# ---- memory_stage_flat ----
### Selected gate families, memory_stage_flat

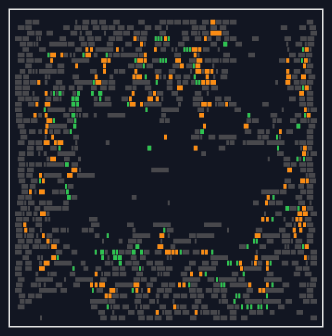

### src/rtl/memory_stage_if.sv
// Data-memory request/ready bus between memory_stage (master) and the data memory (slave).
interface memory_stage_if #(
    parameter int unsigned WORD_W = 32
);
    logic              dmem_req;
    logic              dmem_wen;
    logic [WORD_W-1:0] dmem_addr;
    logic [WORD_W-1:0] dmem_wdata;
    logic [3:0]        dmem_strb;
    logic              dmem_ready;
    logic [WORD_W-1:0] dmem_rdata;

    modport master (
        output dmem_req, dmem_wen, dmem_addr, dmem_wdata, dmem_strb,
        input  dmem_ready, dmem_rdata
    );

    modport slave (
        input  dmem_req, dmem_wen, dmem_addr, dmem_wdata, dmem_strb,
        output dmem_ready, dmem_rdata
    );
endinterface

### src/rtl/memory_stage.sv
// EX/MEM consumer: data-memory handshake, branch resolution/redirect, MEM/WB register, sticky halt.
// Optional MEM_MISALIGN_CHECK_EN adds the misaligned output and suppresses misaligned half/word accesses.
module memory_stage #(
    parameter int unsigned WORD_W = 32,
    parameter int unsigned REG_W  = 5
) (
    input  logic              clk,
    input  logic              rst,
    input  logic [WORD_W-1:0] em_pc,
    input  logic              em_halt,
    input  logic [REG_W-1:0]  em_rd,
    input  logic              em_dread,
    input  logic [1:0]        em_dwrite,
    input  logic [1:0]        em_reg_wr_src,
    input  logic              em_branch_pol,
    input  logic [1:0]        em_pc_ctrl,
    input  logic [WORD_W-1:0] em_rdat2,
    input  logic [WORD_W-1:0] em_alu_out,
    input  logic              em_alu_zero,
    input  logic [WORD_W-1:0] em_pc_plus_imm,
    input  logic              em_branch_predict,
    input  logic [WORD_W-1:0] em_branch_target,
    input  logic              mem_flush,
    memory_stage_if.master    dmem,
    output logic              mem_stall,
    output logic              redirect,
    output logic [WORD_W-1:0] redirect_pc,
    output logic              bp_update,
    output logic              bp_taken,
    output logic [WORD_W-1:0] bp_target,
    output logic              wb_valid,
    output logic [REG_W-1:0]  wb_rd,
    output logic [WORD_W-1:0] wb_data,
    output logic              halt
`ifdef MEM_MISALIGN_CHECK_EN
    ,
    output logic              misaligned
`endif
);
    typedef logic [WORD_W-1:0] word_t;
    typedef logic [REG_W-1:0]  reg_t;
    typedef enum logic { IDLE, WAIT } state_e;

    state_e state_q, state_d;
    logic   halt_q, halt_d;
    logic   flush_q, flush_d;
    logic   wb_valid_q, wb_valid_d;
    reg_t   wb_rd_q;
    word_t  wb_data_q, wb_data_d;

    logic   mem_op, misalign_hit, req, stall, kill, taken, mispredict, resolve_en;
    logic [1:0] lane;
    word_t  target, pc_plus4;

    assign mem_op = em_dread | (em_dwrite != 2'd0);
    assign lane   = em_alu_out[1:0];
    assign kill   = mem_flush | flush_q;

`ifdef MEM_MISALIGN_CHECK_EN
    logic is_half, is_word;
    assign is_half      = (em_dwrite == 2'd2);
    assign is_word      = (em_dwrite == 2'd3) | ((em_dwrite == 2'd0) & em_dread);
    assign misalign_hit = ~halt_q & (state_q == IDLE) & mem_op &
                          ((is_half & em_alu_out[0]) | (is_word & (lane != 2'b00)));
    assign misaligned   = ~rst & misalign_hit;
`else
    assign misalign_hit = 1'b0;
`endif

    always_comb begin
        state_d = state_q;
        req     = 1'b0;
        case (state_q)
            IDLE: begin
                req = mem_op & ~halt_q & ~misalign_hit;
                if (req & ~dmem.dmem_ready) state_d = WAIT;
            end
            WAIT: begin
                req = 1'b1;
                if (dmem.dmem_ready) state_d = IDLE;
            end
        endcase
        // Reset must drop the request at once, even though IDLE would re-request combinationally.
        if (rst) req = 1'b0;
        stall   = req & ~dmem.dmem_ready;
        flush_d = (state_d == WAIT) & kill;
    end

    always_comb begin
        dmem.dmem_wdata = em_rdat2;
        dmem.dmem_strb  = 4'b1111;
        case (em_dwrite)
            2'd1: begin
                dmem.dmem_wdata = {4{em_rdat2[7:0]}};
                dmem.dmem_strb  = 4'b0001 << lane;
            end
            2'd2: begin
                dmem.dmem_wdata = {2{em_rdat2[15:0]}};
                dmem.dmem_strb  = 4'b0011 << {lane[1], 1'b0};
            end
            default: ;
        endcase
    end

    assign dmem.dmem_req  = req;
    assign dmem.dmem_wen  = (em_dwrite != 2'd0);
    assign dmem.dmem_addr = {em_alu_out[WORD_W-1:2], 2'b00};
    assign mem_stall      = stall;

    always_comb begin
        pc_plus4   = em_pc + word_t'(4);
        taken      = ((em_pc_ctrl == 2'd1) & (em_alu_zero ^ em_branch_pol)) | em_pc_ctrl[1];
        target     = (em_pc_ctrl == 2'd3) ? {em_alu_out[WORD_W-1:1], 1'b0} : em_pc_plus_imm;
        mispredict = (em_branch_predict != taken) |
                     (em_branch_predict & taken & (em_branch_target != target));
        resolve_en = ~rst & (state_q == IDLE) & ~halt_q & ~stall;
        redirect    = resolve_en & ~kill & mispredict;
        redirect_pc = taken ? target : pc_plus4;
        bp_update   = resolve_en & (em_pc_ctrl != 2'd0);
        bp_taken    = taken;
        bp_target   = target;
    end

    always_comb begin
        wb_valid_d = (em_rd != '0) & ~kill & ~halt_q & ~misalign_hit;
        case (em_reg_wr_src)
            2'd1:    wb_data_d = dmem.dmem_rdata;
            2'd2:    wb_data_d = pc_plus4;
            default: wb_data_d = em_alu_out;
        endcase
        halt_d = halt_q | (em_halt & ~stall);
    end

    always_ff @(posedge clk or posedge rst) begin
        if (rst) begin
            state_q    <= IDLE;
            flush_q    <= 1'b0;
            halt_q     <= 1'b0;
            wb_valid_q <= 1'b0;
            wb_rd_q    <= '0;
            wb_data_q  <= '0;
        end else begin
            state_q <= state_d;
            flush_q <= flush_d;
            halt_q  <= halt_d;
            if (!stall) begin
                wb_valid_q <= wb_valid_d;
                wb_rd_q    <= em_rd;
                wb_data_q  <= wb_data_d;
            end
        end
    end

    assign wb_valid = wb_valid_q;
    assign wb_rd    = wb_rd_q;
    assign wb_data  = wb_data_q;
    assign halt     = halt_q;
endmodule

### src/flat_wrapper.sv
// flat-port wrapper written by rule: the top's interface ports become plain ports
module memory_stage_flat 
#(
    parameter int unsigned WORD_W = 32,
    parameter int unsigned REG_W  = 5
)
  (clk, rst, em_pc, em_halt, em_rd, em_dread, em_dwrite, em_reg_wr_src, em_branch_pol, em_pc_ctrl, em_rdat2, em_alu_out, em_alu_zero, em_pc_plus_imm, em_branch_predict, em_branch_target, mem_flush, mem_stall, redirect, redirect_pc, bp_update, bp_taken, bp_target, wb_valid, wb_rd, wb_data, halt, dmem_dmem_req, dmem_dmem_wen, dmem_dmem_addr, dmem_dmem_wdata, dmem_dmem_strb, dmem_dmem_ready, dmem_dmem_rdata);
  memory_stage_if #(.WORD_W(WORD_W)) dmem_i ();
  input  logic clk;
  input  logic rst;
  input  logic [WORD_W-1:0] em_pc;
  input  logic em_halt;
  input  logic [REG_W-1:0] em_rd;
  input  logic em_dread;
  input  logic [1:0] em_dwrite;
  input  logic [1:0] em_reg_wr_src;
  input  logic em_branch_pol;
  input  logic [1:0] em_pc_ctrl;
  input  logic [WORD_W-1:0] em_rdat2;
  input  logic [WORD_W-1:0] em_alu_out;
  input  logic em_alu_zero;
  input  logic [WORD_W-1:0] em_pc_plus_imm;
  input  logic em_branch_predict;
  input  logic [WORD_W-1:0] em_branch_target;
  input  logic mem_flush;
  output logic mem_stall;
  output logic redirect;
  output logic [WORD_W-1:0] redirect_pc;
  output logic bp_update;
  output logic bp_taken;
  output logic [WORD_W-1:0] bp_target;
  output logic wb_valid;
  output logic [REG_W-1:0] wb_rd;
  output logic [WORD_W-1:0] wb_data;
  output logic halt;
  output wire logic [$bits(dmem_i.dmem_req)-1:0] dmem_dmem_req;
  output wire logic [$bits(dmem_i.dmem_wen)-1:0] dmem_dmem_wen;
  output wire logic [$bits(dmem_i.dmem_addr)-1:0] dmem_dmem_addr;
  output wire logic [$bits(dmem_i.dmem_wdata)-1:0] dmem_dmem_wdata;
  output wire logic [$bits(dmem_i.dmem_strb)-1:0] dmem_dmem_strb;
  input wire logic [$bits(dmem_i.dmem_ready)-1:0] dmem_dmem_ready;
  input wire logic [$bits(dmem_i.dmem_rdata)-1:0] dmem_dmem_rdata;
  assign dmem_dmem_req = dmem_i.dmem_req;
  assign dmem_dmem_wen = dmem_i.dmem_wen;
  assign dmem_dmem_addr = dmem_i.dmem_addr;
  assign dmem_dmem_wdata = dmem_i.dmem_wdata;
  assign dmem_dmem_strb = dmem_i.dmem_strb;
  assign dmem_i.dmem_ready = dmem_dmem_ready;
  assign dmem_i.dmem_rdata = dmem_dmem_rdata;
  memory_stage #(.WORD_W(WORD_W), .REG_W(REG_W)) u_core (.clk(clk), .rst(rst), .em_pc(em_pc), .em_halt(em_halt), .em_rd(em_rd), .em_dread(em_dread), .em_dwrite(em_dwrite), .em_reg_wr_src(em_reg_wr_src), .em_branch_pol(em_branch_pol), .em_pc_ctrl(em_pc_ctrl), .em_rdat2(em_rdat2), .em_alu_out(em_alu_out), .em_alu_zero(em_alu_zero), .em_pc_plus_imm(em_pc_plus_imm), .em_branch_predict(em_branch_predict), .em_branch_target(em_branch_target), .mem_flush(mem_flush), .dmem(dmem_i), .mem_stall(mem_stall), .redirect(redirect), .redirect_pc(redirect_pc), .bp_update(bp_update), .bp_taken(bp_taken), .bp_target(bp_target), .wb_valid(wb_valid), .wb_rd(wb_rd), .wb_data(wb_data), .halt(halt));
endmodule
### config.mk
export PLATFORM = sky130hd
export DESIGN_NAME = memory_stage_flat
export DESIGN_NICKNAME = d
export VERILOG_FILES = /design/src/rtl/memory_stage_if.sv /design/src/rtl/memory_stage.sv /design/src/flat_wrapper.sv
export SDC_FILE = /design/constraint.sdc
export NUM_CORES = 1
export LEC_CHECK = 0
export CORE_AREA = 2 2 153 155
export DETAILED_ROUTE_END_ITERATION = 12
export DIE_AREA = 0 0 155 157
export SLEW_MARGIN = 20
export SYNTH_ARGS = -nofsm -noshare
export SYNTH_HDL_FRONTEND = slang
export SYNTH_SLANG_ARGS = --single-unit
### constraint.sdc
create_clock -name clk -period 7.2 [get_ports clk]
set_input_delay 0.72 -clock clk [delete_from_list [all_inputs] [get_ports clk]]
set_output_delay 0.72 -clock clk [all_outputs]
set_load 0.1 [all_outputs]
# ---- alpaca_requant ----
==> src/rtl/alpaca_constants_pkg.sv <==
// Word-length constants shared by the polyphase FIR datapath.
// The defaults give a 8-bit accumulator (6 frac) feeding 4-bit samples (3 frac).
package alpaca_constants_pkg;
    localparam int WIDTH          = 4;
    localparam int FRAC_WIDTH     = 3;
    localparam int COEFF_WID      = 3;
    localparam int COEFF_FRAC_WID = 3;
    localparam int TUSER_W        = 8;
    localparam int CNT_W          = 16;
endpackage

==> src/rtl/alpaca_dtypes_pkg.sv <==
// Datapath types: multiply-add accumulator, FFT input sample and the
// AXI-stream sideband that rides alongside each word.
package alpaca_dtypes_pkg;
    import alpaca_constants_pkg::*;

    localparam int MAC_W = WIDTH + COEFF_WID + 1;

    typedef logic signed [MAC_W-1:0] mac_t;
    typedef logic signed [WIDTH-1:0] sample_t;

    typedef struct packed {
        logic               tlast;
        logic [TUSER_W-1:0] tuser;
    } side_t;
endpackage

==> src/rtl/alpaca_round_sat.sv <==
// Combinational requantizer halves: round-half-to-even (i_data -> o_k) and
// saturate (i_k -> o_data). The caller places a register between the two.
module alpaca_round_sat #(
    parameter int WI = 8,
    parameter int FI = 6,
    parameter int WO = 4,
    parameter int FO = 3
) (
    input  logic [WI-1:0]       i_data,
    output logic [WI-FI+FO:0]   o_k,
    input  logic [WI-FI+FO:0]   i_k,
    output logic [WO-1:0]       o_data,
    output logic                o_sat
);
    localparam int D  = FI - FO;
    localparam int KW = WI - D + 1;

    if (D < 1) begin : g_bad_drop
        $error("alpaca_round_sat: FI-FO must be at least 1");
    end
    if ((WI - FI) < (WO - FO)) begin : g_bad_int
        $error("alpaca_round_sat: input integer bits narrower than output");
    end
    if (WO < 2) begin : g_bad_wo
        $error("alpaca_round_sat: WO must be at least 2");
    end

    localparam logic [D-1:0]         HALF = D'(1) << (D - 1);
    localparam logic signed [KW-1:0] MAXV = KW'((1 << (WO - 1)) - 1);
    localparam logic signed [KW-1:0] MINV = KW'(-(1 << (WO - 1)));

    logic [KW-1:0] w_trunc;
    logic [D-1:0]  w_rem;
    logic          w_up;

    // One guard bit above the shifted word so the round-up never wraps.
    assign w_trunc = {i_data[WI-1], i_data[WI-1:D]};
    assign w_rem   = i_data[D-1:0];
    assign w_up    = (w_rem > HALF) | ((w_rem == HALF) & w_trunc[0]);
    assign o_k     = w_trunc + KW'(w_up);

    always_comb begin
        o_sat  = 1'b0;
        o_data = i_k[WO-1:0];
        if ($signed(i_k) > MAXV) begin
            o_sat  = 1'b1;
            o_data = {1'b0, {(WO-1){1'b1}}};
        end else if ($signed(i_k) < MINV) begin
            o_sat  = 1'b1;
            o_data = {1'b1, {(WO-1){1'b0}}};
        end
    end
endmodule

==> src/rtl/alpaca_requant.sv <==
// Two-stage AXI-stream requantizer (round, then saturate) between the FIR
// multiply-add and the FFT, with a saturation event counter for the host.
module alpaca_requant
    import alpaca_dtypes_pkg::*;
#(
    parameter int WI      = alpaca_constants_pkg::WIDTH + alpaca_constants_pkg::COEFF_WID + 1,
    parameter int FI      = alpaca_constants_pkg::FRAC_WIDTH + alpaca_constants_pkg::COEFF_FRAC_WID,
    parameter int WO      = alpaca_constants_pkg::WIDTH,
    parameter int FO      = alpaca_constants_pkg::FRAC_WIDTH,
    parameter int TUSER_W = alpaca_constants_pkg::TUSER_W,
    parameter int CNT_W   = alpaca_constants_pkg::CNT_W
) (
    input  logic               clk,
    input  logic               rst_n,
    input  logic [WI-1:0]      s_axis_tdata,
    input  logic               s_axis_tvalid,
    output logic               s_axis_tready,
    input  logic               s_axis_tlast,
    input  logic [TUSER_W-1:0] s_axis_tuser,
    output logic [WO-1:0]      m_axis_tdata,
    output logic               m_axis_tvalid,
    input  logic               m_axis_tready,
    output logic               m_axis_tlast,
    output logic [TUSER_W-1:0] m_axis_tuser,
    input  logic               clr_stats,
    output logic [CNT_W-1:0]   sat_count,
    output logic               ovf
);
    localparam int KW = WI - (FI - FO) + 1;

    if (TUSER_W != $bits(side_t) - 1) begin : g_bad_tuser
        $error("alpaca_requant: TUSER_W must match the sideband struct");
    end

    logic [1:0]       r_rst_sync;
    logic             w_rst_n;
    logic             r_v1, r_v2;
    logic [KW-1:0]    r_k1;
    side_t            r_side1, r_side2;
    logic [WO-1:0]    r_data2;
    logic             r_sat2;
    logic [CNT_W-1:0] r_cnt;
    logic             r_ovf;
    logic [KW-1:0]    w_k;
    logic [WO-1:0]    w_sdata;
    logic             w_sat;
    logic             w_ce1, w_ce2, w_acc, w_hs;

    // Assert asynchronously, release two edges after rst_n rises.
    always_ff @(posedge clk or negedge rst_n) begin
        if (!rst_n) r_rst_sync <= 2'b00;
        else        r_rst_sync <= {r_rst_sync[0], 1'b1};
    end
    assign w_rst_n = r_rst_sync[1];

    alpaca_round_sat #(.WI(WI), .FI(FI), .WO(WO), .FO(FO)) u_round_sat (
        .i_data (s_axis_tdata),
        .o_k    (w_k),
        .i_k    (r_k1),
        .o_data (w_sdata),
        .o_sat  (w_sat)
    );

    assign w_ce2         = !r_v2 | m_axis_tready;
    assign w_ce1         = !r_v1 | w_ce2;
    assign s_axis_tready = w_ce1 & w_rst_n;
    assign w_acc         = s_axis_tvalid & s_axis_tready;
    assign w_hs          = r_v2 & m_axis_tready;

    always_ff @(posedge clk or negedge w_rst_n) begin
        if (!w_rst_n) begin
            r_v1    <= 1'b0;
            r_k1    <= '0;
            r_side1 <= '0;
        end else if (w_ce1) begin
            r_v1 <= w_acc;
            if (w_acc) begin
                r_k1    <= w_k;
                r_side1 <= '{tlast: s_axis_tlast, tuser: s_axis_tuser};
            end
        end
    end

    always_ff @(posedge clk or negedge w_rst_n) begin
        if (!w_rst_n) begin
            r_v2    <= 1'b0;
            r_data2 <= '0;
            r_sat2  <= 1'b0;
            r_side2 <= '0;
        end else if (w_ce2) begin
            r_v2 <= r_v1;
            if (r_v1) begin
                r_data2 <= w_sdata;
                r_sat2  <= w_sat;
                r_side2 <= r_side1;
            end
        end
    end

    // Clear wins over a same-cycle saturated handshake.
    always_ff @(posedge clk or negedge w_rst_n) begin
        if (!w_rst_n) begin
            r_cnt <= '0;
            r_ovf <= 1'b0;
        end else if (clr_stats) begin
            r_cnt <= '0;
            r_ovf <= 1'b0;
        end else if (w_hs & r_sat2) begin
            r_ovf <= 1'b1;
            if (r_cnt != '1) r_cnt <= r_cnt + CNT_W'(1);
        end
    end

    assign m_axis_tvalid = r_v2;
    assign m_axis_tdata  = r_data2;
    assign m_axis_tlast  = r_side2.tlast;
    assign m_axis_tuser  = r_side2.tuser;
    assign sat_count     = r_cnt;
    assign ovf           = r_ovf;
endmodule

==> config.mk <==
export PLATFORM = sky130hd
export DESIGN_NAME = alpaca_requant
export DESIGN_NICKNAME = d
export VERILOG_FILES = /design/src/rtl/alpaca_constants_pkg.sv /design/src/rtl/alpaca_dtypes_pkg.sv /design/src/rtl/alpaca_round_sat.sv /design/src/rtl/alpaca_requant.sv
export SDC_FILE = /design/constraint.sdc
export NUM_CORES = 1
export LEC_CHECK = 0
export CORE_MARGIN = 2
export CORE_UTILIZATION = 49
export DETAILED_ROUTE_END_ITERATION = 6
export GPL_TIMING_DRIVEN = 0
export PLACE_DENSITY = 0.87
export SLEW_MARGIN = 20
export SYNTH_ARGS = -nofsm -noshare
export SYNTH_HDL_FRONTEND = slang
export SYNTH_SLANG_ARGS = --single-unit
==> constraint.sdc <==
create_clock -name clk -period 2.4 [get_ports clk]
set_input_delay 0.6 -clock clk [delete_from_list [all_inputs] [get_ports clk]]
set_output_delay 0.6 -clock clk [all_outputs]
set_load 0.01 [all_outputs]

==> notes/layouts.md <==
Pictures saved along the way, in no particular order.

Clock distribution.
picture 1
Bar = 50 µm.
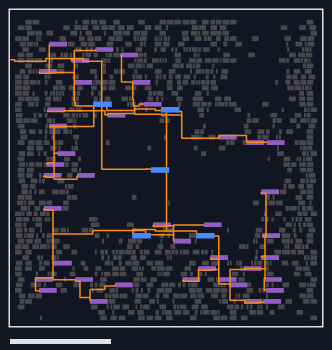
picture 2
Bar = 20 µm.
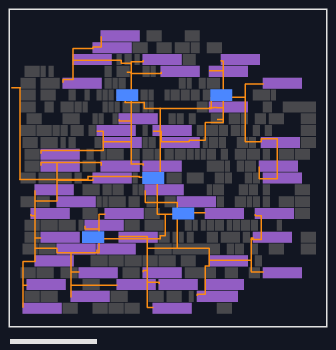
| from | picture |
|---|---|
| alpaca_requant | picture 2 |
| memory_stage_flat | picture 1 |
Of these, largest die: picture 1
Of these, most sequential cells: picture 2

### Placement by cell class, memory_stage_flat

Bar = 50 µm.
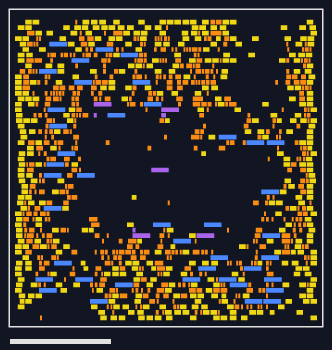
Key: remaining buffers and delay cells = yellow [cells 396, share of their area 47%]; clock drivers and dummy loads = purple [cells 8, share of their area 1.7%]; combinational and other logic = orange [cells 545, share of their area 39%]; sequential cells = blue [cells 41, share of their area 12%]
site row count: 55
fin area: 8685 µm²
Final Core Density: 0.3859
Core Region: 22500 µm²
flop share of the area: 0.1181

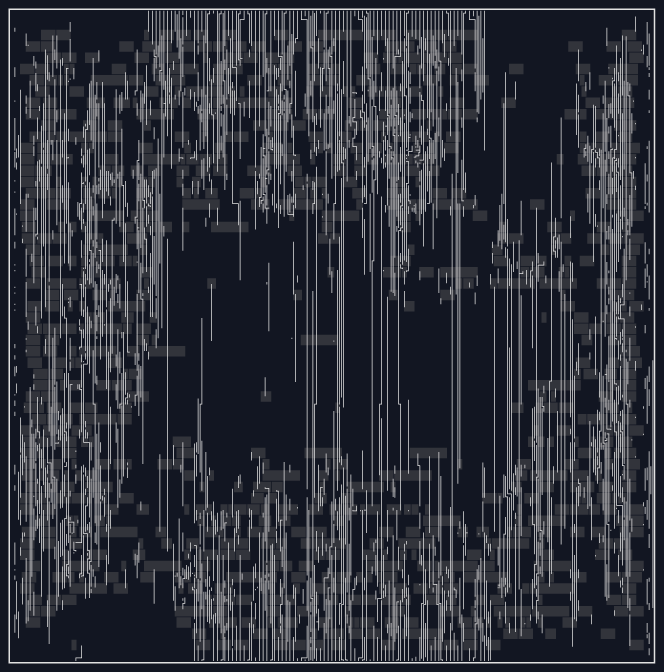
*Metal 2, memory_stage_flat*
The layer carries 14300 µm of wire. The layer holds 52% of the routed length.
GR Util met2: 0.4085
DRT Wirelength: 27.63 mm
vias after detailed routing: 6242

Notes on 'Selected gate families' of memory_stage_flat above:
Key: nand cells = green [cells 109, most used nand2_1, where widely spread]; aoi and oai cells = orange [cells 158, most used a21oi_1, where widely spread]
multi-input logic portion of the cell area: 0.3498
Commonest Layout Cell: clkdlybuf4s50_1
fin cells: 1275

==> reports/qor.txt, memory_stage_flat <==
Tmin final = 5149 ps
Congestion Overflow GR = 0
setup_tns = 0 ps
most frequent CP cell = buf_4
crit path from = em_pc_ctrl[1]
register area share after synthesis = 0.2184
P&R area growth vs syn = 84.85%
Slew headroom = 0.2611
initial DRC count = 384
Synth async-reset ratio = 1.000
CP Buf/Inv Count = 3
Antenna diodes = 0
cell taking the most area after synthesis = dfrtp_1
status = finished clean
worst path arrival time = 4430 ps
critical path class = in -> out
Post-DP Area = 8541 µm²
crit end category = output pin
Post-Syn Area = 4698 µm²
final hold vios = 0
antenna-violating nets left = 0
Port Buf Inserts = 386
initial antenna violation count = 1
GRT Total Usage = 0.2153
Unique masters post-synth = 46
Commonest flop = dfrtp_1
largest net degree at the start of global routing = 59
yosys stat chip area = 4698 µm²
met1 WL = 10.59 mm
Compound Share, Synth = 0.2485
Crit path max-delay family = simple AND/OR/NAND/NOR gates
reg2reg setup slack = 5000 ps
worst hold slack = 470.9 ps
Synth top area share = 0.2184
Met2 Wirelength = 14.27 mm
Ports = 389
memory_stage_flat: layout make-up:
type | instances | area share
well taps | 285 | 0.04106
flip-flops and latches | 41 | 0.1181
inverters | 53 | 0.02305
repair buffers | 396 | 0.4515
clock buffers | 5 | 0.01441
multi-input cells | 492 | 0.3498
clock inverters | 3 | 0.002017
memory_stage_flat: sequential cells by signal, indices dropped and copies added (netlist names):
name	flops
u_core.wb_data	32
u_core.halt	1
u_core.wb_rd	5
u_core.state_q	1
u_core.flush_q	1
u_core.wb_valid	1
memory_stage_flat: where the power goes:
group          leakage (nW)  switching [W]  internal, W
clock                0.0696       0.000118     0.000128
sequential            0.494      0.0000134     0.000254
combinational          2.95       0.000894     0.000322
memory_stage_flat: metrics by stage:
stage / cells / worst slack [ps] / utilization / power (W)
after global placement: 1267 / 2046 / 0.3795 / 0.001489
after global routing: 1275 / 1860 / 0.3859 / 0.001787
after CTS: 1275 / 2001 / 0.3859 / 0.001740
after detailed placement: 1267 / 2014 / 0.3795 / 0.001490
final: 1275 / 2051 / 0.3859 / 0.001730
after floorplan: 666 / 1654 / - / 0.001118
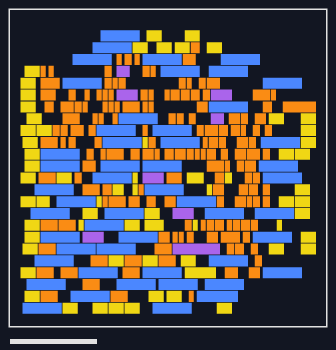
*Placement by cell class, alpaca_requant*
Bar = 20 µm.
Key: sequential cells = blue [cells 50, share of their area 42%]; combinational and other logic = orange [cells 157, share of their area 34%]; clock drivers and dummy loads = purple [cells 8, share of their area 3.9%]; remaining buffers and delay cells = yellow [cells 64, share of their area 20%]
fin area: 3037 µm²
flop share of the area: 0.4124
site row count: 24

==> reports/qor.txt, alpaca_requant <==
status = finished clean
Port Buf Inserts = 52
Ports = 54
DRC = 0
initial antenna violation count = 0
layout inverter count without the clock tree = 4
cells in synth_stat.txt = 217
highest routed layer = met4
Floorplan Nets = 241
metal3 WL = 300 µm
Post-layout nets = 302
final hold vios = 0
seq_cells = 50
worst min path class = reg -> async
Init Core Util = 0.5186
vias after detailed routing = 1870
Die H = 72.58 µm
CP Buf/Inv Count = 2
Resized Gates After CTS = 1
Slew headroom = 0.6273
Yosys reg bits = 50
most common cell in the netlist = dfrtp_1
Met2 Wirelength = 2.267 mm
-- alpaca_requant: stage by stage --
stage / hold WS (ps) / std cells
detailed placement: 186.7 / 322
floorplan: 304.4 / 217
CTS: 197.2 / 330
finish: 179.1 / 331
global route: 210.1 / 331
global placement: 335.2 / 321
-- alpaca_requant: logic make-up after synthesis --
family,Yosys count,synth area share
simple gates,83,0.1949
flops,50,0.5429
compound gates,42,0.1048
mux,22,0.1070
buf+inv,14,0.02660
xor+xnor,3,0.01140
fa+ha+maj,2,0.01086
other cells,1,0.001627
-- alpaca_requant: worst max-delay path by stage --
stage,startpoint,endpoint,slack [ps],cells past startpoint
after CTS,m_axis_tready,s_axis_tready,30,4
after global placement,r_rst_sync[1],s_axis_tready,-780,2
final,r_rst_sync[1],s_axis_tready,170,3
after global routing,r_rst_sync[1],s_axis_tready,40,3
after detailed placement,m_axis_tready,m_axis_tuser[6],-180,5
after floorplan,r_rst_sync[1],r_k1[1],60,3
-- alpaca_requant: power breakdown --
| group | switching (W) | internal [W] | leakage, nW |
|---|---|---|---|
| Sequential | 0.0000816 | 0.000975 | 0.632 |
| Combinational | 0.000192 | 0.000288 | 0.557 |
| Clock | 0.000295 | 0.000316 | 0.0587 |

# ---- blinker_debounce ----
[src/rtl/blinker_debounce.sv]
//------------------------------------------------------------------------------
// Module   : blinker_debounce
// Brief    : Two-flop synchronised, counter-based button debouncer with
//            registered press/release pulses. Defining BLINKER_DEBOUNCE_TOGGLE_EN
//            turns output_0 into a latch-on/latch-off toggle driven by presses.
// Revision : 1.0 - initial release
//------------------------------------------------------------------------------
`default_nettype none

module blinker_debounce #(
    parameter int STABLE_CYCLES = 1000,
    parameter int CNT_W         = 12
) (
    input  logic system1000,
    input  logic system1000_rst,
    input  logic btn_i,
    output logic output_0,
    output logic press_o,
    output logic release_o
);

    typedef enum logic [0:0] {
        ST_STABLE   = 1'b0,
        ST_CHANGING = 1'b1
    } state_t;

    localparam logic [CNT_W-1:0] c_LAST = CNT_W'(STABLE_CYCLES - 1);
    localparam logic [CNT_W-1:0] c_ONE  = CNT_W'(1);

    state_t           r_state;
    logic             r_s1;
    logic             r_s2;
    logic             r_db;
    logic [CNT_W-1:0] r_cnt;
    logic             r_press;
    logic             r_release;

    logic w_diff;
    logic w_accept;

    assign w_diff   = r_s2 ^ r_db;
    // With STABLE_CYCLES==1, c_LAST is zero so acceptance happens from STABLE directly.
    assign w_accept = w_diff && (r_cnt == c_LAST);

    always_ff @(posedge system1000) begin
        if (system1000_rst) begin
            r_s1      <= 1'b0;
            r_s2      <= 1'b0;
            r_db      <= 1'b0;
            r_cnt     <= '0;
            r_press   <= 1'b0;
            r_release <= 1'b0;
            r_state   <= ST_STABLE;
        end else begin
            r_s1      <= btn_i;
            r_s2      <= r_s1;
            r_press   <= 1'b0;
            r_release <= 1'b0;
            case (r_state)
                ST_STABLE: begin
                    if (w_accept) begin
                        r_db      <= r_s2;
                        r_cnt     <= '0;
                        r_press   <= r_s2;
                        r_release <= ~r_s2;
                    end else if (w_diff) begin
                        r_cnt   <= r_cnt + c_ONE;
                        r_state <= ST_CHANGING;
                    end else begin
                        r_cnt <= '0;
                    end
                end
                ST_CHANGING: begin
                    if (!w_diff) begin
                        r_cnt   <= '0;
                        r_state <= ST_STABLE;
                    end else if (w_accept) begin
                        r_db      <= r_s2;
                        r_cnt     <= '0;
                        r_press   <= r_s2;
                        r_release <= ~r_s2;
                        r_state   <= ST_STABLE;
                    end else begin
                        r_cnt <= r_cnt + c_ONE;
                    end
                end
                default: begin
                    r_cnt   <= '0;
                    r_state <= ST_STABLE;
                end
            endcase
        end
    end

    assign press_o   = r_press;
    assign release_o = r_release;

`ifdef BLINKER_DEBOUNCE_TOGGLE_EN
    logic r_toggle;

    always_ff @(posedge system1000) begin
        if (system1000_rst) begin
            r_toggle <= 1'b0;
        end else if (r_press) begin
            r_toggle <= ~r_toggle;
        end
    end

    assign output_0 = r_toggle;
`else
    assign output_0 = r_db;
`endif

endmodule

`default_nettype wire

[config.mk]
export PLATFORM = sky130hd
export DESIGN_NAME = blinker_debounce
export DESIGN_NICKNAME = d
export VERILOG_FILES = /design/src/rtl/blinker_debounce.sv
export SDC_FILE = /design/constraint.sdc
export NUM_CORES = 1
export LEC_CHECK = 0
export CORE_MARGIN = 2
export CORE_UTILIZATION = 30
export CTS_BUF_LIST = sky130_fd_sc_hd__clkbuf_8
export CTS_CLUSTER_DIAMETER = 40
export CTS_CLUSTER_SIZE = 12
export DETAILED_ROUTE_END_ITERATION = 8
export REMOVE_ABC_BUFFERS = 1
export SLEW_MARGIN = 15
export SYNTH_ARGS = -nofsm -noshare
export SYNTH_HDL_FRONTEND = slang
export SYNTH_SLANG_ARGS = --single-unit
[constraint.sdc]
create_clock -name system1000 -period 3.95 [get_ports system1000]
set_input_delay 0.395 -clock system1000 [delete_from_list [all_inputs] [get_ports system1000]]
set_output_delay 0.395 -clock system1000 [all_outputs]
set_load 0.01 [all_outputs]
# ---- simple_bus_rr_arbiter_flat ----
--- config.mk ---
export PLATFORM = sky130hd
export DESIGN_NAME = simple_bus_rr_arbiter_flat
export DESIGN_NICKNAME = d
export VERILOG_FILES = /design/src/rtl/simple_bus_rr_arbiter_if.sv /design/src/rtl/simple_bus_rr_arbiter.sv /design/src/flat_wrapper.sv
export SDC_FILE = /design/constraint.sdc
export NUM_CORES = 1
export LEC_CHECK = 0
export CAP_MARGIN = 20
export CORE_MARGIN = 2
export CORE_UTILIZATION = 42
export DETAILED_ROUTE_END_ITERATION = 12
export GPL_TIMING_DRIVEN = 0
export PLACE_DENSITY = 0.92
export SLEW_MARGIN = 25
export SYNTH_ARGS = -nofsm -noshare
export SYNTH_HDL_FRONTEND = slang
export SYNTH_SLANG_ARGS = --single-unit
--- constraint.sdc ---
create_clock -name clk -period 2.2 [get_ports clk]
set_input_delay 0.55 -clock clk [delete_from_list [all_inputs] [get_ports clk]]
set_output_delay 0.55 -clock clk [all_outputs]
set_load 0.01 [all_outputs]
--- src/rtl/simple_bus_rr_arbiter_if.sv ---
// Bundle of per-master request ports and the shared slave-side bus seen by the arbiter.
// The master modport is the arbiter's view; slave is the environment (clients + slave) view.
interface simple_bus_rr_arbiter_if #(
  parameter int NUM_MASTERS = 4,
  parameter int ADDR_W      = 8,
  parameter int DATA_W      = 8
);
  logic [NUM_MASTERS-1:0]        m_req;
  logic [NUM_MASTERS*ADDR_W-1:0] m_addr;
  logic [NUM_MASTERS*2-1:0]      m_mode;
  logic [NUM_MASTERS*DATA_W-1:0] m_wdata;
  logic [NUM_MASTERS-1:0]        m_gnt;
  logic [NUM_MASTERS-1:0]        m_done;
  logic [NUM_MASTERS-1:0]        m_err;
  logic [DATA_W-1:0]             m_rdata;
  logic                          s_start;
  logic [ADDR_W-1:0]             s_addr;
  logic [1:0]                    s_mode;
  logic [DATA_W-1:0]             s_wdata;
  logic                          s_rdy;
  logic [DATA_W-1:0]             s_rdata;
  logic                          busy;

  modport master (
    input  m_req, m_addr, m_mode, m_wdata, s_rdy, s_rdata,
    output m_gnt, m_done, m_err, m_rdata, s_start, s_addr, s_mode, s_wdata, busy
  );

  modport slave (
    output m_req, m_addr, m_mode, m_wdata, s_rdy, s_rdata,
    input  m_gnt, m_done, m_err, m_rdata, s_start, s_addr, s_mode, s_wdata, busy
  );
endinterface

--- src/rtl/simple_bus_rr_arbiter.sv ---
// Round-robin N-master front end for simple_bus: one slave transfer at a time,
// with completion/error returned to the granted master and an optional s_rdy timeout.
module simple_bus_rr_arbiter #(
  parameter int NUM_MASTERS = 4,
  parameter int ADDR_W      = 8,
  parameter int DATA_W      = 8,
  parameter int TIMEOUT     = 255
) (
  input logic                    clk,
  input logic                    rst,
  simple_bus_rr_arbiter_if.master bus
);
  localparam int PTR_W = $clog2(NUM_MASTERS);
  localparam int CNT_W = (TIMEOUT < 2) ? 1 : $clog2(TIMEOUT + 1);

  typedef enum logic [1:0] {IDLE, XFER, DONE} state_t;

  logic [NUM_MASTERS-1:0][ADDR_W-1:0] addr_a;
  logic [NUM_MASTERS-1:0][1:0]        mode_a;
  logic [NUM_MASTERS-1:0][DATA_W-1:0] wdata_a;

  for (genvar i = 0; i < NUM_MASTERS; i++) begin : g_unpack
    assign addr_a[i]  = bus.m_addr[i*ADDR_W +: ADDR_W];
    assign mode_a[i]  = bus.m_mode[i*2 +: 2];
    assign wdata_a[i] = bus.m_wdata[i*DATA_W +: DATA_W];
  end

  state_t                 state_q, state_d;
  logic [PTR_W-1:0]       ptr_q, ptr_d;
  logic [PTR_W-1:0]       win_q, win_d;
  logic [CNT_W-1:0]       cnt_q, cnt_d;
  logic [NUM_MASTERS-1:0] gnt_q, gnt_d;
  logic [NUM_MASTERS-1:0] done_q, done_d;
  logic [NUM_MASTERS-1:0] err_q, err_d;
  logic [DATA_W-1:0]      rdata_q, rdata_d;
  logic                   start_q, start_d;
  logic [ADDR_W-1:0]      saddr_q, saddr_d;
  logic [1:0]             smode_q, smode_d;
  logic [DATA_W-1:0]      swdata_q, swdata_d;
  logic                   busy_q, busy_d;

  logic             found;
  logic [PTR_W-1:0] win;
  int               idx;
  logic [CNT_W:0]   cnt_inc;
  logic [PTR_W-1:0] ptr_next;

  // First requester at or after the pointer, wrapping past the last master.
  always_comb begin
    found = 1'b0;
    win   = '0;
    idx   = 0;
    for (int k = 0; k < NUM_MASTERS; k++) begin
      idx = int'(ptr_q) + k;
      if (idx >= NUM_MASTERS) idx = idx - NUM_MASTERS;
      if (!found && bus.m_req[PTR_W'(idx)]) begin
        found = 1'b1;
        win   = PTR_W'(idx);
      end
    end
  end

  assign cnt_inc  = {1'b0, cnt_q} + (CNT_W+1)'(1);
  assign ptr_next = (win_q == PTR_W'(NUM_MASTERS - 1)) ? '0 : win_q + PTR_W'(1);

  always_comb begin
    state_d  = state_q;
    ptr_d    = ptr_q;
    win_d    = win_q;
    cnt_d    = cnt_q;
    gnt_d    = gnt_q;
    done_d   = '0;
    err_d    = '0;
    rdata_d  = rdata_q;
    start_d  = 1'b0;
    saddr_d  = saddr_q;
    smode_d  = smode_q;
    swdata_d = swdata_q;
    case (state_q)
      IDLE: begin
        if (found) begin
          win_d      = win;
          saddr_d    = addr_a[win];
          smode_d    = mode_a[win];
          swdata_d   = wdata_a[win];
          gnt_d      = '0;
          gnt_d[win] = 1'b1;
          start_d    = 1'b1;
          cnt_d      = '0;
          state_d    = XFER;
        end
      end
      XFER: begin
        // s_rdy is checked before the timeout so a coincident ready is never an error.
        if (bus.s_rdy) begin
          rdata_d        = bus.s_rdata;
          done_d[win_q]  = 1'b1;
          gnt_d          = '0;
          ptr_d          = ptr_next;
          cnt_d          = '0;
          state_d        = DONE;
        end else if (TIMEOUT != 0 && cnt_inc == (CNT_W+1)'(TIMEOUT)) begin
          rdata_d        = '0;
          done_d[win_q]  = 1'b1;
          err_d[win_q]   = 1'b1;
          gnt_d          = '0;
          ptr_d          = ptr_next;
          cnt_d          = '0;
          state_d        = DONE;
        end else if (TIMEOUT != 0) begin
          cnt_d = cnt_inc[CNT_W-1:0];
        end
      end
      DONE: begin
        state_d = IDLE;
      end
      default: state_d = IDLE;
    endcase
    busy_d = (state_d != IDLE);
  end

  always_ff @(posedge clk) begin
    if (rst) begin
      state_q  <= IDLE;
      ptr_q    <= '0;
      win_q    <= '0;
      cnt_q    <= '0;
      gnt_q    <= '0;
      done_q   <= '0;
      err_q    <= '0;
      rdata_q  <= '0;
      start_q  <= 1'b0;
      saddr_q  <= '0;
      smode_q  <= '0;
      swdata_q <= '0;
      busy_q   <= 1'b0;
    end else begin
      state_q  <= state_d;
      ptr_q    <= ptr_d;
      win_q    <= win_d;
      cnt_q    <= cnt_d;
      gnt_q    <= gnt_d;
      done_q   <= done_d;
      err_q    <= err_d;
      rdata_q  <= rdata_d;
      start_q  <= start_d;
      saddr_q  <= saddr_d;
      smode_q  <= smode_d;
      swdata_q <= swdata_d;
      busy_q   <= busy_d;
    end
  end

  assign bus.m_gnt   = gnt_q;
  assign bus.m_done  = done_q;
  assign bus.m_err   = err_q;
  assign bus.m_rdata = rdata_q;
  assign bus.s_start = start_q;
  assign bus.s_addr  = saddr_q;
  assign bus.s_mode  = smode_q;
  assign bus.s_wdata = swdata_q;
  assign bus.busy    = busy_q;
endmodule

--- src/flat_wrapper.sv ---
// flat-port wrapper written by rule: the top's interface ports become plain ports
module simple_bus_rr_arbiter_flat 
#(
  parameter int NUM_MASTERS = 4,
  parameter int ADDR_W      = 8,
  parameter int DATA_W      = 8,
  parameter int TIMEOUT     = 255
)
  (clk, rst, bus_m_req, bus_m_addr, bus_m_mode, bus_m_wdata, bus_s_rdy, bus_s_rdata, bus_m_gnt, bus_m_done, bus_m_err, bus_m_rdata, bus_s_start, bus_s_addr, bus_s_mode, bus_s_wdata, bus_busy);
  simple_bus_rr_arbiter_if #(.NUM_MASTERS(NUM_MASTERS), .ADDR_W(ADDR_W), .DATA_W(DATA_W)) bus_i ();
  input logic clk;
  input logic rst;
  input wire logic [$bits(bus_i.m_req)-1:0] bus_m_req;
  input wire logic [$bits(bus_i.m_addr)-1:0] bus_m_addr;
  input wire logic [$bits(bus_i.m_mode)-1:0] bus_m_mode;
  input wire logic [$bits(bus_i.m_wdata)-1:0] bus_m_wdata;
  input wire logic [$bits(bus_i.s_rdy)-1:0] bus_s_rdy;
  input wire logic [$bits(bus_i.s_rdata)-1:0] bus_s_rdata;
  output wire logic [$bits(bus_i.m_gnt)-1:0] bus_m_gnt;
  output wire logic [$bits(bus_i.m_done)-1:0] bus_m_done;
  output wire logic [$bits(bus_i.m_err)-1:0] bus_m_err;
  output wire logic [$bits(bus_i.m_rdata)-1:0] bus_m_rdata;
  output wire logic [$bits(bus_i.s_start)-1:0] bus_s_start;
  output wire logic [$bits(bus_i.s_addr)-1:0] bus_s_addr;
  output wire logic [$bits(bus_i.s_mode)-1:0] bus_s_mode;
  output wire logic [$bits(bus_i.s_wdata)-1:0] bus_s_wdata;
  output wire logic [$bits(bus_i.busy)-1:0] bus_busy;
  assign bus_i.m_req = bus_m_req;
  assign bus_i.m_addr = bus_m_addr;
  assign bus_i.m_mode = bus_m_mode;
  assign bus_i.m_wdata = bus_m_wdata;
  assign bus_i.s_rdy = bus_s_rdy;
  assign bus_i.s_rdata = bus_s_rdata;
  assign bus_m_gnt = bus_i.m_gnt;
  assign bus_m_done = bus_i.m_done;
  assign bus_m_err = bus_i.m_err;
  assign bus_m_rdata = bus_i.m_rdata;
  assign bus_s_start = bus_i.s_start;
  assign bus_s_addr = bus_i.s_addr;
  assign bus_s_mode = bus_i.s_mode;
  assign bus_s_wdata = bus_i.s_wdata;
  assign bus_busy = bus_i.busy;
  simple_bus_rr_arbiter #(.NUM_MASTERS(NUM_MASTERS), .ADDR_W(ADDR_W), .DATA_W(DATA_W), .TIMEOUT(TIMEOUT)) u_core (.clk(clk), .rst(rst), .bus(bus_i));
endmodule
# ---- airi5c_float_adder_generic ----
### src/rtl/airi5c_float_adder_generic_pkg.sv
// Shared constants and state encoding for the generic FP add/subtract core.
package airi5c_float_adder_generic_pkg;

  localparam logic [2:0] FPU_RM_RNE = 3'b000;
  localparam logic [2:0] FPU_RM_RDN = 3'b010;

  typedef enum logic [4:0] {
    S_IDLE  = 5'b00001,
    S_ALIGN = 5'b00010,
    S_ADD   = 5'b00100,
    S_NORM  = 5'b01000,
    S_DONE  = 5'b10000
  } state_t;

endpackage

### src/rtl/airi5c_lzc.sv
// Parametrised leading-zero counter; an all-zero input reports W.
module airi5c_lzc #(
  parameter int unsigned W = 24
) (
  input  logic [W-1:0]        din,
  output logic [$clog2(W):0]  cnt
);

  localparam int unsigned CW = $clog2(W) + 1;

  // Scan upward so the highest set bit is the last one to win.
  always_comb begin
    cnt = CW'(W);
    for (int i = 0; i < int'(W); i++) begin
      if (din[i]) cnt = CW'(int'(W) - 1 - i);
    end
  end

endmodule

### src/rtl/airi5c_float_adder_generic.sv
// Multi-cycle FP add/subtract core: unrounded result plus round/sticky for the shared rounder.
module airi5c_float_adder_generic
  import airi5c_float_adder_generic_pkg::*;
#(
  parameter int unsigned MAN_W   = 24,
  parameter int unsigned EXP_W   = 10,
  parameter int unsigned EXP_INF = 255
) (
  input  logic             clk,
  input  logic             n_reset,
  input  logic             kill,
  input  logic             load,
  input  logic             op_add,
  input  logic             op_sub,
  input  logic [2:0]       rm,
  input  logic [MAN_W-1:0] man_a,
  input  logic [MAN_W-1:0] man_b,
  input  logic [EXP_W-1:0] exp_a,
  input  logic [EXP_W-1:0] exp_b,
  input  logic             sgn_a,
  input  logic             sgn_b,
  input  logic             zero_a,
  input  logic             zero_b,
  input  logic             inf_a,
  input  logic             inf_b,
  input  logic             sNaN_a,
  input  logic             sNaN_b,
  input  logic             qNaN_a,
  input  logic             qNaN_b,
  output logic [MAN_W-1:0] man_y,
  output logic [EXP_W-1:0] exp_y,
  output logic             sgn_y,
  output logic             round_bit,
  output logic             sticky_bit,
  output logic             IV,
  output logic             final_res,
  output logic             ready,
  input  logic             res_ack
);

  // Extended operand: sign/carry bit, mantissa, guard, round.
  localparam int unsigned XW    = MAN_W + 3;
  localparam int unsigned SEL_W = $clog2(MAN_W + 3);
  localparam int unsigned LZ_W  = $clog2(MAN_W) + 1;

  typedef struct packed {
    logic [MAN_W-1:0] ma;
    logic [MAN_W-1:0] mb;
    logic [EXP_W-1:0] ea;
    logic [EXP_W-1:0] eb;
    logic             sgn;
    logic             sub;
    logic [XW-1:0]    b_al;
    logic [XW-1:0]    sum;
    logic             stk;
  } dp_t;

  typedef struct packed {
    logic [MAN_W-1:0] man;
    logic [EXP_W-1:0] ex;
    logic             sgn;
    logic             rnd;
    logic             stk;
    logic             iv;
    logic             final_res;
    logic             ready;
  } out_t;

  state_t state;
  dp_t    dp_r, load_dp_c;
  out_t   out_r, spec_c, norm_c;

  logic             abort_c, sgn_b_int, sub_c, swap_c, iv_c, nan_c, cancel_c, special_c;
  logic [EXP_W:0]   d_c;
  logic [SEL_W-1:0] shift_c;
  logic [XW-1:0]    b_ext_c, b_neg_c, b_sh_c;
  logic             stk_c;
  logic [MAN_W-1:0] mant_c;
  logic [LZ_W-1:0]  lz_c;

  assign abort_c   = kill || (load && !op_add && !op_sub);
  assign sgn_b_int = sgn_b ^ op_sub;
  assign sub_c     = sgn_a ^ sgn_b_int;
  assign swap_c    = (zero_a && !zero_b) || ($signed(exp_a) < $signed(exp_b)) ||
                     (exp_a == exp_b && man_a < man_b);
  assign iv_c      = sNaN_a || sNaN_b || (sub_c && inf_a && inf_b);
  assign nan_c     = iv_c || qNaN_a || qNaN_b;
  assign cancel_c  = sub_c && exp_a == exp_b && man_a == man_b;

  // Operand ordering and special-case results, evaluated on load.
  always_comb begin
    load_dp_c     = '0;
    load_dp_c.ma  = swap_c ? man_b : man_a;
    load_dp_c.mb  = swap_c ? man_a : man_b;
    load_dp_c.ea  = swap_c ? exp_b : exp_a;
    load_dp_c.eb  = swap_c ? exp_a : exp_b;
    load_dp_c.sgn = swap_c ? sgn_b_int : sgn_a;
    load_dp_c.sub = sub_c;

    spec_c       = '0;
    spec_c.ready = 1'b1;
    special_c    = 1'b1;
    if (nan_c) begin
      spec_c.man       = {2'b11, (MAN_W-2)'(0)};
      spec_c.ex        = EXP_W'(EXP_INF);
      spec_c.iv        = iv_c;
      spec_c.final_res = 1'b1;
    end else if (inf_a || inf_b) begin
      spec_c.man       = {1'b1, (MAN_W-1)'(0)};
      spec_c.ex        = EXP_W'(EXP_INF);
      spec_c.sgn       = inf_a ? sgn_a : sgn_b_int;
      spec_c.final_res = 1'b1;
    end else if (zero_a && zero_b) begin
      spec_c.sgn       = sgn_a & sgn_b_int;
      spec_c.final_res = 1'b1;
    end else if (cancel_c) begin
      spec_c.sgn       = (rm == FPU_RM_RDN);
      spec_c.final_res = 1'b1;
    end else if (zero_b) begin
      spec_c.man = man_a;
      spec_c.ex  = exp_a;
      spec_c.sgn = sgn_a;
    end else if (zero_a) begin
      spec_c.man = man_b;
      spec_c.ex  = exp_b;
      spec_c.sgn = sgn_b_int;
    end else begin
      special_c = 1'b0;
    end
  end

  // Alignment: saturate the shift so B fully drains into sticky.
  always_comb begin
    d_c     = {dp_r.ea[EXP_W-1], dp_r.ea} - {dp_r.eb[EXP_W-1], dp_r.eb};
    shift_c = (d_c > (EXP_W+1)'(MAN_W + 1)) ? SEL_W'(MAN_W + 2) : d_c[SEL_W-1:0];
    b_ext_c = {1'b0, dp_r.mb, 2'b00};
    b_neg_c = dp_r.sub ? (~b_ext_c + XW'(1)) : b_ext_c;
    b_sh_c  = XW'($signed(b_neg_c) >>> shift_c);
    stk_c   = |(b_neg_c & ~({XW{1'b1}} << shift_c));
  end

  assign mant_c = dp_r.sum[XW-2:2];

  airi5c_lzc #(.W(MAN_W)) u_lzc (
    .din (mant_c),
    .cnt (lz_c)
  );

  // Normalisation of the raw sum.
  always_comb begin
    norm_c       = '0;
    norm_c.ready = 1'b1;
    norm_c.sgn   = dp_r.sgn;
    if (dp_r.sum[XW-1] && !dp_r.sub) begin
      norm_c.man = dp_r.sum[XW-1:3];
      norm_c.ex  = dp_r.ea + EXP_W'(1);
      norm_c.rnd = dp_r.sum[2];
      norm_c.stk = dp_r.stk | dp_r.sum[1] | dp_r.sum[0];
    end else if (mant_c[MAN_W-1]) begin
      norm_c.man = mant_c;
      norm_c.ex  = dp_r.ea;
      norm_c.rnd = dp_r.sum[1];
      norm_c.stk = dp_r.stk | dp_r.sum[0];
    end else if (lz_c == LZ_W'(1)) begin
      norm_c.man = {mant_c[MAN_W-2:0], dp_r.sum[1]};
      norm_c.ex  = dp_r.ea - EXP_W'(1);
      norm_c.rnd = dp_r.sum[0];
      norm_c.stk = dp_r.stk;
    end else begin
      norm_c.man = MAN_W'(({mant_c, dp_r.sum[1:0]} << lz_c) >> 2);
      norm_c.ex  = dp_r.ea - EXP_W'(lz_c);
    end
  end

  always_ff @(posedge clk or negedge n_reset) begin
    if (!n_reset) begin
      state <= S_IDLE;
      dp_r  <= '0;
      out_r <= '0;
    end else if (abort_c) begin
      state <= S_IDLE;
      dp_r  <= '0;
      out_r <= '0;
    end else if (load) begin
      dp_r <= load_dp_c;
      if (special_c) begin
        out_r <= spec_c;
        state <= S_DONE;
      end else begin
        out_r <= '0;
        state <= S_ALIGN;
      end
    end else begin
      case (state)
        S_ALIGN: begin
          dp_r.b_al <= b_sh_c;
          dp_r.stk  <= stk_c;
          state     <= S_ADD;
        end
        S_ADD: begin
          dp_r.sum <= {1'b0, dp_r.ma, 2'b00} + dp_r.b_al;
          state    <= S_NORM;
        end
        S_NORM: begin
          out_r <= norm_c;
          state <= S_DONE;
        end
        S_DONE: begin
          if (res_ack) begin
            out_r.ready <= 1'b0;
            state       <= S_IDLE;
          end
        end
        default: state <= S_IDLE;
      endcase
    end
  end

  assign man_y      = out_r.man;
  assign exp_y      = out_r.ex;
  assign sgn_y      = out_r.sgn;
  assign round_bit  = out_r.rnd;
  assign sticky_bit = out_r.stk;
  assign IV         = out_r.iv;
  assign final_res  = out_r.final_res;
  assign ready      = out_r.ready;

endmodule

### config.mk
export PLATFORM = sky130hd
export DESIGN_NAME = airi5c_float_adder_generic
export DESIGN_NICKNAME = d
export VERILOG_FILES = /design/src/rtl/airi5c_float_adder_generic_pkg.sv /design/src/rtl/airi5c_lzc.sv /design/src/rtl/airi5c_float_adder_generic.sv
export SDC_FILE = /design/constraint.sdc
export NUM_CORES = 1
export LEC_CHECK = 0
export ABC_AREA = 1
export CORE_ASPECT_RATIO = 0.9
export CORE_UTILIZATION = 35
export CTS_BUF_LIST = sky130_fd_sc_hd__clkbuf_2
export CTS_CLUSTER_SIZE = 16
export DETAILED_ROUTE_END_ITERATION = 8
export GPL_TIMING_DRIVEN = 0
export PLACE_DENSITY = 0.63
export SYNTH_ARGS = -nofsm -noshare
export SYNTH_HDL_FRONTEND = slang
export SYNTH_SLANG_ARGS = --single-unit
export TNS_END_PERCENT = 100
### constraint.sdc
create_clock -name clk -period 6.8 [get_ports clk]
set_input_delay 1.36 -clock clk [delete_from_list [all_inputs] [get_ports clk]]
set_output_delay 1.36 -clock clk [all_outputs]
set_load 0.02 [all_outputs]

==> notes/layouts.md <==
Pictures saved along the way, in no particular order.

Clock distribution.
(a)
Bar = 50 µm.
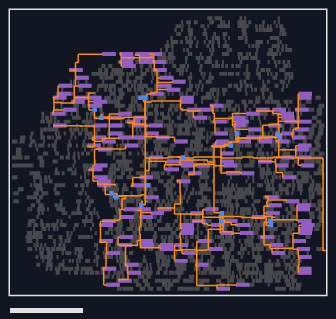
(b)
Bar = 20 µm.
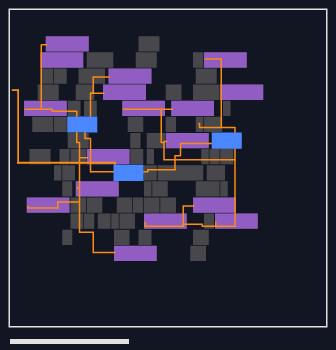
(c)
Bar = 20 µm.
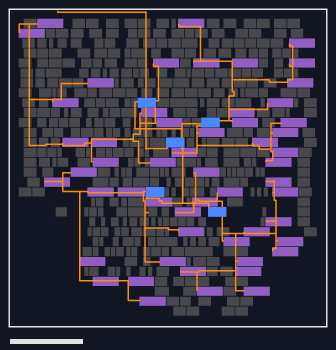
(a): airi5c_float_adder_generic
(c): simple_bus_rr_arbiter_flat
(b): blinker_debounce

Key to (b):
Key: flip-flops = purple [count 17]; clock wires = orange [length 238 µm]; clock drivers = blue [count 3]
There are 4 routed clock nets.

### Placement by cell class, blinker_debounce

Bar = 20 µm.
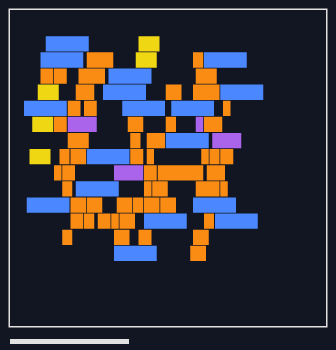
Key: remaining buffers and delay cells = yellow [cells 5, share of their area 6.2%]; sequential cells = blue [cells 17, share of their area 42%]; combinational and other logic = orange [cells 53, share of their area 46%]; clock drivers and dummy loads = purple [cells 4, share of their area 5.6%]
Core Region: 2255 µm²
site row count: 17
fin area: 844.6 µm²
flop share of the area: 0.4030
Final Core Density: 0.3746

==> reports/qor.txt, blinker_debounce <==
fmax = 573.7 MHz
Post-Syn Area = 729.5 µm²
Synth top area share = 0.4666
die width = 53.31 µm
DR WL/cell = 11.57 µm
final hold vios = 0
register area share after synthesis = 0.4666
cells in synth_stat.txt = 72
status = finished clean
Post-synth area hogs = dfxtp_1 (47%), a211oi_1 (6.2%), xor2_1 (3.6%)
met1 usage = 0.1492
antenna-violating nets left = 0
critical path class = reg -> reg
metal3 WL = 35 µm
worst hold stages = 1
Critical Path End = press_o
DRT Wirelength = 1.238 mm
initial antenna violation count = 0
flip-flops with a built-in enable = 0
reg2reg setup slack = 2210 ps
tool warnings = 25
crit path from = r_cnt[4]
## blinker_debounce: report_power, final
part | switching, W | total, W | internal (W)
Clock | 0.0000580 | 0.000127 | 0.0000689
Sequential | 0.000000785 | 0.000173 | 0.000173
Combinational | 0.00000213 | 0.00000559 | 0.00000346
Total | 0.0000609 | 0.000306 | 0.000245
## blinker_debounce: critical path, stage by stage, from the launching register on
cell	delay (ps)
dfxtp_1	360
or4_4	560
nor4_4	500
and4bb_1	270
## blinker_debounce: metrics by stage
step                utilization  instances  hold WS (ps)  area [µm²]
finish                   0.3746        107         452.2       844.6
global route             0.3746        107         463.0       844.6
CTS                      0.3746        107         459.6       844.6
detailed placement       0.3546        103         440.7       799.5
global placement         0.3546        103         425.7       799.5
floorplan                     -         70         413.8       714.4
## blinker_debounce: layout make-up
cell class                      instances  area [µm²]
Timing Repair Buffer                    5       50.05
Tap cell                               28       35.03
Multi-Input combinational cell         52       370.4
Clock buffer                            3       41.29
Inverter                                1       3.754
Clock inverter                          1       3.754
Sequential cell                        17       340.3
Fill cell                             248        1410
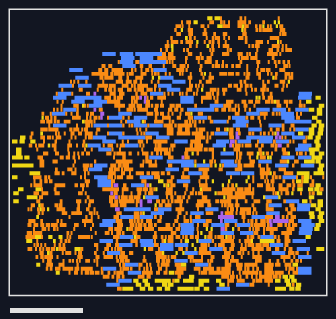
*Placement by cell class, airi5c_float_adder_generic*
Bar = 50 µm.
Key: sequential cells = blue [cells 170, share of their area 27%]; remaining buffers and delay cells = yellow [cells 229, share of their area 11%]; combinational and other logic = orange [cells 1900, share of their area 61%]; clock drivers and dummy loads = purple [cells 32, share of their area 1.5%]
site row count: 70
Final Core Density: 0.4095
Core Region: 40640 µm²
fin area: 16640 µm²

==> reports/qor.txt, airi5c_float_adder_generic <==
clock root buffer = clkbuf_2
status = finished clean
final hold vios = 0
filler cell count = 4387
CTS Buf Count = 17
Reg clk slew, reported paths = 250 ps
fin cells = 2872
PD cells = 156.2 nW/µm²
Largest Pwr Group = registers
critical path class = in -> reg
Clk power = 0.000570 W
Combinational Power Share = 0.355
Basic Gates by Area = 0.3061
Synth async-reset ratio = 1.000
Tot Pwr = 0.002600 W
DR WL/cell = 21.42 µm
Crit path max-delay family = simple AND/OR/NAND/NOR gates
placed insts = 2839
flip-flops with a built-in enable = 0
crit end category = flip-flop
airi5c_float_adder_generic: synthesized netlist by cell type, drive strengths merged (2+ instances only):
| library cell | count |
|---|---|
| o21bai | 2 |
| o21a | 4 |
| o32ai | 2 |
| a21oi | 104 |
| nor2 | 140 |
| o31ai | 5 |
| a22oi | 16 |
| inv | 240 |
| mux2i | 2 |
| buf | 26 |
| a31oi | 17 |
| o211a | 2 |
| clkinv | 7 |
| o211ai | 53 |
| or2 | 22 |
| clkbuf | 76 |
| a211oi | 4 |
| o21ai | 178 |
| xnor2 | 7 |
| o221ai | 3 |
| o22ai | 46 |
| a22o | 2 |
| dfrtp | 169 |
| fa | 3 |
| nand3b | 2 |
| nand4 | 16 |
| a32o | 39 |
| ha | 76 |
| xor2 | 30 |
| nand3 | 208 |
| a21boi | 7 |
| nand2 | 619 |
| o2111ai | 2 |
| nor4 | 6 |
| a221oi | 2 |
| nor3 | 30 |
airi5c_float_adder_generic: layer usage:
metal / track usage / wire length (µm) / vias up
li1: - / - / 7636
met1: 0.4130 / 27860 / 7835
met2: 0.4499 / 26990 / 761
met3: 0.04632 / 5295 / 81
met4: 0.07407 / 1373 / 0
met5: 0 / 0 / -
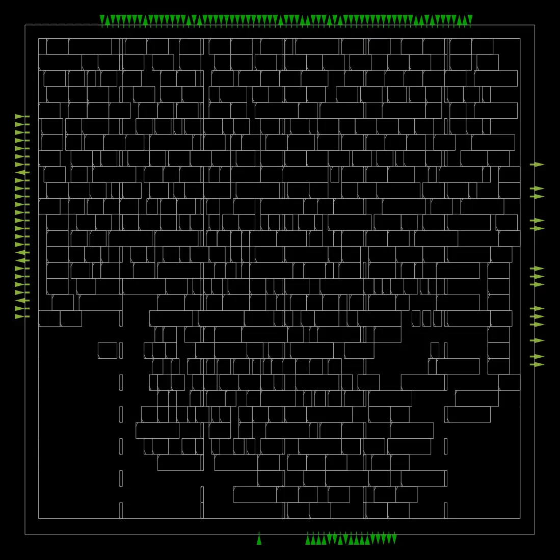
*Placed standard cells, simple_bus_rr_arbiter_flat*
fin cells: 542
Well Taps: 80
seq_cells: 54
flop share of the area: 0.2425
Final Core Density: 0.6687

==> reports/qor.txt, simple_bus_rr_arbiter_flat <==
status = finished clean
die width = 86.62 µm
post-layout period usage = 0.9755
fmax = 465.9 MHz
Min-Delay Endpoint = u_core.bus.s_mode[1]
synth warn = 0
Tot Pwr = 0.002358 W
most common cell in the netlist = dfxtp_1
yosys adder share = 0.02619
CTS Buf Count = 5
Basic Gates by Area = 0.1742
Core Region = 6681 µm²
Congestion Overflow GR = 0
register area share after synthesis = 0.3771
Yosys reg bits = 54
TritonCTS clock tree = done
Floorplan Nets = 422
fin area = 4468 µm²
TritonRoute pass-1 iters = 5
vias per cell = 6.057
worst-case clock buffer depth = 2
Ports = 127
Synth top area share = 0.3771
Top non-seq family = AND-OR/OR-AND gates
initial antenna violation count = 0
clock root buffer = clkbuf_8
# Post-CTS Setup Buffers = 0
DRC = 0
die area = 7502 µm²
Synth async-reset ratio = 0
Post-synth area hogs = dfxtp_1 (38%), o31a_1 (11%), a211oi_1 (10%)
Syn Area/Cell = 8.713 µm²
Unique masters post-synth = 41
max_cap viols = 0
GRT Total Usage = 0.2483
Tmin final = 2146 ps
crit path from = bus_m_req[1]
Post-CTS Hold Buffers = 0
Critical Path End = u_core.bus.s_wdata[4]
-- simple_bus_rr_arbiter_flat: area by class of cell --
class / count / area, µm² / share of cell area
flip-flops and latches: 54 / 1084 / 0.2425
plain buffers: 30 / 176.4 / 0.03948
multi-input cells: 238 / 1729 / 0.3870
repair buffers: 128 / 1276 / 0.2856
inverters: 5 / 18.77 / 0.004200
clock buffers: 5 / 68.82 / 0.01540
well taps: 80 / 100.1 / 0.02240
clock inverters: 2 / 15.01 / 0.003360
-- simple_bus_rr_arbiter_flat: routing by layer --
metal  part of all wire  wire [µm]  track usage
met2               0.51       5038       0.4266
met3              0.064        631      0.05048
met5                  0          0            0
met4              0.030        296       0.1136
met1               0.39       3839       0.2970
-- simple_bus_rr_arbiter_flat: worst max-delay path: cells and delay by family --
family          cells  cell delay, ps
simple gates        3             770
buf+inv             2             760
compound gates      1             280
-- simple_bus_rr_arbiter_flat: where the power goes --
group	internal (W)	switching, W
sequential	0.00104	0.0000417
combinational	0.000391	0.000323
clock	0.000219	0.000338

# ---- pc_run_ctrl ----
### Placed standard cells, pc_run_ctrl

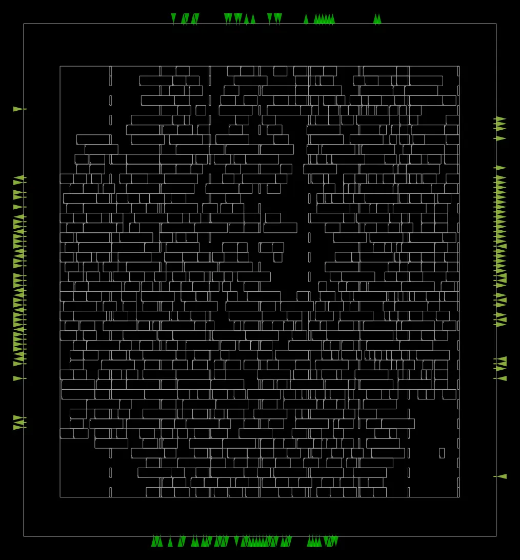

--- config.mk ---
export PLATFORM = sky130hd
export DESIGN_NAME = pc_run_ctrl
export DESIGN_NICKNAME = d
export VERILOG_FILES = /design/src/rtl/pc_run_ctrl.sv
export SDC_FILE = /design/constraint.sdc
export NUM_CORES = 1
export LEC_CHECK = 0
export CAP_MARGIN = 0
export CORE_ASPECT_RATIO = 1.1
export CORE_MARGIN = 10
export CORE_UTILIZATION = 46
export DETAILED_ROUTE_END_ITERATION = 10
export PLACE_DENSITY = 0.74
export RECOVER_POWER = 100
export SLEW_MARGIN = 40
export SYNTH_ARGS = -nofsm -noshare
export SYNTH_HDL_FRONTEND = slang
export SYNTH_SLANG_ARGS = --single-unit
--- constraint.sdc ---
create_clock -name i_clk -period 3.59 [get_ports i_clk]
set_clock_uncertainty 0.2 [all_clocks]
set_input_delay 0.5385 -clock i_clk [delete_from_list [all_inputs] [get_ports i_clk]]
set_output_delay 0.5385 -clock i_clk [all_outputs]
set_load 0.005 [all_outputs]
--- src/rtl/pc_run_ctrl.sv ---
// Debug run-control sequencer: owns the commit enable, halt/resume/step, PC breakpoints.
// Optional instruction-limit halt enabled by defining PC_RUN_CTRL_INSTR_LIMIT_EN.
module pc_run_ctrl #(
  parameter int NUM_BP = 2,
  parameter int CNT_W  = 32,
  localparam int IDX_W = (NUM_BP > 1) ? $clog2(NUM_BP) : 1
) (
  input  logic             i_clk,
  input  logic             i_rst,
  input  logic [31:0]      i_pc,
  input  logic             i_halt_req,
  input  logic             i_resume_req,
  input  logic             i_step_req,
  input  logic             i_bp_we,
  input  logic [IDX_W-1:0] i_bp_idx,
  input  logic [31:0]      i_bp_addr,
  input  logic             i_bp_valid,
`ifdef PC_RUN_CTRL_INSTR_LIMIT_EN
  input  logic [CNT_W-1:0] i_limit,
`endif
  output logic             o_commit_en,
  output logic             o_halted,
  output logic [1:0]       o_halt_cause,
  output logic [31:0]      o_halt_pc,
  output logic [CNT_W-1:0] o_instr_cnt
);

  typedef enum logic [1:0] {
    RUN  = 2'd0,
    HALT = 2'd1,
    STEP = 2'd2
  } state_t;

  typedef enum logic [1:0] {
    CAUSE_REQ   = 2'b00,
    CAUSE_BP    = 2'b01,
    CAUSE_STEP  = 2'b10,
    CAUSE_LIMIT = 2'b11
  } cause_t;

  state_t      state, state_next;
  logic        skip, skip_next;
  logic [1:0]  cause_next;
  logic        commit_raw;
  logic        bp_match;
  logic        bp_hit;
  logic [31:0] bp_addr  [NUM_BP];
  logic        bp_valid [NUM_BP];

  always_comb begin
    bp_match = 1'b0;
    for (int unsigned i = 0; i < NUM_BP; i++) begin
      if (bp_valid[i] && (bp_addr[i] == i_pc)) bp_match = 1'b1;
    end
  end

  assign bp_hit = bp_match & ~skip;

`ifdef PC_RUN_CTRL_INSTR_LIMIT_EN
  logic limit_hit;
  assign limit_hit = (i_limit != '0) && (o_instr_cnt == i_limit) && !skip;
`endif

  // The first RUN cycle after leaving HALT always commits, so neither the
  // breakpoint on the halted PC nor a held halt request can re-halt at once.
  always_comb begin
    state_next = state;
    cause_next = o_halt_cause;
    commit_raw = 1'b0;
    unique case (state)
      RUN: begin
        if (skip) begin
          commit_raw = 1'b1;
        end else if (bp_hit) begin
          state_next = HALT;
          cause_next = CAUSE_BP;
`ifdef PC_RUN_CTRL_INSTR_LIMIT_EN
        end else if (limit_hit) begin
          state_next = HALT;
          cause_next = CAUSE_LIMIT;
`endif
        end else if (i_halt_req) begin
          state_next = HALT;
          cause_next = CAUSE_REQ;
        end else begin
          commit_raw = 1'b1;
        end
      end
      HALT: begin
        if (i_step_req)        state_next = STEP;
        else if (i_resume_req) state_next = RUN;
      end
      STEP: begin
        commit_raw = 1'b1;
        state_next = HALT;
        cause_next = CAUSE_STEP;
      end
      default: state_next = RUN;
    endcase
  end

  always_comb begin
    skip_next = skip;
    if ((state == HALT) && (state_next != HALT)) skip_next = 1'b1;
    else if (state == RUN)                       skip_next = 1'b0;
  end

  // Reset gates commit combinationally so nothing retires while it is held.
  assign o_commit_en = commit_raw & i_rst;
  assign o_halted    = (state == HALT);

  always_ff @(posedge i_clk or negedge i_rst) begin
    if (!i_rst) begin
      state        <= RUN;
      skip         <= 1'b0;
      o_halt_cause <= CAUSE_REQ;
      o_halt_pc    <= '0;
      o_instr_cnt  <= '0;
    end else begin
      state <= state_next;
      skip  <= skip_next;
      if ((state_next == HALT) && (state != HALT)) o_halt_cause <= cause_next;
      if (!o_commit_en) o_halt_pc   <= i_pc;
      else              o_instr_cnt <= o_instr_cnt + 1'b1;
    end
  end

  always_ff @(posedge i_clk or negedge i_rst) begin
    if (!i_rst) begin
      for (int unsigned i = 0; i < NUM_BP; i++) begin
        bp_addr[i]  <= '0;
        bp_valid[i] <= 1'b0;
      end
    end else if (i_bp_we && (int'(i_bp_idx) < NUM_BP)) begin
      bp_addr[i_bp_idx]  <= i_bp_addr;
      bp_valid[i_bp_idx] <= i_bp_valid;
    end
  end

endmodule

# ---- freq_multiplier ----
## src/rtl/freq_multiplier.sv

```systemverilog
// Digital frequency multiplier.
// Measures one period of the slow asynchronous clock f in clk cycles, derives a
// half-period divisor k = C >> (n+1) (clamped to 1..2^KW-1) and toggles acc_out
// every k clk cycles, giving roughly f * 2^n at the output.
module freq_multiplier #(
    parameter int unsigned CW = 11,
    parameter int unsigned KW = 8
) (
    input  logic          clk,
    input  logic          rst,
    input  logic          f,
    input  logic          adjust,
    input  logic [2:0]    n,
    output logic          valid,
    output logic          acc_out,
    output logic [KW-1:0] k
);

    typedef enum logic [2:0] {
        StIdle,
        StWait,
        StMeas,
        StCalc,
        StRun
    } state_e;

    localparam logic [CW-1:0] CntMax = '1;
    localparam logic [CW-1:0] KMax   = CW'((2 ** KW) - 1);

    state_e        state_q;
    logic          f_meta_q;
    logic          f_s_q;
    logic          f_d_q;
    logic          rise;
    logic [CW-1:0] cnt_q;
    logic [KW-1:0] k_q;
    logic [KW-1:0] div_q;
    logic          valid_q;
    logic          acc_q;

    logic [CW-1:0] shifted;
    logic [KW-1:0] k_calc;

    // Two-flop synchronizer for f plus a delay flop for edge detection
    always_ff @(posedge clk or posedge rst) begin
        if (rst) begin
            f_meta_q <= 1'b0;
            f_s_q    <= 1'b0;
            f_d_q    <= 1'b0;
        end else begin
            f_meta_q <= f;
            f_s_q    <= f_meta_q;
            f_d_q    <= f_s_q;
        end
    end

    assign rise = f_s_q & ~f_d_q;

    // Divisor from the measured count, clamped so the output never stalls or overflows k
    always_comb begin
        shifted = cnt_q >> (4'(n) + 4'd1);
        k_calc  = KW'(shifted);
        if (shifted > KMax) begin
            k_calc = '1;
        end else if (shifted == '0) begin
            k_calc = KW'(1);
        end
    end

    // Controller FSM and datapath registers; adjust outside IDLE restarts the measurement
    always_ff @(posedge clk or posedge rst) begin
        if (rst) begin
            state_q <= StIdle;
            cnt_q   <= '0;
            k_q     <= '0;
            div_q   <= '0;
            valid_q <= 1'b0;
            acc_q   <= 1'b0;
        end else if (state_q != StIdle && adjust) begin
            // k deliberately keeps its old value until the next CALC
            state_q <= StWait;
            cnt_q   <= '0;
            valid_q <= 1'b0;
            acc_q   <= 1'b0;
        end else begin
            unique case (state_q)
                StIdle: begin
                    valid_q <= 1'b0;
                    acc_q   <= 1'b0;
                    if (adjust) begin
                        state_q <= StWait;
                    end
                end
                StWait: begin
                    cnt_q <= '0;
                    if (rise) begin
                        state_q <= StMeas;
                    end
                end
                StMeas: begin
                    // Counting on the closing edge too makes C equal the full period
                    if (cnt_q != CntMax) begin
                        cnt_q <= cnt_q + CW'(1);
                    end
                    if (rise) begin
                        state_q <= StCalc;
                    end
                end
                StCalc: begin
                    k_q     <= k_calc;
                    div_q   <= k_calc - KW'(1);
                    acc_q   <= 1'b0;
                    valid_q <= 1'b1;
                    state_q <= StRun;
                end
                StRun: begin
                    if (div_q == '0) begin
                        acc_q <= ~acc_q;
                        div_q <= k_q - KW'(1);
                    end else begin
                        div_q <= div_q - KW'(1);
                    end
                end
                default: begin
                    state_q <= StIdle;
                end
            endcase
        end
    end

    assign valid   = valid_q;
    assign acc_out = acc_q;
    assign k       = k_q;

endmodule

```

## config.mk

```make
export PLATFORM = sky130hd
export DESIGN_NAME = freq_multiplier
export DESIGN_NICKNAME = d
export VERILOG_FILES = /design/src/rtl/freq_multiplier.sv
export SDC_FILE = /design/constraint.sdc
export NUM_CORES = 1
export LEC_CHECK = 0
export ABC_CLOCK_PERIOD_IN_PS = 6950
export CORE_MARGIN = 2
export CORE_UTILIZATION = 30
export CTS_BUF_LIST = sky130_fd_sc_hd__clkbuf_4 sky130_fd_sc_hd__clkbuf_8
export DETAILED_ROUTE_END_ITERATION = 10
export PLACE_DENSITY = 0.51
export SYNTH_ARGS = -nofsm -noshare
export SYNTH_HDL_FRONTEND = slang
export SYNTH_SLANG_ARGS = --single-unit
```

## constraint.sdc

```tcl
create_clock -name clk -period 6.95 [get_ports clk]
set_input_delay 1.39 -clock clk [delete_from_list [all_inputs] [get_ports clk]]
set_output_delay 1.39 -clock clk [all_outputs]
set_load 0.1 [all_outputs]
```

# ---- dmem_axil_bridge ----
### config.mk
export PLATFORM = sky130hd
export DESIGN_NAME = dmem_axil_bridge
export DESIGN_NICKNAME = d
export VERILOG_FILES = /design/src/rtl/dmem_axil_bridge_pkg.sv /design/src/rtl/dmem_axil_bridge_lane_align.sv /design/src/rtl/dmem_axil_bridge.sv
export SDC_FILE = /design/constraint.sdc
export NUM_CORES = 1
export LEC_CHECK = 0
export CAP_MARGIN = 10
export CORE_MARGIN = 2
export CORE_UTILIZATION = 40
export DETAILED_ROUTE_END_ITERATION = 10
export GPL_ROUTABILITY_DRIVEN = 1
export PLACE_DENSITY = 0.92
export SYNTH_ARGS = -nofsm -noshare
export SYNTH_HDL_FRONTEND = slang
export SYNTH_HIERARCHICAL = 1
export SYNTH_SLANG_ARGS = --single-unit
export TNS_END_PERCENT = 5
### constraint.sdc
create_clock -name clk -period 1.7 [get_ports clk]
set_input_delay 0.425 -clock clk [delete_from_list [all_inputs] [get_ports clk]]
set_output_delay 0.425 -clock clk [all_outputs]
set_load 0.03 [all_outputs]
### src/rtl/dmem_axil_bridge_pkg.sv
// -----------------------------------------------------------------------------
// dmem_axil_bridge_pkg
// Shared definitions for the data-memory to AXI4-Lite bridge:
//   state_t         bridge FSM states
//   RESP_*          AXI response codes
//   SZ_*            access size codes, same encoding as the memory-access
//                   stage's type field [1:0]
//   word_align()    clears the byte offset of a byte address
// -----------------------------------------------------------------------------
package dmem_axil_bridge_pkg;

   typedef enum logic [2:0] {
      ST_IDLE,
      ST_RD_A,
      ST_RD_D,
      ST_WR_AW,
      ST_WR_B,
      ST_DONE
   } state_t;

   localparam logic [1:0] RESP_OKAY   = 2'b00;
   localparam logic [1:0] RESP_SLVERR = 2'b10;

   localparam logic [1:0] SZ_BYTE = 2'b00;
   localparam logic [1:0] SZ_HALF = 2'b01;
   localparam logic [1:0] SZ_WORD = 2'b10;

   function automatic logic [31:0] word_align(input logic [31:0] addr);
      return {addr[31:2], 2'b00};
   endfunction

endpackage

### src/rtl/dmem_axil_bridge_lane_align.sv
// -----------------------------------------------------------------------------
// dmem_lane_align
// Purely combinational helper for the bridge: detects misaligned half/word
// accesses and moves store data from lane 0 into its byte lane.
// Ports:
//   byte_off    in   2   address bits [1:0]
//   size        in   2   access size (SZ_BYTE / SZ_HALF / SZ_WORD)
//   wdata       in  32   store data, unshifted
//   misaligned  out  1   half at odd address, or word not on a 4-byte boundary
//   wdata_lane  out 32   store data shifted left by 8*byte_off
// -----------------------------------------------------------------------------
module dmem_lane_align
   import dmem_axil_bridge_pkg::*;
(
   input  logic [1:0]  byte_off,
   input  logic [1:0]  size,
   input  logic [31:0] wdata,
   output logic        misaligned,
   output logic [31:0] wdata_lane
);

   // NOTE: every output of a combinational block gets a default first, so no
   // path through the case can leave it unassigned and infer a latch.
   always_comb begin
      misaligned = 1'b0;
      case (size)
         SZ_HALF: misaligned = byte_off[0];
         SZ_WORD: misaligned = (byte_off != 2'b00);
         default: misaligned = 1'b0;
      endcase
   end

   assign wdata_lane = wdata << {byte_off, 3'b000};

endmodule

### src/rtl/dmem_axil_bridge.sv
// -----------------------------------------------------------------------------
// dmem_axil_bridge
// Converts the MEM stage's single-cycle data-memory request into one AXI4-Lite
// read or write, stalling the pipeline until the transaction completes. The
// completion cycle (DONE) releases the stall and presents the registered read
// word and a one-cycle fault flag (bus error or misalignment).
// Parameters:
//   FAULT_ON_MISALIGN  1: misaligned access faults with no bus traffic
//                      0: misaligned access is issued on the bus as-is
// Ports:
//   clk, rst                   clock; synchronous active-high reset
//   dmem_valid/addr/wdata/     request from the MEM stage (wen==0 means read)
//   wen/size
//   dmem_rdata                 last completed read word (registered)
//   dmem_stall                 hold the pipeline this cycle
//   dmem_fault                 pulse in the completion cycle on error
//   m_aw*/m_w*/m_b*/m_ar*/m_r* AXI4-Lite master channels
// -----------------------------------------------------------------------------
module dmem_axil_bridge
   import dmem_axil_bridge_pkg::*;
#(
   parameter bit FAULT_ON_MISALIGN = 1'b1
)(
   input  logic        clk,
   input  logic        rst,
   input  logic        dmem_valid,
   input  logic [31:0] dmem_addr,
   input  logic [31:0] dmem_wdata,
   input  logic [3:0]  dmem_wen,
   input  logic [1:0]  dmem_size,
   output logic [31:0] dmem_rdata,
   output logic        dmem_stall,
   output logic        dmem_fault,
   output logic [31:0] m_awaddr,
   output logic        m_awvalid,
   input  logic        m_awready,
   output logic [31:0] m_wdata,
   output logic [3:0]  m_wstrb,
   output logic        m_wvalid,
   input  logic        m_wready,
   input  logic [1:0]  m_bresp,
   input  logic        m_bvalid,
   output logic        m_bready,
   output logic [31:0] m_araddr,
   output logic        m_arvalid,
   input  logic        m_arready,
   input  logic [31:0] m_rdata,
   input  logic [1:0]  m_rresp,
   input  logic        m_rvalid,
   output logic        m_rready
);

   state_t      state_q, state_d;
   logic        aw_done_q, aw_done_d;
   logic        w_done_q, w_done_d;
   logic        fault_q;
   logic [31:0] rdata_q;
   logic [31:0] awaddr_q, araddr_q, wdata_q;
   logic [3:0]  wstrb_q;
   logic        misaligned;
   logic [31:0] wdata_lane;
   logic        fault_misalign;
   logic        accept;

   dmem_lane_align u_lane_align (
      .byte_off   (dmem_addr[1:0]),
      .size       (dmem_size),
      .wdata      (dmem_wdata),
      .misaligned (misaligned),
      .wdata_lane (wdata_lane)
   );

   assign fault_misalign = misaligned && FAULT_ON_MISALIGN;
   assign accept         = (state_q == ST_IDLE) && dmem_valid;

   // Next state and channel valids/readies. Valids come straight from state
   // and the done flags, so they hold until their own handshake.
   always_comb begin
      state_d   = state_q;
      aw_done_d = aw_done_q;
      w_done_d  = w_done_q;
      m_arvalid = 1'b0;
      m_rready  = 1'b0;
      m_awvalid = 1'b0;
      m_wvalid  = 1'b0;
      m_bready  = 1'b0;
      case (state_q)
         ST_IDLE: begin
            aw_done_d = 1'b0;
            w_done_d  = 1'b0;
            if (dmem_valid) begin
               if (fault_misalign)        state_d = ST_DONE;
               else if (dmem_wen != 4'h0) state_d = ST_WR_AW;
               else                       state_d = ST_RD_A;
            end
         end
         ST_RD_A: begin
            m_arvalid = 1'b1;
            if (m_arready) state_d = ST_RD_D;
         end
         ST_RD_D: begin
            m_rready = 1'b1;
            if (m_rvalid) state_d = ST_DONE;
         end
         ST_WR_AW: begin
            m_awvalid = !aw_done_q;
            m_wvalid  = !w_done_q;
            // A handshake in this cycle already counts toward leaving.
            aw_done_d = aw_done_q || m_awready;
            w_done_d  = w_done_q  || m_wready;
            if (aw_done_d && w_done_d) state_d = ST_WR_B;
         end
         ST_WR_B: begin
            m_bready = 1'b1;
            if (m_bvalid) state_d = ST_DONE;
         end
         ST_DONE: state_d = ST_IDLE;
         default: state_d = ST_IDLE;
      endcase
   end

   // NOTE: sequential state uses non-blocking assignments so every register
   // samples the pre-edge values regardless of statement order.
   always_ff @(posedge clk) begin
      if (rst) begin
         state_q   <= ST_IDLE;
         aw_done_q <= 1'b0;
         w_done_q  <= 1'b0;
         fault_q   <= 1'b0;
         rdata_q   <= '0;
         awaddr_q  <= '0;
         araddr_q  <= '0;
         wdata_q   <= '0;
         wstrb_q   <= '0;
      end else begin
         state_q   <= state_d;
         aw_done_q <= aw_done_d;
         w_done_q  <= w_done_d;
         if (accept) begin
            awaddr_q <= word_align(dmem_addr);
            araddr_q <= word_align(dmem_addr);
            wdata_q  <= wdata_lane;
            wstrb_q  <= dmem_wen;
            fault_q  <= fault_misalign;
         end
         // Read data is captured even on an error response.
         if (state_q == ST_RD_D && m_rvalid) begin
            rdata_q <= m_rdata;
            if (m_rresp != RESP_OKAY) fault_q <= 1'b1;
         end
         if (state_q == ST_WR_B && m_bvalid && m_bresp != RESP_OKAY) begin
            fault_q <= 1'b1;
         end
      end
   end

   assign m_awaddr   = awaddr_q;
   assign m_araddr   = araddr_q;
   assign m_wdata    = wdata_q;
   assign m_wstrb    = wstrb_q;
   assign dmem_rdata = rdata_q;
   assign dmem_fault = (state_q == ST_DONE) && fault_q;
   assign dmem_stall = dmem_valid && (state_q != ST_DONE);

endmodule


==> gallery <==
Selected gate families.
shot_01.png
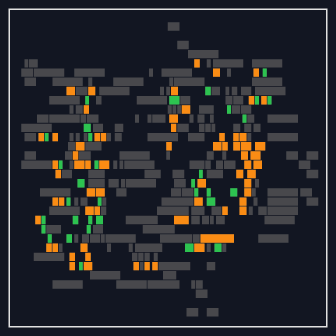
shot_02.png
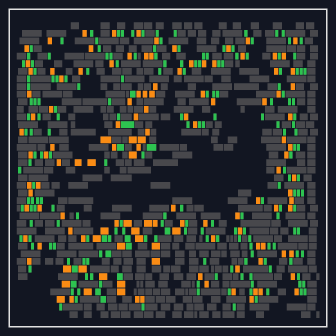
shot_03.png
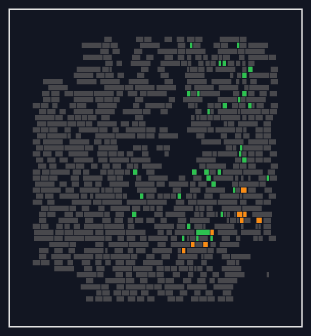
freq_multiplier is shot_01.png.
pc_run_ctrl is shot_03.png.
dmem_axil_bridge is shot_02.png.
The one with the most cells is shot_02.png.

### Placed standard cells, freq_multiplier

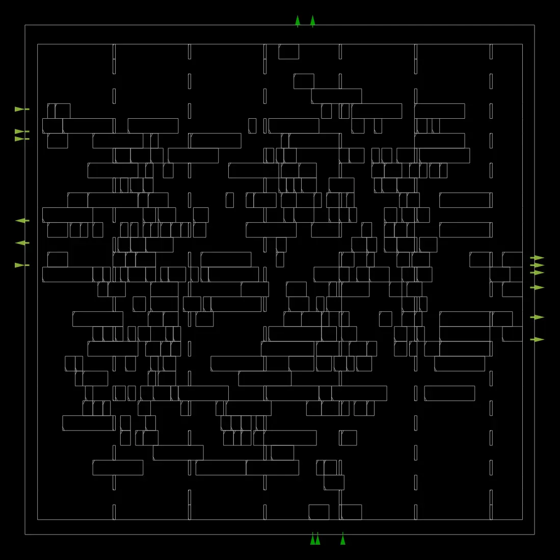
fin cells: 372
Final Core Density: 0.3465
seq_cells: 35
filler cell count: 786

==> reports/qor.txt, freq_multiplier <==
status = finished clean
Crit path max-delay family = AND-OR/OR-AND gates
Synth top area share = 0.3663
Unique masters post-synth = 56
DRC = 0
Port Buf Inserts = 16
max_cap viols = 0
tool warnings = 26
worst min path class = reg -> reg
Resized Gates After CTS = 0
met1 WL = 2.740 mm
CP Max Fanout = 15
RSZ-0062 raised after global routing = false
TritonCTS clock tree = done
Int Power = 0.0003821 W
## freq_multiplier: area by class of cell
class | count | area (µm²) | share of cell area
clock buffer | 6 | 82.58 | 0.03084
multi-input combinational | 202 | 1385 | 0.5173
clock inverter | 1 | 5.005 | 0.001869
tap | 102 | 127.6 | 0.04766
inverter | 9 | 33.78 | 0.01262
sequential | 35 | 875.8 | 0.3271
timing repair buffer | 17 | 167.7 | 0.06262
## freq_multiplier: power by group through the flow
stage	sequential, W	combinational (W)	clock [W]
4_1_cts	0.000278	0.000239	0.000159
6_report	0.000278	0.000237	0.000151
2_1_floorplan	0.000381	0.0000754	0
3_3_place_gp	0.000281	0.000237	0
5_1_grt	0.000283	0.000255	0.000167
3_5_place_dp	0.000282	0.000238	0
## freq_multiplier: final timing paths
path	start	end	slack, ps
min reg2reg	f_meta_q	f_s_q	350
max	n[0]	div_q[7]	2610
max reg2reg	cnt_q[9]	div_q[7]	4040
min in group asynchronous	rst	state_q[2]	1510
max in group asynchronous	rst	k[6]	5130
min	f_meta_q	f_s_q	350
## freq_multiplier: sequential cells by signal (all words and copies together) (netlist names)
signal and flops:
f_s_q 1, state_q 3, f_meta_q 1, div_q 8, cnt_q 11, k 8
acc_out 1, f_d_q 1, valid 1
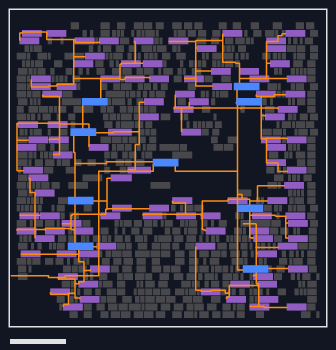
*Clock distribution, dmem_axil_bridge*
Bar = 20 µm.
Key: clock wires = orange [length 1220 µm]; clock drivers = blue [count 9]; flip-flops = purple [count 104]
Position of the flops: widely spread.
Clock power frac: 0.284
Clk power: 0.00205 W

==> reports/qor.txt, dmem_axil_bridge <==
worst path arrival time = 1270 ps
GRT Total Usage = 0.2223
vias in the first global route = 4590
CTS Buf Count = 9
Compound Share, Synth = 0.1527
Synth async-reset ratio = 0
worst-skew pair later-pin latency = 340 ps
startpoint types = flip-flop
crit end category = output pin
synth warn = 6
failing checks = DRC
Post-DP Area = 7227 µm²
final hold vios = 0
Die H = 113.1 µm
Commonest Layout Cell = nand2_1
DRC = 20
Pins Over Slew Limit = 0
worst hold stages = 2
Int Power = 0.004779 W
Well Taps = 143
worst path required time = 1270 ps
layout cells sized above 1 = 0.1247
non-clk buf share = 0.3635
mi-comb count = 409
Antenna diodes = 2
Reg clk slew, reported paths = 70 ps
worst-case clock buffer depth = 2
Flop+latch power = 0.00280 W
status = finished, violations left
Synth top area share = 0.4374
dominant kind of cell by area = buffers
Post-layout nets = 929
worst slack, placed = -408.6 ps
ClkCell Share = 0.03990
DR WL/cell = 14.87 µm
Post-Syn Area = 4760 µm²
[dmem_axil_bridge: critical path, stage by stage (launching register included)]
cell and delay, ps:
dfxtp_4 410, nor2b_4 170, nand2_2 70, nor2_1 110, buf_4 180
[dmem_axil_bridge: registers in the layout, indices dropped and copies added, names as in the netlist]
register and flops:
w_done_q 1, dmem_rdata 32, state_q 3, m_awaddr 30, fault_q 1, m_wstrb 4
m_wdata 32, aw_done_q 1
[dmem_axil_bridge: metal layers]
layer | global-route usage | up-vias
met3 | 0.06856 | 26
li1 | - | 2345
met4 | 0.09512 | 0
met5 | 0 | -
met2 | 0.3804 | 185
met1 | 0.2570 | 2131
[dmem_axil_bridge: kinds of logic (layout without fill, tap and decap cells)]
kind of cell	Yosys count	count (layout)
AOI/OAI and AO/OA	127	127
adders and majority gates	2	2
buffers and inverters	81	305
DFF	104	104
muxes	33	33
other	1	6
and+or+nand+nor	243	243
[dmem_axil_bridge: what timing repair did]
item / 4_1_cts / 5_1_grt
resized: 142 / 8
pin swaps: 1 / 2
setup buffers: 3 / 1
setup endpoints to repair: 135 / 9
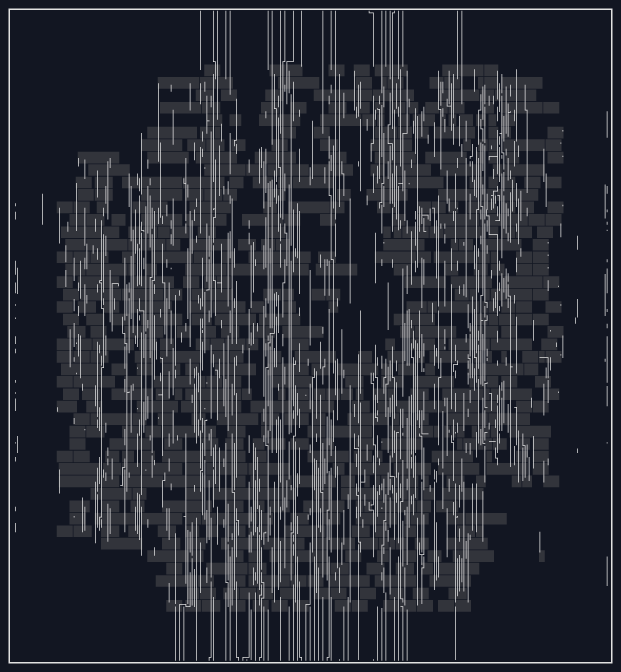
*Metal 2, pc_run_ctrl*
The layer carries 7750 µm of wire. The longest straight run is 54.4 µm.
DRT Wirelength: 15.57 mm
vias after detailed routing: 4224
GR Util met2: 0.2843

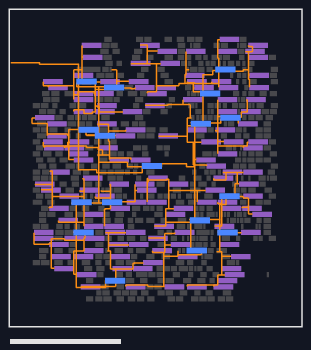
*Clock distribution, pc_run_ctrl*
Bar = 50 µm.
Key: flip-flops = purple [count 135]; clock drivers = blue [count 17]; clock wires = orange [length 1650 µm]
There are 18 routed clock nets.
worst-skew pair later-pin latency: 420 ps
Clk power: 0.00158 W
Clock power frac: 0.348

Notes on 'Placed standard cells' of pc_run_ctrl above:
site row count: 44
filler cell count: 1031
seq_cells: 135
Well Taps: 184

==> reports/qor.txt, pc_run_ctrl <==
biggest regs = bp_addr x64, o_halt_pc x32, o_instr_cnt x32
Pins Over Slew Limit = 70
worst path cell trace = clkdlybuf4s50_1 > xor2_1 > nor4_2 > nand4_1 > or4_4 > nand3_4 > inv_1 > dlygate4sd2_1
Basic Gates by Area = 0.09748
placed insts = 803
fin area = 8454 µm²
H-tree level count = 4
vias in the first global route = 4694
FF-to-FF Start = bp_addr[37]
status = finished, violations left
crit path from = i_pc[23]
final setup violation count = 0
Tmin final = 3514 ps
Sw Ratio = 0.2699
Reg-to-Reg End = o_halt_pc[3]
Slew headroom = -0.4479
yosys adder share = 0.001998
# Post-CTS Setup Buffers = 0
clock buffers = 23
Post-DP Area = 8015 µm²
first-pass GRT wire length = 25.32 mm
synth warn = 0
non-clk buf share = 0.1909
setup_tns = 0 ps
ClkCell Share = 0.06245
failing checks = capacitance limit, slew limit
largest reg by FF count = bp_addr
Crit path depth = 8
max_cap viols = 2
initial DRC count = 187
Top Layout Cells = dfrtp_1 (135), xor2_1 (85), mux2_2 (69), dlygate4sd3_1 (69), clkdlybuf4s50_1 (62)
startpoint types = input port
[pc_run_ctrl: power groups by stage]
| stage | clock network [W] | logic (W) | registers, W |
|---|---|---|---|
| after floorplan | 0 | 0.000634 | 0.00195 |
| after global placement | 0 | 0.00113 | 0.00198 |
| after detailed placement | 0 | 0.00116 | 0.00199 |
| after CTS | 0.00160 | 0.00118 | 0.00197 |
| after global routing | 0.00167 | 0.00110 | 0.00200 |
| final | 0.00158 | 0.00101 | 0.00196 |
[pc_run_ctrl: cell usage after synthesis (all sizes together)]
cell,instances,share of area
dfrtp,135,0.54
mux2,97,0.19
xor2,85,0.12
nor4,19,0.019
nor3,16,0.013
nand2,15,0.010
buf,12,0.018
nand4,10,0.010
inv,8,0.0048
nand3,8,0.0084
nor2,7,0.0042
xnor2,7,0.0098
nor4b,6,0.0084
nor3b,5,0.0060
o21ai,5,0.0040
and2,4,0.0040
clkbuf,4,0.0024
and3,3,0.0030
nor2b,3,0.0030
o31ai,3,0.0036
and4,2,0.0028
or4,2,0.0036
a221o,1,0.0016
a22o,1,0.0014
and2b,1,0.0012
ha,1,0.0020
o22a,1,0.0014
o22ai,1,0.0010
o31a,1,0.0014
o41a,1,0.0018
or3,1,0.0010

# ---- wb_arbiter_flat ----
### Selected gate families, wb_arbiter_flat

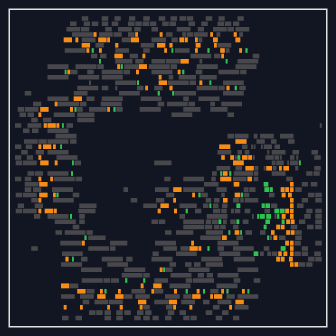

==> config.mk <==
export PLATFORM = sky130hd
export DESIGN_NAME = wb_arbiter_flat
export DESIGN_NICKNAME = d
export VERILOG_FILES = /design/src/rtl/wb_arbiter_if.sv /design/src/rtl/wb_arbiter.sv /design/src/flat_wrapper.sv
export SDC_FILE = /design/constraint.sdc
export NUM_CORES = 1
export LEC_CHECK = 0
export CAP_MARGIN = 20
export CORE_MARGIN = 2
export CORE_UTILIZATION = 25
export DETAILED_ROUTE_END_ITERATION = 12
export PLACE_DENSITY = 0.56
export SYNTH_ARGS = -nofsm -noshare
export SYNTH_HDL_FRONTEND = slang
export SYNTH_SLANG_ARGS = --single-unit
==> constraint.sdc <==
create_clock -name clk -period 19.1 [get_ports clk]
set_input_delay 4.775 -clock clk [delete_from_list [all_inputs] [get_ports clk]]
set_output_delay 4.775 -clock clk [all_outputs]
set_load 0.02 [all_outputs]
==> src/rtl/wb_arbiter_if.sv <==
// wb_arbiter_if: writeback arbiter bus bundling the ALU/memory producers, the register-file write port and the pending mask
//   alu_valid/alu_rd/alu_data   : single-cycle ALU result, no backpressure
//   mem_valid/mem_ready         : memory result handshake
//   mem_rd/mem_data             : memory result destination and value
//   rf_write_enable/reg/data    : registered register-file write port
//   pending_mask                : registers with a live buffered load result
interface wb_arbiter_if;
    logic        alu_valid;
    logic [4:0]  alu_rd;
    logic [31:0] alu_data;
    logic        mem_valid;
    logic        mem_ready;
    logic [4:0]  mem_rd;
    logic [31:0] mem_data;
    logic        rf_write_enable;
    logic [4:0]  rf_write_reg;
    logic [31:0] rf_write_data;
    logic [31:0] pending_mask;

    modport master (
        output alu_valid, alu_rd, alu_data, mem_valid, mem_rd, mem_data,
        input  mem_ready, rf_write_enable, rf_write_reg, rf_write_data, pending_mask
    );

    modport slave (
        input  alu_valid, alu_rd, alu_data, mem_valid, mem_rd, mem_data,
        output mem_ready, rf_write_enable, rf_write_reg, rf_write_data, pending_mask
    );
endinterface

==> src/rtl/wb_arbiter.sv <==
// wb_arbiter: arbitrates one register-file write port between a non-stallable ALU and a buffered memory unit
//   clk   : clock, all state on posedge
//   reset : synchronous active-low reset
//   bus   : wb_arbiter_if.slave (ALU/memory inputs, mem_ready, rf write port, pending_mask)
//   DEPTH : memory-result buffer entries, power of two >= 2
module wb_arbiter #(
    parameter int DEPTH = 2
) (
    input logic         clk,
    input logic         reset,
    wb_arbiter_if.slave bus
);
    localparam int AW = $clog2(DEPTH);
    localparam int CW = AW + 1;

    logic [DEPTH-1:0] vld_q, vld_d;
    logic [4:0]       rd_q  [DEPTH];
    logic [31:0]      dat_q [DEPTH];
    logic [AW-1:0]    wp_q, rp_q;
    logic [CW-1:0]    cnt_q, cnt_d;
    logic             we_q, we_d;
    logic [4:0]       wreg_q, wreg_d;
    logic [31:0]      wdat_q, wdat_d;
    logic             alu_claim, mem_acc, pop, bypass, push, push_vld;
    logic [31:0]      pm;

    assign alu_claim = bus.alu_valid && bus.alu_rd != 5'd0;
    // Ready looks only at the registered count so a same-cycle pop cannot raise it.
    assign bus.mem_ready = (cnt_q != CW'(DEPTH)) && reset;
    assign mem_acc   = bus.mem_valid && bus.mem_ready && bus.mem_rd != 5'd0;
    assign pop       = !alu_claim && cnt_q != '0;
    assign bypass    = mem_acc && !alu_claim && cnt_q == '0;
    assign push      = mem_acc && !bypass;
    // The ALU result is newer, so a same-cycle load to the same register is dead on arrival.
    assign push_vld  = !(alu_claim && bus.mem_rd == bus.alu_rd);
    assign cnt_d     = cnt_q + CW'(push) - CW'(pop);

    always_comb begin
        vld_d = vld_q;
        for (int i = 0; i < DEPTH; i++)
            if (alu_claim && rd_q[i] == bus.alu_rd) vld_d[i] = 1'b0;
        if (pop) vld_d[rp_q] = 1'b0;
        if (push) vld_d[wp_q] = push_vld;
        // Popping a squashed head still consumes the slot but writes nothing.
        we_d   = alu_claim || (pop && vld_q[rp_q]) || bypass;
        wreg_d = alu_claim ? bus.alu_rd : pop ? rd_q[rp_q] : bus.mem_rd;
        wdat_d = alu_claim ? bus.alu_data : pop ? dat_q[rp_q] : bus.mem_data;
    end

    always_comb begin
        pm = '0;
        for (int i = 0; i < DEPTH; i++)
            if (vld_q[i]) pm[rd_q[i]] = 1'b1;
        pm[0] = 1'b0;
    end

    always_ff @(posedge clk) begin
        if (!reset) begin
            cnt_q  <= '0;
            wp_q   <= '0;
            rp_q   <= '0;
            vld_q  <= '0;
            we_q   <= 1'b0;
            wreg_q <= '0;
            wdat_q <= '0;
        end else begin
            cnt_q <= cnt_d;
            vld_q <= vld_d;
            we_q  <= we_d;
            if (we_d) begin
                wreg_q <= wreg_d;
                wdat_q <= wdat_d;
            end
            if (push) begin
                rd_q[wp_q]  <= bus.mem_rd;
                dat_q[wp_q] <= bus.mem_data;
                wp_q        <= wp_q + 1'b1;
            end
            if (pop) rp_q <= rp_q + 1'b1;
        end
    end

    assign bus.rf_write_enable = we_q;
    assign bus.rf_write_reg    = wreg_q;
    assign bus.rf_write_data   = wdat_q;
    assign bus.pending_mask    = pm;
endmodule

==> src/flat_wrapper.sv <==
// flat-port wrapper written by rule: the top's interface ports become plain ports
module wb_arbiter_flat 
#(
    parameter int DEPTH = 2
)
  (clk, reset, bus_alu_valid, bus_alu_rd, bus_alu_data, bus_mem_valid, bus_mem_rd, bus_mem_data, bus_mem_ready, bus_rf_write_enable, bus_rf_write_reg, bus_rf_write_data, bus_pending_mask);
  wb_arbiter_if bus_i ();
  input logic clk;
  input logic reset;
  input wire logic [$bits(bus_i.alu_valid)-1:0] bus_alu_valid;
  input wire logic [$bits(bus_i.alu_rd)-1:0] bus_alu_rd;
  input wire logic [$bits(bus_i.alu_data)-1:0] bus_alu_data;
  input wire logic [$bits(bus_i.mem_valid)-1:0] bus_mem_valid;
  input wire logic [$bits(bus_i.mem_rd)-1:0] bus_mem_rd;
  input wire logic [$bits(bus_i.mem_data)-1:0] bus_mem_data;
  output wire logic [$bits(bus_i.mem_ready)-1:0] bus_mem_ready;
  output wire logic [$bits(bus_i.rf_write_enable)-1:0] bus_rf_write_enable;
  output wire logic [$bits(bus_i.rf_write_reg)-1:0] bus_rf_write_reg;
  output wire logic [$bits(bus_i.rf_write_data)-1:0] bus_rf_write_data;
  output wire logic [$bits(bus_i.pending_mask)-1:0] bus_pending_mask;
  assign bus_i.alu_valid = bus_alu_valid;
  assign bus_i.alu_rd = bus_alu_rd;
  assign bus_i.alu_data = bus_alu_data;
  assign bus_i.mem_valid = bus_mem_valid;
  assign bus_i.mem_rd = bus_mem_rd;
  assign bus_i.mem_data = bus_mem_data;
  assign bus_mem_ready = bus_i.mem_ready;
  assign bus_rf_write_enable = bus_i.rf_write_enable;
  assign bus_rf_write_reg = bus_i.rf_write_reg;
  assign bus_rf_write_data = bus_i.rf_write_data;
  assign bus_pending_mask = bus_i.pending_mask;
  wb_arbiter #(.DEPTH(DEPTH)) u_core (.clk(clk), .reset(reset), .bus(bus_i));
endmodule
# ---- vga_sink_monitor ----
### src/rtl/vga_sink_monitor.sv
// vga_sink_monitor
//   Samples the VGA driver pins on the pixel clock and decodes them back into
//   a pixel stream. It locks to VS, measures every BLANK_N run as a line,
//   counts lines per frame and folds every active pixel into a rotating
//   24-bit checksum. The frame summary is published on each VS start.
// Ports
//   CLOCK_25, reset_n         pixel clock, async active-low reset
//   VGA_HS/VS/BLANK_N/R/G/B   driver pins
//   px_valid/x/y/r/g/b        decoded pixel (two cycles behind the driver)
//   frame_done                one-cycle pulse, summary outputs updated
//   frame_lines/frame_cksum   last frame's line count and checksum
//   h_err/v_err               last frame's geometry errors
//   locked                    previous frame was error-free
module vga_sink_monitor #(
  parameter int   H_ACTIVE = 640,
  parameter int   V_ACTIVE = 480,
  parameter logic HS_POL   = 1'b0,
  parameter logic VS_POL   = 1'b0
) (
  input  logic        CLOCK_25,
  input  logic        reset_n,
  input  logic        VGA_HS,
  input  logic        VGA_VS,
  input  logic        VGA_BLANK_N,
  input  logic [7:0]  VGA_R,
  input  logic [7:0]  VGA_G,
  input  logic [7:0]  VGA_B,
  output logic        px_valid,
  output logic [9:0]  px_x,
  output logic [8:0]  px_y,
  output logic [7:0]  px_r,
  output logic [7:0]  px_g,
  output logic [7:0]  px_b,
  output logic        frame_done,
  output logic [9:0]  frame_lines,
  output logic [23:0] frame_cksum,
  output logic        h_err,
  output logic        v_err,
  output logic        locked
);
  typedef enum logic [1:0] {UNSYNC, SYNC, LOCK} state_t;

  state_t      state_q, state_d;
  logic        hs_q, vs_q, blank_q, vs_p_q, blank_p_q, hs_seen_q;
  logic        hs_d, vs_d, blank_d, vs_p_d, blank_p_d, hs_seen_d;
  logic [23:0] rgb_q, rgb_d, cksum_q, cksum_d, frame_cksum_q, frame_cksum_d;
  logic [9:0]  x_q, x_d, lines_q, lines_d, frame_lines_q, frame_lines_d;
  logic [10:0] run_q, run_d;
  logic [8:0]  y_q, y_d;
  logic        herr_acc_q, herr_acc_d;
  logic        px_valid_q, px_valid_d, frame_done_q, frame_done_d;
  logic        h_err_q, h_err_d, v_err_q, v_err_d;
  logic [9:0]  px_x_q, px_x_d;
  logic [8:0]  px_y_q, px_y_d;
  logic [23:0] px_rgb_q, px_rgb_d;

  logic        vs_start, line_close, line_start, line_bad, in_sync, sync_ok;
  logic        herr_end, verr_end;
  logic [9:0]  lines_end, cur_x;
  logic [10:0] cur_run;
  logic [23:0] ck_base;

  always_comb begin
    // stage 1 sample and its one-cycle-old copy for edge detection
    hs_d      = VGA_HS;
    vs_d      = VGA_VS;
    blank_d   = VGA_BLANK_N;
    rgb_d     = {VGA_R, VGA_G, VGA_B};
    vs_p_d    = vs_q;
    blank_p_d = blank_q;
    hs_seen_d = hs_seen_q | (hs_q == HS_POL);

    vs_start  = (vs_q == VS_POL) && (vs_p_q != VS_POL);
    in_sync   = (state_q != UNSYNC);
    // no VS lock until the driver has shown at least one HS pulse
    sync_ok   = hs_seen_q | (hs_q == HS_POL);

    // a VS start splits an open run: the part so far closes into the ending
    // frame, a still-high BLANK_N opens a fresh run in the new frame
    line_close = blank_p_q && (!blank_q || vs_start);
    line_start = blank_q && (!blank_p_q || vs_start);
    line_bad   = (run_q != 11'(H_ACTIVE));

    lines_end = (line_close && lines_q != 10'h3ff) ? lines_q + 10'd1 : lines_q;
    herr_end  = herr_acc_q | (line_close & line_bad);
    verr_end  = (lines_end != 10'(V_ACTIVE));

    cur_x   = line_start ? 10'd0 : x_q;
    cur_run = line_start ? 11'd0 : run_q;
    x_d     = x_q;
    run_d   = run_q;
    if (blank_q) begin
      x_d   = (cur_x == 10'h3ff) ? cur_x : cur_x + 10'd1;
      run_d = (cur_run == 11'h7ff) ? cur_run : cur_run + 11'd1;
    end

    y_d = y_q;
    if (vs_start)                       y_d = 9'd0;
    else if (line_close && y_q != 9'h1ff) y_d = y_q + 9'd1;
    lines_d    = vs_start ? 10'd0 : lines_end;
    herr_acc_d = vs_start ? 1'b0 : herr_end;

    ck_base = vs_start ? 24'd0 : cksum_q;
    cksum_d = ck_base;
    if (blank_q && (in_sync || vs_start))
      cksum_d = {ck_base[22:0], ck_base[23]} ^ rgb_q;

    frame_done_d  = 1'b0;
    frame_lines_d = frame_lines_q;
    frame_cksum_d = frame_cksum_q;
    h_err_d       = h_err_q;
    v_err_d       = v_err_q;
    if (vs_start && in_sync) begin
      frame_done_d  = 1'b1;
      frame_lines_d = lines_end;
      frame_cksum_d = cksum_q;
      h_err_d       = herr_end;
      v_err_d       = verr_end;
    end

    state_d = state_q;
    if (vs_start) begin
      case (state_q)
        UNSYNC:  if (sync_ok) state_d = SYNC;
        SYNC:    if (!herr_end && !verr_end) state_d = LOCK;
        LOCK:    if (herr_end || verr_end) state_d = SYNC;
        default: state_d = UNSYNC;
      endcase
    end

    px_valid_d = (state_q == LOCK) & blank_q;
    px_x_d     = cur_x;
    px_y_d     = vs_start ? 9'd0 : y_q;
    px_rgb_d   = rgb_q;
  end

  always_ff @(posedge CLOCK_25 or negedge reset_n) begin
    if (!reset_n) begin
      state_q <= UNSYNC;
      hs_q <= ~HS_POL; vs_q <= ~VS_POL; blank_q <= 1'b0; rgb_q <= '0;
      vs_p_q <= ~VS_POL; blank_p_q <= 1'b0; hs_seen_q <= 1'b0;
      x_q <= '0; run_q <= '0; y_q <= '0; lines_q <= '0; herr_acc_q <= 1'b0;
      cksum_q <= '0;
      frame_done_q <= 1'b0; frame_lines_q <= '0; frame_cksum_q <= '0;
      h_err_q <= 1'b0; v_err_q <= 1'b0;
      px_valid_q <= 1'b0; px_x_q <= '0; px_y_q <= '0; px_rgb_q <= '0;
    end else begin
      state_q <= state_d;
      hs_q <= hs_d; vs_q <= vs_d; blank_q <= blank_d; rgb_q <= rgb_d;
      vs_p_q <= vs_p_d; blank_p_q <= blank_p_d; hs_seen_q <= hs_seen_d;
      x_q <= x_d; run_q <= run_d; y_q <= y_d; lines_q <= lines_d;
      herr_acc_q <= herr_acc_d;
      cksum_q <= cksum_d;
      frame_done_q <= frame_done_d; frame_lines_q <= frame_lines_d;
      frame_cksum_q <= frame_cksum_d;
      h_err_q <= h_err_d; v_err_q <= v_err_d;
      px_valid_q <= px_valid_d; px_x_q <= px_x_d; px_y_q <= px_y_d;
      px_rgb_q <= px_rgb_d;
    end
  end

  assign px_valid    = px_valid_q;
  assign px_x        = px_x_q;
  assign px_y        = px_y_q;
  assign px_r        = px_rgb_q[23:16];
  assign px_g        = px_rgb_q[15:8];
  assign px_b        = px_rgb_q[7:0];
  assign frame_done  = frame_done_q;
  assign frame_lines = frame_lines_q;
  assign frame_cksum = frame_cksum_q;
  assign h_err       = h_err_q;
  assign v_err       = v_err_q;
  assign locked      = (state_q == LOCK);
endmodule
### config.mk
export PLATFORM = sky130hd
export DESIGN_NAME = vga_sink_monitor
export DESIGN_NICKNAME = d
export VERILOG_FILES = /design/src/rtl/vga_sink_monitor.sv
export SDC_FILE = /design/constraint.sdc
export NUM_CORES = 1
export LEC_CHECK = 0
export ABC_AREA = 1
export CAP_MARGIN = 20
export CORE_ASPECT_RATIO = 0.8
export CORE_UTILIZATION = 50
export CTS_BUF_LIST = sky130_fd_sc_hd__clkbuf_4
export CTS_CLUSTER_DIAMETER = 60
export DETAILED_ROUTE_END_ITERATION = 6
export GPL_TIMING_DRIVEN = 0
export HOLD_SLACK_MARGIN = 0.02
export PLACE_DENSITY = 0.86
export SLEW_MARGIN = 25
export SYNTH_ARGS = -nofsm -noshare
export SYNTH_HDL_FRONTEND = slang
export SYNTH_SLANG_ARGS = --single-unit
### constraint.sdc
create_clock -name CLOCK_25 -period 2 [get_ports CLOCK_25]
set_input_delay 0.2 -clock CLOCK_25 [delete_from_list [all_inputs] [get_ports CLOCK_25]]
set_output_delay 0.2 -clock CLOCK_25 [all_outputs]
set_load 0.03 [all_outputs]
# ---- mag_tape_seq_flat ----
$ cat config.mk
export PLATFORM = sky130hd
export DESIGN_NAME = mag_tape_seq_flat
export DESIGN_NICKNAME = d
export VERILOG_FILES = /design/src/rtl/mag_tape_seq_if.sv /design/src/rtl/mag_tape_seq.sv /design/src/flat_wrapper.sv
export SDC_FILE = /design/constraint.sdc
export NUM_CORES = 1
export LEC_CHECK = 0
export ABC_AREA = 1
export CORE_MARGIN = 5
export CORE_UTILIZATION = 51
export DETAILED_ROUTE_END_ITERATION = 16
export PLACE_DENSITY = 0.76
export SLEW_MARGIN = 20
export SYNTH_ARGS = -nofsm -noshare
export SYNTH_HDL_FRONTEND = slang
export SYNTH_SLANG_ARGS = --single-unit
$ cat constraint.sdc
create_clock -name CLK -period 1.6 [get_ports CLK]
set_clock_uncertainty 0.1 [all_clocks]
set_input_delay 0.32 -clock CLK [delete_from_list [all_inputs] [get_ports CLK]]
set_output_delay 0.32 -clock CLK [all_outputs]
set_load 0.01 [all_outputs]
$ cat src/rtl/mag_tape_seq_if.sv
// Tape sequencer control bundle: command/status inputs from tape decode and the
// motor/head drive outputs. The master side is the tape controller.
interface mag_tape_seq_if;
    logic TICK;
    logic MAG_TAPE_FWD;
    logic MAG_TAPE_REV;
    logic MAG6_OUT;
    logic TAPE_READY;
    logic TAPE_EOT;
    logic TAPE_BOT;
    logic BLOCK_MARK;
    logic DRIVE_FWD;
    logic DRIVE_REV;
    logic DRIVE_WRITE;
    logic HEAD_VALID;
    logic BUSY;
    logic CMD_DONE;
    logic FAULT;

    modport master (
        output TICK, MAG_TAPE_FWD, MAG_TAPE_REV, MAG6_OUT,
        output TAPE_READY, TAPE_EOT, TAPE_BOT, BLOCK_MARK,
        input  DRIVE_FWD, DRIVE_REV, DRIVE_WRITE, HEAD_VALID,
        input  BUSY, CMD_DONE, FAULT
    );

    modport slave (
        input  TICK, MAG_TAPE_FWD, MAG_TAPE_REV, MAG6_OUT,
        input  TAPE_READY, TAPE_EOT, TAPE_BOT, BLOCK_MARK,
        output DRIVE_FWD, DRIVE_REV, DRIVE_WRITE, HEAD_VALID,
        output BUSY, CMD_DONE, FAULT
    );
endinterface

$ cat src/rtl/mag_tape_seq.sv
// Magnetic tape motion sequencer: accelerate, run to block mark or tape marker,
// decelerate, with run timeout and drive-offline fault. Fault is sticky until reset.
module mag_tape_seq #(
    parameter int unsigned ACCEL_TICKS   = 16,
    parameter int unsigned DECEL_TICKS   = 12,
    parameter int unsigned TIMEOUT_TICKS = 4095
) (
    input logic           CLK,
    input logic           rst_n,
    mag_tape_seq_if.slave bus
);
    localparam int unsigned CNT_W = 12;
    localparam logic [CNT_W-1:0] ACCEL_LAST   = CNT_W'(ACCEL_TICKS - 1);
    localparam logic [CNT_W-1:0] DECEL_LAST   = CNT_W'(DECEL_TICKS - 1);
    localparam logic [CNT_W-1:0] TIMEOUT_LAST = CNT_W'(TIMEOUT_TICKS - 1);

    typedef enum logic [2:0] {
        S_IDLE  = 3'd0,
        S_ACCEL = 3'd1,
        S_RUN   = 3'd2,
        S_DECEL = 3'd3,
        S_FAULT = 3'd4
    } state_t;

    state_t           state_q, state_d;
    logic [CNT_W-1:0] cnt_q, cnt_d;
    logic             dir_rev_q, dir_rev_d;
    logic             write_q, write_d;
    logic             done_c;
    logic             moving_c;
    logic             at_marker_c;

    // A tape marker only stops motion heading toward it.
    assign at_marker_c = dir_rev_q ? bus.TAPE_BOT : bus.TAPE_EOT;

    // Next-state and counter logic.
    always_comb begin
        state_d   = state_q;
        cnt_d     = cnt_q;
        dir_rev_d = dir_rev_q;
        write_d   = write_q;
        done_c    = 1'b0;
        case (state_q)
            S_IDLE: begin
                if (bus.MAG_TAPE_FWD && bus.MAG_TAPE_REV) begin
                    state_d = S_FAULT;
                end else if (bus.MAG_TAPE_FWD) begin
                    if (bus.TAPE_EOT) begin
                        done_c = 1'b1;
                    end else if (bus.TAPE_READY) begin
                        state_d   = S_ACCEL;
                        cnt_d     = '0;
                        dir_rev_d = 1'b0;
                        write_d   = bus.MAG6_OUT;
                    end
                end else if (bus.MAG_TAPE_REV) begin
                    if (bus.TAPE_BOT) begin
                        done_c = 1'b1;
                    end else if (bus.TAPE_READY) begin
                        state_d   = S_ACCEL;
                        cnt_d     = '0;
                        dir_rev_d = 1'b1;
                        write_d   = 1'b0;
                    end
                end
            end
            S_ACCEL: begin
                if (!bus.TAPE_READY) begin
                    state_d = S_FAULT;
                end else if (bus.TICK) begin
                    if (cnt_q == ACCEL_LAST) begin
                        state_d = S_RUN;
                        cnt_d   = '0;
                    end else begin
                        cnt_d = cnt_q + 1'b1;
                    end
                end
            end
            S_RUN: begin
                if (!bus.TAPE_READY) begin
                    state_d = S_FAULT;
                end else if (bus.BLOCK_MARK || at_marker_c) begin
                    state_d = S_DECEL;
                    cnt_d   = '0;
                end else if (bus.TICK) begin
                    if (cnt_q == TIMEOUT_LAST) begin
                        state_d = S_FAULT;
                    end else begin
                        cnt_d = cnt_q + 1'b1;
                    end
                end
            end
            S_DECEL: begin
                if (!bus.TAPE_READY) begin
                    state_d = S_FAULT;
                end else if (bus.TICK) begin
                    if (cnt_q == DECEL_LAST) begin
                        state_d = S_IDLE;
                        cnt_d   = '0;
                        done_c  = 1'b1;
                    end else begin
                        cnt_d = cnt_q + 1'b1;
                    end
                end
            end
            S_FAULT: begin
                state_d = S_FAULT;
            end
            default: begin
                state_d = S_FAULT;
            end
        endcase
    end

    assign moving_c = (state_d == S_ACCEL) || (state_d == S_RUN);

    // State register; outputs are registered from the next state so they track it.
    always_ff @(posedge CLK or negedge rst_n) begin
        if (!rst_n) begin
            state_q         <= S_IDLE;
            cnt_q           <= '0;
            dir_rev_q       <= 1'b0;
            write_q         <= 1'b0;
            bus.DRIVE_FWD   <= 1'b0;
            bus.DRIVE_REV   <= 1'b0;
            bus.DRIVE_WRITE <= 1'b0;
            bus.HEAD_VALID  <= 1'b0;
            bus.BUSY        <= 1'b0;
            bus.CMD_DONE    <= 1'b0;
            bus.FAULT       <= 1'b0;
        end else begin
            state_q         <= state_d;
            cnt_q           <= cnt_d;
            dir_rev_q       <= dir_rev_d;
            write_q         <= write_d;
            bus.DRIVE_FWD   <= moving_c && !dir_rev_d;
            bus.DRIVE_REV   <= moving_c && dir_rev_d;
            bus.DRIVE_WRITE <= (state_d == S_RUN) && write_d;
            bus.HEAD_VALID  <= (state_d == S_RUN);
            bus.BUSY        <= (state_d != S_IDLE);
            bus.CMD_DONE    <= done_c;
            bus.FAULT       <= (state_d == S_FAULT);
        end
    end
endmodule
$ cat src/flat_wrapper.sv
// flat-port wrapper written by rule: the top's interface ports become plain ports
module mag_tape_seq_flat 
#(
    parameter int unsigned ACCEL_TICKS   = 16,
    parameter int unsigned DECEL_TICKS   = 12,
    parameter int unsigned TIMEOUT_TICKS = 4095
)
  (CLK, rst_n, bus_TICK, bus_MAG_TAPE_FWD, bus_MAG_TAPE_REV, bus_MAG6_OUT, bus_TAPE_READY, bus_TAPE_EOT, bus_TAPE_BOT, bus_BLOCK_MARK, bus_DRIVE_FWD, bus_DRIVE_REV, bus_DRIVE_WRITE, bus_HEAD_VALID, bus_BUSY, bus_CMD_DONE, bus_FAULT);
  mag_tape_seq_if bus_i ();
  input logic CLK;
  input logic rst_n;
  input wire logic [$bits(bus_i.TICK)-1:0] bus_TICK;
  input wire logic [$bits(bus_i.MAG_TAPE_FWD)-1:0] bus_MAG_TAPE_FWD;
  input wire logic [$bits(bus_i.MAG_TAPE_REV)-1:0] bus_MAG_TAPE_REV;
  input wire logic [$bits(bus_i.MAG6_OUT)-1:0] bus_MAG6_OUT;
  input wire logic [$bits(bus_i.TAPE_READY)-1:0] bus_TAPE_READY;
  input wire logic [$bits(bus_i.TAPE_EOT)-1:0] bus_TAPE_EOT;
  input wire logic [$bits(bus_i.TAPE_BOT)-1:0] bus_TAPE_BOT;
  input wire logic [$bits(bus_i.BLOCK_MARK)-1:0] bus_BLOCK_MARK;
  output wire logic [$bits(bus_i.DRIVE_FWD)-1:0] bus_DRIVE_FWD;
  output wire logic [$bits(bus_i.DRIVE_REV)-1:0] bus_DRIVE_REV;
  output wire logic [$bits(bus_i.DRIVE_WRITE)-1:0] bus_DRIVE_WRITE;
  output wire logic [$bits(bus_i.HEAD_VALID)-1:0] bus_HEAD_VALID;
  output wire logic [$bits(bus_i.BUSY)-1:0] bus_BUSY;
  output wire logic [$bits(bus_i.CMD_DONE)-1:0] bus_CMD_DONE;
  output wire logic [$bits(bus_i.FAULT)-1:0] bus_FAULT;
  assign bus_i.TICK = bus_TICK;
  assign bus_i.MAG_TAPE_FWD = bus_MAG_TAPE_FWD;
  assign bus_i.MAG_TAPE_REV = bus_MAG_TAPE_REV;
  assign bus_i.MAG6_OUT = bus_MAG6_OUT;
  assign bus_i.TAPE_READY = bus_TAPE_READY;
  assign bus_i.TAPE_EOT = bus_TAPE_EOT;
  assign bus_i.TAPE_BOT = bus_TAPE_BOT;
  assign bus_i.BLOCK_MARK = bus_BLOCK_MARK;
  assign bus_DRIVE_FWD = bus_i.DRIVE_FWD;
  assign bus_DRIVE_REV = bus_i.DRIVE_REV;
  assign bus_DRIVE_WRITE = bus_i.DRIVE_WRITE;
  assign bus_HEAD_VALID = bus_i.HEAD_VALID;
  assign bus_BUSY = bus_i.BUSY;
  assign bus_CMD_DONE = bus_i.CMD_DONE;
  assign bus_FAULT = bus_i.FAULT;
  mag_tape_seq #(.ACCEL_TICKS(ACCEL_TICKS), .DECEL_TICKS(DECEL_TICKS), .TIMEOUT_TICKS(TIMEOUT_TICKS)) u_core (.CLK(CLK), .rst_n(rst_n), .bus(bus_i));
endmodule

==> screenshots <==
Clock distribution.
panel A
Bar = 50 µm.
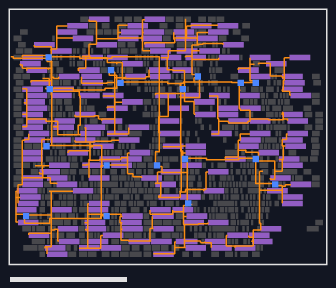
panel B
Bar = 50 µm.
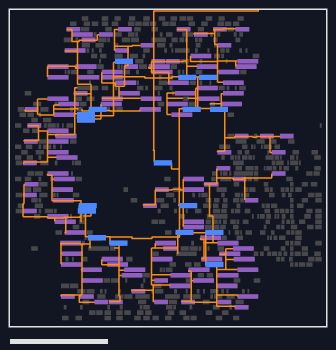
panel C
Bar = 20 µm.
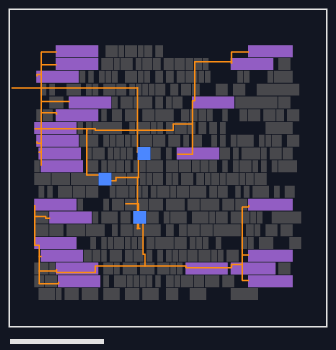
wb_arbiter_flat is panel B.
vga_sink_monitor is panel A.
mag_tape_seq_flat is panel C.
- fewest sequential cells: panel C

Key to panel A:
Key: clock drivers = blue [count 17]; flip-flops = purple [count 178]; clock wires = orange [length 1940 µm]
Position of the flops: widely spread. There are 18 routed clock nets.

### Placed standard cells, mag_tape_seq_flat

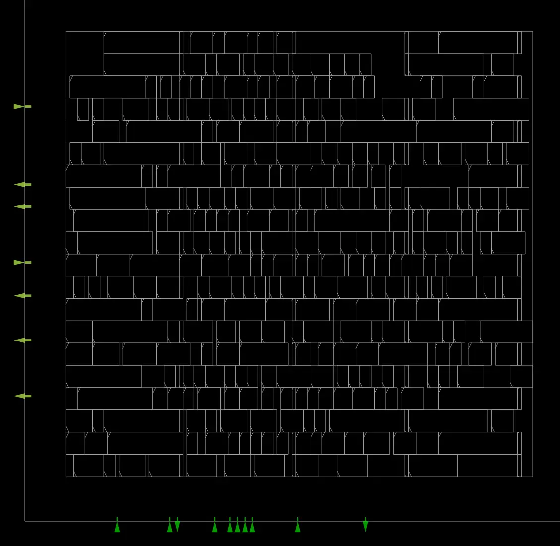
filler cell count: 213
fin cells: 369
site row count: 20
Core Region: 3103 µm²
Well Taps: 44

==> reports/qor.txt, mag_tape_seq_flat <==
status = finished, violations left
failing checks = setup timing
worst hold slack = 242.0 ps
Congestion Overflow GR = 0
maximum vdd drop = 536.8 µV
die width = 67.27 µm
XOR Share, Synth = 0.01571
tool warnings = 29
Init Core Util = 0.5391
worst min path class = in -> async
DRC = 0
layout cells sized above 1 = 0.3477
Sw Ratio = 0.2299
crit path from = u_core.cnt_q[1]
synthesized instance count = 255
final setup violation count = 18
final worst slack = -121.7 ps
Syn Area/Cell = 6.560 µm²
final hold vios = 0
RSZ-0062 raised after global routing = true
Final Core Density = 0.8181
Basic Gates by Area = 0.4188
Reg clk slew, reported paths = 140 ps
Top non-seq family = simple AND/OR/NAND/NOR gates
Int Power = 0.0007846 W
die area = 4525 µm²
yosys adder share = 0.01496
yosys stat chip area = 1673 µm²
antenna-violating nets left = 0
mag_tape_seq_flat: Yosys cell counts (all sizes together):
master	number	area [µm²]
nand2	81	306.6
ha	2	25.02
o31ai	1	7.510
o22ai	2	12.51
nand4	7	43.79
inv	38	142.6
o21bai	1	7.510
a21oi	4	23.77
dfrtp	24	600.6
a21o	1	7.510
clkinv	2	7.510
buf	3	21.27
a211oi	1	7.510
nor3	6	45.04
o21ai	12	60.06
o211ai	3	22.52
nor2	28	112.6
xor2	3	26.28
nand3b	3	22.52
nand3	33	170.2
mag_tape_seq_flat: worst max-delay path, stage by stage, from the launching register on:
cell and delay (ps):
dfrtp_2 460, buf_6 130, ha_4 160, inv_4 50, nor2_4 40, nand3_2 70
o21ai_2 70, a21oi_4 270, buf_6 180, nand3b_1 80, nand2_1 70
mag_tape_seq_flat: area by class of cell:
cell class              instances  area (µm²)
clock buffers                   4       36.28
fillers                       213       564.3
inverters                      40       158.9
multi-input cells             188        1125
flip-flops and latches         24       606.8
well taps                      44       55.05
repair buffers                 69       556.8
mag_tape_seq_flat: metal layers:
metal / GRT usage / routed length, µm
met5: 0 / 0
met4: 0.08608 / 82
met3: 0.03494 / 311
met2: 0.4061 / 2611
met1: 0.2958 / 2082
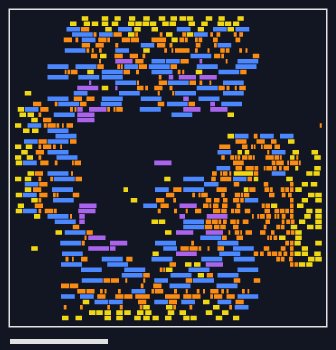
*Placement by cell class, wb_arbiter_flat*
Bar = 50 µm.
Key: remaining buffers and delay cells = yellow [cells 154, share of their area 19%]; sequential cells = blue [cells 119, share of their area 39%]; combinational and other logic = orange [cells 353, share of their area 34%]; clock drivers and dummy loads = purple [cells 32, share of their area 7.8%]
fin area: 8414 µm²
flop share of the area: 0.3713
Final Core Density: 0.3470
site row count: 57

Notes on 'Selected gate families' of wb_arbiter_flat above:
Key: nand cells = green [cells 63, most used nand2_1, where widely spread]; aoi and oai cells = orange [cells 155, most used o21ai_0, where widely spread]
multi-input logic portion of the cell area: 0.3206
fin cells: 982
Commonest Layout Cell: clkdlybuf4s50_1

==> reports/qor.txt, wb_arbiter_flat <==
maximum vdd drop = 68.80 µV
Worst-Margin Slew = 942.0 ps
CTS sink count = 119
Critical Path End = bus_mem_ready
RSZ-0062 raised after global routing = false
P&R area growth vs syn = 37.05%
# Post-CTS Setup Buffers = 0
Congestion Overflow GR = 0
Sw Pwr = 0.0003386 W
Post-Syn Area = 6140 µm²
initial DRC count = 287
max_cap viols = 0
final worst slack = 7696 ps
filler cell count = 2450
Largest Pwr Group = the clock network
largest reg by FF count = u_core.dat_q
first-pass GRT wire length = 27.19 mm
PD cells = 117.0 nW/µm²
Tmin final = 11400 ps
tool warnings = 26
most frequent CP cell = inv_1
MI comb area = 2698 µm²
non-clk buf share = 0.1829
Combinational Power Share = 0.318
Pins Over Slew Limit = 0
post-layout period usage = 0.5971
final setup violation count = 0
status = finished clean
Antenna diodes = 0
CTS Buf Count = 17
H-tree level count = 4
Well Taps = 324
Unique masters post-synth = 59
Die H = 160.7 µm
Slew headroom = 0.3711
Crit path max-delay family = buffers and inverters
worst-skew pair later-pin latency = 410 ps
Comb power = 0.000313 W
Buffers, non-clock = 154
layout inverter count without the clock tree = 6
worst min path class = reg -> reg
FF-to-FF Start = u_core.cnt_q[1]
antenna-violating nets left = 0
leakage = 2.567 nW
flip-flops with a built-in enable = 74
[wb_arbiter_flat: cell usage after synthesis, types with 2 or more instances]
library cell,instances,area share
a211oi_1,5,0.0061
a211oi_2,30,0.061
a31oi_1,3,0.0031
and2_1,2,0.0020
buf_1,3,0.0018
buf_2,11,0.0090
buf_4,7,0.0086
buf_6,9,0.017
clkbuf_1,14,0.0086
clkbuf_2,2,0.0016
dfxtp_1,45,0.15
edfxtp_1,74,0.36
ha_1,2,0.0041
inv_1,6,0.0037
mux2i_1,38,0.062
nand2_1,45,0.028
nand3_1,7,0.0057
nand3b_1,10,0.012
nor2_1,7,0.0043
nor4_1,8,0.0082
nor4_2,26,0.053
nor4_4,4,0.014
o211ai_1,4,0.0049
o21a_1,3,0.0037
o21ai_0,69,0.056
o22ai_1,31,0.032
o41ai_2,2,0.0053
or3_1,3,0.0031
or3b_2,5,0.0071
xnor2_1,14,0.020
xor2_1,3,0.0043
[wb_arbiter_flat: routing by layer]
metal	track usage	share of wire
met1	0.1821	0.48
met2	0.2130	0.46
met3	0.03461	0.049
met4	0.04505	0.014
met5	0	0
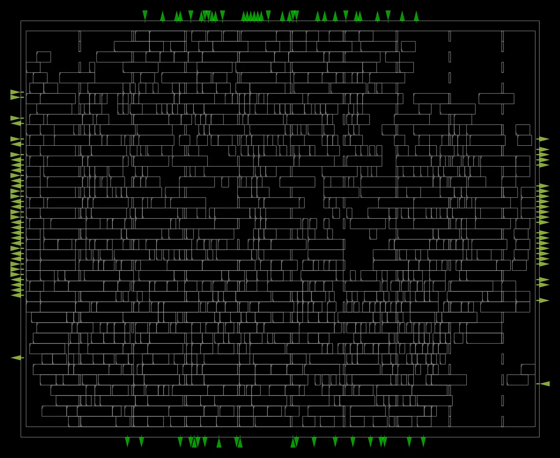
*Placed standard cells, vga_sink_monitor*
filler cell count: 960
Well Taps: 180
site row count: 38
seq_cells: 178
fin cells: 1109

==> reports/qor.txt, vga_sink_monitor <==
largest net degree at the start of global routing = 92
Die H = 108.7 µm
most common cell in the netlist = dfrtp_1
PD cells = 1073 nW/µm²
vias in the first global route = 5431
H-tree level count = 4
worst-skew pair later-pin latency = 590 ps
Post-DP HPWL = 10.32 mm
cells in synth_stat.txt = 731
vias after detailed routing = 5697
Post-CTS Hold Buffers = 24
clock buffers = 18
status = finished, violations left
failing checks = setup timing
final worst slack = -234.5 ps
die area = 14720 µm²
TritonCTS clock tree = done
# Post-CTS Setup Buffers = 14
max_cap viols = 0
final setup violation count = 23
## vga_sink_monitor: worst max-delay path, cell delays in order (launching register included)
cell and delay [ps]:
dfstp_2 570, inv_2 40, nand2_4 60, nand2_4 50
nand2_4 70, inv_4 40, buf_8 130, nor2_4 110
ha_4 160, nand2_4 50, nor2_4 90, nand3_2 100
nor2_4 190, nand3_4 110, nand2_4 130, inv_6 60
nand2_2 60, xor2_1 140
## vga_sink_monitor: worst max-delay path by stage
stage	startpoint	to
2_1_floorplan	vs_p_d	x_q[4]
3_3_place_gp	reset_n	px_rgb_d[13]
3_5_place_dp	vs_p_d	run_q[2]
4_1_cts	vs_p_d	x_q[3]
5_1_grt	vs_p_d	x_q[4]
6_report	vs_p_d	x_q[3]
## vga_sink_monitor: per-layer routing
| metal | vias to the layer above | global-route usage | part of all wire |
|---|---|---|---|
| met5 | - | 0 | 0 |
| met4 | 0 | 0.08266 | 0.023 |
| met2 | 176 | 0.3718 | 0.48 |
| met1 | 2766 | 0.3089 | 0.43 |
| met3 | 33 | 0.07345 | 0.066 |
| li1 | 2722 | - | - |

# ---- shift_issue ----
### Selected gate families, shift_issue

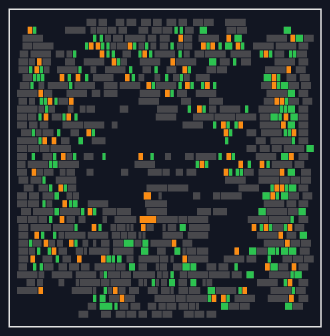

### src/rtl/shift_issue.sv
// Two-stage issue pipeline for MIPS R-type shift instructions.
// S1 decodes and feeds an external combinational shifter; S2 holds the result.
module shift_issue #(
  parameter int CNT_W = 16
) (
  input  logic             clk,
  input  logic             reset,
  input  logic             in_valid,
  output logic             in_ready,
  input  logic [5:0]       funct,
  input  logic [4:0]       shamt,
  input  logic [31:0]      rs_val,
  input  logic [31:0]      rt_val,
  input  logic [4:0]       rd,
  output logic [31:0]      sh_value,
  output logic [1:0]       sh_op,
  output logic [4:0]       sh_amt,
  input  logic [31:0]      sh_result,
  output logic             out_valid,
  input  logic             out_ready,
  output logic [31:0]      out_result,
  output logic [4:0]       out_rd,
  output logic             out_illegal,
  output logic [CNT_W-1:0] done_count
);

  localparam logic [1:0] OP_SRL = 2'b00;
  localparam logic [1:0] OP_SRA = 2'b01;
  localparam logic [1:0] OP_SLL = 2'b10;

  localparam logic [5:0] F_SLL  = 6'b000000;
  localparam logic [5:0] F_SRL  = 6'b000010;
  localparam logic [5:0] F_SRA  = 6'b000011;
  localparam logic [5:0] F_SLLV = 6'b000100;
  localparam logic [5:0] F_SRLV = 6'b000110;
  localparam logic [5:0] F_SRAV = 6'b000111;

  // Handshakes: a transfer happens on an edge where valid && ready are both 1.
  // ready never depends on valid on the same side; valid, once raised by the
  // block, holds with stable payload until the matching ready is seen.

  logic        s1_valid;
  logic [1:0]  s1_op;
  logic [4:0]  s1_amt;
  logic [31:0] s1_value;
  logic [4:0]  s1_rd;
  logic        s1_illegal;

  logic        s2_valid;
  logic        adv2;
  logic        in_fire;
  logic        s1_adv;
  logic        out_fire;

  logic [1:0]  dec_op;
  logic [4:0]  dec_amt;
  logic        dec_illegal;
  logic        unused_rs;

  assign unused_rs = ^rs_val[31:5];

  assign adv2     = !s2_valid || out_ready;
  assign in_ready = !s1_valid || adv2;
  assign in_fire  = in_valid && in_ready;
  assign s1_adv   = s1_valid && adv2;
  assign out_valid = s2_valid;
  assign out_fire = s2_valid && out_ready;

  always_comb begin
    dec_op      = OP_SRL;
    dec_amt     = 5'd0;
    dec_illegal = 1'b0;
    case (funct)
      F_SLL:  begin dec_op = OP_SLL; dec_amt = shamt;       end
      F_SRL:  begin dec_op = OP_SRL; dec_amt = shamt;       end
      F_SRA:  begin dec_op = OP_SRA; dec_amt = shamt;       end
      F_SLLV: begin dec_op = OP_SLL; dec_amt = rs_val[4:0]; end
      F_SRLV: begin dec_op = OP_SRL; dec_amt = rs_val[4:0]; end
      F_SRAV: begin dec_op = OP_SRA; dec_amt = rs_val[4:0]; end
      default: dec_illegal = 1'b1;
    endcase
  end

  // Shifter sees zeros whenever S1 is empty, so it never toggles on stale data.
  assign sh_value = s1_valid ? s1_value : 32'd0;
  assign sh_op    = s1_valid ? s1_op    : 2'd0;
  assign sh_amt   = s1_valid ? s1_amt   : 5'd0;

  always_ff @(posedge clk) begin
    if (reset) begin
      s1_valid   <= 1'b0;
      s1_op      <= 2'd0;
      s1_amt     <= 5'd0;
      s1_value   <= 32'd0;
      s1_rd      <= 5'd0;
      s1_illegal <= 1'b0;
    end else if (in_fire) begin
      s1_valid   <= 1'b1;
      s1_op      <= dec_op;
      s1_amt     <= dec_amt;
      s1_value   <= rt_val;
      s1_rd      <= rd;
      s1_illegal <= dec_illegal;
    end else if (s1_adv) begin
      s1_valid   <= 1'b0;
    end
  end

  always_ff @(posedge clk) begin
    if (reset) begin
      s2_valid    <= 1'b0;
      out_result  <= 32'd0;
      out_rd      <= 5'd0;
      out_illegal <= 1'b0;
    end else if (s1_adv) begin
      s2_valid    <= 1'b1;
      out_result  <= s1_illegal ? 32'd0 : sh_result;
      out_rd      <= s1_rd;
      out_illegal <= s1_illegal;
    end else if (out_fire) begin
      s2_valid    <= 1'b0;
    end
  end

  always_ff @(posedge clk) begin
    if (reset) begin
      done_count <= '0;
    end else if (out_fire) begin
      done_count <= done_count + CNT_W'(1);
    end
  end

endmodule

### config.mk
export PLATFORM = sky130hd
export DESIGN_NAME = shift_issue
export DESIGN_NICKNAME = d
export VERILOG_FILES = /design/src/rtl/shift_issue.sv
export SDC_FILE = /design/constraint.sdc
export NUM_CORES = 1
export LEC_CHECK = 0
export CAP_MARGIN = 15
export CORE_AREA = 2 2 105 107
export DETAILED_ROUTE_END_ITERATION = 10
export DIE_AREA = 0 0 107 109
export GPL_ROUTABILITY_DRIVEN = 0
export PLACE_DENSITY = 0.89
export SLEW_MARGIN = 15
export SYNTH_ARGS = -nofsm -noshare
export SYNTH_HDL_FRONTEND = slang
export SYNTH_SLANG_ARGS = --single-unit
export TNS_END_PERCENT = 1
### constraint.sdc
create_clock -name clk -period 1.75 [get_ports clk]
set_input_delay 0.2625 -clock clk [delete_from_list [all_inputs] [get_ports clk]]
set_output_delay 0.2625 -clock clk [all_outputs]
set_load 0.01 [all_outputs]
# ---- vc4_mapper ----
## config.mk

```make
export PLATFORM = sky130hd
export DESIGN_NAME = vc4_mapper
export DESIGN_NICKNAME = d
export VERILOG_FILES = /design/src/rtl/vc4_mapper_pkg.sv /design/src/rtl/vc4_poh_gen.sv /design/src/rtl/vc4_mapper.sv
export SDC_FILE = /design/constraint.sdc
export NUM_CORES = 1
export LEC_CHECK = 0
export CAP_MARGIN = 30
export CORE_MARGIN = 2
export CORE_UTILIZATION = 54
export CTS_CLUSTER_SIZE = 14
export DETAILED_ROUTE_END_ITERATION = 12
export PLACE_DENSITY = 0.79
export SLEW_MARGIN = 20
export SYNTH_ARGS = -nofsm -noshare
export SYNTH_HDL_FRONTEND = slang
export SYNTH_SLANG_ARGS = --single-unit
```

## constraint.sdc

```tcl
create_clock -name clk -period 3 [get_ports clk]
set_input_delay 0.45 -clock clk [delete_from_list [all_inputs] [get_ports clk]]
set_output_delay 0.45 -clock clk [all_outputs]
set_load 0.1 [all_outputs]
```

## src/rtl/vc4_mapper_pkg.sv

```systemverilog
// vc4_mapper_pkg: shared constants, widths and state type for the C4 -> VC4 mapper.
// Latency: n/a (declarations only).
// Backpressure: n/a.
package vc4_mapper_pkg;

  localparam int C4_ROWS     = 9;
  localparam int C4_COLS     = 260;
  localparam int VC4_COLS    = 261;
  localparam int VC4_POH_COL = 0;

  localparam int POH_J1_ROW  = 0;
  localparam int POH_B3_ROW  = 1;
  localparam int POH_C2_ROW  = 2;

  localparam int ROW_W = 4;
  localparam int COL_W = 9;

  localparam logic [ROW_W-1:0] LAST_ROW = ROW_W'(C4_ROWS - 1);
  localparam logic [COL_W-1:0] LAST_COL = COL_W'(VC4_COLS - 1);
  localparam logic [COL_W-1:0] POH_COL  = COL_W'(VC4_POH_COL);

  typedef enum logic {HUNT, RUN} vc4_map_state_t;

endpackage

```

## src/rtl/vc4_poh_gen.sv

```systemverilog
// vc4_poh_gen: selects the POH byte for a VC4 row and (optionally) computes B3.
// Latency: POH byte is combinational in row; B3 register updates on the last frame byte transfer.
// Backpressure: none; only counts bytes actually transferred downstream.
// Ports: clk/rst_n; row (current VC4 row); xfer + xfer_byte/sof/eof describe a downstream
// transfer; clear (HUNT entry) discards partial parity; poh = byte for column 0.
// Macro VC4_B3_CALC_EN: when defined, row 1 carries the BIP-8 of the previous frame;
// otherwise row 1 carries POH_FILL and no parity state exists.
module vc4_poh_gen
  import vc4_mapper_pkg::*;
#(
  parameter logic [7:0] J1_BYTE  = 8'h01,
  parameter logic [7:0] C2_BYTE  = 8'h02,
  parameter logic [7:0] POH_FILL = 8'h00
) (
  input  logic             clk,
  input  logic             rst_n,
  input  logic [ROW_W-1:0] row,
  input  logic             xfer,
  input  logic [7:0]       xfer_byte,
  input  logic             xfer_sof,
  input  logic             xfer_eof,
  input  logic             clear,
  output logic [7:0]       poh
);

  logic [7:0] b3_byte;

`ifdef VC4_B3_CALC_EN
  logic [7:0] acc;
  logic [7:0] b3;
  logic       b3_ok;

  // J1 transfer restarts the accumulator, so a stale byte of an aborted frame
  // that drains after relock never leaks into the next parity.
  always_ff @(posedge clk or negedge rst_n) begin
    if (!rst_n) begin
      acc   <= 8'h00;
      b3    <= 8'h00;
      b3_ok <= 1'b0;
    end else if (clear) begin
      acc   <= 8'h00;
      b3_ok <= 1'b0;
    end else if (xfer) begin
      if (xfer_eof) begin
        b3    <= acc ^ xfer_byte;
        acc   <= 8'h00;
        b3_ok <= 1'b1;
      end else if (xfer_sof) begin
        acc <= xfer_byte;
      end else begin
        acc <= acc ^ xfer_byte;
      end
    end
  end

  assign b3_byte = b3_ok ? b3 : 8'h00;
`else
  logic unused_b3;
  assign unused_b3 = ^{clk, rst_n, xfer, xfer_byte, xfer_sof, xfer_eof, clear};
  assign b3_byte   = POH_FILL;
`endif

  always_comb begin
    poh = POH_FILL;
    if (row == ROW_W'(POH_J1_ROW))      poh = J1_BYTE;
    else if (row == ROW_W'(POH_B3_ROW)) poh = b3_byte;
    else if (row == ROW_W'(POH_C2_ROW)) poh = C2_BYTE;
  end

endmodule

```

## src/rtl/vc4_mapper.sv

```systemverilog
// vc4_mapper: maps a byte-serial C4 (9x260) into a VC4 (9x261) by inserting the POH column.
// Latency: sof byte accepted at edge k -> J1 on vc4_data after k+1, sof byte after k+2.
// Backpressure: output holds while valid&~ready; input stalls only when the one-entry buffer is full.
// Ports: clk, rst_n; c4_data/c4_sof/c4_valid/c4_ready input stream; vc4_data/vc4_sof/vc4_sor/
// vc4_valid/vc4_ready output stream; locked (in RUN); frame_err (1-cycle alignment-loss pulse).
// Macro VC4_B3_CALC_EN enables the B3 parity carried in row 1 (see vc4_poh_gen).
module vc4_mapper
  import vc4_mapper_pkg::*;
#(
  parameter logic [7:0] J1_BYTE  = 8'h01,
  parameter logic [7:0] C2_BYTE  = 8'h02,
  parameter logic [7:0] POH_FILL = 8'h00
) (
  input  logic       clk,
  input  logic       rst_n,
  input  logic [7:0] c4_data,
  input  logic       c4_sof,
  input  logic       c4_valid,
  output logic       c4_ready,
  output logic [7:0] vc4_data,
  output logic       vc4_sof,
  output logic       vc4_sor,
  output logic       vc4_valid,
  input  logic       vc4_ready,
  output logic       locked,
  output logic       frame_err
);

  vc4_map_state_t   state, state_nxt;
  logic [ROW_W-1:0] row, row_nxt;
  logic [COL_W-1:0] col, col_nxt;

  logic       ibuf_valid, ibuf_sof, ibuf_pop;
  logic [7:0] ibuf_data;

  logic       adv, xfer;
  logic       ld, ld_sof, ld_sor, ld_eof;
  logic [7:0] ld_data;
  logic       err;
  logic       vc4_eof;
  logic [7:0] poh_byte;
  logic       exp_sof;

  assign adv      = ~vc4_valid | vc4_ready;
  assign xfer     = vc4_valid & vc4_ready;
  assign c4_ready = ~ibuf_valid | ibuf_pop;
  assign locked   = (state == RUN);
  assign exp_sof  = (row == '0) && (col == COL_W'(1));

  // row is forced to 0 whenever HUNT is entered, so it is valid for J1 selection in HUNT too.
  vc4_poh_gen #(
    .J1_BYTE  (J1_BYTE),
    .C2_BYTE  (C2_BYTE),
    .POH_FILL (POH_FILL)
  ) u_poh (
    .clk       (clk),
    .rst_n     (rst_n),
    .row       (row),
    .xfer      (xfer),
    .xfer_byte (vc4_data),
    .xfer_sof  (vc4_sof),
    .xfer_eof  (vc4_eof),
    .clear     (err),
    .poh       (poh_byte)
  );

  always_comb begin
    state_nxt = state;
    row_nxt   = row;
    col_nxt   = col;
    ibuf_pop  = 1'b0;
    ld        = 1'b0;
    ld_data   = ibuf_data;
    ld_sof    = 1'b0;
    ld_sor    = 1'b0;
    ld_eof    = 1'b0;
    err       = 1'b0;

    unique case (state)
      HUNT: begin
        if (ibuf_valid) begin
          if (!ibuf_sof) begin
            ibuf_pop = 1'b1;
          end else begin
            // Relock: the row 0 / col 0 step is taken in this same cycle so J1
            // follows the sof byte's arrival in ibuf by one edge.
            state_nxt = RUN;
            row_nxt   = '0;
            col_nxt   = '0;
            if (adv) begin
              ld      = 1'b1;
              ld_data = poh_byte;
              ld_sof  = 1'b1;
              ld_sor  = 1'b1;
              col_nxt = COL_W'(1);
            end
          end
        end
      end
      RUN: begin
        if (adv) begin
          if (col == POH_COL) begin
            ld      = 1'b1;
            ld_data = poh_byte;
            ld_sof  = (row == '0);
            ld_sor  = 1'b1;
            col_nxt = COL_W'(1);
          end else if (ibuf_valid) begin
            if (ibuf_sof == exp_sof) begin
              ibuf_pop = 1'b1;
              ld       = 1'b1;
              ld_eof   = (row == LAST_ROW) && (col == LAST_COL);
              if (col == LAST_COL) begin
                col_nxt = '0;
                row_nxt = (row == LAST_ROW) ? '0 : row + 1'b1;
              end else begin
                col_nxt = col + 1'b1;
              end
            end else begin
              // A misplaced sof is kept so HUNT can relock on it next cycle.
              err       = 1'b1;
              state_nxt = HUNT;
              row_nxt   = '0;
              col_nxt   = '0;
              ibuf_pop  = ~ibuf_sof;
            end
          end
        end
      end
      default: state_nxt = HUNT;
    endcase
  end

  always_ff @(posedge clk or negedge rst_n) begin
    if (!rst_n) begin
      state <= HUNT;
      row   <= '0;
      col   <= '0;
    end else begin
      state <= state_nxt;
      row   <= row_nxt;
      col   <= col_nxt;
    end
  end

  always_ff @(posedge clk or negedge rst_n) begin
    if (!rst_n) begin
      ibuf_valid <= 1'b0;
      ibuf_data  <= 8'h00;
      ibuf_sof   <= 1'b0;
    end else if (c4_valid && c4_ready) begin
      ibuf_valid <= 1'b1;
      ibuf_data  <= c4_data;
      ibuf_sof   <= c4_sof;
    end else if (ibuf_pop) begin
      ibuf_valid <= 1'b0;
    end
  end

  always_ff @(posedge clk or negedge rst_n) begin
    if (!rst_n) begin
      vc4_data  <= 8'h00;
      vc4_sof   <= 1'b0;
      vc4_sor   <= 1'b0;
      vc4_valid <= 1'b0;
      vc4_eof   <= 1'b0;
      frame_err <= 1'b0;
    end else begin
      frame_err <= err;
      if (adv) begin
        vc4_valid <= ld;
        vc4_sof   <= ld & ld_sof;
        vc4_sor   <= ld & ld_sor;
        vc4_eof   <= ld & ld_eof;
        if (ld) vc4_data <= ld_data;
      end
    end
  end

endmodule

```

# ---- lamp_pattern_decoder ----
==> src/rtl/lamp_pattern_decoder.sv <==
// lamp_pattern_decoder: receive-side observer for the 8-LED running-lamp bus.
// Identifies which of the four lamp modes is running, locks after a run of
// consistent steps, then tracks phase, counts good steps and flags bad ones.
//
// Strobe semantics: y is sampled only on rising edges where y_valid is high.
// There is no back-pressure; every strobed sample is consumed on that edge.
// With y_valid low, nothing changes except mismatch returning to 0.
module lamp_pattern_decoder #(
    parameter int LOCK_CNT = 4,  // consecutive matching transitions to lock (1..15)
    parameter int ERR_MAX  = 2   // consecutive bad transitions that drop lock (1..15)
) (
    input  logic        clk,
    input  logic        reset,      // asynchronous, active-low
    input  logic        y_valid,
    input  logic [7:0]  y,
    output logic [1:0]  mode,
    output logic        locked,
    output logic        mismatch,
    output logic [2:0]  pos,
    output logic [15:0] step_cnt,
    output logic        dbg_state   // 0 = SEARCH, 1 = LOCKED
);

    typedef enum logic {
        SEARCH = 1'b0,
        LOCKED = 1'b1
    } state_t;

    state_t      state;
    logic        have_prev;
    logic [7:0]  prev_y;
    logic [1:0]  cand;
    logic [3:0]  run;
    logic [3:0]  err_run;

    logic [3:0]  match;
    logic        match_any;
    logic [1:0]  match_idx;
    logic [1:0]  cand_nxt;
    logic [3:0]  run_nxt;
    logic [3:0]  lock_pos;
    logic [3:0]  trk_pos;

    // True when exactly one bit of p is set.
    function automatic logic is_onehot(input logic [7:0] p);
        return (p != 8'h00) && ((p & (p - 8'h01)) == 8'h00);
    endfunction

    // Phase of pattern p within mode m: {recognised, index}.
    function automatic logic [3:0] pos_of(input logic [1:0] m, input logic [7:0] p);
        logic [3:0] r;
        r = 4'b0000;
        case (m)
            2'd0, 2'd1: begin
                if (is_onehot(p)) begin
                    for (int i = 0; i < 8; i++) begin
                        if (p[i]) r = {1'b1, 3'(i)};
                    end
                end
            end
            2'd2: begin
                case (p)
                    8'h81:   r = 4'b1000;
                    8'h42:   r = 4'b1001;
                    8'h24:   r = 4'b1010;
                    8'h18:   r = 4'b1011;
                    default: r = 4'b0000;
                endcase
            end
            default: begin
                case (p)
                    8'hFF:   r = 4'b1000;
                    8'h00:   r = 4'b1001;
                    default: r = 4'b0000;
                endcase
            end
        endcase
        return r;
    endfunction

    // Classify the transition prev_y -> y against each mode's successor rule.
    always_comb begin
        match = 4'b0000;
        if (is_onehot(prev_y)) begin
            if (y == {prev_y[6:0], prev_y[7]}) match[0] = 1'b1;
            if (y == {prev_y[0], prev_y[7:1]}) match[1] = 1'b1;
        end
        case (prev_y)
            8'h81:   if (y == 8'h42) match[2] = 1'b1;
            8'h42:   if (y == 8'h24) match[2] = 1'b1;
            8'h24:   if (y == 8'h18) match[2] = 1'b1;
            8'h18:   if (y == 8'h81) match[2] = 1'b1;
            8'hFF:   if (y == 8'h00) match[3] = 1'b1;
            8'h00:   if (y == 8'hFF) match[3] = 1'b1;
            default: ;
        endcase
    end

    // Encode the (at most one-hot) match vector; pattern sets are disjoint.
    always_comb begin
        match_any = |match;
        match_idx = 2'd0;
        if (match[1]) match_idx = 2'd1;
        if (match[2]) match_idx = 2'd2;
        if (match[3]) match_idx = 2'd3;
    end

    // Candidate tracking while searching: extend the run or restart it.
    always_comb begin
        cand_nxt = cand;
        run_nxt  = 4'd0;
        if (match_any) begin
            if ((match_idx == cand) && (run != 4'd0)) begin
                run_nxt = run + 4'd1;
            end else begin
                cand_nxt = match_idx;
                run_nxt  = 4'd1;
            end
        end
        lock_pos = pos_of(cand_nxt, y);
        trk_pos  = pos_of(mode, y);
    end

    assign locked    = (state == LOCKED);
    assign dbg_state = state;

    // Search/lock state machine with registered outputs.
    always_ff @(posedge clk or negedge reset) begin
        if (!reset) begin
            state     <= SEARCH;
            have_prev <= 1'b0;
            prev_y    <= 8'h00;
            cand      <= 2'd0;
            run       <= 4'd0;
            err_run   <= 4'd0;
            mode      <= 2'd0;
            mismatch  <= 1'b0;
            pos       <= 3'd0;
            step_cnt  <= 16'd0;
        end else begin
            mismatch <= 1'b0;
            if (y_valid) begin
                prev_y    <= y;
                have_prev <= 1'b1;
                if (have_prev) begin
                    case (state)
                        SEARCH: begin
                            cand <= cand_nxt;
                            run  <= run_nxt;
                            if (match_any && (run_nxt == 4'(LOCK_CNT))) begin
                                state    <= LOCKED;
                                mode     <= cand_nxt;
                                step_cnt <= 16'd0;
                                err_run  <= 4'd0;
                                if (lock_pos[3]) pos <= lock_pos[2:0];
                            end
                        end
                        default: begin
                            if (trk_pos[3]) pos <= trk_pos[2:0];
                            if (match_any && (match_idx == mode)) begin
                                err_run <= 4'd0;
                                if (step_cnt != 16'hFFFF) step_cnt <= step_cnt + 16'd1;
                            end else begin
                                mismatch <= 1'b1;
                                if ((err_run + 4'd1) == 4'(ERR_MAX)) begin
                                    state <= SEARCH;
                                    run   <= 4'd0;
                                end else begin
                                    err_run <= err_run + 4'd1;
                                end
                            end
                        end
                    endcase
                end
            end
        end
    end

endmodule
==> config.mk <==
export PLATFORM = sky130hd
export DESIGN_NAME = lamp_pattern_decoder
export DESIGN_NICKNAME = d
export VERILOG_FILES = /design/src/rtl/lamp_pattern_decoder.sv
export SDC_FILE = /design/constraint.sdc
export NUM_CORES = 1
export LEC_CHECK = 0
export CORE_ASPECT_RATIO = 1.5
export CORE_UTILIZATION = 35
export CTS_CLUSTER_DIAMETER = 80
export DETAILED_ROUTE_END_ITERATION = 10
export PLACE_DENSITY = 0.62
export RECOVER_POWER = 50
export SLEW_MARGIN = 20
export SYNTH_ARGS = -nofsm -noshare
export SYNTH_HDL_FRONTEND = slang
export SYNTH_SLANG_ARGS = --single-unit
==> constraint.sdc <==
create_clock -name clk -period 4.5 [get_ports clk]
set_clock_uncertainty 0.15 [all_clocks]
set_input_delay 0.9 -clock clk [delete_from_list [all_inputs] [get_ports clk]]
set_output_delay 0.9 -clock clk [all_outputs]
set_load 0.02 [all_outputs]
### Metal 2, vc4_mapper

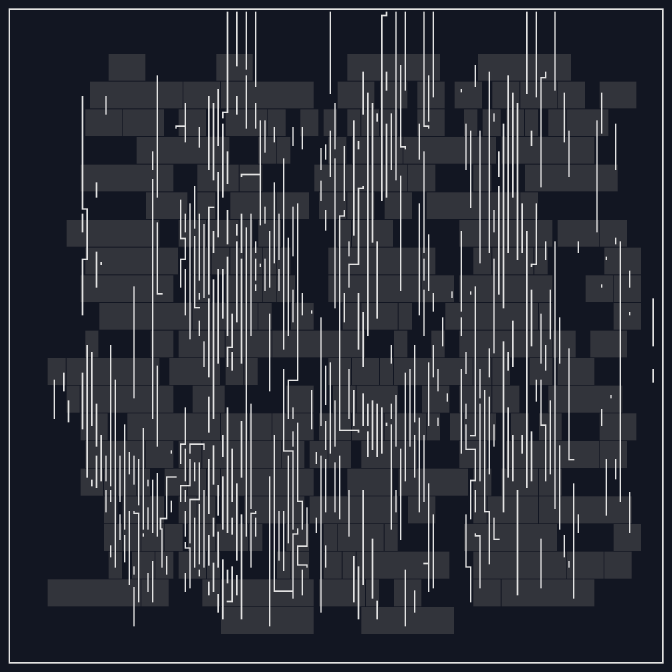
The longest straight run is 30.3 µm. 204 nets have wire on it. The wires run mostly vertical. The layer holds 48% of the routed length.
DRT Wirelength: 4.210 mm
GR Util met2: 0.3555
vias after detailed routing: 1591

==> reports/qor.txt, vc4_mapper <==
status = finished clean
Top Layout Cells = dfrtp_1 (36), nand2_1 (17), buf_4 (17), nor2_1 (15), nand3_1 (14)
MI comb area = 991.0 µm²
largest net degree at the start of global routing = 37
mi-comb count = 144
DR WL/cell = 15.65 µm
Ports = 27
TritonCTS clock tree = done
RSZ-0062 raised after global routing = false
initial antenna violation count = 0
CP Max Fanout = 8
cells in synth_stat.txt = 197
Max stage delay on crit path = 450 ps
die width = 64.12 µm
worst-skew pair later-pin latency = 360 ps
Reg clk slew, reported paths = 110 ps
DRC = 0
Reg-to-Reg End = col[5]
flip-flops with a built-in enable = 0
Post-Syn Area = 1952 µm²
final hold vios = 0
fin cells = 269
Commonest flop = dfrtp_1
Pins Over Slew Limit = 0
site row count = 21
final setup violation count = 0
worst slack, placed = 229.1 ps
worst hold slack = 489.6 ps
## vc4_mapper: logic make-up after synthesis
group	after synthesis	share of synthesized area
flip-flops	36	0.4615
AND-OR/OR-AND	56	0.1987
XOR/XNOR	1	0.004488
adder cells (fa/ha/maj)	8	0.05128
buffers and inverters	17	0.03653
AND/OR/NAND/NOR	69	0.1904
multiplexers	10	0.05705
## vc4_mapper: synth_stat cells, drive strengths merged (4+ instances only)
cell    number  area [µm²]
buf          5       26.27
inv          6       22.52
a31oi        5       31.28
o21ai       20       100.1
o31ai        6       50.05
nor2        15       56.30
and2         4       25.02
a21oi        9       45.04
nand2b       4       25.02
dfrtp       36       900.9
clkbuf       6       22.52
nand3       14       70.07
mux2         9       101.4
nand2       18       70.07
ha           8       100.1
## vc4_mapper: state kept, by name (all words and copies together) (netlist names)
signal and flops:
vc4_data 8, frame_err 1, vc4_sor 1, vc4_sof 1, vc4_valid 1, ibuf_data 8
locked 1, row 4, ibuf_valid 1, col 9, ibuf_sof 1
## vc4_mapper: through the flow
stage                     cell area [µm²]    util
after global placement               2237  0.6549
after global routing                 2305  0.6747
after CTS                            2302  0.6740
after detailed placement             2237  0.6549
final                                2305  0.6747
after floorplan                      1961       -
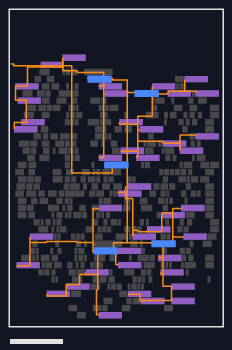
*Clock distribution, lamp_pattern_decoder*
Bar = 20 µm.
Key: clock wires = orange [length 647 µm]; clock drivers = blue [count 5]; flip-flops = purple [count 42]
There are 6 routed clock nets.
worst-skew pair later-pin latency: 290 ps

==> reports/qor.txt, lamp_pattern_decoder <==
status = finished, violations left
failing checks = capacitance limit, slew limit
metal3 WL = 222 µm
max_cap viols = 1
tool warnings = 28
flip-flops with a built-in enable = 0
yosys stat chip area = 3257 µm²
layout inverter count without the clock tree = 11
ClkCell Share = 0.05069
final hold vios = 0
final setup violation count = 0
most common cell in the netlist = nand2_1
H-tree level count = 2
synth warn = 0
Pins Over Slew Limit = 43
initial DRC count = 112
GR Util met2 = 0.3432
Resized Gates After CTS = 0
cell taking the most area after synthesis = dfrtp_1
## lamp_pattern_decoder: flip-flops by register name, summed over array words and instances, names as in the netlist
| register | count |
|---|---|
| prev_y | 8 |
| have_prev | 1 |
| mode | 2 |
| step_cnt | 16 |
| err_run | 4 |
| pos | 3 |
| run | 4 |
| dbg_state | 1 |
| mismatch | 1 |
| cand | 2 |
## lamp_pattern_decoder: through the flow
| step | util | hold WS, ps | setup WS [ps] | cell area [µm²] |
|---|---|---|---|---|
| detailed placement | 0.4172 | 333.7 | 202.3 | 3727 |
| CTS | 0.4395 | 348.1 | 509.3 | 3926 |
| finish | 0.4394 | 333.6 | 479.8 | 3925 |
| global placement | 0.4172 | 322.8 | 276.7 | 3727 |
| global route | 0.4394 | 362.6 | 296.4 | 3925 |
| floorplan | - | 302.4 | 736.7 | 3257 |
## lamp_pattern_decoder: how the worst max path moves through the flow
stage	from	end	slack, ps	cells after the start
floorplan	y[0]	pos[0]	740	9
global placement	y[0]	pos[2]	280	10
detailed placement	y[2]	pos[2]	200	10
CTS	y[2]	pos[2]	510	10
global route	y[2]	pos[2]	300	10
finish	y[2]	pos[2]	480	10
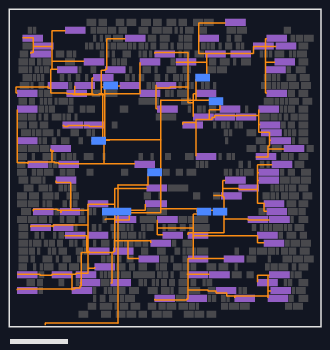
*Clock distribution, shift_issue*
Bar = 20 µm.
Key: clock wires = orange [length 1260 µm]; clock drivers = blue [count 9]; flip-flops = purple [count 101]
Position of the flops: widely spread. There are 10 routed clock nets.
worst-skew pair later-pin latency: 350 ps
clock skew: 13.98 ps

## Picture notes: 'Selected gate families' of shift_issue
Key: nand cells = green [cells 184, most used nand2_1, where widely spread]; aoi and oai cells = orange [cells 91, most used a21oi_1, where widely spread]
multi-input logic portion of the cell area: 0.3089
fin cells: 825

==> reports/qor.txt, shift_issue <==
DRC = 0
Core Region = 10600 µm²
final worst slack = 94.98 ps
Top Layout Cells = clkdlybuf4s50_1 (142), nand2_1 (133), dfxtp_1 (99), a21oi_1 (88), dlygate4sd2_1 (40)
DRT Wirelength = 11.70 mm
P&R area growth vs syn = 53.21%
metal3 WL = 938 µm
XOR Share, Synth = 0.02121
CTS sink count = 101
worst min path class = in -> reg
most common cell in the netlist = nand2_1
GRT Total Usage = 0.1959
Post-CTS Hold Buffers = 0
Pins Over Slew Limit = 0
setup_tns = 0 ps
CTS Buf Count = 9
H-tree level count = 3
Post-synth area hogs = dfxtp_1 (49%), nand2_1 (12%), a21oi_1 (11%)
DR WL/cell = 14.19 µm
Commonest Layout Cell = clkdlybuf4s50_1
flip-flops with a built-in enable = 0
status = finished clean
Compound Share, Synth = 0.1164
[shift_issue: area by class of cell]
cell class                      instances  share of cell area
Sequential cell                       101              0.3200
Inverter                                4            0.002373
Multi-Input combinational cell        365              0.3089
Tap cell                              140             0.02769
Clock buffer                           10             0.02176
Timing Repair Buffer                  200              0.3133
Clock inverter                          5            0.005934
[shift_issue: final timing paths]
| check | start | to | slack [ps] | cells after the start |
|---|---|---|---|---|
| worst max-delay path | done_count[9] | done_count[9] | 90 | 1 |
| worst min-delay path | reset | done_count[12] | 320 | 2 |
| worst max register to register | done_count[0] | done_count[14] | 160 | 5 |
| worst min register to register | s1_amt[0] | s1_amt[0] | 450 | 2 |
[shift_issue: through the flow]
step | cell area [µm²]
after global routing | 6326
after floorplan | 4129
after detailed placement | 6198
final | 6326
after global placement | 6198
after CTS | 6325

# ---- fp_mul_mant_seq_flat ----
### Placement by cell class, fp_mul_mant_seq_flat

Bar = 50 µm.
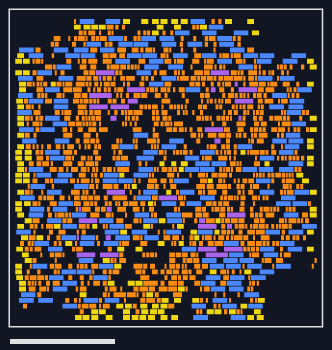

<file path="src/rtl/fp_pkg.sv">
// Shared floating-point constants, FSM state type and IEEE-754 single-precision
// field helpers for the multiply path.
//   fp_exp   : biased exponent field
//   fp_frac  : fraction field
//   fp_sign  : sign bit
//   fp_hidden: implicit leading bit (0 for zero/denormal, which are flushed)
//   fp_mant  : full significand {hidden, frac}
package fp_pkg;

    localparam int FP_BIAS   = 127;
    localparam int FP_EXP_W  = 8;
    localparam int FP_FRAC_W = 23;
    localparam int FP_MANT_W = 24;
    localparam int FP_PROD_W = 51;

    typedef enum logic {
        ST_IDLE = 1'b0,
        ST_RUN  = 1'b1
    } state_t;

    function automatic logic [FP_EXP_W-1:0] fp_exp(input logic [31:0] x);
        return FP_EXP_W'(x >> FP_FRAC_W);
    endfunction

    function automatic logic [FP_FRAC_W-1:0] fp_frac(input logic [31:0] x);
        return FP_FRAC_W'(x);
    endfunction

    function automatic logic fp_sign(input logic [31:0] x);
        return 1'(x >> 31);
    endfunction

    function automatic logic fp_hidden(input logic [31:0] x);
        return fp_exp(x) != '0;
    endfunction

    function automatic logic [FP_MANT_W-1:0] fp_mant(input logic [31:0] x);
        return {fp_hidden(x), fp_frac(x)};
    endfunction

endpackage

</file>
<file path="src/rtl/fp_mul_mant_seq_if.sv">
// Request/result bundle of the sequential significand multiplier.
//   start        : request, sampled only while idle
//   a, b         : IEEE-754 single-precision operands
//   busy         : multiplication in progress
//   done         : one-cycle pulse, result fields valid
//   product      : {1'b0, ma*mb, 2'b00}
//   new_exponent : ea+eb-bias, clamped at 0
//   new_sign     : sign(a) ^ sign(b)
interface fp_mul_mant_seq_if;
    import fp_pkg::*;

    logic                  start;
    logic [31:0]           a;
    logic [31:0]           b;
    logic                  busy;
    logic                  done;
    logic [FP_PROD_W-1:0]  product;
    logic [FP_EXP_W:0]     new_exponent;
    logic                  new_sign;

    modport master (
        output start, a, b,
        input  busy, done, product, new_exponent, new_sign
    );

    modport slave (
        input  start, a, b,
        output busy, done, product, new_exponent, new_sign
    );

endinterface

</file>
<file path="src/rtl/fp_mul_mant_seq_mult.sv">
// Radix-2 shift-add significand multiplier datapath, one multiplier bit per
// clock. The controller loads operands, then steps W times.
//   clk, reset : clock, synchronous active-low reset
//   load       : latch operands, clear accumulator and counter
//   step       : perform one shift-add iteration
//   mcand_in   : multiplicand significand
//   mplier_in  : multiplier significand
//   acc_next   : accumulator value after the current iteration
//   last       : current iteration is the final one
module mant_seq_mult
    import fp_pkg::*;
#(
    parameter int W = FP_MANT_W
) (
    input  logic           clk,
    input  logic           reset,
    input  logic           load,
    input  logic           step,
    input  logic [W-1:0]   mcand_in,
    input  logic [W-1:0]   mplier_in,
    output logic [2*W-1:0] acc_next,
    output logic           last
);

    localparam int CNT_W = $clog2(W);

    logic [2*W-1:0] acc;
    logic [2*W-1:0] mcand;
    logic [W-1:0]   mplier;
    logic [CNT_W-1:0] cnt;

    // Partial sums never exceed 2W bits, so the add cannot overflow.
    assign acc_next = mplier[0] ? acc + mcand : acc;
    assign last     = (cnt == CNT_W'(W - 1));

    always_ff @(posedge clk) begin
        if (!reset) begin
            acc    <= '0;
            mcand  <= '0;
            mplier <= '0;
            cnt    <= '0;
        end else if (load) begin
            acc    <= '0;
            mcand  <= {{W{1'b0}}, mcand_in};
            mplier <= mplier_in;
            cnt    <= '0;
        end else if (step) begin
            acc    <= acc_next;
            mcand  <= mcand << 1;
            mplier <= mplier >> 1;
            cnt    <= cnt + 1'b1;
        end
    end

endmodule

</file>
<file path="src/rtl/fp_mul_mant_seq.sv">
// Sequential mantissa/exponent core of the FP multiply path. Produces the raw
// significand product, clamped biased exponent sum and result sign for the
// downstream normalize/round stage. Zero (or denormal) operands complete in a
// single cycle without entering RUN.
//   clk   : clock
//   reset : synchronous active-low reset
//   bus   : request/result bundle (slave side)
//
// state   | meaning
// --------+---------------------------------------------
// ST_IDLE | waiting for start; zero-path ops finish here
// ST_RUN  | shift-add iterations in progress (busy=1)
module fp_mul_mant_seq
    import fp_pkg::*;
#(
    parameter int MANT_W = FP_MANT_W,
    parameter int BIAS   = FP_BIAS
) (
    input  logic               clk,
    input  logic               reset,
    fp_mul_mant_seq_if.slave   bus
);

    localparam int SUM_W = FP_EXP_W + 2;
    localparam logic [SUM_W-1:0] BIAS_V = SUM_W'(BIAS);

    state_t state, state_nxt;

    logic                  load, step, finish, zero_op, last;
    logic                  zero_in;
    logic [2*MANT_W-1:0]   acc_next;
    logic [SUM_W-1:0]      exp_sum;
    logic [FP_EXP_W:0]     exp_calc, exp_q;
    logic                  sign_calc, sign_q;

    assign zero_in   = !fp_hidden(bus.a) || !fp_hidden(bus.b);
    assign exp_sum   = {2'b00, fp_exp(bus.a)} + {2'b00, fp_exp(bus.b)};
    assign exp_calc  = (exp_sum < BIAS_V) ? '0 : (FP_EXP_W+1)'(exp_sum - BIAS_V);
    assign sign_calc = fp_sign(bus.a) ^ fp_sign(bus.b);

    mant_seq_mult #(.W(MANT_W)) u_mult (
        .clk       (clk),
        .reset     (reset),
        .load      (load),
        .step      (step),
        .mcand_in  (MANT_W'(fp_mant(bus.a))),
        .mplier_in (MANT_W'(fp_mant(bus.b))),
        .acc_next  (acc_next),
        .last      (last)
    );

    always_ff @(posedge clk) begin
        if (!reset) state <= ST_IDLE;
        else        state <= state_nxt;
    end

    always_comb begin
        state_nxt = state;
        load      = 1'b0;
        step      = 1'b0;
        finish    = 1'b0;
        zero_op   = 1'b0;
        case (state)
            ST_IDLE: begin
                if (bus.start) begin
                    if (zero_in) begin
                        zero_op = 1'b1;
                    end else begin
                        load      = 1'b1;
                        state_nxt = ST_RUN;
                    end
                end
            end
            ST_RUN: begin
                step = 1'b1;
                if (last) begin
                    finish    = 1'b1;
                    state_nxt = ST_IDLE;
                end
            end
            default: state_nxt = ST_IDLE;
        endcase
    end

    assign bus.busy = (state == ST_RUN);

    always_ff @(posedge clk) begin
        if (!reset) begin
            bus.done         <= 1'b0;
            bus.product      <= '0;
            bus.new_exponent <= '0;
            bus.new_sign     <= 1'b0;
            exp_q            <= '0;
            sign_q           <= 1'b0;
        end else begin
            bus.done <= zero_op | finish;
            if (load) begin
                exp_q  <= exp_calc;
                sign_q <= sign_calc;
            end
            if (zero_op) begin
                bus.product      <= '0;
                bus.new_exponent <= '0;
                bus.new_sign     <= sign_calc;
            end else if (finish) begin
                // Final iteration's sum goes straight to the output register.
                bus.product      <= FP_PROD_W'({1'b0, acc_next, 2'b00});
                bus.new_exponent <= exp_q;
                bus.new_sign     <= sign_q;
            end
        end
    end

endmodule

</file>
<file path="src/flat_wrapper.sv">
// flat-port wrapper written by rule: the top's interface ports become plain ports
module fp_mul_mant_seq_flat import fp_pkg::*;
#(
    parameter int MANT_W = FP_MANT_W,
    parameter int BIAS   = FP_BIAS
)
  (clk, reset, bus_start, bus_a, bus_b, bus_busy, bus_done, bus_product, bus_new_exponent, bus_new_sign);
  fp_mul_mant_seq_if bus_i ();
  input  logic clk;
  input  logic reset;
  input wire logic [$bits(bus_i.start)-1:0] bus_start;
  input wire logic [$bits(bus_i.a)-1:0] bus_a;
  input wire logic [$bits(bus_i.b)-1:0] bus_b;
  output wire logic [$bits(bus_i.busy)-1:0] bus_busy;
  output wire logic [$bits(bus_i.done)-1:0] bus_done;
  output wire logic [$bits(bus_i.product)-1:0] bus_product;
  output wire logic [$bits(bus_i.new_exponent)-1:0] bus_new_exponent;
  output wire logic [$bits(bus_i.new_sign)-1:0] bus_new_sign;
  assign bus_i.start = bus_start;
  assign bus_i.a = bus_a;
  assign bus_i.b = bus_b;
  assign bus_busy = bus_i.busy;
  assign bus_done = bus_i.done;
  assign bus_product = bus_i.product;
  assign bus_new_exponent = bus_i.new_exponent;
  assign bus_new_sign = bus_i.new_sign;
  fp_mul_mant_seq #(.MANT_W(MANT_W), .BIAS(BIAS)) u_core (.clk(clk), .reset(reset), .bus(bus_i));
endmodule
</file>
<file path="config.mk">
export PLATFORM = sky130hd
export DESIGN_NAME = fp_mul_mant_seq_flat
export DESIGN_NICKNAME = d
export VERILOG_FILES = /design/src/rtl/fp_pkg.sv /design/src/rtl/fp_mul_mant_seq_if.sv /design/src/rtl/fp_mul_mant_seq_mult.sv /design/src/rtl/fp_mul_mant_seq.sv /design/src/flat_wrapper.sv
export SDC_FILE = /design/constraint.sdc
export NUM_CORES = 1
export LEC_CHECK = 0
export CAP_MARGIN = 20
export CORE_AREA = 2 2 147 149
export DETAILED_ROUTE_END_ITERATION = 16
export DIE_AREA = 0 0 149 151
export PLACE_DENSITY = 0.75
export SETUP_SLACK_MARGIN = 0.2
export SYNTH_ARGS = -nofsm -noshare
export SYNTH_HDL_FRONTEND = slang
export SYNTH_SLANG_ARGS = --single-unit
</file>
<file path="constraint.sdc">
create_clock -name clk -period 5.4 [get_ports clk]
set_input_delay 1.08 -clock clk [delete_from_list [all_inputs] [get_ports clk]]
set_output_delay 1.08 -clock clk [all_outputs]
set_load 0.005 [all_outputs]
</file>
# ---- du_dump_serializer ----
$ cat src/rtl/du_pkg.sv
// Shared types and constants for the debug-unit dump serializer.
package du_pkg;

  typedef enum logic [3:0] {
    StIdle,
    StHeader,
    StLatch,
    StRegAddr,
    StRegWait,
    StRegSend,
    StMemAddr,
    StMemWait,
    StMemSend,
    StCksum,
    StDone
  } du_state_e;

  localparam logic [7:0]  HEADER           = 8'hA5;
  localparam int unsigned NB_R_INT_DEFAULT = 341;

  function automatic int unsigned latch_bytes(input int unsigned nb_r_int);
    return (nb_r_int + 7) / 8;
  endfunction

  localparam int unsigned LATCH_BYTES = latch_bytes(NB_R_INT_DEFAULT);

endpackage

$ cat src/rtl/du_word_to_bytes.sv
// Splits a 32-bit word into four little-endian bytes over a valid/ready handshake.
module du_word_to_bytes (
  input  logic        clk_i,
  input  logic        rst_ni,
  input  logic        send_i,
  input  logic [31:0] word_i,
  input  logic        ready_i,
  output logic [7:0]  byte_o,
  output logic        valid_o,
  output logic        last_o
);

  logic [31:0] word_q;
  logic [1:0]  cnt_q;
  logic        active_q;
  logic [31:0] word_cur;
  logic        xfer;

  // Byte 0 goes out straight from word_i in the load cycle, so no extra latency is added.
  always_comb begin
    word_cur = active_q ? word_q : word_i;
    byte_o   = word_cur[{cnt_q, 3'b000} +: 8];
    valid_o  = active_q | send_i;
    xfer     = valid_o & ready_i;
    last_o   = xfer & (cnt_q == 2'd3);
  end

  always_ff @(posedge clk_i or negedge rst_ni) begin
    if (!rst_ni) begin
      word_q   <= '0;
      cnt_q    <= '0;
      active_q <= 1'b0;
    end else begin
      if (send_i && !active_q) begin
        word_q   <= word_i;
        active_q <= 1'b1;
      end
      if (xfer) begin
        cnt_q <= cnt_q + 2'd1;
        if (cnt_q == 2'd3) begin
          active_q <= 1'b0;
        end
      end
    end
  end

endmodule

$ cat src/rtl/du_dump_serializer.sv
// Streams a framed dump (header, latch snapshot, register file, data memory) as bytes.
// Define DU_DUMP_CHECKSUM_EN to append an XOR trailer byte covering the whole frame.
module du_dump_serializer
  import du_pkg::*;
#(
  parameter int unsigned NB_REG      = 32,
  parameter int unsigned NB_R_INT    = 341,
  parameter int unsigned N_REGS      = 32,
  parameter int unsigned MEM_WORDS   = 64,
  parameter int unsigned NB_MEM_ADDR = 8
) (
  input  logic                   i_clk,
  input  logic                   i_reset_n,
  input  logic                   i_start,
  input  logic [NB_R_INT-1:0]    i_snapshot,
  output logic [4:0]             o_reg_addr,
  input  logic [NB_REG-1:0]      i_reg_data,
  output logic [NB_MEM_ADDR-1:0] o_mem_addr,
  input  logic [NB_REG-1:0]      i_mem_data,
  output logic [7:0]             o_byte,
  output logic                   o_byte_valid,
  input  logic                   i_byte_ready,
  output logic                   o_busy,
  output logic                   o_done
);

  localparam int unsigned LatchBytes = latch_bytes(NB_R_INT);
  localparam int unsigned SnapW      = LatchBytes * 8;
  localparam int unsigned IdxW       = $clog2(LatchBytes);

  du_state_e              state_q;
  logic [SnapW-1:0]       snap_q;
  logic [IdxW-1:0]        idx_q;
  logic [4:0]             reg_cnt_q;
  logic [4:0]             reg_addr_q;
  logic [NB_MEM_ADDR-1:0] mem_cnt_q;
  logic [NB_MEM_ADDR-1:0] mem_addr_q;
`ifdef DU_DUMP_CHECKSUM_EN
  logic [7:0]             cksum_q;
`endif

  logic        w2b_send;
  logic [31:0] w2b_word;
  logic [7:0]  w2b_byte;
  logic        w2b_valid;
  logic        w2b_last;
  logic        xfer;

  assign w2b_send = (state_q == StRegSend) || (state_q == StMemSend);
  assign w2b_word = (state_q == StMemSend) ? 32'(i_mem_data) : 32'(i_reg_data);

  du_word_to_bytes u_w2b (
    .clk_i   (i_clk),
    .rst_ni  (i_reset_n),
    .send_i  (w2b_send),
    .word_i  (w2b_word),
    .ready_i (i_byte_ready),
    .byte_o  (w2b_byte),
    .valid_o (w2b_valid),
    .last_o  (w2b_last)
  );

  always_comb begin
    o_byte       = '0;
    o_byte_valid = 1'b0;
    unique case (state_q)
      StHeader: begin
        o_byte       = HEADER;
        o_byte_valid = 1'b1;
      end
      StLatch: begin
        o_byte       = snap_q[7:0];
        o_byte_valid = 1'b1;
      end
      StRegSend, StMemSend: begin
        o_byte       = w2b_byte;
        o_byte_valid = w2b_valid;
      end
`ifdef DU_DUMP_CHECKSUM_EN
      StCksum: begin
        o_byte       = cksum_q;
        o_byte_valid = 1'b1;
      end
`endif
      default: ;
    endcase
  end

  assign xfer       = o_byte_valid & i_byte_ready;
  assign o_busy     = (state_q != StIdle) && (state_q != StDone);
  assign o_done     = (state_q == StDone);
  assign o_reg_addr = reg_addr_q;
  assign o_mem_addr = mem_addr_q;

  always_ff @(posedge i_clk or negedge i_reset_n) begin
    if (!i_reset_n) begin
      state_q    <= StIdle;
      snap_q     <= '0;
      idx_q      <= '0;
      reg_cnt_q  <= '0;
      reg_addr_q <= '0;
      mem_cnt_q  <= '0;
      mem_addr_q <= '0;
`ifdef DU_DUMP_CHECKSUM_EN
      cksum_q    <= '0;
`endif
    end else begin
`ifdef DU_DUMP_CHECKSUM_EN
      if (xfer) begin
        cksum_q <= cksum_q ^ o_byte;
      end
`endif
      unique case (state_q)
        StIdle, StDone: begin
          if (i_start) begin
            snap_q    <= SnapW'(i_snapshot);
            idx_q     <= '0;
            reg_cnt_q <= '0;
            mem_cnt_q <= '0;
`ifdef DU_DUMP_CHECKSUM_EN
            cksum_q   <= '0;
`endif
            state_q   <= StHeader;
          end else begin
            state_q <= StIdle;
          end
        end
        StHeader: begin
          if (i_byte_ready) begin
            state_q <= StLatch;
          end
        end
        StLatch: begin
          if (i_byte_ready) begin
            snap_q <= snap_q >> 8;
            idx_q  <= idx_q + 1'b1;
            if (idx_q == IdxW'(LatchBytes - 1)) begin
              state_q <= StRegAddr;
            end
          end
        end
        StRegAddr: begin
          reg_addr_q <= reg_cnt_q;
          state_q    <= StRegWait;
        end
        StRegWait: state_q <= StRegSend;
        StRegSend: begin
          if (w2b_last) begin
            if (reg_cnt_q == 5'(N_REGS - 1)) begin
              reg_cnt_q <= '0;
              state_q   <= StMemAddr;
            end else begin
              reg_cnt_q <= reg_cnt_q + 5'd1;
              state_q   <= StRegAddr;
            end
          end
        end
        StMemAddr: begin
          mem_addr_q <= mem_cnt_q;
          state_q    <= StMemWait;
        end
        StMemWait: state_q <= StMemSend;
        StMemSend: begin
          if (w2b_last) begin
            if (mem_cnt_q == NB_MEM_ADDR'(MEM_WORDS - 1)) begin
              mem_cnt_q <= '0;
`ifdef DU_DUMP_CHECKSUM_EN
              state_q   <= StCksum;
`else
              state_q   <= StDone;
`endif
            end else begin
              mem_cnt_q <= mem_cnt_q + 1'b1;
              state_q   <= StMemAddr;
            end
          end
        end
`ifdef DU_DUMP_CHECKSUM_EN
        StCksum: begin
          if (i_byte_ready) begin
            state_q <= StDone;
          end
        end
`endif
        default: state_q <= StIdle;
      endcase
    end
  end

endmodule

$ cat config.mk
export PLATFORM = sky130hd
export DESIGN_NAME = du_dump_serializer
export DESIGN_NICKNAME = d
export VERILOG_FILES = /design/src/rtl/du_pkg.sv /design/src/rtl/du_word_to_bytes.sv /design/src/rtl/du_dump_serializer.sv
export SDC_FILE = /design/constraint.sdc
export NUM_CORES = 1
export LEC_CHECK = 0
export CAP_MARGIN = 20
export CORE_ASPECT_RATIO = 1.25
export CORE_MARGIN = 2
export CORE_UTILIZATION = 50
export CTS_BUF_LIST = sky130_fd_sc_hd__clkbuf_16
export DETAILED_ROUTE_END_ITERATION = 6
export GPL_TIMING_DRIVEN = 0
export PLACE_DENSITY = 0.89
export RECOVER_POWER = 50
export SKIP_CTS_REPAIR_TIMING = 1
export SLEW_MARGIN = 10
export SYNTH_ARGS = -nofsm -noshare
export SYNTH_HDL_FRONTEND = slang
export SYNTH_SLANG_ARGS = --single-unit
export TNS_END_PERCENT = 10
$ cat constraint.sdc
create_clock -name i_clk -period 5 [get_ports i_clk]
set_clock_uncertainty 0.1 [all_clocks]
set_input_delay 0.75 -clock i_clk [delete_from_list [all_inputs] [get_ports i_clk]]
set_output_delay 0.75 -clock i_clk [all_outputs]
set_load 0.02 [all_outputs]
# ---- perf_counter_bank ----
==> config.mk <==
export PLATFORM = sky130hd
export DESIGN_NAME = perf_counter_bank
export DESIGN_NICKNAME = d
export VERILOG_FILES = /design/src/rtl/perf_counter_bank.sv
export SDC_FILE = /design/constraint.sdc
export NUM_CORES = 1
export LEC_CHECK = 0
export CORE_ASPECT_RATIO = 0.75
export CORE_UTILIZATION = 55
export DETAILED_ROUTE_END_ITERATION = 8
export PLACE_DENSITY = 0.84
export SYNTH_ARGS = -nofsm -noshare
export SYNTH_HDL_FRONTEND = slang
export SYNTH_SLANG_ARGS = --single-unit
==> constraint.sdc <==
create_clock -name clk -period 2.95 [get_ports clk]
set_input_delay 0.885 -clock clk [delete_from_list [all_inputs] [get_ports clk]]
set_output_delay 0.885 -clock clk [all_outputs]
set_load 0.1 [all_outputs]
==> src/rtl/perf_counter_bank.sv <==
// Event-counter bank: NUM_CH event channels plus a cycle counter, with halt freeze,
// sticky overflow flags and a one-cycle registered read port.
module perf_counter_bank_lane #(
  parameter int CNT_W = 32,
  parameter int SAT   = 0
) (
  input  logic             clk,
  input  logic             rst_n,
  input  logic             clr_i,
  input  logic             inc_i,
  output logic [CNT_W-1:0] cnt_o,
  output logic             ovf_o
);
  logic [CNT_W-1:0] cnt_q, cnt_d;
  logic             ovf_q, ovf_d;

  always_comb begin
    cnt_d = cnt_q;
    ovf_d = ovf_q;
    if (clr_i) begin
      cnt_d = '0;
      ovf_d = 1'b0;
    end else if (inc_i) begin
      if (&cnt_q) begin
        ovf_d = 1'b1;
        cnt_d = (SAT != 0) ? cnt_q : '0;
      end else begin
        cnt_d = cnt_q + CNT_W'(1);
      end
    end
  end

  always_ff @(posedge clk or negedge rst_n) begin
    if (!rst_n) begin
      cnt_q <= '0;
      ovf_q <= 1'b0;
    end else begin
      cnt_q <= cnt_d;
      ovf_q <= ovf_d;
    end
  end

  assign cnt_o = cnt_q;
  assign ovf_o = ovf_q;
endmodule

module perf_counter_bank #(
  parameter int NUM_CH = 6,
  parameter int CNT_W  = 32,
  parameter int SAT    = 0,
  parameter int SEL_W  = $clog2(NUM_CH+1)
) (
  input  logic              clk,
  input  logic              rst_n,
  input  logic              clr,
  input  logic              en,
  input  logic [NUM_CH-1:0] event_in,
  input  logic              halt,
  input  logic              rd_req,
  input  logic [SEL_W-1:0]  rd_sel,
  output logic              rd_valid,
  output logic [CNT_W-1:0]  rd_data,
  output logic [NUM_CH:0]   ovf,
  output logic              frozen
);
  typedef enum logic {RUN, FROZEN} state_e;
  state_e state_q, state_d;

  logic                         cnt_en;
  logic [NUM_CH:0]              inc;
  logic [NUM_CH:0][CNT_W-1:0]   cnt;
  logic [CNT_W-1:0]             rd_mux;
  logic                         rd_valid_q;
  logic [CNT_W-1:0]             rd_data_q, rd_data_d;

  // Top lane is the cycle counter; it counts whenever the bank is enabled.
  assign cnt_en = (state_q == RUN) && en && !clr;
  assign inc    = {cnt_en, event_in & {NUM_CH{cnt_en}}};

  for (genvar i = 0; i <= NUM_CH; i++) begin : g_lane
    perf_counter_bank_lane #(.CNT_W(CNT_W), .SAT(SAT)) u_lane (
      .clk   (clk),
      .rst_n (rst_n),
      .clr_i (clr),
      .inc_i (inc[i]),
      .cnt_o (cnt[i]),
      .ovf_o (ovf[i])
    );
  end

  always_comb begin
    state_d = state_q;
    if (clr)                          state_d = RUN;
    else if (state_q == RUN && halt)  state_d = FROZEN;
  end

  // Out-of-range selects fall through to zero.
  always_comb begin
    rd_mux = '0;
    for (int i = 0; i <= NUM_CH; i++)
      if (rd_sel == SEL_W'(i)) rd_mux = cnt[i];
  end

  assign rd_data_d = rd_req ? rd_mux : rd_data_q;

  always_ff @(posedge clk or negedge rst_n) begin
    if (!rst_n) begin
      state_q    <= RUN;
      rd_valid_q <= 1'b0;
      rd_data_q  <= '0;
    end else begin
      state_q    <= state_d;
      rd_valid_q <= rd_req;
      rd_data_q  <= rd_data_d;
    end
  end

  assign rd_valid = rd_valid_q;
  assign rd_data  = rd_data_q;
  assign frozen   = (state_q == FROZEN);
endmodule

# ---- trees_batch_ctrl ----
`src/rtl/trees_batch_ctrl.sv`:
```
// Batch sequencer for the tree-ensemble inference block: loads features, starts, waits, drains predictions.
// Optional perf counter is enabled by defining TREES_BATCH_PERF_EN.
module trees_batch_ctrl #(
    parameter int  N_FEATURE      = 32,
    parameter int  MAX_BURST      = 5000,
    parameter int  TIMEOUT_CYCLES = 1000000,
    localparam int BL_W           = $clog2(MAX_BURST),
    localparam int ADDR_W         = $clog2(MAX_BURST*N_FEATURE)
) (
    input  logic              clk,
    input  logic              rst_n,
    input  logic              cmd_valid,
    output logic              cmd_ready,
    input  logic [BL_W-1:0]   cmd_burst_len,
    input  logic              abort,
    input  logic              in_valid,
    output logic              in_ready,
    input  logic [63:0]       in_data,
    output logic              out_valid,
    input  logic              out_ready,
    output logic [63:0]       out_data,
    output logic              out_last,
    output logic              acc_load_features,
    output logic [ADDR_W-1:0] acc_feature_addr,
    output logic [63:0]       acc_features2,
    output logic [BL_W-1:0]   acc_burst_len,
    output logic              acc_start,
    input  logic              acc_done,
    input  logic [63:0]       acc_prediction,
    output logic [BL_W-1:0]   acc_prediction_addr,
    output logic              busy,
    output logic              job_done,
    output logic              job_err,
`ifdef TREES_BATCH_PERF_EN
    output logic [31:0]       perf_cycles,
`endif
    output logic [2:0]        dbg_state
);

    localparam int              HALF    = N_FEATURE / 2;
    localparam int              WD_W    = $clog2(TIMEOUT_CYCLES + 1);
    localparam logic [BL_W:0]   MAX_BL  = (BL_W+1)'(MAX_BURST);
    localparam logic [WD_W-1:0] WD_LAST = WD_W'(TIMEOUT_CYCLES - 1);

    typedef enum logic [2:0] {
        S_IDLE  = 3'd0,
        S_LOAD  = 3'd1,
        S_START = 3'd2,
        S_RUN   = 3'd3,
        S_DRAIN = 3'd4
    } state_t;

    state_t            state_q;
    logic [ADDR_W-1:0] total_q;
    logic [ADDR_W-1:0] wcnt_q;
    logic [BL_W-1:0]   nwords_q;
    logic [BL_W-1:0]   drain_idx_q;
    logic [BL_W-1:0]   burst_len_q;
    logic [WD_W-1:0]   wdog_q;
    logic              load_q;
    logic [ADDR_W-1:0] faddr_q;
    logic [63:0]       fdata_q;
    logic              start_q;
    logic              last_q;
    logic              done_q;
    logic              err_q;
`ifdef TREES_BATCH_PERF_EN
    logic [31:0]       perf_q;
`endif

    logic              cmd_hs;
    logic              in_hs;
    logic              out_hs;
    logic              len_bad;
    logic              last_word;
    logic              wdog_expired;
    logic [ADDR_W-1:0] total_d;
    logic [BL_W-1:0]   nwords_d;
    logic [BL_W-1:0]   drain_idx_d;
    logic              drain_last_d;

    // Every stream here transfers a beat on a cycle where valid & ready are both high at the
    // clock edge; valid never depends on ready, and the sender holds its payload while stalled.
    assign cmd_ready = (state_q == S_IDLE);
    assign in_ready  = (state_q == S_LOAD);
    assign out_valid = (state_q == S_DRAIN);
    assign busy      = (state_q != S_IDLE);
    assign dbg_state = state_q;

    assign cmd_hs = cmd_valid & cmd_ready;
    assign in_hs  = in_valid & in_ready;
    assign out_hs = out_valid & out_ready;

    assign len_bad      = (cmd_burst_len == '0) || ({1'b0, cmd_burst_len} > MAX_BL);
    assign total_d      = ADDR_W'(cmd_burst_len) * ADDR_W'(HALF);
    assign nwords_d     = BL_W'(({1'b0, cmd_burst_len} + (BL_W+1)'(7)) >> 3);
    assign last_word    = (wcnt_q == total_q - ADDR_W'(1));
    assign wdog_expired = (wdog_q == WD_LAST);
    assign drain_idx_d  = drain_idx_q + BL_W'(1);
    assign drain_last_d = (drain_idx_d == nwords_q - BL_W'(1));

    assign acc_load_features   = load_q;
    assign acc_feature_addr    = faddr_q;
    assign acc_features2       = fdata_q;
    assign acc_burst_len       = burst_len_q;
    assign acc_start           = start_q;
    assign acc_prediction_addr = drain_idx_q;
    assign out_data            = (state_q == S_DRAIN) ? acc_prediction : '0;
    assign out_last            = last_q;
    assign job_done            = done_q;
    assign job_err             = err_q;
`ifdef TREES_BATCH_PERF_EN
    assign perf_cycles         = perf_q;
`endif

    always_ff @(posedge clk or negedge rst_n) begin
        if (!rst_n) begin
            state_q     <= S_IDLE;
            total_q     <= '0;
            wcnt_q      <= '0;
            nwords_q    <= '0;
            drain_idx_q <= '0;
            burst_len_q <= '0;
            wdog_q      <= '0;
            load_q      <= 1'b0;
            faddr_q     <= '0;
            fdata_q     <= '0;
            start_q     <= 1'b0;
            last_q      <= 1'b0;
            done_q      <= 1'b0;
            err_q       <= 1'b0;
`ifdef TREES_BATCH_PERF_EN
            perf_q      <= '0;
`endif
        end else begin
            load_q  <= 1'b0;
            start_q <= 1'b0;
            done_q  <= 1'b0;
            err_q   <= 1'b0;
            // Abort outranks every other event and drops all strobes on the next edge.
            if (abort && state_q != S_IDLE) begin
                state_q <= S_IDLE;
                err_q   <= 1'b1;
                last_q  <= 1'b0;
            end else begin
                case (state_q)
                    S_IDLE: begin
                        if (cmd_hs) begin
                            if (len_bad) begin
                                err_q <= 1'b1;
                            end else begin
                                burst_len_q <= cmd_burst_len;
                                total_q     <= total_d;
                                nwords_q    <= nwords_d;
                                wcnt_q      <= '0;
                                drain_idx_q <= '0;
                                wdog_q      <= '0;
`ifdef TREES_BATCH_PERF_EN
                                perf_q      <= '0;
`endif
                                state_q     <= S_LOAD;
                            end
                        end
                    end
                    S_LOAD: begin
                        if (in_hs) begin
                            load_q  <= 1'b1;
                            faddr_q <= wcnt_q;
                            fdata_q <= in_data;
                            wcnt_q  <= wcnt_q + ADDR_W'(1);
                            if (last_word) begin
                                state_q <= S_START;
                            end
                        end
                    end
                    S_START: begin
                        start_q <= 1'b1;
                        wdog_q  <= '0;
                        state_q <= S_RUN;
                    end
                    S_RUN: begin
`ifdef TREES_BATCH_PERF_EN
                        if (perf_q != '1) begin
                            perf_q <= perf_q + 32'd1;
                        end
`endif
                        // acc_done wins over a watchdog expiry in the same cycle.
                        if (acc_done) begin
                            state_q     <= S_DRAIN;
                            drain_idx_q <= '0;
                            last_q      <= (nwords_q == BL_W'(1));
                        end else if (wdog_expired) begin
                            state_q <= S_IDLE;
                            err_q   <= 1'b1;
                        end else begin
                            wdog_q <= wdog_q + WD_W'(1);
                        end
                    end
                    S_DRAIN: begin
                        if (out_hs) begin
                            if (last_q) begin
                                state_q <= S_IDLE;
                                done_q  <= 1'b1;
                                last_q  <= 1'b0;
                            end else begin
                                drain_idx_q <= drain_idx_d;
                                last_q      <= drain_last_d;
                            end
                        end
                    end
                    default: state_q <= S_IDLE;
                endcase
            end
        end
    end

endmodule

```
`config.mk`:
```
export PLATFORM = sky130hd
export DESIGN_NAME = trees_batch_ctrl
export DESIGN_NICKNAME = d
export VERILOG_FILES = /design/src/rtl/trees_batch_ctrl.sv
export SDC_FILE = /design/constraint.sdc
export NUM_CORES = 1
export LEC_CHECK = 0
export CORE_UTILIZATION = 35
export CTS_BUF_LIST = sky130_fd_sc_hd__clkbuf_16
export DETAILED_ROUTE_END_ITERATION = 10
export PLACE_DENSITY = 0.66
export SLEW_MARGIN = 15
export SYNTH_ARGS = -nofsm -noshare
export SYNTH_HDL_FRONTEND = slang
export SYNTH_SLANG_ARGS = --single-unit
export TNS_END_PERCENT = 50
```
`constraint.sdc`:
```
create_clock -name clk -period 6.5 [get_ports clk]
set_input_delay 1.625 -clock clk [delete_from_list [all_inputs] [get_ports clk]]
set_output_delay 1.625 -clock clk [all_outputs]
set_load 0.01 [all_outputs]
```
### Selected gate families, du_dump_serializer

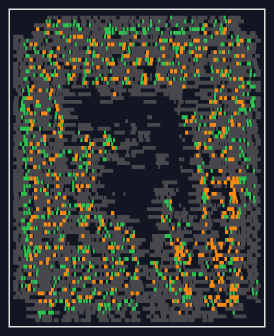
Key: nand cells = green [cells 769, most used nand2_1, where widely spread]; aoi and oai cells = orange [cells 467, most used a31oi_1, where widely spread]
multi-input logic portion of the cell area: 0.3189
fin cells: 3349
Commonest Layout Cell: nand2_1

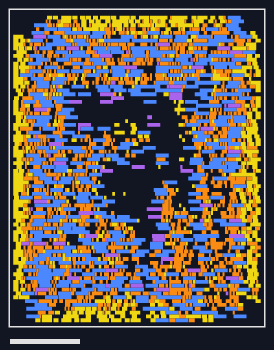
*Placement by cell class, du_dump_serializer*
Bar = 50 µm.
Key: combinational and other logic = orange [cells 1736, share of their area 33%]; sequential cells = blue [cells 412, share of their area 41%]; remaining buffers and delay cells = yellow [cells 621, share of their area 21%]; clock drivers and dummy loads = purple [cells 76, share of their area 5.3%]
Core Region: 38240 µm²
flop share of the area: 0.3991
fin area: 25830 µm²

==> reports/qor.txt, du_dump_serializer <==
register area share after synthesis = 0.5308
CTS Buf Count = 42
Init Core Util = 0.5080
most frequent CP cell = clkbuf_1
max_cap viols = 1
Commonest flop = dfrtp_1
worst-skew pair later-pin latency = 540 ps
Int Power = 0.009123 W
P&R area growth vs syn = 32.99%
Unique masters post-synth = 57
worst path required time = 4150 ps
Floorplan Nets = 2748
Syn Area/Cell = 8.326 µm²
filler cell count = 2920
failing checks = capacitance limit, slew limit
Pins Over Slew Limit = 71
status = finished, violations left
synth warn = 0
Crit path depth = 8
die width = 180.3 µm
worst slack, placed = 901.8 ps
antenna-violating nets left = 0
Comb power = 0.00649 W
max reg flops = 341
du_dump_serializer: final cells by class:
type / instances / area (µm²) / share of cell area
clock buffers: 45 / 1126 / 0.04359
inverters: 12 / 45.04 / 0.001744
repair buffers: 436 / 4434 / 0.1716
plain buffers: 185 / 828.3 / 0.03206
well taps: 492 / 615.6 / 0.02383
multi-input cells: 1724 / 8238 / 0.3189
diodes: 12 / 30.03 / 0.001162
flip-flops and latches: 412 / 10310 / 0.3991
clock inverters: 31 / 206.4 / 0.007991
du_dump_serializer: logic make-up (layout without fill, tap and decap cells):
group,count (synthesis),after routing,share of synthesized area
AOI/OAI and AO/OA,485,485,0.1572
xor gates and xnor gates,7,7,0.003156
adders and majority gates,6,6,0.003865
buffers and inverters,197,709,0.04515
DFF,412,412,0.5308
muxes,38,38,0.02061
other,0,12,0
and+or+nand+nor,1188,1188,0.2393
du_dump_serializer: routing by layer:
metal	vias up	GRT usage	wire, µm
met3	175	0.05359	4762
li1	8888	-	-
met4	2	0.1530	2837
met1	9190	0.3621	23480
met5	-	0	15
met2	1037	0.5479	32520
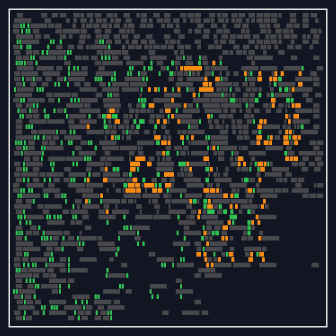
*Selected gate families, trees_batch_ctrl*
Key: aoi and oai cells = orange [cells 137, most used o21ai_0]; nand cells = green [cells 366, most used nand2_1, where widely spread]
fin cells: 1685
Commonest Layout Cell: clkdlybuf4s50_1

==> reports/qor.txt, trees_batch_ctrl <==
status = finished clean
Post-DP HPWL = 20.61 mm
PD cells = 302.6 nW/µm²
reg2reg setup slack = 3340 ps
largest net degree at the start of global routing = 88
Seq pwr share = 0.380
cells in synth_stat.txt = 1053
vias per cell = 5.137
Basic Gates by Area = 0.3067
post-layout period usage = 0.6990
Int Power = 0.002615 W
Commonest flop = dfrtp_1
die area = 26170 µm²
Top non-seq family = simple AND/OR/NAND/NOR gates
Core Region = 25110 µm²
Clock power frac = 0.270
die width = 161.8 µm
initial DRC count = 711
Crit path max-delay family = AND-OR/OR-AND gates
CTS sink count = 165
yosys adder share = 0.008402
Resized Gates After CTS = 0
crit end category = flip-flop
yosys stat chip area = 8935 µm²
final hold vios = 0
max_cap viols = 0
trees_batch_ctrl: cells by family (layout without fill, tap and decap cells):
family	Yosys count	in the layout
compound gates	150	150
simple gates	576	576
buf+inv	91	393
xor+xnor	63	63
mux	2	2
flops	165	165
fa+ha+maj	6	6
trees_batch_ctrl: metrics by stage:
stage / utilization / power (W) / cell area (µm²)
finish: 0.5210 / 0.003958 / 13080
detailed placement: 0.4955 / 0.002896 / 12440
floorplan: - / 0.002115 / 8935
CTS: 0.5199 / 0.003987 / 13050
global route: 0.5210 / 0.004201 / 13080
global placement: 0.4955 / 0.002882 / 12440
trees_batch_ctrl: area by class of cell:
cell class | count | area, µm²
multi-input combinational | 797 | 4447
fill | 2396 | 12030
clock buffer | 17 | 425.4
timing repair buffer | 340 | 3402
sequential | 165 | 4129
clock inverter | 15 | 186.4
tap | 330 | 412.9
inverter | 21 | 78.83
trees_batch_ctrl: state kept, by name, indices dropped and copies added, names as in the netlist:
name / count
wcnt_q: 18
out_last: 1
dbg_state: 3
job_err: 1
acc_load_features: 1
acc_feature_addr: 18
job_done: 1
nwords_q: 11
acc_start: 1
acc_features2: 64
wdog_q: 20
acc_prediction_addr: 13
acc_burst_len: 13
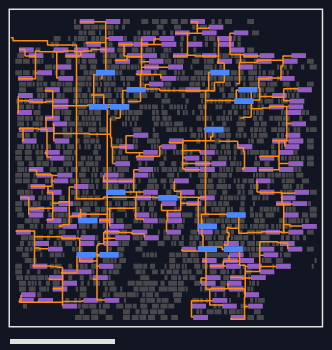
*Clock distribution, fp_mul_mant_seq_flat*
Bar = 50 µm.
Key: clock wires = orange [length 2350 µm]; flip-flops = purple [count 195]; clock drivers = blue [count 17]
Position of the flops: widely spread.
worst-skew pair later-pin latency: 440 ps
clock skew: 9.951 ps
Clock power frac: 0.397

## Picture notes: 'Placement by cell class' of fp_mul_mant_seq_flat
Key: combinational and other logic = orange [cells 1045, share of their area 53%]; clock drivers and dummy loads = purple [cells 32, share of their area 4.6%]; sequential cells = blue [cells 195, share of their area 31%]; remaining buffers and delay cells = yellow [cells 142, share of their area 11%]
Core Region: 20820 µm²
site row count: 53

==> reports/qor.txt, fp_mul_mant_seq_flat <==
vias after detailed routing = 9676
first-pass GRT wire length = 45.95 mm
status = finished clean
yosys adder share = 0.06922
XOR Share, Synth = 0.04990
Synth async-reset ratio = 0
cells in synth_stat.txt = 1328
Clk power = 0.00126 W
synthesized instance count = 1328
worst path required time = 5770 ps
Largest Pwr Group = registers
CTS sink count = 195
Syn Area/Cell = 8.194 µm²
worst slack, placed = 993.1 ps
ClkCell Share = 0.04483
critical path class = in -> reg
Yosys reg bits = 195
Seq pwr share = 0.478
seq_cells = 195
Well Taps = 275
crit end category = flip-flop
die area = 22500 µm²
Congestion Overflow GR = 0
Reg clk slew, reported paths = 70 ps
TritonRoute pass-1 iters = 5
Sw Ratio = 0.2600
post-layout period usage = 0.7435
maximum vdd drop = 225.3 µV
vias in the first global route = 9177
Resized Gates After CTS = 0
multi-input logic portion of the cell area = 0.5121
TritonCTS clock tree = done
Init Core Util = 0.5226
crit path from = bus_b[23]
Crit path depth = 11
RSZ-0062 raised after global routing = false
routability cong. = 0.9752
initial antenna violation count = 0
Crit path max-delay family = AND-OR/OR-AND gates
setup_tns = 0 ps
fp_mul_mant_seq_flat: per-layer routing:
layer	global-route usage	vias to the layer above
met5	0	-
met4	0.09667	0
met2	0.4242	261
met3	0.03404	56
met1	0.3303	4505
li1	-	4854
fp_mul_mant_seq_flat: stage by stage:
stage / utilization / hold slack (ps) / total power [W] / instances
3_5_place_dp: 0.5903 / 445.0 / 0.001947 / 1657
2_1_floorplan: - / 425.5 / 0.001815 / 1330
4_1_cts: 0.6180 / 460.7 / 0.003199 / 1689
6_report: 0.6180 / 456.5 / 0.003182 / 1689
5_1_grt: 0.6180 / 481.5 / 0.003303 / 1689
3_3_place_gp: 0.5903 / 439.0 / 0.001939 / 1657
fp_mul_mant_seq_flat: worst reg2reg max path, stage by stage, from the launching register on:
cell and delay [ps]:
dfxtp_1 370, ha_1 180, inv_1 50, fa_1 410
nor2b_4 150, o211ai_1 120, a31oi_1 390, a221o_1 280
a21oi_1 140, nand2b_1 220, o21ai_1 270, a31oi_1 180
xor2_1 180, a2111oi_0 630
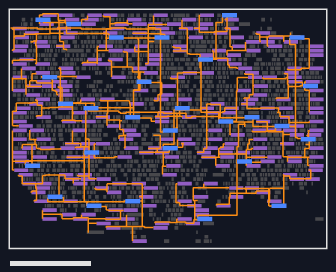
*Clock distribution, perf_counter_bank*
Bar = 50 µm.
Key: flip-flops = purple [count 265]; clock wires = orange [length 3420 µm]; clock drivers = blue [count 28]
There are 29 routed clock nets.
Clk power: 0.00402 W
Clock power frac: 0.471

==> reports/qor.txt, perf_counter_bank <==
met1 usage = 0.4535
Core Region = 27070 µm²
placed insts = 2086
startpoint types = input port
XOR Share, Synth = 0.09731
Crit path max-delay family = buffers and inverters
CTS sink count = 265
seq_cells = 265
DRC = 0
vias per cell = 6.493
initial DRC count = 1739
CTS Buf Count = 28
clock buffers = 36
non-clk buf share = 0.07686
ClkCell Share = 0.05995
mi-comb count = 1264
first-pass GRT wire length = 72.39 mm
Tmin final = 2570 ps
maximum vdd drop = 385.1 µV
Floorplan Nets = 1716
Post-Syn Area = 15210 µm²
final worst slack = 379.9 ps
worst slack, placed = -124.1 ps
Init Core Util = 0.5620
CP Max Fanout = 6
fmax = 389.1 MHz
GR Util met2 = 0.4748
FF-to-FF Start = g_lane[3].u_lane.cnt_o[14]
initial antenna violation count = 0
Antenna diodes = 0
FF+latch area = 6631 µm²
flip-flops with a built-in enable = 0
status = finished clean
Ports = 56
Combinational Power Share = 0.092
Int Power = 0.006395 W
Post-CTS Hold Buffers = 0
## perf_counter_bank: worst register-to-register path, delay by kind of cell (launching register included)
| family | cells | cell delay [ps] |
|---|---|---|
| buffers and inverters | 1 | 190 |
| AOI/OAI and AO/OA | 1 | 310 |
| and+or+nand+nor | 4 | 1460 |
| DFF | 1 | 470 |
## perf_counter_bank: cell usage after synthesis, drive strengths merged (3+ instances only)
cell,n
and2,16
nor3,61
a22o,3
a22oi,62
ha,7
and3,37
o21ai,86
nand2b,3
buf,29
xnor2,112
a31oi,9
o31ai,11
clkbuf,77
o221ai,31
nand2,105
or4,12
nor2b,7
and3b,5
nand3,82
a21o,6
inv,59
mux2i,7
nand4,79
xor2,57
dfrtp,265
nor4,34
or3,20
a31o,4
and4,30
o211ai,42
mux2,33
o21a,3
or2,13
nor2,227
o2111ai,6
a21oi,27
nand3b,3
## perf_counter_bank: routing by layer
metal  routed length (µm)  vias up
li1                     -     6269
met1                19310     6738
met2                19510      754
met3                 4483      121
met4                 1953        0
met5                    0        -
## perf_counter_bank: sequential cells by signal, indices dropped and copies added (netlist names)
register	cells
frozen	1
g_lane.u_lane.ovf_o	7
g_lane.u_lane.cnt_o	224
rd_valid	1
rd_data	32

==> gallery <==
Placed standard cells.
Plate I
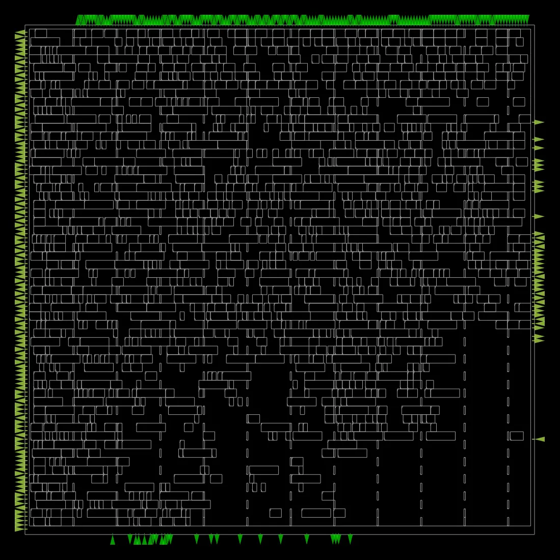
Plate II
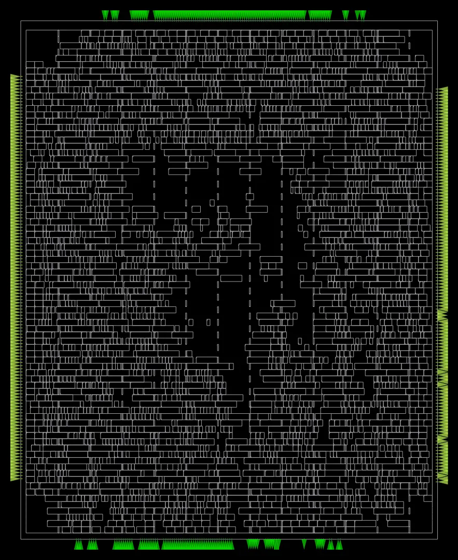
Plate III
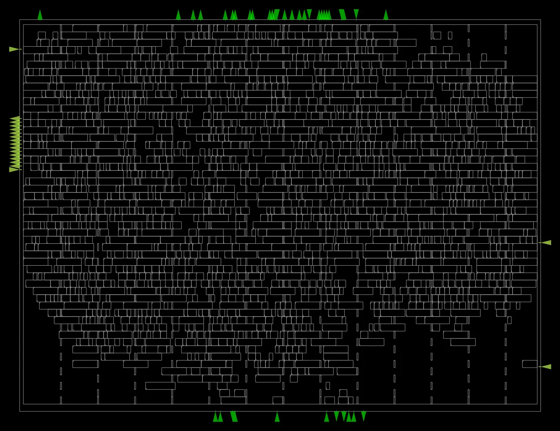
Plate IV
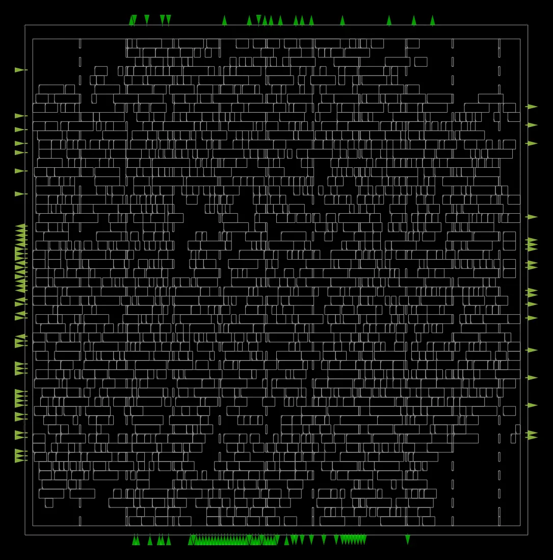
Of these, lowest utilization: Plate I
Of these, most cells: Plate II
Plate I: trees_batch_ctrl
Plate IV: fp_mul_mant_seq_flat
Plate II: du_dump_serializer
Plate III: perf_counter_bank



==> layout pictures side by side <==
Clock distribution.
image #1
Bar = 20 µm.
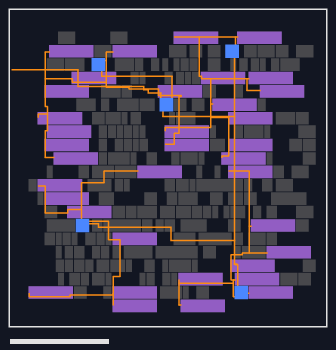
image #2
Bar = 20 µm.
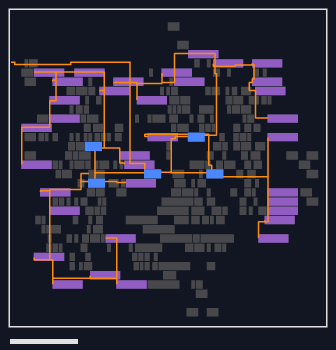
image #3
Bar = 50 µm.
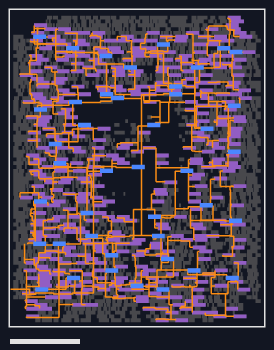
image #4
Bar = 50 µm.
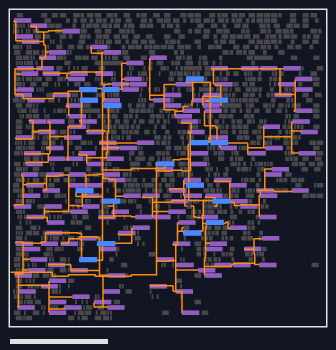
trees_batch_ctrl -> image #4
du_dump_serializer -> image #3
freq_multiplier -> image #2
vc4_mapper -> image #1

Key to image #1:
Key: clock drivers = blue [count 5]; clock wires = orange [length 455 µm]; flip-flops = purple [count 36]
Position of the flops: widely spread. There are 6 routed clock nets.


## Gallery

Selected gate families.
image #1
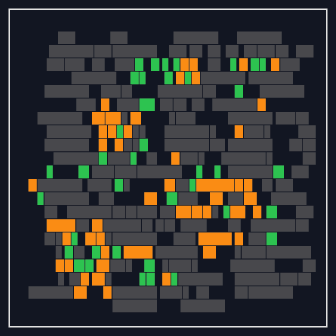
image #2
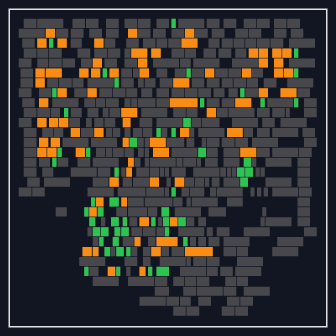
image #3
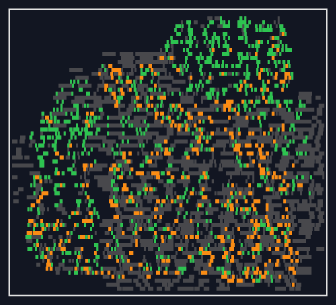
image #4
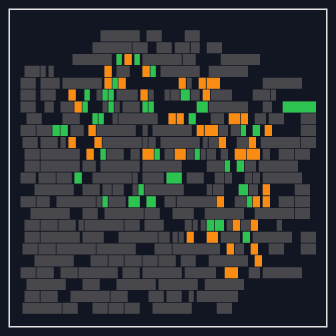
image #5
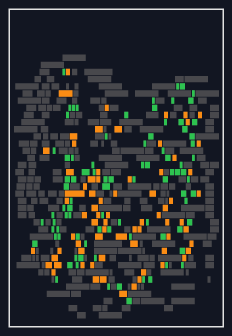
image #6
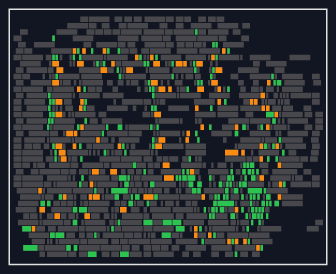
- most cells: image #3
- fewest cells: image #1
Image #6 comes from vga_sink_monitor.
Image #2 comes from simple_bus_rr_arbiter_flat.
Image #3 comes from airi5c_float_adder_generic.
Image #5 comes from lamp_pattern_decoder.
Image #1 comes from vc4_mapper.
Image #4 comes from alpaca_requant.

Power figures rest on the tool's default switching activity, not on a simulated workload.
